==================== uart_tx
**src/rtl/uart_pkg.sv**
```systemverilog
// Shared UART definitions: frame FSM encoding, parity-mode codes and parity helpers.
// Used by both the transmitter and the receiver.
package uart_pkg;

  localparam int DATA_BITS = 8;

  typedef enum logic [2:0] {
    ST_IDLE   = 3'd0,
    ST_SYNC   = 3'd1,
    ST_START  = 3'd2,
    ST_DATA   = 3'd3,
    ST_PARITY = 3'd4,
    ST_STOP   = 3'd5
  } uart_state_e;

  localparam logic [1:0] PAR_NONE = 2'b00;
  localparam logic [1:0] PAR_EVEN = 2'b01;
  localparam logic [1:0] PAR_ODD  = 2'b10;

  function automatic logic parity_enabled(input logic [1:0] mode);
    return (mode == PAR_EVEN) || (mode == PAR_ODD);
  endfunction

  // Odd mode inverts the plain XOR so the total count of ones becomes odd.
  function automatic logic parity_bit(input logic [DATA_BITS-1:0] data, input logic [1:0] mode);
    return (^data) ^ (mode == PAR_ODD);
  endfunction

endpackage

```
**src/rtl/uart_tx.sv**
```systemverilog
// UART transmit serializer: start bit, 8 data bits LSB-first, optional parity,
// 1 or 2 stop bits, with every bit boundary paced by baud_tick.
module uart_tx
  import uart_pkg::*;
#(
  parameter int STOP_BITS = 1
) (
  input  logic       clk,
  input  logic       reset,
  input  logic       baud_tick,
  input  logic       tx_valid,
  input  logic [7:0] tx_data,
  input  logic [1:0] parity_mode,
  output logic       tx_ready,
  output logic       tx,
  output logic       busy,
  output logic       tx_done
);

  localparam logic [2:0] LAST_BIT  = 3'(DATA_BITS - 1);
  localparam logic       STOP_LAST = 1'(STOP_BITS - 1);

  uart_state_e state_q, state_d;
  logic [7:0]  shift_q, shift_d;
  logic [1:0]  mode_q, mode_d;
  logic        par_q, par_d;
  logic [2:0]  bit_cnt_q, bit_cnt_d;
  logic        stop_cnt_q, stop_cnt_d;
  logic        tx_q, tx_d;
  logic        ready_q;
  logic        busy_q;
  logic        done_q, done_d;
  logic        accept_s;

  assign accept_s = tx_valid && ready_q;

  // Next-state and next-output logic for the frame FSM.
  always_comb begin
    state_d    = state_q;
    shift_d    = shift_q;
    mode_d     = mode_q;
    par_d      = par_q;
    bit_cnt_d  = bit_cnt_q;
    stop_cnt_d = stop_cnt_q;
    tx_d       = tx_q;
    done_d     = 1'b0;
    case (state_q)
      ST_IDLE: begin
        tx_d = 1'b1;
        if (accept_s) begin
          shift_d = tx_data;
          mode_d  = parity_mode;
          par_d   = parity_bit(tx_data, parity_mode);
          // A tick on the accept edge starts the frame at once, skipping SYNC.
          if (baud_tick) begin
            state_d = ST_START;
            tx_d    = 1'b0;
          end else begin
            state_d = ST_SYNC;
          end
        end else begin
          state_d = ST_IDLE;
        end
      end
      ST_SYNC: begin
        if (baud_tick) begin
          state_d = ST_START;
          tx_d    = 1'b0;
        end else begin
          tx_d = 1'b1;
        end
      end
      ST_START: begin
        if (baud_tick) begin
          state_d   = ST_DATA;
          tx_d      = shift_q[0];
          bit_cnt_d = 3'd0;
        end else begin
          tx_d = 1'b0;
        end
      end
      ST_DATA: begin
        if (baud_tick) begin
          if (bit_cnt_q != LAST_BIT) begin
            shift_d   = {1'b0, shift_q[7:1]};
            tx_d      = shift_q[1];
            bit_cnt_d = bit_cnt_q + 3'd1;
          end else if (parity_enabled(mode_q)) begin
            state_d = ST_PARITY;
            tx_d    = par_q;
          end else begin
            state_d    = ST_STOP;
            tx_d       = 1'b1;
            stop_cnt_d = 1'b0;
          end
        end else begin
          tx_d = tx_q;
        end
      end
      ST_PARITY: begin
        if (baud_tick) begin
          state_d    = ST_STOP;
          tx_d       = 1'b1;
          stop_cnt_d = 1'b0;
        end else begin
          tx_d = par_q;
        end
      end
      ST_STOP: begin
        tx_d = 1'b1;
        if (baud_tick) begin
          if (stop_cnt_q == STOP_LAST) begin
            state_d = ST_IDLE;
            done_d  = 1'b1;
          end else begin
            stop_cnt_d = stop_cnt_q + 1'b1;
          end
        end else begin
          stop_cnt_d = stop_cnt_q;
        end
      end
      default: begin
        state_d = ST_IDLE;
        tx_d    = 1'b1;
      end
    endcase
  end

  // State and registered outputs; ready/busy are decoded from the next state.
  always_ff @(posedge clk or posedge reset) begin
    if (reset) begin
      state_q    <= ST_IDLE;
      shift_q    <= 8'h00;
      mode_q     <= PAR_NONE;
      par_q      <= 1'b0;
      bit_cnt_q  <= 3'd0;
      stop_cnt_q <= 1'b0;
      tx_q       <= 1'b1;
      ready_q    <= 1'b1;
      busy_q     <= 1'b0;
      done_q     <= 1'b0;
    end else begin
      state_q    <= state_d;
      shift_q    <= shift_d;
      mode_q     <= mode_d;
      par_q      <= par_d;
      bit_cnt_q  <= bit_cnt_d;
      stop_cnt_q <= stop_cnt_d;
      tx_q       <= tx_d;
      ready_q    <= (state_d == ST_IDLE);
      busy_q     <= (state_d != ST_IDLE);
      done_q     <= done_d;
    end
  end

  assign tx_ready = ready_q;
  assign tx       = tx_q;
  assign busy     = busy_q;
  assign tx_done  = done_q;

endmodule
```
**config.mk**
```make
export PLATFORM = sky130hd
export DESIGN_NAME = uart_tx
export DESIGN_NICKNAME = d
export VERILOG_FILES = /design/src/rtl/uart_pkg.sv /design/src/rtl/uart_tx.sv
export SDC_FILE = /design/constraint.sdc
export NUM_CORES = 1
export LEC_CHECK = 0
export ABC_AREA = 1
export CORE_UTILIZATION = 48
export DETAILED_ROUTE_END_ITERATION = 8
export PLACE_DENSITY_LB_ADDON = 0.3
export SYNTH_ARGS = -nofsm -noshare
export SYNTH_HDL_FRONTEND = slang
export SYNTH_SLANG_ARGS = --single-unit
```
**constraint.sdc**
```tcl
create_clock -name clk -period 1.4 [get_ports clk]
set_input_delay 0.42 -clock clk [delete_from_list [all_inputs] [get_ports clk]]
set_output_delay 0.42 -clock clk [all_outputs]
set_load 0.05 [all_outputs]
```
==================== external_interrupt_controller
File: src/rtl/external_interrupt_controller_pkg.sv
// Shared definitions for the external interrupt controller: FSM state
// encodings, source IDs and the fixed-priority selection helper.
// Build option: EIC_EDGE_DETECT_EN (edge capture) is consumed by the top.
package external_interrupt_controller_pkg;

  // Number of external interrupt sources handled by the block
  localparam int EIC_NUM_SRC = 2;

  // Request FSM state encodings
  typedef enum logic [1:0] {
    EIC_ST_IDLE = 2'd0,
    EIC_ST_REQ  = 2'd1,
    EIC_ST_HOLD = 2'd2
  } eic_state_t;

  // Source identifiers as presented on EIC_I_Id
  localparam logic EIC_ID_SRC0 = 1'b0;
  localparam logic EIC_ID_SRC1 = 1'b1;

  // Fixed priority: source 0 always wins over source 1
  function automatic logic eic_pick_id(input logic [EIC_NUM_SRC-1:0] eligible);
    return eligible[0] ? EIC_ID_SRC0 : EIC_ID_SRC1;
  endfunction

  // One-hot clear vector for the source that the core has just taken
  function automatic logic [EIC_NUM_SRC-1:0] eic_id_onehot(input logic id);
    return (id == EIC_ID_SRC1) ? 2'b10 : 2'b01;
  endfunction

endpackage

File: src/rtl/external_interrupt_controller_signal_synchronizer.sv
// Two-flop synchronizer for one asynchronous input bit.
// Latency: 2 clock edges from first sampling to q.
// No backpressure; the input is sampled every cycle.
module signal_synchronizer (
  input  logic clk,
  input  logic rst,
  input  logic d,
  output logic q
);

  logic meta;
  logic stable;

  // Metastability filter: first flop may go metastable, second resolves it
  always_ff @(posedge clk or posedge rst) begin
    if (rst) begin
      meta   <= 1'b0;
      stable <= 1'b0;
    end else begin
      meta   <= d;
      stable <= meta;
    end
  end

  assign q = stable;

endmodule

File: src/rtl/external_interrupt_controller.sv
// External interrupt controller: synchronizes two raw interrupt lines,
// tracks pending sources and presents one request at a time to the core.
// Latency: source edge sampled at edge k -> Pending after k+2, request after k+3.
// Backpressure: a presented request is held stable until IntAck.
// Build option: EIC_EDGE_DETECT_EN selects edge capture with sticky Pending;
// undefined selects level mode (Pending follows the synchronized level).
module external_interrupt_controller
  import external_interrupt_controller_pkg::*;
(
  input  logic       Sys_Clock,
  input  logic       Sys_Reset,
  input  logic [1:0] IntSrc,
  input  logic       IntAck,
  input  logic       MaskWen,
  input  logic [1:0] MaskData,
  output logic       EIC_I_Req,
  output logic       EIC_I_Id,
  output logic [1:0] Pending,
  output logic [1:0] Mask
);

  logic [EIC_NUM_SRC-1:0] src_sync;
  logic [EIC_NUM_SRC-1:0] eligible;
  eic_state_t             state;

  // One synchronizer per interrupt source
  for (genvar gi = 0; gi < EIC_NUM_SRC; gi++) begin : g_sync
    signal_synchronizer u_sync (
      .clk (Sys_Clock),
      .rst (Sys_Reset),
      .d   (IntSrc[gi]),
      .q   (src_sync[gi])
    );
  end

  // Sources that may raise a request at the next IDLE decision
  assign eligible = Pending & Mask;

`ifdef EIC_EDGE_DETECT_EN
  logic [EIC_NUM_SRC-1:0] src_hist;
  logic [EIC_NUM_SRC-1:0] src_rise;
  logic [EIC_NUM_SRC-1:0] ack_clr;

  // History flop: previous synchronized level, used to find rising edges
  always_ff @(posedge Sys_Clock or posedge Sys_Reset) begin
    if (Sys_Reset) begin
      src_hist <= '0;
    end else begin
      src_hist <= src_sync;
    end
  end

  assign src_rise = src_sync & ~src_hist;

  // Only an ack while a request is outstanding clears the presented source
  assign ack_clr = ((state == EIC_ST_REQ) && IntAck) ? eic_id_onehot(EIC_I_Id) : '0;

  // Sticky pending: set by a rising edge, cleared by ack; set wins on a tie
  always_ff @(posedge Sys_Clock or posedge Sys_Reset) begin
    if (Sys_Reset) begin
      Pending <= '0;
    end else begin
      Pending <= (Pending & ~ack_clr) | src_rise;
    end
  end
`else
  // Level mode: pending mirrors the synchronized level; ack has no effect
  always_ff @(posedge Sys_Clock or posedge Sys_Reset) begin
    if (Sys_Reset) begin
      Pending <= '0;
    end else begin
      Pending <= src_sync;
    end
  end
`endif

  // Mask register, written by the IO path in any FSM state
  always_ff @(posedge Sys_Clock or posedge Sys_Reset) begin
    if (Sys_Reset) begin
      Mask <= '0;
    end else if (MaskWen) begin
      Mask <= MaskData;
    end
  end

  // Request FSM with registered request/ID outputs. The ID is latched on
  // entry to REQ and frozen there, because the core may stall before acking.
  // HOLD gives the core one request-free cycle to finish its pipeline flush.
  always_ff @(posedge Sys_Clock or posedge Sys_Reset) begin
    if (Sys_Reset) begin
      state     <= EIC_ST_IDLE;
      EIC_I_Req <= 1'b0;
      EIC_I_Id  <= EIC_ID_SRC0;
    end else begin
      case (state)
        EIC_ST_IDLE: begin
          if (eligible != '0) begin
            state     <= EIC_ST_REQ;
            EIC_I_Req <= 1'b1;
            EIC_I_Id  <= eic_pick_id(eligible);
          end
        end
        EIC_ST_REQ: begin
          if (IntAck) begin
            state     <= EIC_ST_HOLD;
            EIC_I_Req <= 1'b0;
          end
        end
        EIC_ST_HOLD: begin
          state     <= EIC_ST_IDLE;
          EIC_I_Req <= 1'b0;
        end
        default: begin
          state     <= EIC_ST_IDLE;
          EIC_I_Req <= 1'b0;
        end
      endcase
    end
  end

endmodule

File: config.mk
export PLATFORM = sky130hd
export DESIGN_NAME = external_interrupt_controller
export DESIGN_NICKNAME = d
export VERILOG_FILES = /design/src/rtl/external_interrupt_controller_pkg.sv /design/src/rtl/external_interrupt_controller_signal_synchronizer.sv /design/src/rtl/external_interrupt_controller.sv
export SDC_FILE = /design/constraint.sdc
export NUM_CORES = 1
export LEC_CHECK = 0
export CORE_AREA = 2 2 39 41
export CTS_BUF_LIST = sky130_fd_sc_hd__clkbuf_16
export CTS_CLUSTER_DIAMETER = 200
export DETAILED_ROUTE_END_ITERATION = 8
export DIE_AREA = 0 0 41 43
export SETUP_SLACK_MARGIN = 0.3
export SLEW_MARGIN = 20
export SYNTH_ARGS = -nofsm -noshare
export SYNTH_HDL_FRONTEND = slang
export SYNTH_SLANG_ARGS = --single-unit
File: constraint.sdc
create_clock -name Sys_Clock -period 2.6 [get_ports Sys_Clock]
set_clock_uncertainty 0.15 [all_clocks]
set_input_delay 0.39 -clock Sys_Clock [delete_from_list [all_inputs] [get_ports Sys_Clock]]
set_output_delay 0.39 -clock Sys_Clock [all_outputs]
set_load 0.005 [all_outputs]
==================== uart_tx_arbiter_flat
File: src/rtl/uart_tx_arbiter_if.sv
// uart_tx_arbiter_if: requester/arbiter/transmitter handshake bundle
// Ports: req/data_in (requests, packed payloads), grant/ack (owner, completion pulse),
//        tx_start/tx_data/tx_busy/tx_done (UART transmitter side), err_timeout (sticky error)
interface uart_tx_arbiter_if #(
    parameter int N_REQ  = 4,
    parameter int DATA_W = 8
);
    logic [N_REQ-1:0]        req;
    logic [N_REQ*DATA_W-1:0] data_in;
    logic [N_REQ-1:0]        grant;
    logic [N_REQ-1:0]        ack;
    logic                    tx_start;
    logic [DATA_W-1:0]       tx_data;
    logic                    tx_busy;
    logic                    tx_done;
    logic                    err_timeout;
    modport master (
        output req, data_in, tx_busy, tx_done,
        input  grant, ack, tx_start, tx_data, err_timeout
    );
    modport slave (
        input  req, data_in, tx_busy, tx_done,
        output grant, ack, tx_start, tx_data, err_timeout
    );
endinterface

File: src/rtl/uart_tx_arbiter.sv
// uart_tx_arbiter: round-robin arbiter sharing one UART transmitter among N_REQ requesters
// Ports: clk; rst_n (async active-low, release synchronised); bus (slave modport):
//        req/data_in/tx_busy/tx_done in, grant/ack/tx_start/tx_data/err_timeout out
module uart_tx_arbiter #(
    parameter int N_REQ   = 4,
    parameter int DATA_W  = 8,
    parameter int TIMEOUT = 1024
) (
    input  logic             clk,
    input  logic             rst_n,
    uart_tx_arbiter_if.slave bus
);
    localparam int IW = $clog2(N_REQ);
    localparam int CW = $clog2(TIMEOUT);
    localparam logic [CW-1:0] CNT_LAST = CW'(TIMEOUT - 1);
    localparam logic [IW-1:0] IDX_LAST = IW'(N_REQ - 1);

    typedef enum logic [1:0] {IDLE, START, WAIT_BUSY, WAIT_DONE} state_t;

    state_t            state_q, state_d;
    logic [N_REQ-1:0]  grant_q, grant_d, ack_q, ack_d;
    logic [DATA_W-1:0] tx_data_q, tx_data_d;
    logic [CW-1:0]     cnt_q, cnt_d, cnt_inc;
    logic [IW-1:0]     last_q, last_d, idx_q, idx_d, win_idx;
    logic              err_q, err_d, run_q, win_vld, done;
    logic [DATA_W-1:0] slice [N_REQ];

    for (genvar g = 0; g < N_REQ; g++) begin : g_slice
        assign slice[g] = bus.data_in[g*DATA_W +: DATA_W];
    end

    assign cnt_inc = cnt_q + CW'(1);

    // scan from furthest to nearest so the first requester after last_q wins
    always_comb begin
        win_vld = 1'b0;
        win_idx = last_q;
        for (int i = N_REQ; i >= 1; i--) begin
            if (bus.req[IW'((int'(last_q) + i) % N_REQ)]) begin
                win_vld = 1'b1;
                win_idx = IW'((int'(last_q) + i) % N_REQ);
            end
        end
    end

    always_comb begin
        state_d   = state_q;
        grant_d   = grant_q;
        ack_d     = '0;
        tx_data_d = tx_data_q;
        cnt_d     = cnt_q;
        last_d    = last_q;
        idx_d     = idx_q;
        err_d     = err_q;
        // a done pulse in WAIT_BUSY completes the frame even if busy was never seen
        done      = (state_q == WAIT_BUSY || state_q == WAIT_DONE) && bus.tx_done;
        case (state_q)
            IDLE: if (run_q && win_vld) begin
                state_d          = START;
                grant_d          = '0;
                grant_d[win_idx] = 1'b1;
                idx_d            = win_idx;
                tx_data_d        = slice[win_idx];
            end
            START: begin
                state_d = WAIT_BUSY;
                cnt_d   = '0;
            end
            WAIT_BUSY: if (!bus.tx_done) begin
                if (bus.tx_busy) state_d = WAIT_DONE;
                else if (cnt_inc == CNT_LAST) begin
                    state_d = IDLE;
                    grant_d = '0;
                    last_d  = idx_q;
                    err_d   = 1'b1;
                    cnt_d   = '0;
                end else cnt_d = cnt_inc;
            end
            default: ;
        endcase
        if (done) begin
            state_d = IDLE;
            grant_d = '0;
            ack_d   = grant_q;
            last_d  = idx_q;
        end
    end

    // run_q holds off arbitration for one edge after reset release
    always_ff @(posedge clk or negedge rst_n) begin
        if (!rst_n) begin
            state_q   <= IDLE;
            grant_q   <= '0;
            ack_q     <= '0;
            tx_data_q <= '0;
            cnt_q     <= '0;
            last_q    <= IDX_LAST;
            idx_q     <= '0;
            err_q     <= 1'b0;
            run_q     <= 1'b0;
        end else begin
            state_q   <= state_d;
            grant_q   <= grant_d;
            ack_q     <= ack_d;
            tx_data_q <= tx_data_d;
            cnt_q     <= cnt_d;
            last_q    <= last_d;
            idx_q     <= idx_d;
            err_q     <= err_d;
            run_q     <= 1'b1;
        end
    end

    assign bus.grant       = grant_q;
    assign bus.ack         = ack_q;
    assign bus.tx_start    = (state_q == START);
    assign bus.tx_data     = tx_data_q;
    assign bus.err_timeout = err_q;
endmodule

File: src/flat_wrapper.sv
// flat-port wrapper written by rule: the top's interface ports become plain ports
module uart_tx_arbiter_flat 
#(
    parameter int N_REQ   = 4,
    parameter int DATA_W  = 8,
    parameter int TIMEOUT = 1024
)
  (clk, rst_n, bus_req, bus_data_in, bus_tx_busy, bus_tx_done, bus_grant, bus_ack, bus_tx_start, bus_tx_data, bus_err_timeout);
  uart_tx_arbiter_if #(.N_REQ(N_REQ), .DATA_W(DATA_W)) bus_i ();
  input  logic clk;
  input  logic rst_n;
  input wire logic [$bits(bus_i.req)-1:0] bus_req;
  input wire logic [$bits(bus_i.data_in)-1:0] bus_data_in;
  input wire logic [$bits(bus_i.tx_busy)-1:0] bus_tx_busy;
  input wire logic [$bits(bus_i.tx_done)-1:0] bus_tx_done;
  output wire logic [$bits(bus_i.grant)-1:0] bus_grant;
  output wire logic [$bits(bus_i.ack)-1:0] bus_ack;
  output wire logic [$bits(bus_i.tx_start)-1:0] bus_tx_start;
  output wire logic [$bits(bus_i.tx_data)-1:0] bus_tx_data;
  output wire logic [$bits(bus_i.err_timeout)-1:0] bus_err_timeout;
  assign bus_i.req = bus_req;
  assign bus_i.data_in = bus_data_in;
  assign bus_i.tx_busy = bus_tx_busy;
  assign bus_i.tx_done = bus_tx_done;
  assign bus_grant = bus_i.grant;
  assign bus_ack = bus_i.ack;
  assign bus_tx_start = bus_i.tx_start;
  assign bus_tx_data = bus_i.tx_data;
  assign bus_err_timeout = bus_i.err_timeout;
  uart_tx_arbiter #(.N_REQ(N_REQ), .DATA_W(DATA_W), .TIMEOUT(TIMEOUT)) u_core (.clk(clk), .rst_n(rst_n), .bus(bus_i));
endmodule
File: config.mk
export PLATFORM = sky130hd
export DESIGN_NAME = uart_tx_arbiter_flat
export DESIGN_NICKNAME = d
export VERILOG_FILES = /design/src/rtl/uart_tx_arbiter_if.sv /design/src/rtl/uart_tx_arbiter.sv /design/src/flat_wrapper.sv
export SDC_FILE = /design/constraint.sdc
export NUM_CORES = 1
export LEC_CHECK = 0
export ABC_AREA = 1
export ABC_CLOCK_PERIOD_IN_PS = 1800
export CAP_MARGIN = 20
export CORE_MARGIN = 2
export CORE_UTILIZATION = 44
export DETAILED_ROUTE_END_ITERATION = 7
export GPL_TIMING_DRIVEN = 0
export MAX_ROUTING_LAYER = met4
export PLACE_DENSITY = 0.86
export SLEW_MARGIN = 40
export SYNTH_ARGS = -nofsm -noshare
export SYNTH_HDL_FRONTEND = slang
export SYNTH_SLANG_ARGS = --single-unit
File: constraint.sdc
create_clock -name clk -period 1.8 [get_ports clk]
set_clock_uncertainty 0.2 [all_clocks]
set_input_delay 0.36 -clock clk [delete_from_list [all_inputs] [get_ports clk]]
set_output_delay 0.36 -clock clk [all_outputs]
set_load 0.05 [all_outputs]
==================== parity_frame_stats
### config.mk
export PLATFORM = sky130hd
export DESIGN_NAME = parity_frame_stats
export DESIGN_NICKNAME = d
export VERILOG_FILES = /design/src/rtl/parity_frame_stats.sv
export SDC_FILE = /design/constraint.sdc
export NUM_CORES = 1
export LEC_CHECK = 0
export ABC_AREA = 0
export CAP_MARGIN = 20
export CORE_MARGIN = 2
export CORE_UTILIZATION = 54
export CTS_CLUSTER_DIAMETER = 100
export CTS_CLUSTER_SIZE = 28
export DETAILED_ROUTE_END_ITERATION = 10
export GPL_TIMING_DRIVEN = 0
export PLACE_DENSITY = 0.79
export SYNTH_ARGS = -nofsm -noshare
export SYNTH_HDL_FRONTEND = slang
export SYNTH_SLANG_ARGS = --single-unit
export TNS_END_PERCENT = 30
### constraint.sdc
create_clock -name clk -period 3.7 [get_ports clk]
set_clock_uncertainty 0.1 [all_clocks]
set_input_delay 0.555 -clock clk [delete_from_list [all_inputs] [get_ports clk]]
set_output_delay 0.555 -clock clk [all_outputs]
set_load 0.02 [all_outputs]
### src/rtl/parity_frame_stats.sv
// Groups a stream of is-even flags into frames and reports per-frame even/odd
// counts and the longest run of evens over a valid/ready handshake.
module parity_frame_stats #(
  parameter int FRAME_LEN = 16,
  parameter int RUN_LEN   = 4,
  localparam int CW       = $clog2(FRAME_LEN + 1)
) (
  input  logic          clk,
  input  logic          rst,
  input  logic          in_valid,
  output logic          in_ready,
  input  logic          in_is_even,
  input  logic          in_last,
  output logic          out_valid,
  input  logic          out_ready,
  output logic [CW-1:0] sample_count,
  output logic [CW-1:0] even_count,
  output logic [CW-1:0] odd_count,
  output logic [CW-1:0] max_run,
  output logic          run_hit
);

  typedef enum logic {COLLECT = 1'b0, REPORT = 1'b1} state_t;

  state_t        state_q, state_d;
  logic [CW-1:0] cnt_q, cnt_d;
  logic [CW-1:0] evens_q, evens_d;
  logic [CW-1:0] cur_run_q, cur_run_d;
  logic [CW-1:0] best_run_q, best_run_d;
  logic [CW-1:0] sample_count_q, sample_count_d;
  logic [CW-1:0] even_count_q, even_count_d;
  logic [CW-1:0] odd_count_q, odd_count_d;
  logic [CW-1:0] max_run_q, max_run_d;
  logic          run_hit_q, run_hit_d;

  always_comb begin
    state_d        = state_q;
    cnt_d          = cnt_q;
    evens_d        = evens_q;
    cur_run_d      = cur_run_q;
    best_run_d     = best_run_q;
    sample_count_d = sample_count_q;
    even_count_d   = even_count_q;
    odd_count_d    = odd_count_q;
    max_run_d      = max_run_q;
    run_hit_d      = run_hit_q;
    unique case (state_q)
      COLLECT: begin
        if (in_valid) begin
          cnt_d      = cnt_q + CW'(1);
          evens_d    = evens_q + CW'(in_is_even);
          cur_run_d  = in_is_even ? cur_run_q + CW'(1) : '0;
          best_run_d = (cur_run_d > best_run_q) ? cur_run_d : best_run_q;
          // Summary captures the counters as updated by the closing sample.
          if (in_last || (cnt_q == CW'(FRAME_LEN - 1))) begin
            sample_count_d = cnt_d;
            even_count_d   = evens_d;
            odd_count_d    = cnt_d - evens_d;
            max_run_d      = best_run_d;
            run_hit_d      = (best_run_d >= CW'(RUN_LEN));
            state_d        = REPORT;
          end
        end
      end
      REPORT: begin
        if (out_ready) begin
          cnt_d      = '0;
          evens_d    = '0;
          cur_run_d  = '0;
          best_run_d = '0;
          state_d    = COLLECT;
        end
      end
      default: state_d = COLLECT;
    endcase
  end

  always_ff @(posedge clk) begin
    if (rst) begin
      state_q        <= COLLECT;
      cnt_q          <= '0;
      evens_q        <= '0;
      cur_run_q      <= '0;
      best_run_q     <= '0;
      sample_count_q <= '0;
      even_count_q   <= '0;
      odd_count_q    <= '0;
      max_run_q      <= '0;
      run_hit_q      <= 1'b0;
    end else begin
      state_q        <= state_d;
      cnt_q          <= cnt_d;
      evens_q        <= evens_d;
      cur_run_q      <= cur_run_d;
      best_run_q     <= best_run_d;
      sample_count_q <= sample_count_d;
      even_count_q   <= even_count_d;
      odd_count_q    <= odd_count_d;
      max_run_q      <= max_run_d;
      run_hit_q      <= run_hit_d;
    end
  end

  assign in_ready     = (state_q == COLLECT);
  assign out_valid    = (state_q == REPORT);
  assign sample_count = sample_count_q;
  assign even_count   = even_count_q;
  assign odd_count    = odd_count_q;
  assign max_run      = max_run_q;
  assign run_hit      = run_hit_q;

endmodule

==> layout pictures side by side <==
Layout detail.
Plate I
Region (23, 8) to (53, 38) um. Cells in grey, sequential cells in the stronger grey; small squares are vias.
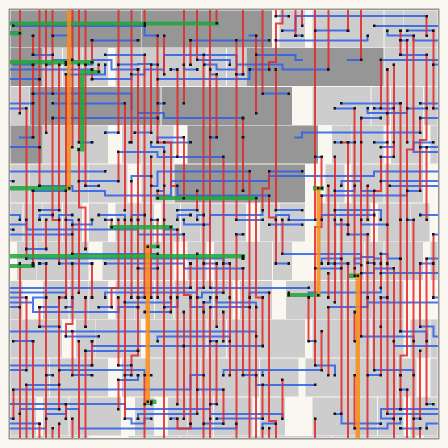
Plate II
Region (18, 5) to (48, 35) um. Cells in grey, sequential cells in the stronger grey; small squares are vias.
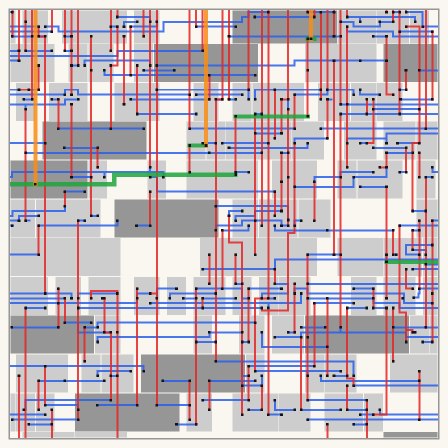
Plate III
Region (12, 1) to (42, 31) um. Cells in grey, sequential cells in the stronger grey; small squares are vias.
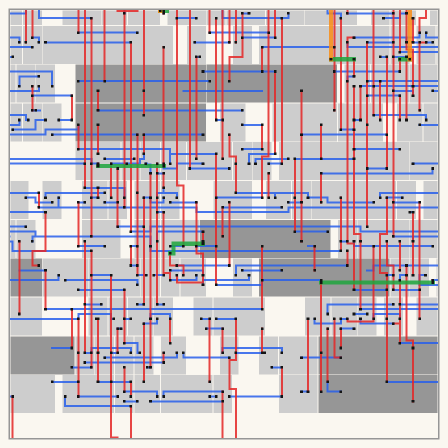
Plate I comes from uart_tx_arbiter_flat.
Plate II comes from parity_frame_stats.
Plate III comes from uart_tx.

Key to Plate II:
| colour | layer |
|---|---|
| orange | metal 4 |
| green | metal 3 |
| red | metal 2 |
| blue | metal 1 |
sequential cells in the window: 10
cells with their middle in the window: 84
most frequent: dfxtp_1 (10), nand2_1 (9), a21oi_1 (7)
netlist names of flops here include: cur_run_q (4), evens_q (3), best_run_q (2)

### Signal metal coverage by tile, uart_tx_arbiter_flat

Scale: 4 px per um. 15 x 15 tiles, from white (low) to dark blue (high), scaled to the fullest tile. Values are wire area over tile area, all layers added.
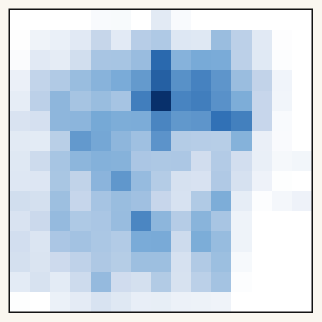
emptiest ninth of the die: south-east
mean over tiles: 0.23
tiles over half the peak: 10%
nearly empty tiles: 19%
final WL: 7750 um
Total GRT Usage: 27.7%
vias post-DR: 2680
Routed WL per cell: 15.7 um

==> results.toml, uart_tx_arbiter_flat <==
# yosys + openroad results
[status]
status = "finished with violations"
failed_checks = "setup timing"

[clock_tree]
cts_resized = 95

[critical_path]
crit_type = "flip-flop to flip-flop"
worstPathMaxFanout = 7
cp_cell_sequence = "nand3_2, xor2_1, nand2_1, nor2_4, nand3_2, nand2_4, inv_2, nand2_1, o21ai_1"
worst_path_max_delay_cell = "dfrtp_1"

[floorplanning]
ios = 58
rows = 25

[synthesis]
synthCells = 336
area_leaders = "dfrtp_1 36%, nand2_1 27%, nand3_1 6.9%, inv_1 5.0%, ha_1 3.3%"
yosysUniqueCellTypes = 29
ys.flops = 34

[placement]
dp_cells = 461
place_hpwl_um = 4180
portBuffers = 57
dpl_worst_slack_ns = -0.696
gp_congestion = 0.896

[global_routing]
antenna_found_initial = 0
grt_pass1_vias = 2567
use_met3_pct = 4.23
grt_max_degree = 22
grt_most_used_layer = "met2"

[cells_and_area]
largest-register = "u_core.cnt_q"
final-nonclk-buf-share_pct = 24.9
flops = 34
area_share_clock_buf_inv_pct = 2.55
num-nonclk-inverters = 34
lay_top_count = "nand2_1"
sh_seq_area_pct = 23.9

[pwr]
p_clk_share_pct = 9.4
p_per_area_nw_per_um2 = 1780
power_combinational_uw = 4670
p_seq_share_pct = 17.6

[routing]
ant_nets = 0
wl_met1_um = 2930
drc = 0

[final_timing]
tns_ns = -8.92
fin_ws_ns = -0.424
setup_viol = 28

[flow_run]
log.warning_count = 33
### Cell area per tile, external_interrupt_controller

Scale: 8 px per um. 8 x 9 tiles, from white (low) to dark blue (high), 0 to 100% covered.
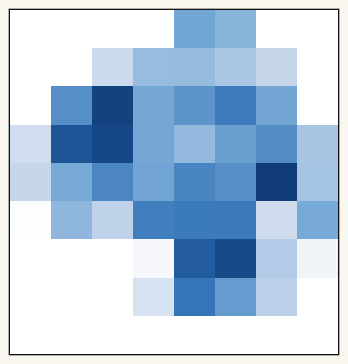
mean over tiles: 32%
nearly empty tiles: 38%
fullest tile: 95%
emptiest ninth of the die: south-west
densest ninth of the die: centre
tiles over 75% full: 8.3%
core footprint: 1380 um^2
fp_density: 25.3%

### Clock network drawn from the DEF, external_interrupt_controller

Scale: 8 px per um.
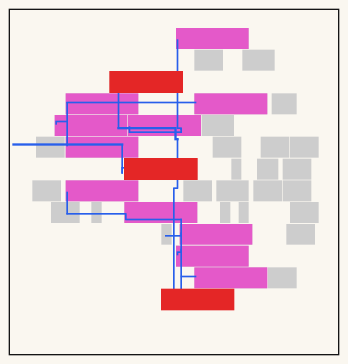
[blue] clock wires | length: 134 um
[red] clock drivers | count: 3
[magenta] flip-flops | count: 11
routed clock nets: 4
Skew-Pair Late Insertion Delay: 0.23 ns
Clock net power: 268 uW
Clock power frac: 46.0%

==> results.toml, external_interrupt_controller <==
# yosys + openroad results
[floorplanning]
die_y_um = 43

[cells_and_area]
num-nonclk-inverters = 1
flops = 11
final-nonclk-buf-share_pct = 22.5
comb_share_pct = 12.3
largest_class = "flip-flops and latches"

[clock_tree]
post_cts_buffers = 0
clock_path_buffers = 2

[final_timing]
worst_hold_slack_ns = 0.196
rsz0062_at_grt = "false"
fin_ws_ns = 0.869
tightest_slew_ns = 0.385

[synthesis]
ys_cells = 21
syn_nets = 29
top_cell = "dfrtp_1"

[pwr]
p_seq_share_pct = 39.0
ir_worst_vdd_mv = 0.387

[min_path]
hold_class = "flip-flop to flip-flop"
whs_path_depth = 0

[critical_path]
ff2ff_path_depth = 2
cp_num_cells = 1
arrival_ns = 1.19
critPathMaxStageDelay_ns = 0.53
worst_path_max_delay_cell = "clkdlybuf4s50_1"

[status]
status = "complete, no violations"

[placement]
portBuffers = 13
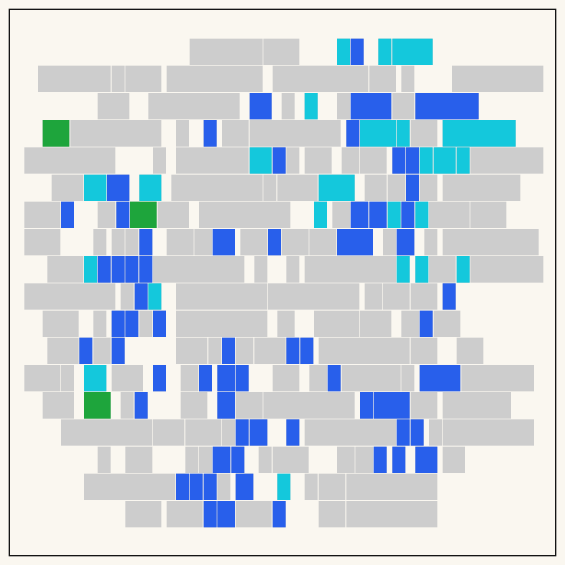
*Logic cells by family, uart_tx*
Scale: 10 px per um.
| colour | family | cells |
|---|---|---|
| green | non-inverting ao/oa cells | 3 |
| cyan | nor cells | 24 |
| blue | nand cells | 63 |
most numerous logic cell after layout: nand2_1
logic share of the area: 39.4%
Post-Layout Cell Count: 249

==> results.toml, uart_tx <==
# yosys + openroad results
[status]
failed_checks = "setup timing"
status = "finished with violations"

[global_routing]
grt-ovfl-total = 0

[routing]
wl_met1_um = 1380
num_vias = 1239

[final_timing]
setup_viol = 13
fin_ws_ns = -0.0999

[synthesis]
synthCells = 177
yosysTopAreaCell = "dfrtp_1"
yosysWarnings = 0
ys_seq_share_pct = 39.9

[critical_path]
cp-endpoint = "shift_q[5]"

[pwr]
pg_clk_uw = 297
ir_worst_vdd_mv = 1.34

[clock_tree]
cts_hold_buf = 0
### Congestion heat map, parity_frame_stats

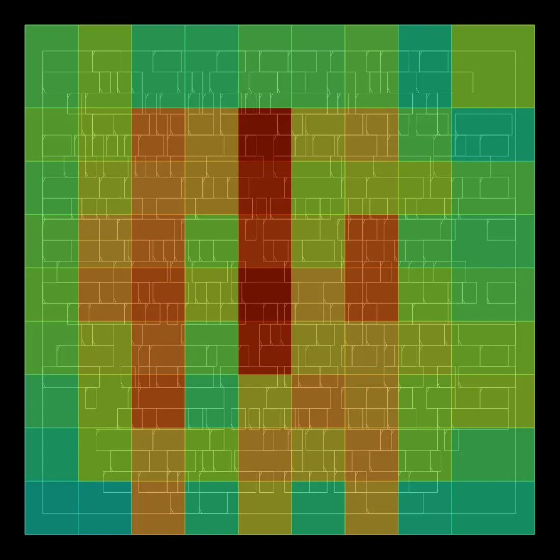
met3 global-route usage: 6.13%
GR Layer Usage met2: 41.0%

### Clock network drawn from the DEF, parity_frame_stats

Scale: 6 px per um.
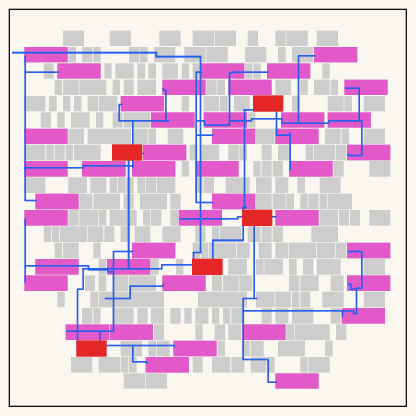
[red] clock drivers | count: 5
[magenta] flip-flops | count: 42
[blue] clock wires | length: 530 um
routed clock nets: 6
Skew-Pair Late Insertion Delay: 0.30 ns
Clock power frac: 35.4%
Clock net power: 370 uW

==> results.toml, parity_frame_stats <==
# yosys + openroad results
[status]
status = "complete, no violations"

[synthesis]
top_cell_area_share_pct = 40.6
yosysTopAreaCell = "dfxtp_1"
synthArstFlopShare_pct = 0
synthFlopType = "dfxtp_1"
ys.flops = 42
edf_count = 0
ys_seq_share_pct = 40.6
synthMuxAreaShare_pct = 3.02

[final_timing]
report.final.slew_viol_count = 0
max_freq_ghz = 0.311
tightest_slew_ns = 0.713
final-hold-violation-count = 0
rsz0062_at_grt = "false"

[pwr]
power_leader = "registers"
combPwrFrac_pct = 18.2

[critical_path]
critPathLaunch = "in_is_even"
critPathMaxStageDelay_ns = 0.57
cp-start-kind = "input pin"
worst_path_max_delay_cell = "clkdlybuf4s50_1"
reg2reg_from = "cur_run_q[0]"

[floorplanning]
coreArea_um2 = 3660
rows = 22
die_y_um = 65.9
tapCellCount = 48

[global_routing]
grt-ovfl-total = 0
track_usage_pct = 24.5

[cells_and_area]
flop_area_um2 = 841
final_cell_mix = "42 x dfxtp_1, 35 x nor2_1, 27 x clkdlybuf4s50_1"
lay_top_count = "dfxtp_1"
largest_class = "combinational gates"
insertedDiodeCount = 0
flops = 42
num-fill-cells = 317

[routing]
routed.top_layer = "met4"
ant_nets = 0

[clock_tree]
cts_tree = "built"
clk_pin_slew_worst_paths_ns = 0.08
numCtsBuffers = 5

[placement]
place_hpwl_um = 3480

[flow_run]
log.warning_count = 26

==================== piso_serializer
### Signal metal coverage by tile, piso_serializer

Scale: 4 px per um. 17 x 17 tiles, from white (low) to dark blue (high), scaled to the fullest tile. Values are wire area over tile area, all layers added.
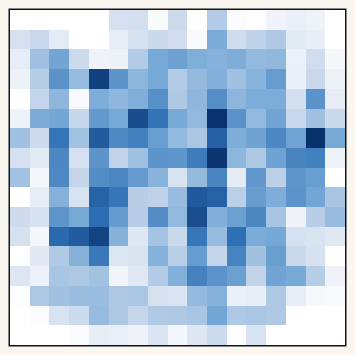

===== config.mk =====
export PLATFORM = sky130hd
export DESIGN_NAME = piso_serializer
export DESIGN_NICKNAME = d
export VERILOG_FILES = /design/src/rtl/piso_serializer.sv
export SDC_FILE = /design/constraint.sdc
export NUM_CORES = 1
export LEC_CHECK = 0
export ABC_AREA = 1
export CELL_PAD_IN_SITES_DETAIL_PLACEMENT = 2
export CELL_PAD_IN_SITES_GLOBAL_PLACEMENT = 2
export CORE_MARGIN = 2
export CORE_UTILIZATION = 27
export CTS_CLUSTER_DIAMETER = 100
export DETAILED_ROUTE_END_ITERATION = 10
export PLACE_DENSITY_LB_ADDON = 0.1
export SKIP_LAST_GASP = 1
export SYNTH_ARGS = -nofsm -noshare
export SYNTH_HDL_FRONTEND = slang
export SYNTH_SLANG_ARGS = --single-unit

===== constraint.sdc =====
create_clock -name clk_i -period 1.8 [get_ports clk_i]
set_input_delay 0.27 -clock clk_i [delete_from_list [all_inputs] [get_ports clk_i]]
set_output_delay 0.27 -clock clk_i [all_outputs]
set_load 0.05 [all_outputs]

===== src/rtl/piso_serializer.sv =====
// Parallel-in/serial-out serializer: valid/ready sample load, one bit out per en_i strobe.
// Define PISO_PRESET_EN to add the synchronous all-ones preset input prst_i.
module piso_serializer #(
  parameter int WIDTH     = 24,
  parameter bit LSB_FIRST = 1'b0,
  parameter bit IDLE_LVL  = 1'b0
) (
  input  logic                       clk_i,
  input  logic                       rst_i,
  input  logic                       en_i,
  input  logic                       load_valid_i,
  input  logic [WIDTH-1:0]           load_data_i,
  output logic                       load_ready_o,
`ifdef PISO_PRESET_EN
  input  logic                       prst_i,
`endif
  output logic                       sdo_o,
  output logic                       busy_o,
  output logic                       done_o,
  output logic [$clog2(WIDTH+1)-1:0] count_o
);

  // state    | meaning
  // ST_IDLE  | no word in flight, sdo_o at IDLE_LVL, ready for a load
  // ST_SHIFT | word in flight, one bit consumed per en_i strobe

  localparam int CW = $clog2(WIDTH+1);

  typedef enum logic {ST_IDLE, ST_SHIFT} state_t;

  state_t           state_q, state_d;
  logic [WIDTH-1:0] shreg_q, shreg_d;
  logic [CW-1:0]    cnt_q, cnt_d;
  logic             done_q, done_d;

  logic             preset;
  logic             last_bit;
  logic             ready;
  logic             accept;
  logic [WIDTH-1:0] shifted;

`ifdef PISO_PRESET_EN
  assign preset = prst_i;
`else
  assign preset = 1'b0;
`endif

  // The final strobe of a word opens the ready window so the next word can follow gaplessly.
  assign last_bit = (state_q == ST_SHIFT) && (cnt_q == CW'(1)) && en_i;
  assign ready    = ((state_q == ST_IDLE) || last_bit) && !preset;
  assign accept   = load_valid_i && ready;
  assign shifted  = LSB_FIRST ? {1'b0, shreg_q[WIDTH-1:1]} : {shreg_q[WIDTH-2:0], 1'b0};

  always_comb begin
    state_d = state_q;
    shreg_d = shreg_q;
    cnt_d   = cnt_q;
    done_d  = last_bit && !preset;
    if (preset) begin
      state_d = ST_SHIFT;
      shreg_d = '1;
      cnt_d   = CW'(WIDTH);
    end else if (accept) begin
      state_d = ST_SHIFT;
      shreg_d = load_data_i;
      cnt_d   = CW'(WIDTH);
    end else if ((state_q == ST_SHIFT) && en_i) begin
      shreg_d = shifted;
      cnt_d   = cnt_q - CW'(1);
      if (last_bit) begin
        state_d = ST_IDLE;
      end
    end
  end

  always_ff @(posedge clk_i or posedge rst_i) begin
    if (rst_i) begin
      state_q <= ST_IDLE;
      shreg_q <= '0;
      cnt_q   <= '0;
      done_q  <= 1'b0;
    end else begin
      state_q <= state_d;
      shreg_q <= shreg_d;
      cnt_q   <= cnt_d;
      done_q  <= done_d;
    end
  end

  assign load_ready_o = ready;
  assign busy_o       = (state_q == ST_SHIFT);
  assign done_o       = done_q;
  assign count_o      = cnt_q;
  assign sdo_o        = (state_q == ST_SHIFT) ? (LSB_FIRST ? shreg_q[0] : shreg_q[WIDTH-1])
                                              : IDLE_LVL;

endmodule


==================== transition_controller
[config.mk]
export PLATFORM = sky130hd
export DESIGN_NAME = transition_controller
export DESIGN_NICKNAME = d
export VERILOG_FILES = /design/src/rtl/transition_controller_pkg.sv /design/src/rtl/iris_mask_pipe.sv /design/src/rtl/transition_controller.sv
export SDC_FILE = /design/constraint.sdc
export NUM_CORES = 1
export LEC_CHECK = 0
export CAP_MARGIN = 20
export CELL_PAD_IN_SITES_DETAIL_PLACEMENT = 1
export CELL_PAD_IN_SITES_GLOBAL_PLACEMENT = 2
export CORE_MARGIN = 1
export CORE_UTILIZATION = 40
export DETAILED_ROUTE_END_ITERATION = 12
export GPL_ROUTABILITY_DRIVEN = 0
export PLACE_DENSITY_LB_ADDON = 0.1
export SLEW_MARGIN = 5
export SYNTH_ARGS = -nofsm -noshare
export SYNTH_HDL_FRONTEND = slang
export SYNTH_HIERARCHICAL = 1
export SYNTH_SLANG_ARGS = --single-unit
[constraint.sdc]
create_clock -name clk -period 5.9 [get_ports clk]
set_input_delay 1.475 -clock clk [delete_from_list [all_inputs] [get_ports clk]]
set_output_delay 1.475 -clock clk [all_outputs]
set_load 0.005 [all_outputs]
[src/rtl/transition_controller_pkg.sv]
// Shared types and constants for the stage-transition controller.
//   state_t   : iris sequencing states (OPENING, BRIGHT, CLOSING, DARK)
//   MASK_ON   : mask value for a visible pixel
//   MASK_OFF  : mask value for a black pixel
//   COL_W/ROW_W/RAD_W : pixel column, pixel row and radius widths
package transition_controller_pkg;

  typedef enum logic [1:0] {
    OPENING = 2'd0,
    BRIGHT  = 2'd1,
    CLOSING = 2'd2,
    DARK    = 2'd3
  } state_t;

  localparam logic [11:0] MASK_ON  = 12'hFFF;
  localparam logic [11:0] MASK_OFF = 12'h000;

  localparam int COL_W = 10;
  localparam int ROW_W = 9;
  localparam int RAD_W = 10;

endpackage

[src/rtl/iris_mask_pipe.sv]
// Two-stage iris mask datapath.
// Stage 1 registers dx^2, dy^2, r^2 and the controller state.
// Stage 2 registers the inclusive circle compare, or the BRIGHT/DARK override.
// Ports:
//   clk, rstn          : pixel clock, async active-low reset
//   col_addr, row_addr : current pixel
//   cx, cy             : iris centre
//   radius             : current iris radius
//   state              : controller state, aligned with the pixel it is sampled with
//   mask               : 12'hFFF visible / 12'h000 black, 2 cycles after the address
module iris_mask_pipe
  import transition_controller_pkg::*;
(
  input  logic             clk,
  input  logic             rstn,
  input  logic [COL_W-1:0] col_addr,
  input  logic [ROW_W-1:0] row_addr,
  input  logic [COL_W-1:0] cx,
  input  logic [ROW_W-1:0] cy,
  input  logic [RAD_W-1:0] radius,
  input  state_t           state,
  output logic [11:0]      mask
);

  logic signed [10:0] dx_s;
  logic signed [10:0] dy_s;
  logic [9:0]         abs_dx_s;
  logic [9:0]         abs_dy_s;
  logic [20:0]        dx_sq_s;
  logic [20:0]        dy_sq_s;
  logic [19:0]        r_sq_s;
  logic [20:0]        dx_sq_r;
  logic [20:0]        dy_sq_r;
  logic [19:0]        r_sq_r;
  state_t             state_s1_r;
  logic [21:0]        dist_sq_s;
  logic [11:0]        mask_nxt_s;
  logic [11:0]        mask_r;

  // Signed offsets and their squares; magnitudes always fit 10 bits, so squares are exact.
  always_comb begin
    dx_s     = $signed({1'b0, col_addr}) - $signed({1'b0, cx});
    dy_s     = $signed({2'b00, row_addr}) - $signed({2'b00, cy});
    abs_dx_s = dx_s[10] ? 10'(-dx_s) : 10'(dx_s);
    abs_dy_s = dy_s[10] ? 10'(-dy_s) : 10'(dy_s);
    dx_sq_s  = 21'(abs_dx_s) * 21'(abs_dx_s);
    dy_sq_s  = 21'(abs_dy_s) * 21'(abs_dy_s);
    r_sq_s   = 20'(radius) * 20'(radius);
  end

  // Stage 1: squares and state. State resets to DARK so the first mask out of reset is black.
  always_ff @(posedge clk or negedge rstn) begin
    if (!rstn) begin
      dx_sq_r    <= 21'd0;
      dy_sq_r    <= 21'd0;
      r_sq_r     <= 20'd0;
      state_s1_r <= DARK;
    end else begin
      dx_sq_r    <= dx_sq_s;
      dy_sq_r    <= dy_sq_s;
      r_sq_r     <= r_sq_s;
      state_s1_r <= state;
    end
  end

  // Inclusive circle test with state override taken from the same pipeline slot.
  always_comb begin
    dist_sq_s  = 22'(dx_sq_r) + 22'(dy_sq_r);
    mask_nxt_s = MASK_OFF;
    case (state_s1_r)
      BRIGHT:  mask_nxt_s = MASK_ON;
      DARK:    mask_nxt_s = MASK_OFF;
      default: begin
        if (dist_sq_s <= 22'(r_sq_r)) begin
          mask_nxt_s = MASK_ON;
        end else begin
          mask_nxt_s = MASK_OFF;
        end
      end
    endcase
  end

  // Stage 2: registered mask.
  always_ff @(posedge clk or negedge rstn) begin
    if (!rstn) begin
      mask_r <= MASK_OFF;
    end else begin
      mask_r <= mask_nxt_s;
    end
  end

  assign mask = mask_r;

endmodule

[src/rtl/transition_controller.sv]
// Stage-transition controller: sequences the iris OPENING -> BRIGHT -> CLOSING -> DARK,
// tracks the stage index and pulses the game-core reset while the screen is dark.
// Ports:
//   clk, rstn          : pixel clock, async active-low reset
//   frame_tick         : one-cycle pulse per frame
//   over               : [1] event valid, [0] win(1)/lose(0); only honoured in BRIGHT
//   cx, cy             : iris centre
//   col_addr, row_addr : current pixel
//   mask               : per-pixel mask, 2 cycles after the address
//   stage              : current stage index
//   game_rstn          : active-low reset pulse to the game core
//   busy               : low only in BRIGHT
module transition_controller
  import transition_controller_pkg::*;
#(
  parameter int MAX_RADIUS  = 640,
  parameter int RADIUS_STEP = 1,
  parameter int DARK_FRAMES = 30,
  parameter int RESET_TICKS = 8,
  parameter int NUM_STAGES  = 4,
  parameter int STAGE_W     = 2
) (
  input  logic               clk,
  input  logic               rstn,
  input  logic               frame_tick,
  input  logic [1:0]         over,
  input  logic [COL_W-1:0]   cx,
  input  logic [ROW_W-1:0]   cy,
  input  logic [COL_W-1:0]   col_addr,
  input  logic [ROW_W-1:0]   row_addr,
  output logic [11:0]        mask,
  output logic [STAGE_W-1:0] stage,
  output logic               game_rstn,
  output logic               busy
);

  localparam int                 RAD_XW     = RAD_W + 1;
  localparam logic [RAD_W-1:0]   RAD_MAX    = RAD_W'(MAX_RADIUS);
  localparam logic [RAD_XW-1:0]  STEP_EXT   = RAD_XW'(RADIUS_STEP);
  localparam logic [15:0]        DARK_LAST  = 16'(DARK_FRAMES - 1);
  localparam logic [15:0]        RST_LAST   = 16'(RESET_TICKS - 1);
  localparam logic [STAGE_W-1:0] STAGE_LAST = STAGE_W'(NUM_STAGES - 1);
  localparam bit                 DARK_SKIP  = (DARK_FRAMES == 32'sd0);

  state_t             state_r;
  state_t             state_nxt_s;
  logic [RAD_W-1:0]   radius_r;
  logic [RAD_W-1:0]   radius_nxt_s;
  logic [RAD_XW-1:0]  rad_up_s;
  logic [STAGE_W-1:0] stage_r;
  logic [STAGE_W-1:0] stage_nxt_s;
  logic               win_r;
  logic               win_nxt_s;
  logic [15:0]        dark_cnt_r;
  logic [15:0]        dark_cnt_nxt_s;
  logic               pulse_start_s;
  logic [15:0]        rst_cnt_r;
  logic               game_rstn_r;
  logic               busy_r;

  // Next-state, radius, stage and dark-counter logic.
  always_comb begin
    state_nxt_s    = state_r;
    radius_nxt_s   = radius_r;
    stage_nxt_s    = stage_r;
    win_nxt_s      = win_r;
    dark_cnt_nxt_s = dark_cnt_r;
    pulse_start_s  = 1'b0;
    rad_up_s       = {1'b0, radius_r} + STEP_EXT;

    case (state_r)
      OPENING: begin
        if (radius_r == RAD_MAX) begin
          state_nxt_s = BRIGHT;
        end else begin
          state_nxt_s = OPENING;
        end
        if (frame_tick) begin
          if (rad_up_s >= {1'b0, RAD_MAX}) begin
            radius_nxt_s = RAD_MAX;
          end else begin
            radius_nxt_s = rad_up_s[RAD_W-1:0];
          end
        end else begin
          radius_nxt_s = radius_r;
        end
      end

      BRIGHT: begin
        // Radius is deliberately left untouched here, even on a frame tick.
        if (over[1]) begin
          win_nxt_s   = over[0];
          state_nxt_s = CLOSING;
        end else begin
          state_nxt_s = BRIGHT;
        end
      end

      CLOSING: begin
        if (radius_r == {RAD_W{1'b0}}) begin
          state_nxt_s    = DARK;
          dark_cnt_nxt_s = 16'd0;
          pulse_start_s  = 1'b1;
          if (win_r) begin
            if (stage_r == STAGE_LAST) begin
              stage_nxt_s = {STAGE_W{1'b0}};
            end else begin
              stage_nxt_s = stage_r + STAGE_W'(1);
            end
          end else begin
            stage_nxt_s = stage_r;
          end
        end else if (frame_tick) begin
          if ({1'b0, radius_r} > STEP_EXT) begin
            radius_nxt_s = radius_r - STEP_EXT[RAD_W-1:0];
          end else begin
            radius_nxt_s = {RAD_W{1'b0}};
          end
        end else begin
          radius_nxt_s = radius_r;
        end
      end

      DARK: begin
        if (DARK_SKIP) begin
          state_nxt_s = OPENING;
        end else if (frame_tick) begin
          if (dark_cnt_r == DARK_LAST) begin
            state_nxt_s    = OPENING;
            dark_cnt_nxt_s = 16'd0;
          end else begin
            dark_cnt_nxt_s = dark_cnt_r + 16'd1;
          end
        end else begin
          dark_cnt_nxt_s = dark_cnt_r;
        end
      end

      default: begin
        state_nxt_s = OPENING;
      end
    endcase
  end

  // FSM state, radius, stage, win flag, dark counter and busy registers.
  always_ff @(posedge clk or negedge rstn) begin
    if (!rstn) begin
      state_r    <= OPENING;
      radius_r   <= {RAD_W{1'b0}};
      stage_r    <= {STAGE_W{1'b0}};
      win_r      <= 1'b0;
      dark_cnt_r <= 16'd0;
      busy_r     <= 1'b1;
    end else begin
      state_r    <= state_nxt_s;
      radius_r   <= radius_nxt_s;
      stage_r    <= stage_nxt_s;
      win_r      <= win_nxt_s;
      dark_cnt_r <= dark_cnt_nxt_s;
      busy_r     <= (state_nxt_s != BRIGHT);
    end
  end

  // Game reset pulse: low for RESET_TICKS cycles after rstn release or after entering DARK.
  always_ff @(posedge clk or negedge rstn) begin
    if (!rstn) begin
      game_rstn_r <= 1'b0;
      rst_cnt_r   <= 16'd0;
    end else if (pulse_start_s) begin
      game_rstn_r <= 1'b0;
      rst_cnt_r   <= 16'd0;
    end else if (!game_rstn_r) begin
      if (rst_cnt_r == RST_LAST) begin
        game_rstn_r <= 1'b1;
        rst_cnt_r   <= 16'd0;
      end else begin
        rst_cnt_r   <= rst_cnt_r + 16'd1;
      end
    end else begin
      game_rstn_r <= 1'b1;
      rst_cnt_r   <= rst_cnt_r;
    end
  end

  iris_mask_pipe u_mask (
    .clk      (clk),
    .rstn     (rstn),
    .col_addr (col_addr),
    .row_addr (row_addr),
    .cx       (cx),
    .cy       (cy),
    .radius   (radius_r),
    .state    (state_r),
    .mask     (mask)
  );

  assign stage     = stage_r;
  assign game_rstn = game_rstn_r;
  assign busy      = busy_r;

endmodule

==================== load_store_unit
### config.mk
export PLATFORM = sky130hd
export DESIGN_NAME = load_store_unit
export DESIGN_NICKNAME = d
export VERILOG_FILES = /design/src/rtl/lsu_pkg.sv /design/src/rtl/lsu_load_extend.sv /design/src/rtl/load_store_unit.sv
export SDC_FILE = /design/constraint.sdc
export NUM_CORES = 1
export LEC_CHECK = 0
export CORE_MARGIN = 2
export CORE_UTILIZATION = 50
export CTS_BUF_LIST = sky130_fd_sc_hd__clkbuf_16
export DETAILED_ROUTE_END_ITERATION = 8
export PLACE_DENSITY = 0.88
export SLEW_MARGIN = 20
export SYNTH_ARGS = -nofsm -noshare
export SYNTH_HDL_FRONTEND = slang
export SYNTH_SLANG_ARGS = --single-unit
### constraint.sdc
create_clock -name clk -period 8.97 [get_ports clk]
set_clock_uncertainty 0.2 [all_clocks]
set_input_delay 1.794 -clock clk [delete_from_list [all_inputs] [get_ports clk]]
set_output_delay 1.794 -clock clk [all_outputs]
set_load 0.005 [all_outputs]
### src/rtl/lsu_pkg.sv
// Shared definitions for the load/store unit: width codes (common with the
// control decoder), FSM states and the byte-lane mask helper.
package lsu_pkg;

  localparam int unsigned XLEN = 32;

  localparam logic [2:0] LD_LB  = 3'd0;
  localparam logic [2:0] LD_LH  = 3'd1;
  localparam logic [2:0] LD_LW  = 3'd2;
  localparam logic [2:0] LD_LBU = 3'd4;
  localparam logic [2:0] LD_LHU = 3'd5;

  localparam logic [2:0] ST_SB = 3'd0;
  localparam logic [2:0] ST_SH = 3'd1;
  localparam logic [2:0] ST_SW = 3'd2;

  typedef enum logic [1:0] {
    IDLE  = 2'd0,
    BEAT0 = 2'd1,
    BEAT1 = 2'd2,
    DONE  = 2'd3
  } lsu_state_t;

  // 8-lane mask spanning two words; size_code 0/1/2 = 1/2/4 bytes
  function automatic logic [7:0] lsu_byte_mask(input logic [1:0] size_code,
                                               input logic [1:0] offset);
    logic [7:0] base;
    case (size_code)
      2'd0:    base = 8'h01;
      2'd1:    base = 8'h03;
      default: base = 8'h0F;
    endcase
    return base << offset;
  endfunction

endpackage

### src/rtl/lsu_load_extend.sv
// Aligns the captured {beat1, beat0} read data by the byte offset and
// sign/zero-extends it according to the load width code.
module lsu_load_extend
  import lsu_pkg::*;
(
  input  logic [63:0] i_data,
  input  logic [1:0]  i_offset,
  input  logic [2:0]  i_width,
  output logic [31:0] o_result
);

  logic [31:0] w_shifted;

  always_comb begin
    w_shifted = 32'(i_data >> {i_offset, 3'b000});
    case (i_width)
      LD_LB:   o_result = {{24{w_shifted[7]}}, w_shifted[7:0]};
      LD_LH:   o_result = {{16{w_shifted[15]}}, w_shifted[15:0]};
      LD_LBU:  o_result = {24'h0, w_shifted[7:0]};
      LD_LHU:  o_result = {16'h0, w_shifted[15:0]};
      default: o_result = w_shifted;
    endcase
  end

endmodule

### src/rtl/load_store_unit.sv
// Load/store unit: runs decoder memory requests as one or two word-wide
// req/ack bus beats, splitting misaligned accesses, and stalls the core meanwhile.
module load_store_unit
  import lsu_pkg::*;
(
  input  logic            clk,
  input  logic            rst,
  input  logic            mem_read_en,
  input  logic            mem_write_en,
  input  logic [2:0]      load_width,
  input  logic [2:0]      store_width,
  input  logic [XLEN-1:0] addr,
  input  logic [XLEN-1:0] wdata,
  output logic [XLEN-1:0] rdata,
  output logic            stall,
  output logic            fault,
  output logic            bus_req,
  output logic            bus_we,
  output logic [XLEN-1:0] bus_addr,
  output logic [3:0]      bus_be,
  output logic [XLEN-1:0] bus_wdata,
  input  logic            bus_ack,
  input  logic [XLEN-1:0] bus_rdata
);

  lsu_state_t r_state, w_next_state;

  logic [XLEN-1:0] r_word_addr;
  logic [1:0]      r_offset;
  logic [2:0]      r_lwidth;
  logic            r_is_load;
  logic            r_split;
  logic [3:0]      r_be_hi;
  logic [XLEN-1:0] r_wdata_hi;
  logic [XLEN-1:0] r_beat0;

  logic            r_bus_req;
  logic            r_bus_we;
  logic [XLEN-1:0] r_bus_addr;
  logic [3:0]      r_bus_be;
  logic [XLEN-1:0] r_bus_wdata;
  logic [XLEN-1:0] r_rdata;

  logic            w_legal_lw, w_legal_sw, w_legal, w_illegal;
  logic [1:0]      w_size_code;
  logic [7:0]      w_mask;
  logic [63:0]     w_wdata64;
  logic            w_ack;
  logic [63:0]     w_ld_data;
  logic [XLEN-1:0] w_ld_result;
  logic            w_stall, w_fault;

  // Request decode, lane mask and store lane alignment
  always_comb begin
    w_legal_lw  = load_width inside {LD_LB, LD_LH, LD_LW, LD_LBU, LD_LHU};
    w_legal_sw  = store_width inside {ST_SB, ST_SH, ST_SW};
    w_legal     = (mem_read_en ^ mem_write_en) &&
                  (mem_read_en ? w_legal_lw : w_legal_sw);
    w_illegal   = (mem_read_en && mem_write_en) ||
                  (mem_read_en && !w_legal_lw) ||
                  (mem_write_en && !w_legal_sw);
    w_size_code = mem_read_en ? load_width[1:0] : store_width[1:0];
    w_mask      = lsu_byte_mask(w_size_code, addr[1:0]);
    w_wdata64   = {32'h0, wdata} << {addr[1:0], 3'b000};
    w_ack       = bus_ack && r_bus_req;
    w_ld_data   = (r_state == BEAT1) ? {bus_rdata, r_beat0} : {32'h0, bus_rdata};
  end

  lsu_load_extend u_load_extend (
    .i_data   (w_ld_data),
    .i_offset (r_offset),
    .i_width  (r_lwidth),
    .o_result (w_ld_result)
  );

  always_ff @(posedge clk or posedge rst) begin
    if (rst) r_state <= IDLE;
    else     r_state <= w_next_state;
  end

  always_comb begin
    w_next_state = r_state;
    case (r_state)
      IDLE:    if (w_legal) w_next_state = BEAT0;
      BEAT0:   if (w_ack) w_next_state = r_split ? BEAT1 : DONE;
      BEAT1:   if (w_ack) w_next_state = DONE;
      default: w_next_state = IDLE;
    endcase
  end

  // Core-facing handshake; forced low while reset is held
  always_comb begin
    w_stall = 1'b0;
    w_fault = 1'b0;
    if (!rst) begin
      case (r_state)
        IDLE: begin
          w_stall = w_legal;
          w_fault = w_illegal;
        end
        BEAT0, BEAT1: w_stall = 1'b1;
        default: ;
      endcase
    end
  end

  // Captured request, bus beat registers and load result
  always_ff @(posedge clk or posedge rst) begin
    if (rst) begin
      r_word_addr <= '0;
      r_offset    <= '0;
      r_lwidth    <= '0;
      r_is_load   <= 1'b0;
      r_split     <= 1'b0;
      r_be_hi     <= '0;
      r_wdata_hi  <= '0;
      r_beat0     <= '0;
      r_bus_req   <= 1'b0;
      r_bus_we    <= 1'b0;
      r_bus_addr  <= '0;
      r_bus_be    <= '0;
      r_bus_wdata <= '0;
      r_rdata     <= '0;
    end else begin
      case (r_state)
        IDLE: begin
          if (w_legal) begin
            r_word_addr <= {addr[XLEN-1:2], 2'b00};
            r_offset    <= addr[1:0];
            r_lwidth    <= load_width;
            r_is_load   <= mem_read_en;
            r_split     <= |w_mask[7:4];
            r_be_hi     <= w_mask[7:4];
            r_wdata_hi  <= mem_write_en ? w_wdata64[63:32] : '0;
            r_bus_req   <= 1'b1;
            r_bus_we    <= mem_write_en;
            r_bus_addr  <= {addr[XLEN-1:2], 2'b00};
            r_bus_be    <= w_mask[3:0];
            r_bus_wdata <= mem_write_en ? w_wdata64[31:0] : '0;
          end
        end
        BEAT0: begin
          if (w_ack) begin
            r_beat0 <= bus_rdata;
            if (r_split) begin
              r_bus_addr  <= r_word_addr + 32'd4;
              r_bus_be    <= r_be_hi;
              r_bus_wdata <= r_wdata_hi;
            end else begin
              r_bus_req   <= 1'b0;
              r_bus_we    <= 1'b0;
              r_bus_addr  <= '0;
              r_bus_be    <= '0;
              r_bus_wdata <= '0;
              if (r_is_load) r_rdata <= w_ld_result;
            end
          end
        end
        BEAT1: begin
          if (w_ack) begin
            r_bus_req   <= 1'b0;
            r_bus_we    <= 1'b0;
            r_bus_addr  <= '0;
            r_bus_be    <= '0;
            r_bus_wdata <= '0;
            if (r_is_load) r_rdata <= w_ld_result;
          end
        end
        default: ;
      endcase
    end
  end

  assign rdata     = r_rdata;
  assign stall     = w_stall;
  assign fault     = w_fault;
  assign bus_req   = r_bus_req;
  assign bus_we    = r_bus_we;
  assign bus_addr  = r_bus_addr;
  assign bus_be    = r_bus_be;
  assign bus_wdata = r_bus_wdata;

endmodule


## Gallery

Logic cells by family.
shot_01.png
Scale: 3 px per um.
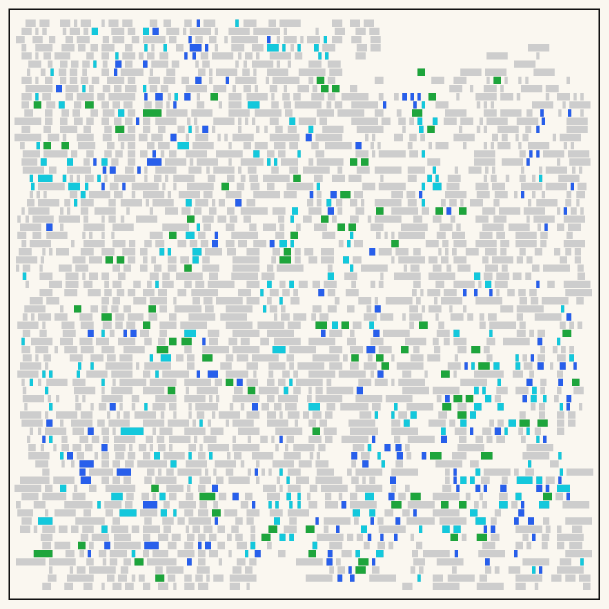
shot_02.png
Scale: 6 px per um.
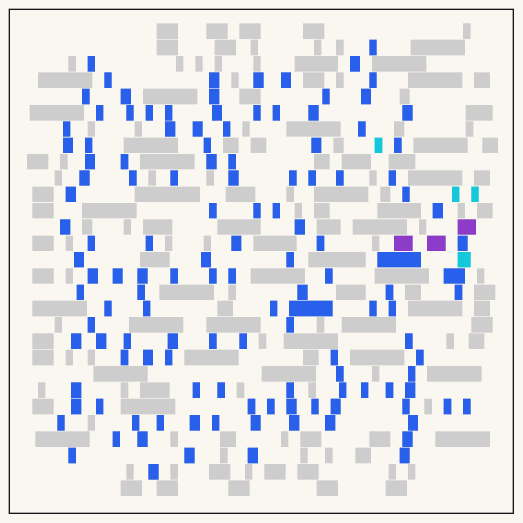
shot_03.png
Scale: 4 px per um.
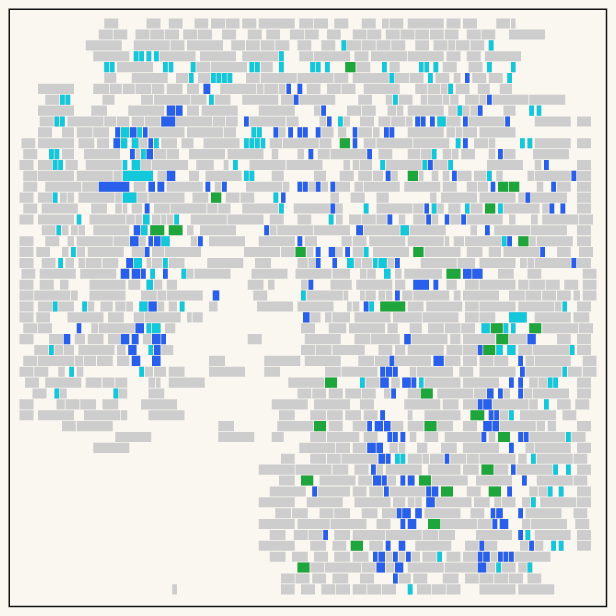
| from | picture |
|---|---|
| load_store_unit | shot_03.png |
| transition_controller | shot_01.png |
| piso_serializer | shot_02.png |
- smallest die: shot_02.png
- largest die: shot_01.png

Key to shot_02.png:
| colour | family | cells |
|---|---|---|
| purple | xor and xnor cells | 3 |
| cyan | nor cells | 4 |
| blue | nand cells | 131 |

### M4 wires, load_store_unit

Scale: 3 px per um. Supply wires on this layer in grey.
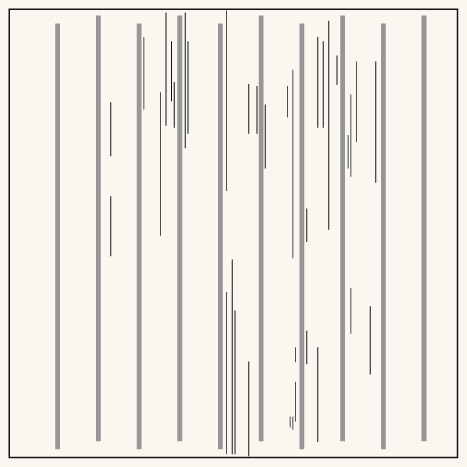
main direction: vertical
longest straight run: 69.4 um
wire length on this layer: 997 um
nets with wire on the layer: 34
vias post-DR: 9154
final WL: 28900 um

==> results.toml, load_store_unit <==
# yosys + openroad results
[cells_and_area]
final_cell_mix = "207 x clkdlybuf4s50_1, 197 x dfrtp_1, 130 x nand2_1"
comb_share_pct = 39.3
sh_seq_area_pct = 37.4

[clock_tree]
post_cts_buffers = 0
cts.sinks = 198

[placement]
place_area_um2 = 12700
place_hpwl_um = 20100

[floorplanning]
rows = 53

[routing]
first_iter_violations = 778

[synthesis]
synthArstFlopShare_pct = 100
edf_count = 0

[global_routing]
grt-ovfl-total = 0

[critical_path]
cp_num_cells = 6
worstPathMaxFanout = 38

[status]
status = "complete, no violations"
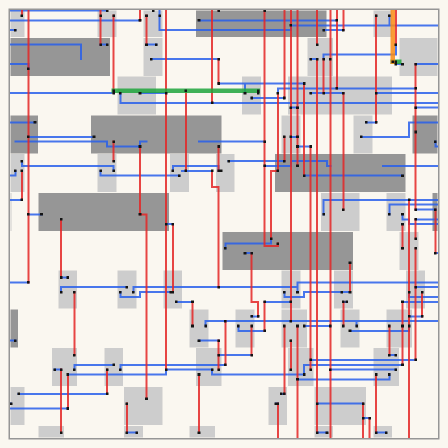
*Layout detail, piso_serializer*
Region (27, 10) to (57, 40) um. Cells in grey, sequential cells in the stronger grey; small squares are vias.
| colour | layer |
|---|---|
| green | metal 3 |
| blue | metal 1 |
| red | metal 2 |
| orange | metal 4 |
most frequent: nand2_1 (18), nand3_1 (8), inv_1 (7)
sequential cells in the window: 6
cells with their middle in the window: 45
netlist names of flops here include: shreg_q (6)

## Picture notes: 'Signal metal coverage by tile' of piso_serializer
mean over tiles: 0.11
fullest tile: 0.31
tiles over half the peak: 27%
emptiest ninth of the die: south-east
densest ninth of the die: centre
nearly empty tiles: 10%
Total GRT Usage: 15.4%
Routed WL per cell: 13.2 um

==> results.toml, piso_serializer <==
# yosys + openroad results
[cells_and_area]
final_nets = 316
final-nonclk-buf-share_pct = 20.8
area_share_clock_buf_inv_pct = 4.92
flops = 31
area_delta_synth_final_pct = 39.0
num-fill-cells = 743
n_all_buffers = 49
drive_above_1_share_pct = 12.2
lay_top_count = "nand2_1"
num-nonclk-inverters = 55
final_util_pct = 38.3
largest_reg_flops = 24
sh_seq_area_pct = 32.5

[floorplanning]
die_y_um = 83.8
coreArea_um2 = 6240
rows = 29
fp_util_pct = 27.5
fp.dieW_um = 83.8

[routing]
drc = 0
ant_nets = 0
avgViaCountPerCell = 4.50

[synthesis]
yosysUniqueCellTypes = 16
ys_area_um2 = 1720
synthMuxAreaShare_pct = 0
top_cell_area_share_pct = 45.2
ys.flops = 31

[critical_path]
rr_endpoint = "shreg_q[12]"
critPathCaptureType = "output pin"
r2r_slack_ns = 0.17

[final_timing]
tns_ns = 0

[flow_run]
cap_violations = 0

[global_routing]
grt_most_used_layer = "met2"
grt_pass1_wl_um = 8610
met1_usage_pct = 19.9

[status]
status = "complete, no violations"
### M4 wires, transition_controller

Scale: 2 px per um. Supply wires on this layer in grey.
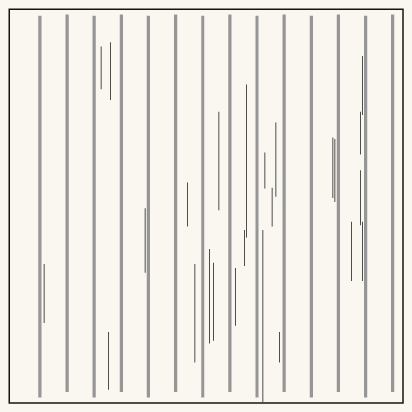
nets with wire on the layer: 22
longest straight run: 85.7 um
wire length on this layer: 838 um
share of all routed wire: 2.0%
main direction: vertical
final WL: 41300 um
vias post-DR: 12900

==> results.toml, transition_controller <==
# yosys + openroad results
[placement]
place_hpwl_um = 33100
dpl_worst_slack_ns = -2.93
place_area_um2 = 18400

[final_timing]
fin_crit_ns = 7.88
slew_headroom_pct = 25.6
fin_worst_skew_ns = 0.0173
report.final.slew_viol_count = 0
setup_viol = 29
tns_ns = -35.95
fin_ws_ns = -1.98

[cells_and_area]
mi_logic_area_um2 = 12400
area_share_clock_buf_inv_pct = 1.50
num-fill-cells = 4177
area_delta_synth_final_pct = 32.0
flop_area_um2 = 2730
largest_class = "combinational gates"

[critical_path]
cp-start-kind = "input pin"
cp_num_cells = 36
cp_common_cell = "fa_1"
ff2ff_path_depth = 17
r2r_slack_ns = 0.46
critPathCaptureType = "flip-flop"
cp-endpoint = "u_mask/dy_sq_r[18]"
rr_endpoint = "u_mask/r_sq_r[19]"

[synthesis]
top_cell = "inv_1"
edf_count = 0
synthArstFlopShare_pct = 100

[global_routing]
grt-ovfl-total = 0
grt_pass1_vias = 14600
grt_most_used_layer = "met2"
use_met2_pct = 42.1

[routing]
drc = 0
drtPass1Iterations = 4

[floorplanning]
dieArea_um2 = 38500
rows = 70
fp.dieW_um = 196

[status]
failed_checks = "setup timing"
status = "finished with violations"

[clock_tree]
cts.sinks = 109
clock_path_buffers = 2

[min_path]
hold_class = "flip-flop to flip-flop"

==================== bit_stream_sub_fsm_flat
`config.mk`:
```
export PLATFORM = sky130hd
export DESIGN_NAME = bit_stream_sub_fsm_flat
export DESIGN_NICKNAME = d
export VERILOG_FILES = /design/src/rtl/bit_stream_sub_fsm_if.sv /design/src/rtl/bit_stream_sub_fsm.sv /design/src/flat_wrapper.sv
export SDC_FILE = /design/constraint.sdc
export NUM_CORES = 1
export LEC_CHECK = 0
export ABC_AREA = 1
export CAP_MARGIN = 20
export CORE_AREA = 2 2 39 41
export DETAILED_ROUTE_END_ITERATION = 8
export DIE_AREA = 0 0 41 43
export HOLD_SLACK_MARGIN = 0.06
export SYNTH_ARGS = -nofsm -noshare
export SYNTH_HDL_FRONTEND = slang
export SYNTH_SLANG_ARGS = --single-unit
```
`constraint.sdc`:
```
create_clock -name clk -period 1.4 [get_ports clk]
set_input_delay 0.14 -clock clk [delete_from_list [all_inputs] [get_ports clk]]
set_output_delay 0.14 -clock clk [all_outputs]
set_load 0.005 [all_outputs]
```
`src/rtl/bit_stream_sub_fsm_if.sv`:
```
// Bit-serial subtractor stream bundle.
// master drives in_valid/sof/S/A(/mode); slave returns D/out_valid/eow/borrow_out.
// Optional mode signal exists when BIT_STREAM_SUB_ADD_MODE_EN is defined.
interface bit_stream_sub_fsm_if;
   logic in_valid;
   logic sof;
   logic S;
   logic A;
   logic D;
   logic out_valid;
   logic eow;
   logic borrow_out;
`ifdef BIT_STREAM_SUB_ADD_MODE_EN
   logic mode;

   modport master (
      output in_valid, sof, S, A, mode,
      input  D, out_valid, eow, borrow_out
   );

   modport slave (
      input  in_valid, sof, S, A, mode,
      output D, out_valid, eow, borrow_out
   );
`else
   modport master (
      output in_valid, sof, S, A,
      input  D, out_valid, eow, borrow_out
   );

   modport slave (
      input  in_valid, sof, S, A,
      output D, out_valid, eow, borrow_out
   );
`endif
endinterface

```
`src/rtl/bit_stream_sub_fsm.sv`:
```
// Bit-serial LSB-first subtractor D = S - A with word framing and end-of-word borrow.
// Ports: clk, rst (async active-high), bus (slave): in_valid, sof, S, A -> D, out_valid, eow, borrow_out.
// Define BIT_STREAM_SUB_ADD_MODE_EN to add a per-word mode input (1 = add, carry on borrow_out).
module bit_stream_sub_fsm #(
   parameter  int WORD_LEN = 16,
   localparam int CNT_W    = $clog2(WORD_LEN)
) (
   input logic                 clk,
   input logic                 rst,
   bit_stream_sub_fsm_if.slave bus
);

   typedef enum logic [1:0] {
      IDLE   = 2'd0,
      RUN_NB = 2'd1,
      RUN_B  = 2'd2
   } state_t;

   localparam logic [CNT_W-1:0] LAST = CNT_W'(WORD_LEN - 1);

   state_t           state_q, state_d;
   logic [CNT_W-1:0] cnt_q, cnt_d;
   logic             d_q, d_d;
   logic             out_valid_q, out_valid_d;
   logic             eow_q, eow_d;
   logic             borrow_q, borrow_d;

   logic in_run;
   logic start;
   logic run_bit;
   logic accept;
   logic last;
   logic br;
   logic mode_cur;
   logic d_bit;
   logic nxt_sub;
   logic nxt_add;
   logic br_nxt;

`ifdef BIT_STREAM_SUB_ADD_MODE_EN
   logic mode_q, mode_d;
`endif

   // sof always restarts a word, even mid-word, with borrow forced to 0
   assign in_run  = (state_q != IDLE);
   assign start   = bus.in_valid & bus.sof;
   assign run_bit = bus.in_valid & ~bus.sof & in_run;
   assign accept  = start | run_bit;
   assign last    = run_bit & (cnt_q == LAST);
   assign br      = run_bit & (state_q == RUN_B);

`ifdef BIT_STREAM_SUB_ADD_MODE_EN
   // mode is taken live on the sof bit, then held for the word
   assign mode_cur = start ? bus.mode : mode_q;
`else
   assign mode_cur = 1'b0;
`endif

   assign d_bit   = bus.S ^ bus.A ^ br;
   assign nxt_sub = (~bus.S & bus.A) | (~(bus.S ^ bus.A) & br);
   assign nxt_add = (bus.S & bus.A) | (br & (bus.S ^ bus.A));
   assign br_nxt  = mode_cur ? nxt_add : nxt_sub;

   always_ff @(posedge clk or posedge rst) begin
      if (rst) begin
         state_q     <= IDLE;
         cnt_q       <= '0;
         d_q         <= 1'b0;
         out_valid_q <= 1'b0;
         eow_q       <= 1'b0;
         borrow_q    <= 1'b0;
`ifdef BIT_STREAM_SUB_ADD_MODE_EN
         mode_q      <= 1'b0;
`endif
      end else begin
         state_q     <= state_d;
         cnt_q       <= cnt_d;
         d_q         <= d_d;
         out_valid_q <= out_valid_d;
         eow_q       <= eow_d;
         borrow_q    <= borrow_d;
`ifdef BIT_STREAM_SUB_ADD_MODE_EN
         mode_q      <= mode_d;
`endif
      end
   end

   always_comb begin
      state_d = state_q;
      cnt_d   = cnt_q;
`ifdef BIT_STREAM_SUB_ADD_MODE_EN
      mode_d  = mode_q;
`endif
      unique case (1'b1)
         start: begin
            state_d = br_nxt ? RUN_B : RUN_NB;
            cnt_d   = CNT_W'(1);
`ifdef BIT_STREAM_SUB_ADD_MODE_EN
            mode_d  = bus.mode;
`endif
         end
         run_bit: begin
            if (last) begin
               state_d = IDLE;
               cnt_d   = '0;
            end else begin
               state_d = br_nxt ? RUN_B : RUN_NB;
               cnt_d   = cnt_q + CNT_W'(1);
            end
         end
         default: ;
      endcase
   end

   // D holds through stalls; flags are single-cycle pulses
   always_comb begin
      out_valid_d = accept;
      d_d         = accept ? d_bit : d_q;
      eow_d       = last;
      borrow_d    = last & br_nxt;
   end

   assign bus.D          = d_q;
   assign bus.out_valid  = out_valid_q;
   assign bus.eow        = eow_q;
   assign bus.borrow_out = borrow_q;

endmodule
```
`src/flat_wrapper.sv`:
```
// flat-port wrapper written by rule: the top's interface ports become plain ports
module bit_stream_sub_fsm_flat 
#(
   parameter  int WORD_LEN = 16,
   localparam int CNT_W    = $clog2(WORD_LEN)
)
  (clk, rst, bus_in_valid, bus_sof, bus_S, bus_A, bus_D, bus_out_valid, bus_eow, bus_borrow_out);
  bit_stream_sub_fsm_if bus_i ();
  input logic clk;
  input logic rst;
  input wire logic [$bits(bus_i.in_valid)-1:0] bus_in_valid;
  input wire logic [$bits(bus_i.sof)-1:0] bus_sof;
  input wire logic [$bits(bus_i.S)-1:0] bus_S;
  input wire logic [$bits(bus_i.A)-1:0] bus_A;
  output wire logic [$bits(bus_i.D)-1:0] bus_D;
  output wire logic [$bits(bus_i.out_valid)-1:0] bus_out_valid;
  output wire logic [$bits(bus_i.eow)-1:0] bus_eow;
  output wire logic [$bits(bus_i.borrow_out)-1:0] bus_borrow_out;
  assign bus_i.in_valid = bus_in_valid;
  assign bus_i.sof = bus_sof;
  assign bus_i.S = bus_S;
  assign bus_i.A = bus_A;
  assign bus_D = bus_i.D;
  assign bus_out_valid = bus_i.out_valid;
  assign bus_eow = bus_i.eow;
  assign bus_borrow_out = bus_i.borrow_out;
  bit_stream_sub_fsm #(.WORD_LEN(WORD_LEN)) u_core (.clk(clk), .rst(rst), .bus(bus_i));
endmodule
```
==================== four_step_comm_seq_flat
===== src/rtl/four_step_comm_seq_pkg.sv =====
// fsc_pkg: shared types and helpers for the four-step commutation sequencer.
//   state_t    : sequencer state encoding {IDLE, S1, S2, S3}
//   mask_f/r   : forward (even-bit) / reverse (odd-bit) gate masks for nsw switches
//   vec_legal  : true when exactly one switch pair is 2'b11 and every other bit is 0
// Vectors are carried at MAXW bits inside the helpers; callers slice to 2*NSW.
package fsc_pkg;

  localparam int MAXW = 32;

  typedef enum logic [1:0] {IDLE, S1, S2, S3} state_t;

  function automatic logic [MAXW-1:0] mask_f(input int nsw);
    mask_f = '0;
    for (int i = 0; i < MAXW/2; i++)
      if (i < nsw) mask_f[2*i] = 1'b1;
  endfunction

  function automatic logic [MAXW-1:0] mask_r(input int nsw);
    mask_r = '0;
    for (int i = 0; i < MAXW/2; i++)
      if (i < nsw) mask_r[2*i+1] = 1'b1;
  endfunction

  function automatic logic vec_legal(input logic [MAXW-1:0] v, input int nsw);
    int   ones;
    logic ok;
    ones = 0;
    ok   = 1'b1;
    for (int i = 0; i < MAXW/2; i++) begin
      if (i < nsw) begin
        // a half-on pair (only one gate of a switch) is never a legal target
        case (v[2*i +: 2])
          2'b11:   ones++;
          2'b00:   ;
          default: ok = 1'b0;
        endcase
      end else if (v[2*i +: 2] != 2'b00) begin
        ok = 1'b0;
      end
    end
    return ok && (ones == 1);
  endfunction

endpackage


===== src/rtl/four_step_comm_seq_if.sv =====
// Handshake/bus bundle between the modulator (master) and the sequencer (slave).
//   vnew/dir/step_time/req/clr_fault : modulator -> sequencer
//   ready/busy/done/vout/fault       : sequencer -> modulator / gate drivers
interface four_step_comm_seq_if #(
  parameter int NSW    = 3,
  parameter int STEP_W = 8
);
  logic [2*NSW-1:0]  vnew;
  logic              dir;
  logic              req;
  logic [STEP_W-1:0] step_time;
  logic              clr_fault;
  logic              ready;
  logic              busy;
  logic              done;
  logic              fault;
  logic [2*NSW-1:0]  vout;

  modport master (output vnew, dir, req, step_time, clr_fault,
                  input  ready, busy, done, fault, vout);
  modport slave  (input  vnew, dir, req, step_time, clr_fault,
                  output ready, busy, done, fault, vout);
endinterface


===== src/rtl/four_step_comm_seq_dwell_timer.sv =====
// fsc_dwell_timer: dwell counter for one sequencer step.
//   load   : restart at 0 (state entry), has priority
//   en     : count while a step is active
//   limit  : last count value (dwell - 1)
//   expire : count has reached limit; counter holds there (no wrap)
module fsc_dwell_timer #(
  parameter int STEP_W = 8
) (
  input  logic              clk,
  input  logic              rst_n,
  input  logic              load,
  input  logic              en,
  input  logic [STEP_W-1:0] limit,
  output logic              expire
);
  logic [STEP_W-1:0] cnt;

  assign expire = (cnt == limit);

  always_ff @(posedge clk or negedge rst_n) begin
    if (!rst_n)               cnt <= '0;
    else if (load)            cnt <= '0;
    else if (en && !expire)   cnt <= cnt + 1'b1;
  end
endmodule


===== src/rtl/four_step_comm_seq.sv =====
// four_step_comm_seq: four-step commutation sequencer for one output phase.
// Steps the gate vector from the last committed vector (vold) to an accepted
// target through current-direction-safe states S1..S3, each held step_q+1 cycles.
//   clk, rst_n : clock, async active-low reset (forces VRESET on vout)
//   bus        : four_step_comm_seq_if.slave (vnew/dir/req/step_time/clr_fault in,
//                ready/busy/done/fault/vout out)
// Optional: define FSC_VECTOR_CHECK_EN to reject illegal targets and raise a
// sticky fault; otherwise fault is tied 0 and clr_fault is ignored.
module four_step_comm_seq
  import fsc_pkg::*;
#(
  parameter int               NSW    = 3,
  parameter int               STEP_W = 8,
  parameter logic [2*NSW-1:0] VRESET = {{(2*NSW-2){1'b0}}, 2'b11}
) (
  input logic                 clk,
  input logic                 rst_n,
  four_step_comm_seq_if.slave bus
);
  localparam int               VW     = 2*NSW;
  localparam logic [MAXW-1:0]  MF_ALL = mask_f(NSW);
  localparam logic [MAXW-1:0]  MR_ALL = mask_r(NSW);
  localparam logic [VW-1:0]    MASK_F = MF_ALL[VW-1:0];
  localparam logic [VW-1:0]    MASK_R = MR_ALL[VW-1:0];

  state_t            state, state_nxt;
  logic [VW-1:0]     vold, vold_nxt, vnew_q, vout_q, vout_nxt;
  logic [VW-1:0]     nv, m;
  logic              dir_q, done_q, done_nxt;
  logic [STEP_W-1:0] step_q;
  logic              accept, legal, start, load, expire;

  assign accept = bus.req && (state == IDLE);

`ifdef FSC_VECTOR_CHECK_EN
  assign legal = vec_legal(MAXW'(bus.vnew), NSW);
`else
  assign legal = 1'b1;
`endif

  // an equal target completes the handshake without a sequence
  assign start = accept && legal && (bus.vnew != vold);

  fsc_dwell_timer #(.STEP_W(STEP_W)) u_dwell (
    .clk    (clk),
    .rst_n  (rst_n),
    .load   (load),
    .en     (state != IDLE),
    .limit  (step_q),
    .expire (expire)
  );

  always_ff @(posedge clk or negedge rst_n) begin
    if (!rst_n) begin
      state  <= IDLE;
      vold   <= VRESET;
      vnew_q <= VRESET;
      vout_q <= VRESET;
      dir_q  <= 1'b0;
      step_q <= '0;
      done_q <= 1'b0;
    end else begin
      state  <= state_nxt;
      vold   <= vold_nxt;
      vout_q <= vout_nxt;
      done_q <= done_nxt;
      if (start) begin
        vnew_q <= bus.vnew;
        dir_q  <= bus.dir;
        step_q <= bus.step_time;
      end
    end
  end

  always_comb begin
    state_nxt = state;
    load      = 1'b0;
    vold_nxt  = vold;
    done_nxt  = 1'b0;
    case (state)
      IDLE: if (start)  begin state_nxt = S1; load = 1'b1; end
      S1:   if (expire) begin state_nxt = S2; load = 1'b1; end
      S2:   if (expire) begin state_nxt = S3; load = 1'b1; end
      S3:   if (expire) begin
              state_nxt = IDLE;
              vold_nxt  = vnew_q;
              done_nxt  = 1'b1;
            end
      default: state_nxt = IDLE;
    endcase

    // on the accepting edge the latched copies are not yet loaded
    nv = start ? bus.vnew : vnew_q;
    m  = (start ? bus.dir : dir_q) ? MASK_F : MASK_R;

    vout_nxt = vold_nxt;
    case (state_nxt)
      S1:      vout_nxt = vold & m;
      S2:      vout_nxt = (vold | nv) & m;
      S3:      vout_nxt = nv & m;
      default: vout_nxt = vold_nxt;
    endcase
  end

`ifdef FSC_VECTOR_CHECK_EN
  logic fault_q;
  always_ff @(posedge clk or negedge rst_n) begin
    if (!rst_n) fault_q <= 1'b0;
    else        fault_q <= (accept && !legal) || (fault_q && !bus.clr_fault);
  end
  assign bus.fault = fault_q;
`else
  assign bus.fault = 1'b0;
`endif

  assign bus.ready = (state == IDLE);
  assign bus.busy  = (state != IDLE);
  assign bus.done  = done_q;
  assign bus.vout  = vout_q;
endmodule


===== src/flat_wrapper.sv =====
// flat-port wrapper written by rule: the top's interface ports become plain ports
module four_step_comm_seq_flat import fsc_pkg::*;
#(
  parameter int               NSW    = 3,
  parameter int               STEP_W = 8,
  parameter logic [2*NSW-1:0] VRESET = {{(2*NSW-2){1'b0}}, 2'b11}
)
  (clk, rst_n, bus_vnew, bus_dir, bus_req, bus_step_time, bus_clr_fault, bus_ready, bus_busy, bus_done, bus_fault, bus_vout);
  four_step_comm_seq_if #(.NSW(NSW), .STEP_W(STEP_W)) bus_i ();
  input logic clk;
  input logic rst_n;
  input wire logic [$bits(bus_i.vnew)-1:0] bus_vnew;
  input wire logic [$bits(bus_i.dir)-1:0] bus_dir;
  input wire logic [$bits(bus_i.req)-1:0] bus_req;
  input wire logic [$bits(bus_i.step_time)-1:0] bus_step_time;
  input wire logic [$bits(bus_i.clr_fault)-1:0] bus_clr_fault;
  output wire logic [$bits(bus_i.ready)-1:0] bus_ready;
  output wire logic [$bits(bus_i.busy)-1:0] bus_busy;
  output wire logic [$bits(bus_i.done)-1:0] bus_done;
  output wire logic [$bits(bus_i.fault)-1:0] bus_fault;
  output wire logic [$bits(bus_i.vout)-1:0] bus_vout;
  assign bus_i.vnew = bus_vnew;
  assign bus_i.dir = bus_dir;
  assign bus_i.req = bus_req;
  assign bus_i.step_time = bus_step_time;
  assign bus_i.clr_fault = bus_clr_fault;
  assign bus_ready = bus_i.ready;
  assign bus_busy = bus_i.busy;
  assign bus_done = bus_i.done;
  assign bus_fault = bus_i.fault;
  assign bus_vout = bus_i.vout;
  four_step_comm_seq #(.NSW(NSW), .STEP_W(STEP_W), .VRESET(VRESET)) u_core (.clk(clk), .rst_n(rst_n), .bus(bus_i));
endmodule

===== config.mk =====
export PLATFORM = sky130hd
export DESIGN_NAME = four_step_comm_seq_flat
export DESIGN_NICKNAME = d
export VERILOG_FILES = /design/src/rtl/four_step_comm_seq_pkg.sv /design/src/rtl/four_step_comm_seq_if.sv /design/src/rtl/four_step_comm_seq_dwell_timer.sv /design/src/rtl/four_step_comm_seq.sv /design/src/flat_wrapper.sv
export SDC_FILE = /design/constraint.sdc
export NUM_CORES = 1
export LEC_CHECK = 0
export CORE_MARGIN = 10
export CORE_UTILIZATION = 34
export DETAILED_ROUTE_END_ITERATION = 8
export PLACE_DENSITY_LB_ADDON = 0.25
export SYNTH_ARGS = -nofsm -noshare
export SYNTH_HDL_FRONTEND = slang
export SYNTH_SLANG_ARGS = --single-unit

===== constraint.sdc =====
create_clock -name clk -period 2.4 [get_ports clk]
set_clock_uncertainty 0.1 [all_clocks]
set_input_delay 0.6 -clock clk [delete_from_list [all_inputs] [get_ports clk]]
set_output_delay 0.6 -clock clk [all_outputs]
set_load 0.02 [all_outputs]

==================== lpf_interp_flat
## src/rtl/lpf_interp_if.sv

```systemverilog
// Handshake bundle for the linear-interpolating upsampler: low-rate sample input
// and high-rate interpolated output, each with valid/ready.
interface lpf_interp_if;
  logic       in_valid;
  logic       in_ready;
  logic [7:0] in_dat;
  logic       out_valid;
  logic       out_ready;
  logic [7:0] out_dat;
  logic       out_last;

  modport master (
    output in_valid, in_dat, out_ready,
    input  in_ready, out_valid, out_dat, out_last
  );

  modport slave (
    input  in_valid, in_dat, out_ready,
    output in_ready, out_valid, out_dat, out_last
  );
endinterface

```

## src/rtl/lpf_interp.sv

```systemverilog
// Linear-interpolating upsampler: each accepted 8-bit sample produces 2^UP_LOG2
// outputs ramping from the previous sample toward the new one.
//
// state | meaning
// EMPTY | no segment in progress; waiting for an input sample
// RUN   | emitting segment outputs k = 0 .. N-1
module lpf_interp #(
  parameter int UP_LOG2 = 3
) (
  input  logic         clk,
  input  logic         rst,
  lpf_interp_if.slave  bus
);

  localparam int PW = 10 + UP_LOG2;

  typedef enum logic {EMPTY, RUN} state_t;

  state_t               state, state_nxt;
  logic [7:0]           prev, prev_nxt;
  logic [7:0]           cur, cur_nxt;
  logic [UP_LOG2-1:0]   k, k_nxt;
  logic                 primed, primed_nxt;

  logic                 in_ready_c;
  logic                 out_valid_c;
  logic                 k_last;

  logic signed [8:0]    diff;
  logic signed [PW-1:0] diff_x;
  logic signed [PW-1:0] k_x;
  logic signed [PW-1:0] prod;

  assign k_last = &k;

  // Output depends only on registered state; no in_* -> out_* path.
  assign diff   = $signed({1'b0, cur}) - $signed({1'b0, prev});
  assign diff_x = {{(PW-9){diff[8]}}, diff};
  assign k_x    = {{(PW-UP_LOG2){1'b0}}, k};
  assign prod   = diff_x * k_x;

  assign bus.out_dat   = prev + 8'(prod >>> UP_LOG2);
  assign bus.out_valid = out_valid_c;
  assign bus.out_last  = out_valid_c & k_last;
  assign bus.in_ready  = in_ready_c;

  always_ff @(posedge clk or negedge rst) begin
    if (!rst) begin
      state  <= EMPTY;
      prev   <= '0;
      cur    <= '0;
      k      <= '0;
      primed <= 1'b0;
    end else begin
      state  <= state_nxt;
      prev   <= prev_nxt;
      cur    <= cur_nxt;
      k      <= k_nxt;
      primed <= primed_nxt;
    end
  end

  always_comb begin
    state_nxt   = state;
    prev_nxt    = prev;
    cur_nxt     = cur;
    k_nxt       = k;
    primed_nxt  = primed;
    in_ready_c  = 1'b0;
    out_valid_c = 1'b0;
    case (state)
      EMPTY: begin
        in_ready_c = 1'b1;
        if (bus.in_valid) begin
          cur_nxt   = bus.in_dat;
          k_nxt     = '0;
          state_nxt = RUN;
          // First sample after reset ramps from itself, giving N flat copies.
          if (!primed) begin
            prev_nxt   = bus.in_dat;
            primed_nxt = 1'b1;
          end
        end
      end
      RUN: begin
        out_valid_c = 1'b1;
        in_ready_c  = k_last & bus.out_ready;
        if (bus.out_ready) begin
          if (!k_last) begin
            k_nxt = k + 1'b1;
          end else begin
            prev_nxt = cur;
            k_nxt    = '0;
            // Chaining the next sample here keeps out_valid gap-free.
            if (bus.in_valid) begin
              cur_nxt = bus.in_dat;
            end else begin
              state_nxt = EMPTY;
            end
          end
        end
      end
      default: state_nxt = EMPTY;
    endcase
  end

endmodule

```

## src/flat_wrapper.sv

```systemverilog
// flat-port wrapper written by rule: the top's interface ports become plain ports
module lpf_interp_flat 
#(
  parameter int UP_LOG2 = 3
)
  (clk, rst, bus_in_valid, bus_in_dat, bus_out_ready, bus_in_ready, bus_out_valid, bus_out_dat, bus_out_last);
  lpf_interp_if bus_i ();
  input  logic clk;
  input  logic rst;
  input wire logic [$bits(bus_i.in_valid)-1:0] bus_in_valid;
  input wire logic [$bits(bus_i.in_dat)-1:0] bus_in_dat;
  input wire logic [$bits(bus_i.out_ready)-1:0] bus_out_ready;
  output wire logic [$bits(bus_i.in_ready)-1:0] bus_in_ready;
  output wire logic [$bits(bus_i.out_valid)-1:0] bus_out_valid;
  output wire logic [$bits(bus_i.out_dat)-1:0] bus_out_dat;
  output wire logic [$bits(bus_i.out_last)-1:0] bus_out_last;
  assign bus_i.in_valid = bus_in_valid;
  assign bus_i.in_dat = bus_in_dat;
  assign bus_i.out_ready = bus_out_ready;
  assign bus_in_ready = bus_i.in_ready;
  assign bus_out_valid = bus_i.out_valid;
  assign bus_out_dat = bus_i.out_dat;
  assign bus_out_last = bus_i.out_last;
  lpf_interp #(.UP_LOG2(UP_LOG2)) u_core (.clk(clk), .rst(rst), .bus(bus_i));
endmodule
```

## config.mk

```make
export PLATFORM = sky130hd
export DESIGN_NAME = lpf_interp_flat
export DESIGN_NICKNAME = d
export VERILOG_FILES = /design/src/rtl/lpf_interp_if.sv /design/src/rtl/lpf_interp.sv /design/src/flat_wrapper.sv
export SDC_FILE = /design/constraint.sdc
export NUM_CORES = 1
export LEC_CHECK = 0
export CAP_MARGIN = 15
export CORE_AREA = 2 2 70 72
export DETAILED_ROUTE_END_ITERATION = 10
export DIE_AREA = 0 0 72 74
export PLACE_DENSITY_LB_ADDON = 0.25
export REMOVE_ABC_BUFFERS = 1
export SYNTH_ARGS = -nofsm -noshare
export SYNTH_HDL_FRONTEND = slang
export SYNTH_SLANG_ARGS = --single-unit
```

## constraint.sdc

```tcl
create_clock -name clk -period 5.2 [get_ports clk]
set_input_delay 1.04 -clock clk [delete_from_list [all_inputs] [get_ports clk]]
set_output_delay 1.04 -clock clk [all_outputs]
set_load 0.02 [all_outputs]
```

==================== spi_master_tx
--- src/rtl/spi_pkg.sv ---
// Shared SPI definitions: word widths, default timing and the initiator state encoding.
// The omega word width lives here so the host side and the receiver agree on frame length.
package spi_pkg;

    localparam int SPI_WORD_W      = 64;
    localparam int SPI_CLK_DIV_DEF = 4;
    localparam int SPI_CS_GAP_DEF  = 4;
    localparam int OMEGA_W         = SPI_WORD_W;

    typedef enum logic [2:0] {
        IDLE  = 3'd0,
        SETUP = 3'd1,
        SHIFT = 3'd2,
        HOLD  = 3'd3,
        GAP   = 3'd4
    } spi_state_e;

endpackage

--- src/rtl/spi_sck_div.sv ---
// Half-period timer: one-cycle tick every CLK_DIV clocks; sync clear restarts the count at zero.
// The tick is high on the last cycle of each half-period, so the next sck edge lands exactly CLK_DIV clocks after a clear.
module spi_sck_div #(
    parameter int CLK_DIV = 4
) (
    input  logic clk,
    input  logic rst,
    input  logic clr,
    output logic tick
);

    localparam int CW = $clog2(CLK_DIV);

    logic [CW-1:0] cnt;

    assign tick = (cnt == CW'(CLK_DIV - 1));

    always_ff @(posedge clk or posedge rst) begin
        if (rst) begin
            cnt <= '0;
        end else if (clr || tick) begin
            cnt <= '0;
        end else begin
            cnt <= cnt + 1'b1;
        end
    end

endmodule

--- src/rtl/spi_master_tx.sv ---
// SPI mode-0 initiator sending one WIDTH-bit word per frame, MSB first; all outputs registered.
// Accepts only in IDLE (tx_ready); words offered while busy are dropped, tx_valid held high gives back-to-back frames.
module spi_master_tx
    import spi_pkg::*;
#(
    parameter int WIDTH   = SPI_WORD_W,
    parameter int CLK_DIV = SPI_CLK_DIV_DEF,
    parameter int CS_GAP  = SPI_CS_GAP_DEF
) (
    input  logic             clk,
    input  logic             rst,
    input  logic [WIDTH-1:0] tx_data,
    input  logic             tx_valid,
    output logic             tx_ready,
    output logic             sck,
    output logic             mosi,
    output logic             ssel,
    output logic             busy,
    output logic             done
);

    localparam int BW = $clog2(WIDTH);
    // The IDLE cycle before the next accept also holds ssel high, so GAP itself is one cycle shorter.
    localparam int GAP_CYC = (CS_GAP > 1) ? CS_GAP - 1 : 1;
    localparam int GW = $clog2(GAP_CYC + 1);

    spi_state_e       state, state_nx;
    logic [WIDTH-1:0] shreg, shreg_nx;
    logic [BW-1:0]    bit_cnt, bit_cnt_nx;
    logic [GW-1:0]    gap_cnt, gap_cnt_nx;
    logic             sck_nx, mosi_nx, ssel_nx, busy_nx, done_nx;
    logic             accept;
    logic             tick;

    assign tx_ready = (state == IDLE);
    assign accept   = tx_valid && tx_ready;

    spi_sck_div #(
        .CLK_DIV (CLK_DIV)
    ) u_sck_div (
        .clk  (clk),
        .rst  (rst),
        .clr  (accept),
        .tick (tick)
    );

    always_ff @(posedge clk or posedge rst) begin
        if (rst) begin
            state   <= IDLE;
            shreg   <= '0;
            bit_cnt <= '0;
            gap_cnt <= '0;
            sck     <= 1'b0;
            mosi    <= 1'b0;
            ssel    <= 1'b1;
            busy    <= 1'b0;
            done    <= 1'b0;
        end else begin
            state   <= state_nx;
            shreg   <= shreg_nx;
            bit_cnt <= bit_cnt_nx;
            gap_cnt <= gap_cnt_nx;
            sck     <= sck_nx;
            mosi    <= mosi_nx;
            ssel    <= ssel_nx;
            busy    <= busy_nx;
            done    <= done_nx;
        end
    end

    always_comb begin
        state_nx   = state;
        shreg_nx   = shreg;
        bit_cnt_nx = bit_cnt;
        gap_cnt_nx = gap_cnt;
        sck_nx     = sck;
        mosi_nx    = mosi;
        ssel_nx    = ssel;
        busy_nx    = busy;
        done_nx    = 1'b0;

        case (state)
            IDLE: begin
                if (accept) begin
                    state_nx   = SETUP;
                    shreg_nx   = tx_data;
                    mosi_nx    = tx_data[WIDTH-1];
                    ssel_nx    = 1'b0;
                    busy_nx    = 1'b1;
                    bit_cnt_nx = '0;
                end
            end
            SETUP: begin
                if (tick) begin
                    sck_nx   = 1'b1;
                    state_nx = SHIFT;
                end
            end
            SHIFT: begin
                // bit_cnt holds the index of the most recent rising edge
                if (tick) begin
                    if (sck) begin
                        sck_nx = 1'b0;
                        if (bit_cnt == BW'(WIDTH - 1)) begin
                            state_nx = HOLD;
                        end else begin
                            shreg_nx = shreg << 1;
                            mosi_nx  = shreg[WIDTH-2];
                        end
                    end else begin
                        sck_nx     = 1'b1;
                        bit_cnt_nx = bit_cnt + 1'b1;
                    end
                end
            end
            HOLD: begin
                if (tick) begin
                    ssel_nx    = 1'b1;
                    mosi_nx    = 1'b0;
                    done_nx    = 1'b1;
                    gap_cnt_nx = '0;
                    state_nx   = GAP;
                end
            end
            GAP: begin
                if (gap_cnt == GW'(GAP_CYC - 1)) begin
                    state_nx = IDLE;
                    busy_nx  = 1'b0;
                end else begin
                    gap_cnt_nx = gap_cnt + 1'b1;
                end
            end
            default: begin
                state_nx = IDLE;
            end
        endcase
    end

endmodule

--- config.mk ---
export PLATFORM = sky130hd
export DESIGN_NAME = spi_master_tx
export DESIGN_NICKNAME = d
export VERILOG_FILES = /design/src/rtl/spi_pkg.sv /design/src/rtl/spi_sck_div.sv /design/src/rtl/spi_master_tx.sv
export SDC_FILE = /design/constraint.sdc
export NUM_CORES = 1
export LEC_CHECK = 0
export CAP_MARGIN = 5
export CELL_PAD_IN_SITES_DETAIL_PLACEMENT = 1
export CELL_PAD_IN_SITES_GLOBAL_PLACEMENT = 1
export CORE_ASPECT_RATIO = 0.7
export CORE_UTILIZATION = 30
export DETAILED_ROUTE_END_ITERATION = 7
export PLACE_DENSITY = 0.61
export SLEW_MARGIN = 15
export SYNTH_ARGS = -nofsm -noshare
export SYNTH_HDL_FRONTEND = slang
export SYNTH_SLANG_ARGS = --single-unit
--- constraint.sdc ---
create_clock -name clk -period 6.2 [get_ports clk]
set_clock_uncertainty 0.2 [all_clocks]
set_input_delay 1.24 -clock clk [delete_from_list [all_inputs] [get_ports clk]]
set_output_delay 1.24 -clock clk [all_outputs]
set_load 0.005 [all_outputs]
### Clock network drawn from the DEF, spi_master_tx

Scale: 2 px per um.
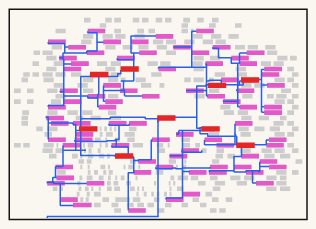
[blue] clock wires | length: 1190 um
[red] clock drivers | count: 9
[magenta] flip-flops | count: 81
flops lie: spread over the die
routed clock nets: 10
Skew-Pair Late Insertion Delay: 0.34 ns

### Layout detail, spi_master_tx

Region (59, 16) to (89, 46) um. Cells in grey, sequential cells in the stronger grey; small squares are vias.
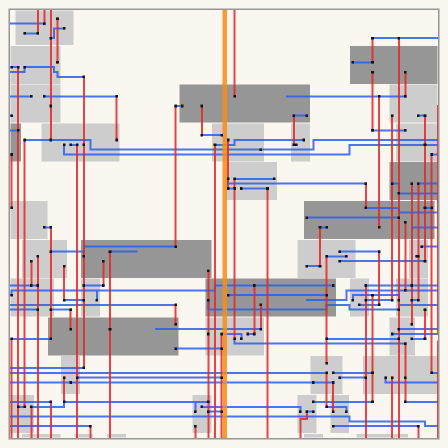
| colour | layer |
|---|---|
| red | metal 2 |
| blue | metal 1 |
| orange | metal 4 |
most frequent: dfrtp_1 (6), mux2_2 (4), nor2_1 (4)
netlist names of flops here include: state (3), shreg (2)
sequential cells in the window: 6
cells with their middle in the window: 31

==> results.toml, spi_master_tx <==
# yosys + openroad results
[floorplanning]
dieArea_um2 = 15500
fp.dieW_um = 148

[status]
status = "complete, no violations"

[cells_and_area]
final_cell_mix = "107 x mux2_4, 80 x dfrtp_1, 72 x clkdlybuf4s50_1"
flop_area_um2 = 2030
largestRegisters = "shreg (63), bit_cnt (6), state (3)"
area_delta_synth_final_pct = 24.5

[synthesis]
top_cell_area_share_pct = 44.6
area_leaders = "dfrtp_1 45%, mux2_4 36%, mux2_2 4.3%, buf_6 2.0%, nand2_1 1.1%"
synthMuxAreaShare_pct = 40.7
compound_area_share_pct = 4.29

[routing]
routed_wl_um = 9170

[clock_tree]
post_cts_buffers = 0

[min_path]
hp-start = "u_sck_div.cnt[0]"

[final_timing]
rsz0062_at_grt = "false"
slew_headroom_pct = 26.9
### Congestion heat map, four_step_comm_seq_flat

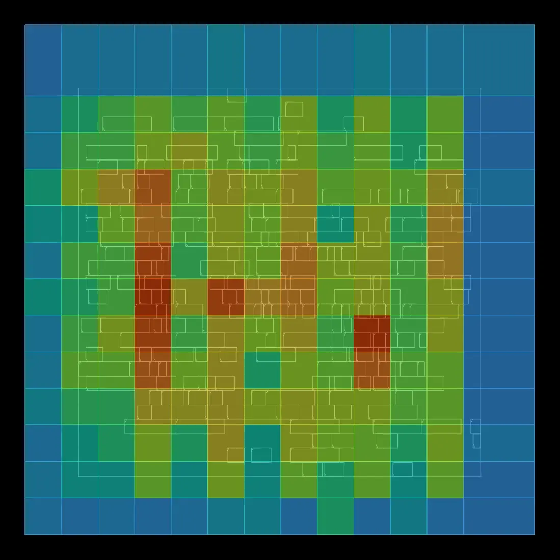
met3 global-route usage: 3.35%
Routed WL per cell: 13.9 um

==> results.toml, four_step_comm_seq_flat <==
# yosys + openroad results
[status]
status = "complete, no violations"

[critical_path]
crit_type = "flip-flop to output pin"
cp_cell_sequence = "inv_1, ha_4, inv_1, clkdlybuf4s50_1"
arrival_ns = 1.61
cp-start-kind = "flip-flop"
reg2reg_from = "u_core.step_q[7]"
required_ns = 1.70
critPathLaunch = "u_core.state[0]"
cp-endpoint = "bus_busy"

[clock_tree]
numCtsBuffers = 5
cts_root_buf = "clkbuf_8"

[synthesis]
synthCells = 169
yosysUniqueCellTypes = 31
netlist_area_um2 = 1970
synthArstFlopShare_pct = 100
top_cell = "dfrtp_1"
ys.flops = 38

[cells_and_area]
n_all_buffers = 50
area_share_clock_buf_inv_pct = 3.64
clkbuf_count = 6
post-route-cell-area_um2 = 2610
area_delta_synth_final_pct = 32.4
flops = 38
largestRegisters = "u_core.step_q (8), u_core.u_dwell.cnt (8)"
final-nonclk-buf-share_pct = 17.7
largest_class = "combinational gates"

[routing]
routed.top_layer = "met4"
routed_wl_um = 4100

[placement]
place_area_um2 = 2500

[global_routing]
grt_most_used_layer = "met2"
track_usage_pct = 9.36

[min_path]
hold_class = "input pin to asynchronous set/reset pin"
### Congestion heat map, lpf_interp_flat

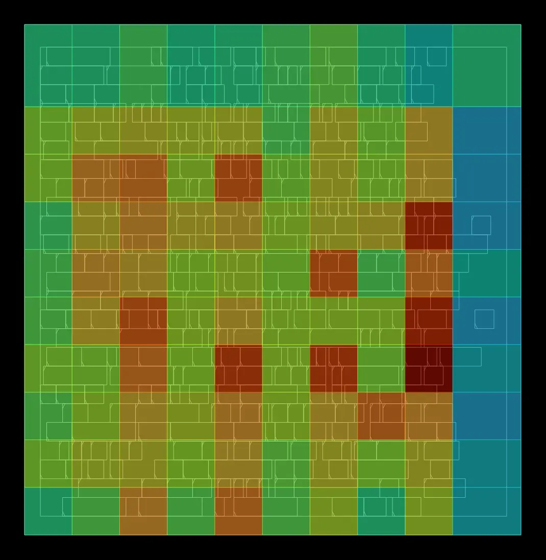
global route hottest layer: met2
M1 GR Usage: 25.9%
Routed WL per cell: 12.2 um
Total GRT Usage: 20.8%

### Layout detail, lpf_interp_flat

Region (21, 7) to (51, 37) um. Cells in grey, sequential cells in the stronger grey; small squares are vias.
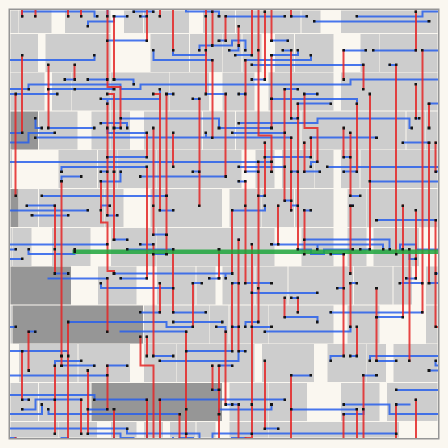
| colour | layer |
|---|---|
| red | metal 2 |
| green | metal 3 |
| blue | metal 1 |
cells with their middle in the window: 86
most frequent: buf_4 (16), inv_1 (14), ha_1 (8)
sequential cells in the window: 2
netlist names of flops here include: u_core.cur (1), u_core.prev (1)

==> results.toml, lpf_interp_flat <==
# yosys + openroad results
[status]
status = "finished with violations"
failed_checks = "setup timing"

[critical_path]
r2r_slack_ns = 3.08
critPathTopFamily = "adder cells"

[cells_and_area]
drive_above_1_share_pct = 37.4
num-fill-cells = 327

[clock_tree]
cts_resized = 67
h-tree-depth = 1
cts_hold_buf = 0

[final_timing]
setup_viol = 6
fin_ws_ns = -0.764
final-hold-violation-count = 0

[routing]
wl_met2_um = 2550
first_iter_violations = 40

[synthesis]
yosysTopAreaCell = "dfrtp_1"

[placement]
place_hpwl_um = 4080
### Signal metal coverage by tile, bit_stream_sub_fsm_flat

Scale: 8 px per um. 8 x 9 tiles, from white (low) to dark blue (high), scaled to the fullest tile. Values are wire area over tile area, all layers added.
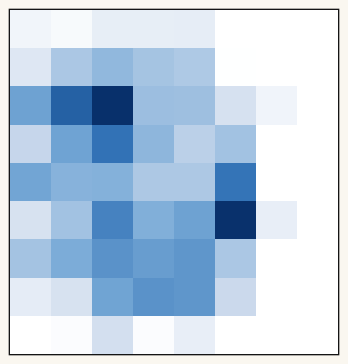
mean over tiles: 0.082
nearly empty tiles: 31%
tiles over half the peak: 22%
final WL: 939 um
Routed WL per cell: 9.78 um

### Congestion heat map, bit_stream_sub_fsm_flat

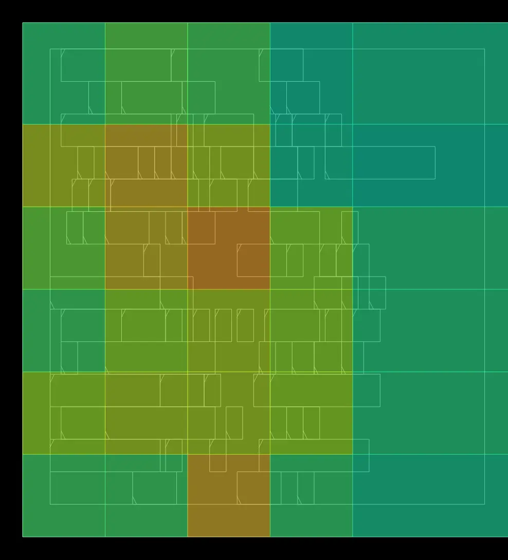
global route hottest layer: met2
M1 GR Usage: 19.8%
Core Util, Final: 50.4%
GR Layer Usage met2: 20.6%
Total GRT Usage: 14.5%

==> results.toml, bit_stream_sub_fsm_flat <==
# yosys + openroad results
[routing]
ant_nets = 0

[floorplanning]
coreArea_um2 = 1380
tapCellCount = 16
fp_util_pct = 37.6

[critical_path]
r2r_slack_ns = 0.15
ff2ff_path_depth = 5
arrival_ns = 1.44

[synthesis]
synthFlopType = "dfrtp_1"
synthArstFlopShare_pct = 100
top_cell = "nand2_1"

[final_timing]
setup_viol = 0
worst_hold_slack_ns = 0.151

[placement]
dpl_worst_slack_ns = -0.161
portBuffers = 9

[cells_and_area]
clkbuf_count = 4
sh_seq_area_pct = 35.9
mi_logic_area_um2 = 233
flops = 10

[status]
status = "complete, no violations"

==> gallery <==
Logic cells by family.
(a)
Scale: 12 px per um.
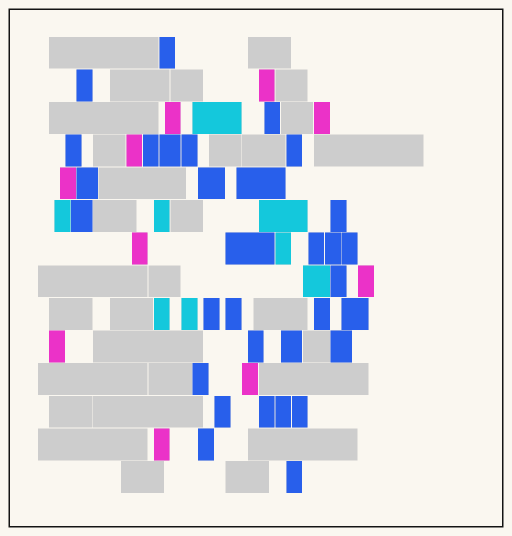
(b)
Scale: 8 px per um.
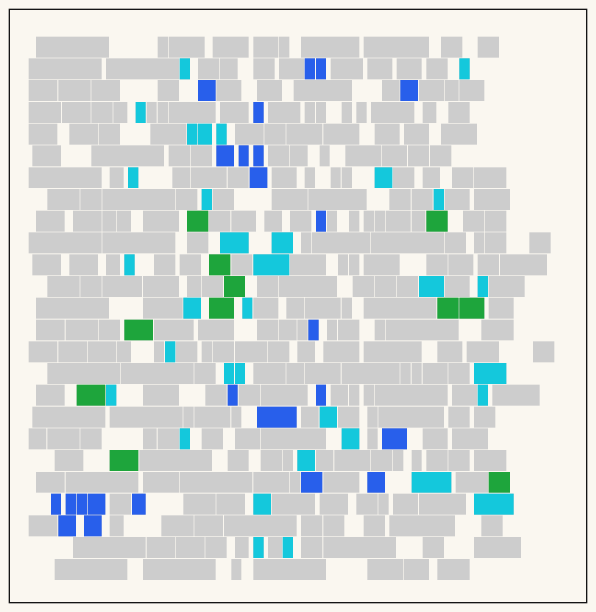
(c)
Scale: 4 px per um.
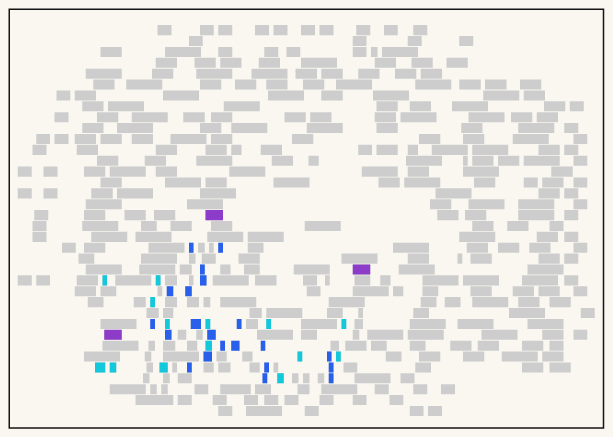
(d)
Scale: 6 px per um.
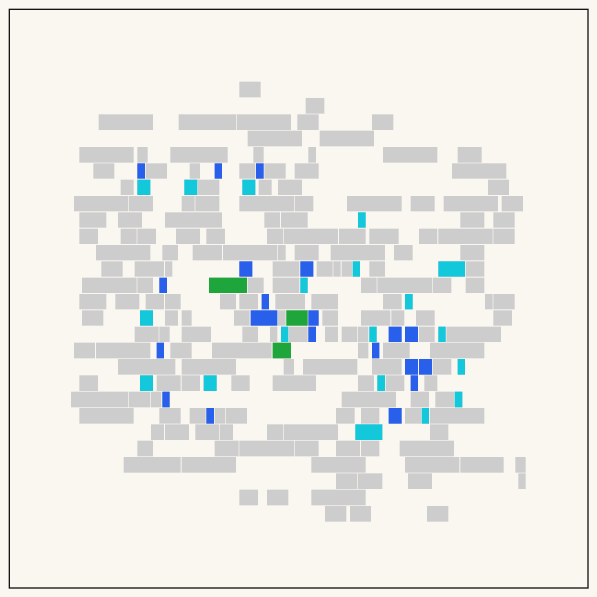
| from | picture |
|---|---|
| lpf_interp_flat | (b) |
| bit_stream_sub_fsm_flat | (a) |
| four_step_comm_seq_flat | (d) |
| spi_master_tx | (c) |


==================== spike_rate_decoder
### Layout detail, spike_rate_decoder

Region (27, 11) to (57, 41) um. Cells in grey, sequential cells in the stronger grey; small squares are vias.
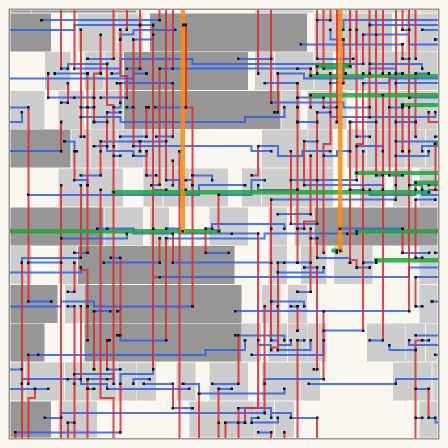

--- config.mk ---
export PLATFORM = sky130hd
export DESIGN_NAME = spike_rate_decoder
export DESIGN_NICKNAME = d
export VERILOG_FILES = /design/src/rtl/spike_rate_decoder.sv
export SDC_FILE = /design/constraint.sdc
export NUM_CORES = 1
export LEC_CHECK = 0
export ABC_AREA = 1
export CAP_MARGIN = 20
export CORE_AREA = 2 2 82 84
export DETAILED_ROUTE_END_ITERATION = 7
export DIE_AREA = 0 0 84 86
export PLACE_DENSITY = 0.71
export SKIP_CTS_REPAIR_TIMING = 1
export SYNTH_ARGS = -nofsm -noshare
export SYNTH_HDL_FRONTEND = slang
export SYNTH_SLANG_ARGS = --single-unit
--- constraint.sdc ---
create_clock -name clk -period 2.5 [get_ports clk]
set_input_delay 0.75 -clock clk [delete_from_list [all_inputs] [get_ports clk]]
set_output_delay 0.75 -clock clk [all_outputs]
set_load 0.03 [all_outputs]
--- src/rtl/spike_rate_decoder.sv ---
// -----------------------------------------------------------------------------
// spike_rate_decoder
//   Receive-side rate decoder for the SNN output layer. After a start pulse it
//   counts spikes per output-neuron channel over a fixed window of WINDOW
//   cycles, using saturating counters. It then scans the counts one channel per
//   cycle to find the argmax and holds the result behind a valid/ready
//   handshake.
//
// Ports
//   clk        : clock, rising edge
//   reset      : synchronous, active-high reset (priority over all inputs)
//   start      : begin a decode window (honoured only while idle)
//   spike_in   : one spike bit per channel, sampled during the count phase
//   busy       : high whenever a decode is in progress or a result is pending
//   count_out  : per-channel counts, channel i at [i*CNT_W +: CNT_W]
//   class_out  : index of the channel with the highest count (ties -> lowest)
//   no_spike   : every channel count was zero in the completed window
//   out_valid  : result available
//   out_ready  : downstream accepts the result
// -----------------------------------------------------------------------------
module spike_rate_decoder #(
  parameter int N_CH   = 3,
  parameter int WINDOW = 255,
  parameter int CNT_W  = 8,
  parameter int CLS_W  = 2
) (
  input  logic                    clk,
  input  logic                    reset,
  input  logic                    start,
  input  logic [N_CH-1:0]         spike_in,
  output logic                    busy,
  output logic [N_CH*CNT_W-1:0]   count_out,
  output logic [CLS_W-1:0]        class_out,
  output logic                    no_spike,
  output logic                    out_valid,
  input  logic                    out_ready
);

  localparam int WIN_W = (WINDOW > 1) ? $clog2(WINDOW) : 1;
  localparam int IDX_W = $clog2(N_CH);
  localparam logic [WIN_W-1:0] WIN_LAST = WIN_W'(WINDOW - 1);
  localparam logic [IDX_W-1:0] IDX_LAST = IDX_W'(N_CH - 1);

  typedef enum logic [1:0] {
    S_IDLE  = 2'd0,
    S_COUNT = 2'd1,
    S_SCAN  = 2'd2,
    S_DONE  = 2'd3
  } state_t;

  state_t             state_q;
  logic [CNT_W-1:0]   cnt_q [N_CH];
  logic [CNT_W-1:0]   cnt_d [N_CH];
  logic [WIN_W-1:0]   win_q;
  logic [IDX_W-1:0]   idx_q;
  logic [CNT_W-1:0]   best_val_q;
  logic [CLS_W-1:0]   best_idx_q;
  logic [CLS_W-1:0]   class_q;
  logic               no_spike_q;
  logic               valid_q;
  logic               busy_q;

  logic [CNT_W-1:0]   cur_val_s;
  logic               take_s;
  logic [CNT_W-1:0]   new_val_s;
  logic [CLS_W-1:0]   new_idx_s;

  // Saturating next-count per channel: stick at all-ones instead of wrapping.
  always_comb begin
    for (int i = 0; i < N_CH; i++) begin
      cnt_d[i] = cnt_q[i];
      if (spike_in[i] && (cnt_q[i] != {CNT_W{1'b1}})) begin
        cnt_d[i] = cnt_q[i] + CNT_W'(1);
      end else begin
        cnt_d[i] = cnt_q[i];
      end
    end
  end

  // Argmax step for the channel under scan; strict compare keeps the lowest
  // index on ties.
  always_comb begin
    cur_val_s = cnt_q[idx_q];
    take_s    = (cur_val_s > best_val_q);
    new_val_s = best_val_q;
    new_idx_s = best_idx_q;
    if (take_s) begin
      new_val_s = cur_val_s;
      new_idx_s = CLS_W'(idx_q);
    end else begin
      new_val_s = best_val_q;
      new_idx_s = best_idx_q;
    end
  end

  // Decoder FSM with registered result outputs.
  always_ff @(posedge clk) begin
    if (reset) begin
      state_q    <= S_IDLE;
      for (int i = 0; i < N_CH; i++) cnt_q[i] <= '0;
      win_q      <= '0;
      idx_q      <= '0;
      best_val_q <= '0;
      best_idx_q <= '0;
      class_q    <= '0;
      no_spike_q <= 1'b0;
      valid_q    <= 1'b0;
      busy_q     <= 1'b0;
    end else begin
      case (state_q)
        S_IDLE: begin
          if (start) begin
            state_q    <= S_COUNT;
            busy_q     <= 1'b1;
            for (int i = 0; i < N_CH; i++) cnt_q[i] <= '0;
            win_q      <= '0;
            idx_q      <= '0;
            best_val_q <= '0;
            best_idx_q <= '0;
            class_q    <= '0;
            no_spike_q <= 1'b0;
          end
        end
        S_COUNT: begin
          for (int i = 0; i < N_CH; i++) cnt_q[i] <= cnt_d[i];
          if (win_q == WIN_LAST) begin
            state_q    <= S_SCAN;
            win_q      <= '0;
            idx_q      <= '0;
            best_val_q <= '0;
            best_idx_q <= '0;
          end else begin
            win_q <= win_q + WIN_W'(1);
          end
        end
        S_SCAN: begin
          best_val_q <= new_val_s;
          best_idx_q <= new_idx_s;
          if (idx_q == IDX_LAST) begin
            // Last channel: publish using the just-computed best so the
            // result is valid on the same edge that enters DONE.
            state_q    <= S_DONE;
            valid_q    <= 1'b1;
            class_q    <= new_idx_s;
            no_spike_q <= (new_val_s == '0);
          end else begin
            idx_q <= idx_q + IDX_W'(1);
          end
        end
        S_DONE: begin
          if (out_ready) begin
            state_q <= S_IDLE;
            valid_q <= 1'b0;
            busy_q  <= 1'b0;
          end
        end
        default: begin
          state_q <= S_IDLE;
          valid_q <= 1'b0;
          busy_q  <= 1'b0;
        end
      endcase
    end
  end

  // Counters are held through IDLE, so the last result stays visible.
  for (genvar g = 0; g < N_CH; g++) begin : g_cnt_out
    assign count_out[g*CNT_W +: CNT_W] = cnt_q[g];
  end

  assign busy      = busy_q;
  assign class_out = class_q;
  assign no_spike  = no_spike_q;
  assign out_valid = valid_q;

endmodule

==================== bus_arbiter8
**src/rtl/bus_arbiter8_pkg.sv**
```systemverilog
// Shared encodings, sizes and the round-robin pick used by the bus_arbiter8 slice.
// The pick is pure combinational logic; it has no timing or backpressure of its own.
package bus_arbiter8_pkg;

   localparam int N_REQ  = 8;
   localparam int LANE_W = 16;

   typedef enum logic {
      IDLE = 1'b0,
      OWN  = 1'b1
   } state_t;

   // Returns {found, index}. Scans ptr+1 .. ptr+8 in 3-bit arithmetic.
   // The loop runs backwards so the nearest requester after ptr is written last and wins.
   function automatic logic [3:0] rr_pick(input logic [N_REQ-1:0] r, input logic [2:0] ptr);
      logic [2:0] idx;
      logic [3:0] res;
      res = 4'b0000;
      for (int i = N_REQ; i >= 1; i--) begin
         idx = ptr + 3'(i);
         if (r[idx]) res = {1'b1, idx};
      end
      return res;
   endfunction

endpackage

```
**src/rtl/bus_arbiter8_mux.sv**
```systemverilog
// 8-way 16-bit lane multiplexer, purely combinational (zero latency).
// It holds no state and applies no backpressure.
module Mux8Way16
   import bus_arbiter8_pkg::*;
(
   input  logic [N_REQ*LANE_W-1:0] din,
   input  logic [2:0]              sel,
   output logic [LANE_W-1:0]       out
);

   assign out = din[{sel, 4'b0000} +: LANE_W];

endmodule

```
**src/rtl/bus_arbiter8.sv**
```systemverilog
// Round-robin owner of a 16-bit bus that holds each grant until the burst's last word; 1-cycle grant latency.
// A stalled sink (out_ready low) or an owner with no word freezes the grant; transfers need out_valid & out_ready.
module bus_arbiter8
   import bus_arbiter8_pkg::*;
(
   input  logic         clk,
   input  logic         reset,
   input  logic [7:0]   req,
   input  logic [7:0]   last,
   input  logic [127:0] din,
   input  logic         out_ready,
   output logic [15:0]  out,
   output logic         out_valid,
   output logic         out_last,
   output logic [7:0]   gnt,
   output logic [2:0]   sel,
   output logic         busy
);

   state_t     state;
   logic [2:0] ptr;
   logic [3:0] idle_pick;
   logic [3:0] rel_pick;
   logic       xfer;

   Mux8Way16 u_mux (
      .din (din),
      .sel (sel),
      .out (out)
   );

   assign out_valid = busy & req[sel];
   assign out_last  = out_valid & last[sel];
   assign xfer      = out_valid & out_ready;

   // On release the owner is masked so it cannot win back its own slot on the same edge.
   assign idle_pick = rr_pick(req, ptr);
   assign rel_pick  = rr_pick(req & ~(8'b1 << sel), sel);

   always_ff @(posedge clk) begin
      if (reset) begin
         state <= IDLE;
         sel   <= 3'd0;
         ptr   <= 3'd7;
         gnt   <= 8'h00;
         busy  <= 1'b0;
      end else begin
         case (state)
            IDLE: begin
               if (idle_pick[3]) begin
                  state <= OWN;
                  sel   <= idle_pick[2:0];
                  gnt   <= 8'b1 << idle_pick[2:0];
                  busy  <= 1'b1;
               end
            end
            OWN: begin
               if (xfer && last[sel]) begin
                  ptr <= sel;
                  if (rel_pick[3]) begin
                     sel <= rel_pick[2:0];
                     gnt <= 8'b1 << rel_pick[2:0];
                  end else begin
                     state <= IDLE;
                     gnt   <= 8'h00;
                     busy  <= 1'b0;
                  end
               end
            end
            default: begin
               state <= IDLE;
               gnt   <= 8'h00;
               busy  <= 1'b0;
            end
         endcase
      end
   end

endmodule
```
**config.mk**
```make
export PLATFORM = sky130hd
export DESIGN_NAME = bus_arbiter8
export DESIGN_NICKNAME = d
export VERILOG_FILES = /design/src/rtl/bus_arbiter8_pkg.sv /design/src/rtl/bus_arbiter8_mux.sv /design/src/rtl/bus_arbiter8.sv
export SDC_FILE = /design/constraint.sdc
export NUM_CORES = 1
export LEC_CHECK = 0
export ABC_AREA = 1
export CORE_MARGIN = 1
export CORE_UTILIZATION = 37
export CTS_CLUSTER_DIAMETER = 30
export DETAILED_ROUTE_END_ITERATION = 10
export GPL_TIMING_DRIVEN = 0
export PLACE_DENSITY_LB_ADDON = 0.1
export SLEW_MARGIN = 40
export SYNTH_ARGS = -nofsm -noshare
export SYNTH_HDL_FRONTEND = slang
export SYNTH_SLANG_ARGS = --single-unit
```
**constraint.sdc**
```tcl
create_clock -name clk -period 3 [get_ports clk]
set_input_delay 0.45 -clock clk [delete_from_list [all_inputs] [get_ports clk]]
set_output_delay 0.45 -clock clk [all_outputs]
set_load 0.02 [all_outputs]
```
==================== conv_window_buffer
## config.mk

```make
export PLATFORM = sky130hd
export DESIGN_NAME = conv_window_buffer
export DESIGN_NICKNAME = d
export VERILOG_FILES = /design/src/rtl/conv_pkg.sv /design/src/rtl/conv_line_buffer.sv /design/src/rtl/conv_window_buffer.sv
export SDC_FILE = /design/constraint.sdc
export NUM_CORES = 1
export LEC_CHECK = 0
export ABC_CLOCK_PERIOD_IN_PS = 2700
export CORE_MARGIN = 2
export CORE_UTILIZATION = 34
export DETAILED_ROUTE_END_ITERATION = 10
export PLACE_DENSITY_LB_ADDON = 0.08
export RECOVER_POWER = 50
export SYNTH_ARGS = -nofsm -noshare
export SYNTH_HDL_FRONTEND = slang
export SYNTH_SLANG_ARGS = --single-unit
```

## constraint.sdc

```tcl
create_clock -name clk -period 2.7 [get_ports clk]
set_input_delay 0.405 -clock clk [delete_from_list [all_inputs] [get_ports clk]]
set_output_delay 0.405 -clock clk [all_outputs]
set_load 0.005 [all_outputs]
```

## src/rtl/conv_pkg.sv

```systemverilog
`default_nettype none
// ----------------------------------------------------------------------------
// conv_pkg - shared state type and window-position helpers, rev 1.0
// ----------------------------------------------------------------------------
package conv_pkg;

  typedef enum logic [0:0] {
    FILL = 1'b0,
    RUN  = 1'b1
  } state_e;

  function automatic int window_count(input int w, input int h, input int n, input int s);
    return ((w - n) / s + 1) * ((h - n) / s + 1);
  endfunction

  function automatic logic emit_pos(input int r, input int c, input int n, input int s);
    return (r >= n - 1) && (c >= n - 1) &&
           ((r - (n - 1)) % s == 0) && ((c - (n - 1)) % s == 0);
  endfunction

  // Coordinate of the last stride-aligned window corner along one axis.
  function automatic int last_pos(input int len, input int n, input int s);
    return (n - 1) + ((len - n) / s) * s;
  endfunction

endpackage
`default_nettype wire

```

## src/rtl/conv_line_buffer.sv

```systemverilog
`default_nettype none
// ----------------------------------------------------------------------------
// conv_line_buffer - last N-1 image rows of full pixels, addressed by column, rev 1.0
// ----------------------------------------------------------------------------
module conv_line_buffer
  import conv_pkg::*;
#(
  parameter int N          = 3,
  parameter int ImageWidth = 4,
  parameter int PixBits    = 4,
  localparam int ColBits   = $clog2(ImageWidth)
) (
  input  logic                      clk,
  input  logic                      wr_en,
  input  logic [ColBits-1:0]        col,
  input  logic [PixBits-1:0]        wr_pix,
  output logic [(N-1)*PixBits-1:0]  rd_pix
);

  // Row 0 is the oldest stored row, row N-2 the most recent one.
  logic [PixBits-1:0] mem [N-1][ImageWidth];

  always_ff @(posedge clk) begin
    if (wr_en) begin
      for (int k = 0; k < N - 2; k++) begin
        mem[k][col] <= mem[k+1][col];
      end
      mem[N-2][col] <= wr_pix;
    end
  end

  for (genvar k = 0; k < N - 1; k++) begin : g_rd
    assign rd_pix[k*PixBits +: PixBits] = mem[k][col];
  end

endmodule
`default_nettype wire

```

## src/rtl/conv_window_buffer.sv

```systemverilog
`default_nettype none
// ----------------------------------------------------------------------------
// conv_window_buffer - streaming N x N x Channels window generator with handshakes, rev 1.0
// ----------------------------------------------------------------------------
module conv_window_buffer
  import conv_pkg::*;
#(
  parameter int N           = 3,
  parameter int BitSize     = 4,
  parameter int Channels    = 1,
  parameter int ImageWidth  = 4,
  parameter int ImageHeight = 4,
  parameter int Stride      = 1
) (
  input  logic                               clk,
  input  logic                               res_n,
  input  logic                               in_valid,
  output logic                               in_ready,
  input  logic [Channels*BitSize-1:0]        in_data,
  output logic                               out_valid,
  input  logic                               out_ready,
  output logic [N*N*Channels*BitSize-1:0]    out_data,
  output logic                               out_done
);

  localparam int PixBits = Channels * BitSize;
  localparam int WinBits = N * N * PixBits;
  localparam int ColBits = $clog2(ImageWidth);
  localparam int RowBits = $clog2(ImageHeight);
  localparam int LastR   = last_pos(ImageHeight, N, Stride);
  localparam int LastC   = last_pos(ImageWidth, N, Stride);

  state_e               state, state_next;
  logic [ColBits-1:0]   col;
  logic [RowBits-1:0]   row;
  logic                 accept, col_last, row_last, frame_end, emit, emit_last;
  logic [(N-1)*PixBits-1:0] line_pix;
  logic [N*PixBits-1:0] col_pix;
  logic [WinBits-1:0]   win, win_next;

  assign in_ready  = res_n && (!out_valid || out_ready);
  assign accept    = in_valid && in_ready;
  assign col_last  = (col == ColBits'(ImageWidth - 1));
  assign row_last  = (row == RowBits'(ImageHeight - 1));
  assign frame_end = col_last && row_last;
  assign emit      = (state == RUN) && emit_pos(int'(row), int'(col), N, Stride);
  assign emit_last = emit && (row == RowBits'(LastR)) && (col == ColBits'(LastC));
  assign col_pix   = {in_data, line_pix};

  conv_line_buffer #(
    .N          (N),
    .ImageWidth (ImageWidth),
    .PixBits    (PixBits)
  ) u_lines (
    .clk    (clk),
    .wr_en  (accept),
    .col    (col),
    .wr_pix (in_data),
    .rd_pix (line_pix)
  );

  // Shift every window row left by one pixel and append the new column on the right.
  always_comb begin
    win_next = win;
    for (int i = 0; i < N; i++) begin
      for (int j = 0; j < N - 1; j++) begin
        win_next[(i*N+j)*PixBits +: PixBits] = win[(i*N+j+1)*PixBits +: PixBits];
      end
      win_next[(i*N+N-1)*PixBits +: PixBits] = col_pix[i*PixBits +: PixBits];
    end
  end

  always_comb begin
    state_next = state;
    if (accept) begin
      case (state)
        FILL: if (col_last && row == RowBits'(N - 2)) state_next = RUN;
        RUN:  if (frame_end) state_next = FILL;
      endcase
    end
  end

  always_ff @(posedge clk) begin
    if (accept) win <= win_next;
  end

  always_ff @(posedge clk) begin
    if (!res_n) begin
      state     <= FILL;
      col       <= '0;
      row       <= '0;
      out_valid <= 1'b0;
      out_done  <= 1'b0;
      out_data  <= '0;
    end else begin
      state <= state_next;
      if (accept) begin
        col <= col_last ? '0 : col + 1'b1;
        if (col_last) row <= row_last ? '0 : row + 1'b1;
      end
      if (accept && emit) begin
        out_valid <= 1'b1;
        out_data  <= win_next;
        out_done  <= emit_last;
      end else if (out_ready) begin
        out_valid <= 1'b0;
        out_done  <= 1'b0;
      end
    end
  end

endmodule
`default_nettype wire

```

==================== rv32_addsub_arbiter_flat
$ cat config.mk
export PLATFORM = sky130hd
export DESIGN_NAME = rv32_addsub_arbiter_flat
export DESIGN_NICKNAME = d
export VERILOG_FILES = /design/src/rtl/rv32_addsub_arbiter_pkg.sv /design/src/rtl/rv32_addsub_arbiter_if.sv /design/src/rtl/rv32_alu_add_sub.sv /design/src/rtl/rv32_rr_arbiter.sv /design/src/rtl/rv32_addsub_arbiter.sv /design/src/flat_wrapper.sv
export SDC_FILE = /design/constraint.sdc
export NUM_CORES = 1
export LEC_CHECK = 0
export CAP_MARGIN = 20
export CORE_UTILIZATION = 46
export DETAILED_ROUTE_END_ITERATION = 10
export PLACE_DENSITY_LB_ADDON = 0.08
export SYNTH_ARGS = -nofsm -noshare
export SYNTH_HDL_FRONTEND = slang
export SYNTH_SLANG_ARGS = --single-unit
$ cat constraint.sdc
create_clock -name clk -period 8.6 [get_ports clk]
set_input_delay 1.72 -clock clk [delete_from_list [all_inputs] [get_ports clk]]
set_output_delay 1.72 -clock clk [all_outputs]
set_load 0.02 [all_outputs]
$ cat src/rtl/rv32_addsub_arbiter_pkg.sv
// Opsel codes, output-stage states and the add/sub result bundle shared by
// the execute-stage add/sub arbiter.
package rv32_alu_pkg;

  localparam logic [3:0] ALU_ADD    = 4'd0;
  localparam logic [3:0] ALU_SUB    = 4'd1;
  localparam logic [3:0] ALU_ADD_PC = 4'd7;
  localparam logic [3:0] ALU_SUB_B  = 4'd8;
  localparam logic [3:0] ALU_ADD_LS = 4'd15;

  typedef enum logic {
    OUT_EMPTY = 1'b0,
    OUT_FULL  = 1'b1
  } out_state_e;

  typedef struct packed {
    logic [31:0] result;
    logic        illegal;
  } alu_rsp_t;

  function automatic logic is_add(input logic [3:0] opsel);
    return (opsel == ALU_ADD) || (opsel == ALU_ADD_PC) || (opsel == ALU_ADD_LS);
  endfunction

  function automatic logic is_sub(input logic [3:0] opsel);
    return (opsel == ALU_SUB) || (opsel == ALU_SUB_B);
  endfunction

endpackage

$ cat src/rtl/rv32_addsub_arbiter_if.sv
// Requester/response bundle of the shared add/sub unit; master = requesters
// plus consumer, slave = the arbiter.
interface rv32_addsub_arbiter_if #(parameter int NUM_REQ = 3);
  localparam int ID_W = $clog2(NUM_REQ);

  logic [NUM_REQ-1:0]       req_valid;
  logic [NUM_REQ-1:0]       req_ready;
  logic [NUM_REQ-1:0][3:0]  req_opsel;
  logic [NUM_REQ-1:0][31:0] req_opa;
  logic [NUM_REQ-1:0][31:0] req_opb;
  logic                     rsp_valid;
  logic                     rsp_ready;
  logic [31:0]              rsp_result;
  logic [ID_W-1:0]          rsp_id;
  logic                     rsp_illegal;

  modport master (
    output req_valid, req_opsel, req_opa, req_opb, rsp_ready,
    input  req_ready, rsp_valid, rsp_result, rsp_id, rsp_illegal
  );

  modport slave (
    input  req_valid, req_opsel, req_opa, req_opb, rsp_ready,
    output req_ready, rsp_valid, rsp_result, rsp_id, rsp_illegal
  );
endinterface

$ cat src/rtl/rv32_alu_add_sub.sv
// Shared 32-bit add/sub datapath; unknown opsel yields 0 and flags illegal.
module rv32_alu_add_sub
  import rv32_alu_pkg::*;
(
  input  logic [3:0]  opsel,
  input  logic [31:0] opa,
  input  logic [31:0] opb,
  output alu_rsp_t    rsp
);
  always_comb begin
    rsp = '0;
    if (is_add(opsel))      rsp.result  = opa + opb;
    else if (is_sub(opsel)) rsp.result  = opa - opb;
    else                    rsp.illegal = 1'b1;
  end
endmodule

$ cat src/rtl/rv32_rr_arbiter.sv
// Combinational round-robin pick: first requester after ptr, wrapping.
module rv32_rr_arbiter #(
  parameter int NUM_REQ = 3,
  parameter int ID_W    = $clog2(NUM_REQ)
) (
  input  logic [NUM_REQ-1:0] req,
  input  logic [ID_W-1:0]    ptr,
  output logic [NUM_REQ-1:0] grant,
  output logic [ID_W-1:0]    idx
);
  logic [ID_W-1:0] j;
  logic            found;

  always_comb begin
    grant = '0;
    idx   = '0;
    found = 1'b0;
    j     = '0;
    // k = NUM_REQ lands back on ptr itself, so the last winner is checked last
    for (int k = 1; k <= NUM_REQ; k++) begin
      j = ID_W'((int'(ptr) + k) % NUM_REQ);
      if (!found && req[j]) begin
        found    = 1'b1;
        grant[j] = 1'b1;
        idx      = j;
      end
    end
  end
endmodule

$ cat src/rtl/rv32_addsub_arbiter.sv
// Round-robin sharing of one add/sub unit among NUM_REQ requesters, with a
// single-entry registered output stage under valid/ready back-pressure.
module rv32_addsub_arbiter
  import rv32_alu_pkg::*;
#(
  parameter int NUM_REQ = 3,
  parameter int ID_W    = $clog2(NUM_REQ)
) (
  input logic                  clk,
  input logic                  rst,
  rv32_addsub_arbiter_if.slave bus
);
  out_state_e         state, state_nxt;
  logic [NUM_REQ-1:0] grant;
  logic [ID_W-1:0]    gidx, ptr, id_q;
  logic               accept, xfer;
  alu_rsp_t           alu_out, rsp_q;

  rv32_rr_arbiter #(.NUM_REQ(NUM_REQ), .ID_W(ID_W)) u_arb (
    .req   (bus.req_valid),
    .ptr   (ptr),
    .grant (grant),
    .idx   (gidx)
  );

  rv32_alu_add_sub u_alu (
    .opsel (bus.req_opsel[gidx]),
    .opa   (bus.req_opa[gidx]),
    .opb   (bus.req_opb[gidx]),
    .rsp   (alu_out)
  );

  // Consume and refill may coincide, so a full stage still accepts on rsp_ready
  assign accept        = (state == OUT_EMPTY) || bus.rsp_ready;
  assign bus.req_ready = (rst || !accept) ? '0 : grant;
  assign xfer          = |(bus.req_valid & bus.req_ready);

  always_ff @(posedge clk or posedge rst) begin
    if (rst) state <= OUT_EMPTY;
    else     state <= state_nxt;
  end

  always_comb begin
    state_nxt = state;
    case (state)
      OUT_EMPTY: if (xfer) state_nxt = OUT_FULL;
      OUT_FULL:  if (bus.rsp_ready && !xfer) state_nxt = OUT_EMPTY;
    endcase
  end

  always_comb begin
    bus.rsp_valid = (state == OUT_FULL);
  end

  always_ff @(posedge clk or posedge rst) begin
    if (rst) begin
      rsp_q <= '0;
      id_q  <= '0;
      ptr   <= ID_W'(NUM_REQ - 1);
    end else if (xfer) begin
      rsp_q <= alu_out;
      id_q  <= gidx;
      ptr   <= gidx;
    end
  end

  assign bus.rsp_result  = rsp_q.result;
  assign bus.rsp_illegal = rsp_q.illegal;
  assign bus.rsp_id      = id_q;
endmodule

$ cat src/flat_wrapper.sv
// flat-port wrapper written by rule: the top's interface ports become plain ports
module rv32_addsub_arbiter_flat import rv32_alu_pkg::*;
#(
  parameter int NUM_REQ = 3,
  parameter int ID_W    = $clog2(NUM_REQ)
)
  (clk, rst, bus_req_valid, bus_req_opsel, bus_req_opa, bus_req_opb, bus_rsp_ready, bus_req_ready, bus_rsp_valid, bus_rsp_result, bus_rsp_id, bus_rsp_illegal);
  rv32_addsub_arbiter_if #(.NUM_REQ(NUM_REQ)) bus_i ();
  input logic clk;
  input logic rst;
  input wire logic [$bits(bus_i.req_valid)-1:0] bus_req_valid;
  input wire logic [$bits(bus_i.req_opsel)-1:0] bus_req_opsel;
  input wire logic [$bits(bus_i.req_opa)-1:0] bus_req_opa;
  input wire logic [$bits(bus_i.req_opb)-1:0] bus_req_opb;
  input wire logic [$bits(bus_i.rsp_ready)-1:0] bus_rsp_ready;
  output wire logic [$bits(bus_i.req_ready)-1:0] bus_req_ready;
  output wire logic [$bits(bus_i.rsp_valid)-1:0] bus_rsp_valid;
  output wire logic [$bits(bus_i.rsp_result)-1:0] bus_rsp_result;
  output wire logic [$bits(bus_i.rsp_id)-1:0] bus_rsp_id;
  output wire logic [$bits(bus_i.rsp_illegal)-1:0] bus_rsp_illegal;
  assign bus_i.req_valid = bus_req_valid;
  assign bus_i.req_opsel = bus_req_opsel;
  assign bus_i.req_opa = bus_req_opa;
  assign bus_i.req_opb = bus_req_opb;
  assign bus_i.rsp_ready = bus_rsp_ready;
  assign bus_req_ready = bus_i.req_ready;
  assign bus_rsp_valid = bus_i.rsp_valid;
  assign bus_rsp_result = bus_i.rsp_result;
  assign bus_rsp_id = bus_i.rsp_id;
  assign bus_rsp_illegal = bus_i.rsp_illegal;
  rv32_addsub_arbiter #(.NUM_REQ(NUM_REQ), .ID_W(ID_W)) u_core (.clk(clk), .rst(rst), .bus(bus_i));
endmodule
### Clock network drawn from the DEF, spike_rate_decoder

Scale: 4 px per um.
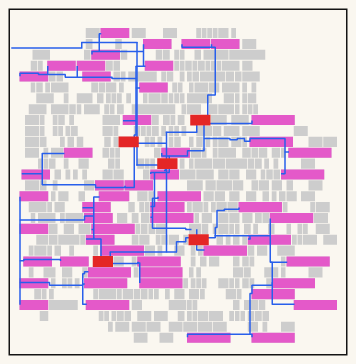
[blue] clock wires | length: 662 um
[magenta] flip-flops | count: 53
[red] clock drivers | count: 5
routed clock nets: 6
flops lie: spread over the die
Skew-Pair Late Insertion Delay: 0.31 ns
Final Skew: 0.00649 ns

## Picture notes: 'Layout detail' of spike_rate_decoder
| colour | layer |
|---|---|
| orange | metal 4 |
| red | metal 2 |
| green | metal 3 |
| blue | metal 1 |
most frequent: nand2_1 (19), buf_4 (14)
sequential cells in the window: 8
cells with their middle in the window: 86
netlist names of flops here include: cnt_q (7)

==> results.toml, spike_rate_decoder <==
# yosys + openroad results
[floorplanning]
dieArea_um2 = 7220

[routing]
drc = 0
avgViaCountPerCell = 5.24
wl_met1_um = 3200
drtPass1Iterations = 4
routed-wl-met3_um = 316
routed.top_layer = "met4"

[cells_and_area]
largestRegisters = "cnt_q (24), best_val_q (8), win_q (8)"
n_all_buffers = 71
comb_cells = 273
lay_top_count = "nand2_1"
num-nonclk-inverters = 61
flop_area_um2 = 1310
sh_seq_area_pct = 32.5
flops = 53

[clock_tree]
clk_pin_slew_worst_paths_ns = 0.10

[critical_path]
cp_num_cells = 16
worst-path-buf-inv = 4
required_ns = 2.72

[final_timing]
slew_headroom_pct = 62.1
max_freq_ghz = 0.408
final-hold-violation-count = 0

[synthesis]
ys.flops = 53
compound_area_share_pct = 15.8
area_leaders = "edfxtp_1 24%, dfxtp_1 19%, nand2_1 9.4%, ha_1 7.8%, inv_1 7.2%"
edf_count = 24
yosysUniqueCellTypes = 38
ys_cells = 391
synthSimpleGateAreaFrac_pct = 24.5
adder_share_pct = 7.76

[global_routing]
grt_max_degree = 19

[status]
status = "complete, no violations"

[placement]
portBuffers = 35

[flow_run]
cap_violations = 0
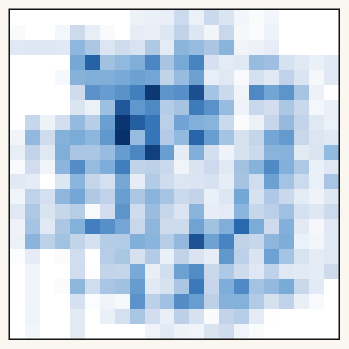
*Signal metal coverage by tile, conv_window_buffer*
Scale: 3 px per um. 22 x 22 tiles, from white (low) to dark blue (high), scaled to the fullest tile. Values are wire area over tile area, all layers added.
nearly empty tiles: 16%
fullest tile: 0.40
mean over tiles: 0.10
Total GRT Usage: 14.1%
Routed WL per cell: 17.0 um
vias post-DR: 2358
final WL: 7970 um

### Layout detail, conv_window_buffer

Region (40, 18) to (70, 48) um. Cells in grey, sequential cells in the stronger grey; small squares are vias.
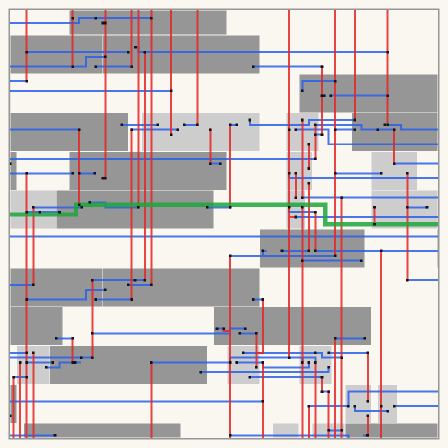
| colour | layer |
|---|---|
| blue | metal 1 |
| green | metal 3 |
| red | metal 2 |
sequential cells in the window: 13
cells with their middle in the window: 25
most frequent: edfxtp_1 (12), nand4_1 (4)
netlist names of flops here include: u_lines.mem (6), win (6)

==> results.toml, conv_window_buffer <==
# yosys + openroad results
[status]
status = "complete, no violations"

[placement]
dp_cells = 453
portBuffers = 46
place_area_um2 = 4330
gp_congestion = 0.762

[clock_tree]
clk_pin_slew_worst_paths_ns = 0.09
cts_resized = 0
cts_hold_buf = 0
clock_path_buffers = 2

[min_path]
hp-start = "out_data[6]"

[critical_path]
cp-endpoint = "u_lines.mem[0][17]"
ff2ff_path_depth = 3
crit_type = "flip-flop to flip-flop"
required_ns = 2.70

[cells_and_area]
lay_top_count = "edfxtp_1"
sh_seq_area_pct = 56.4
final_util_pct = 41.6
comb_share_pct = 23.4

[final_timing]
rsz0062_at_grt = "false"
tightest_slew_ns = 0.565
setup_viol = 0

[global_routing]
grt_pass1_wl_um = 12600

[flow_run]
log.warning_count = 31

[floorplanning]
tapCellCount = 140

[synthesis]
syn_area_per_cell_um2 = 13.4
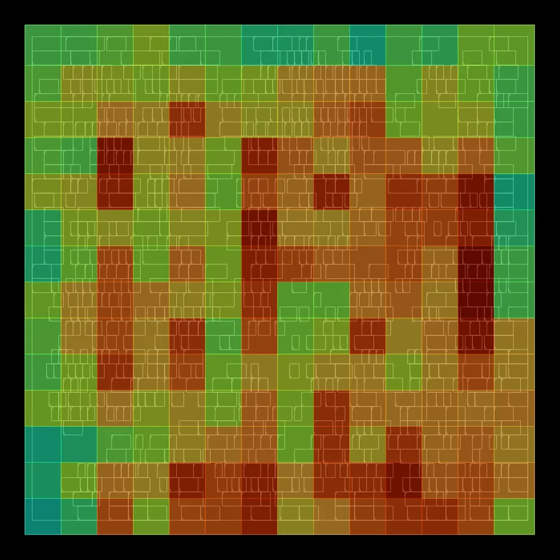
*Congestion heat map, bus_arbiter8*
met3 global-route usage: 2.73%
M1 GR Usage: 42.4%
Core Util, Final: 62.6%
GR Layer Usage met2: 56.7%
Routed WL per cell: 17.1 um

==> results.toml, bus_arbiter8 <==
# yosys + openroad results
[status]
status = "complete, no violations"

[synthesis]
netlist_area_um2 = 3370
synthTopCellsByCount = "133 x nor2_1, 123 x nand2_1, 89 x nand3_1, 66 x o21ai_0, 33 x inv_1"
yosysTopAreaCell = "nor2_1"
area_leaders = "nor2_1 15%, nand2_1 14%, nand3_1 13%, o21ai_0 9.8%, dfxtp_1 9.5%"
yosysUniqueCellTypes = 35
syn_nets = 789
ys.flops = 16

[critical_path]
arrival_ns = 2.48
rr_endpoint = "sel[1]"
worstPathMaxFanout = 10
critPathCaptureType = "output pin"
required_ns = 2.55
worst_path_max_delay_cell = "clkdlybuf4s50_1"

[cells_and_area]
clkbuf_count = 4
largest_reg_flops = 8
flop_area_um2 = 324
num-nonclk-inverters = 54
num-fill-cells = 861
final_nets = 973
flops = 16
largest-register = "gnt"
lay_top_count = "clkdlybuf4s50_1"

[placement]
dp_cells = 916
place_hpwl_um = 12600
dpl_worst_slack_ns = -0.756

[final_timing]
tightest_slew_ns = 0.552
rsz0062_at_grt = "true"
max_freq_ghz = 0.341
final-hold-violation-count = 0

[routing]
avgViaCountPerCell = 5.50
ant_nets = 0
routed_wl_um = 15800

[clock_tree]
clock_latency_ns = 0.25
post_cts_buffers = 0
numCtsBuffers = 3
cts_hold_buf = 0

[min_path]
whs_path_depth = 2
hold_class = "flip-flop to flip-flop"

[global_routing]
track_usage_pct = 32.4

[floorplanning]
tapCellCount = 108
dieArea_um2 = 9490
coreArea_um2 = 8760
### Congestion heat map, rv32_addsub_arbiter_flat

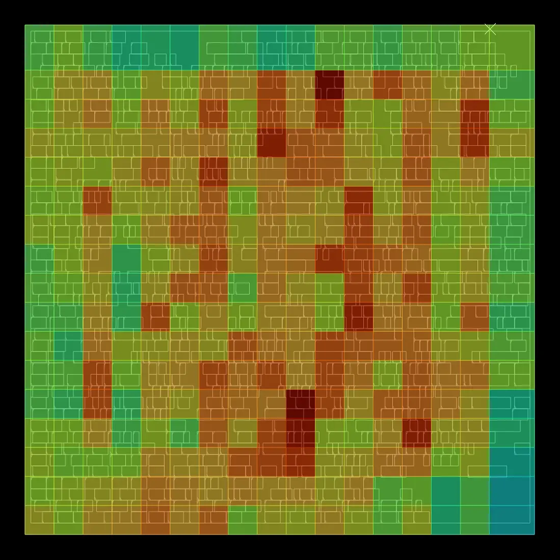
Total GRT Usage: 29.4%
GR Layer Usage met2: 49.1%

### Layout detail, rv32_addsub_arbiter_flat

Region (46, 21) to (76, 51) um. Cells in grey, sequential cells in the stronger grey; small squares are vias.
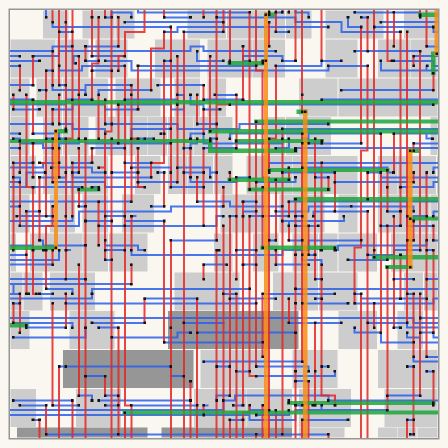
| colour | layer |
|---|---|
| green | metal 3 |
| blue | metal 1 |
| red | metal 2 |
| orange | metal 4 |
cells with their middle in the window: 86
netlist names of flops here include: u_core.bus.rsp_result (2)
most frequent: a21oi_1 (12), o21ai_0 (7)
sequential cells in the window: 2

==> results.toml, rv32_addsub_arbiter_flat <==
# yosys + openroad results
[routing]
wl_met1_um = 9790
drc = 4
ant_nets = 0

[global_routing]
met1_usage_pct = 38.6

[cells_and_area]
comb_share_pct = 55.1
num-nonclk-inverters = 75

[synthesis]
top_cell_area_share_pct = 13.8
synthFlopType = "dfrtp_1"
synthXorXnorAreaFrac_pct = 3.22
synthSimpleGateAreaFrac_pct = 16.8

[clock_tree]
cts_hold_buf = 0
cts_resized = 0
cts.sinks = 37
clock_latency_ns = 0.28

[status]
status = "finished with violations"
failed_checks = "DRC"

[final_timing]
tns_ns = 0

[floorplanning]
ios = 249


==> notes/layouts.md <==
Pictures saved along the way, in no particular order.

Clock network drawn from the DEF.
panel A
Scale: 8 px per um.
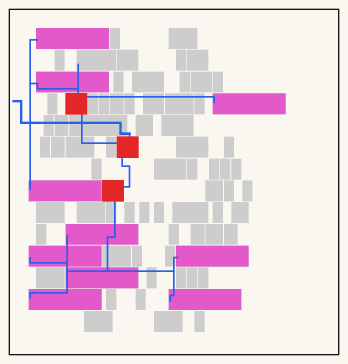
panel B
Scale: 6 px per um.
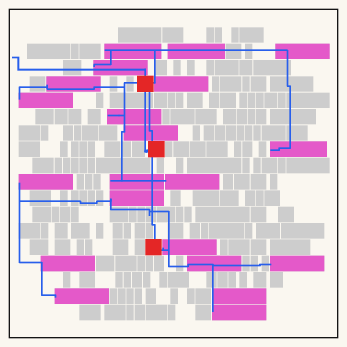
panel C
Scale: 4 px per um.
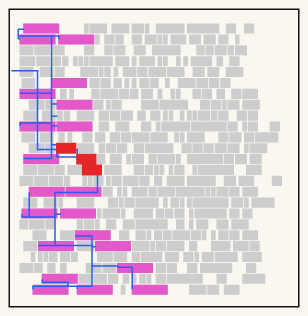
panel D
Scale: 3 px per um.
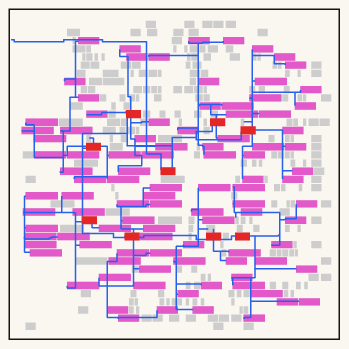
panel E
Scale: 4 px per um.
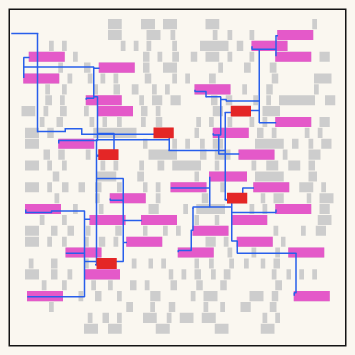
panel F
Scale: 4 px per um.
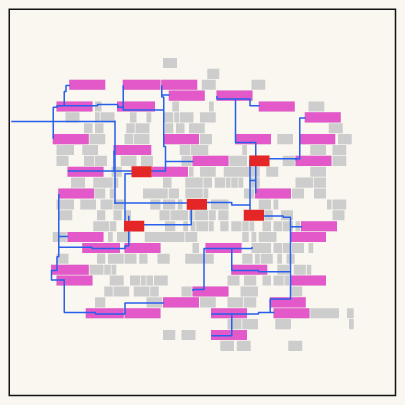
The one with the most sequential cells is panel D.
The one with the largest die is panel D.
Panel F is four_step_comm_seq_flat.
Panel A is bit_stream_sub_fsm_flat.
Panel B is uart_tx.
Panel E is piso_serializer.
Panel C is lpf_interp_flat.
Panel D is conv_window_buffer.


==> layout pictures side by side <==
M4 wires.
image #1
Scale: 4 px per um. Supply wires on this layer in grey.
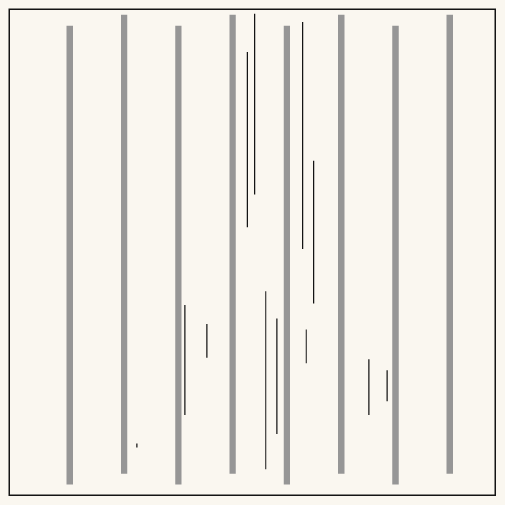
image #2
Scale: 6 px per um. Supply wires on this layer in grey.
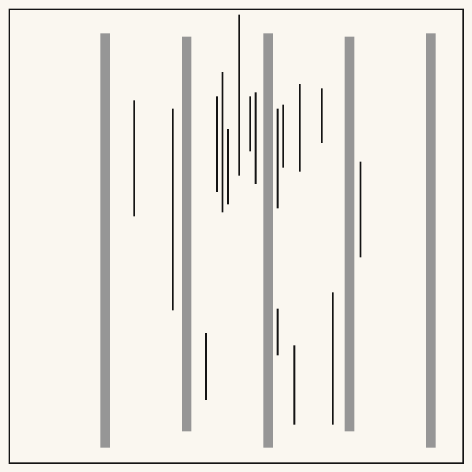
image #3
Scale: 4 px per um. Supply wires on this layer in grey.
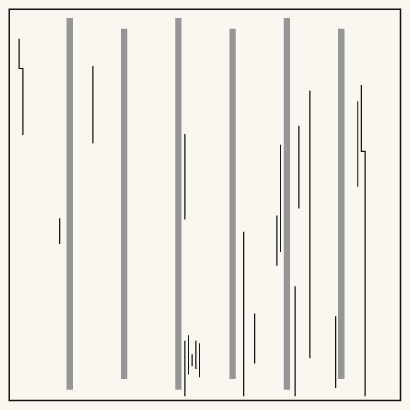
- largest die: image #1
Image #1 is rv32_addsub_arbiter_flat.
Image #3 is bus_arbiter8.
Image #2 is uart_tx_arbiter_flat.

Power and IR drop assume default switching activity.
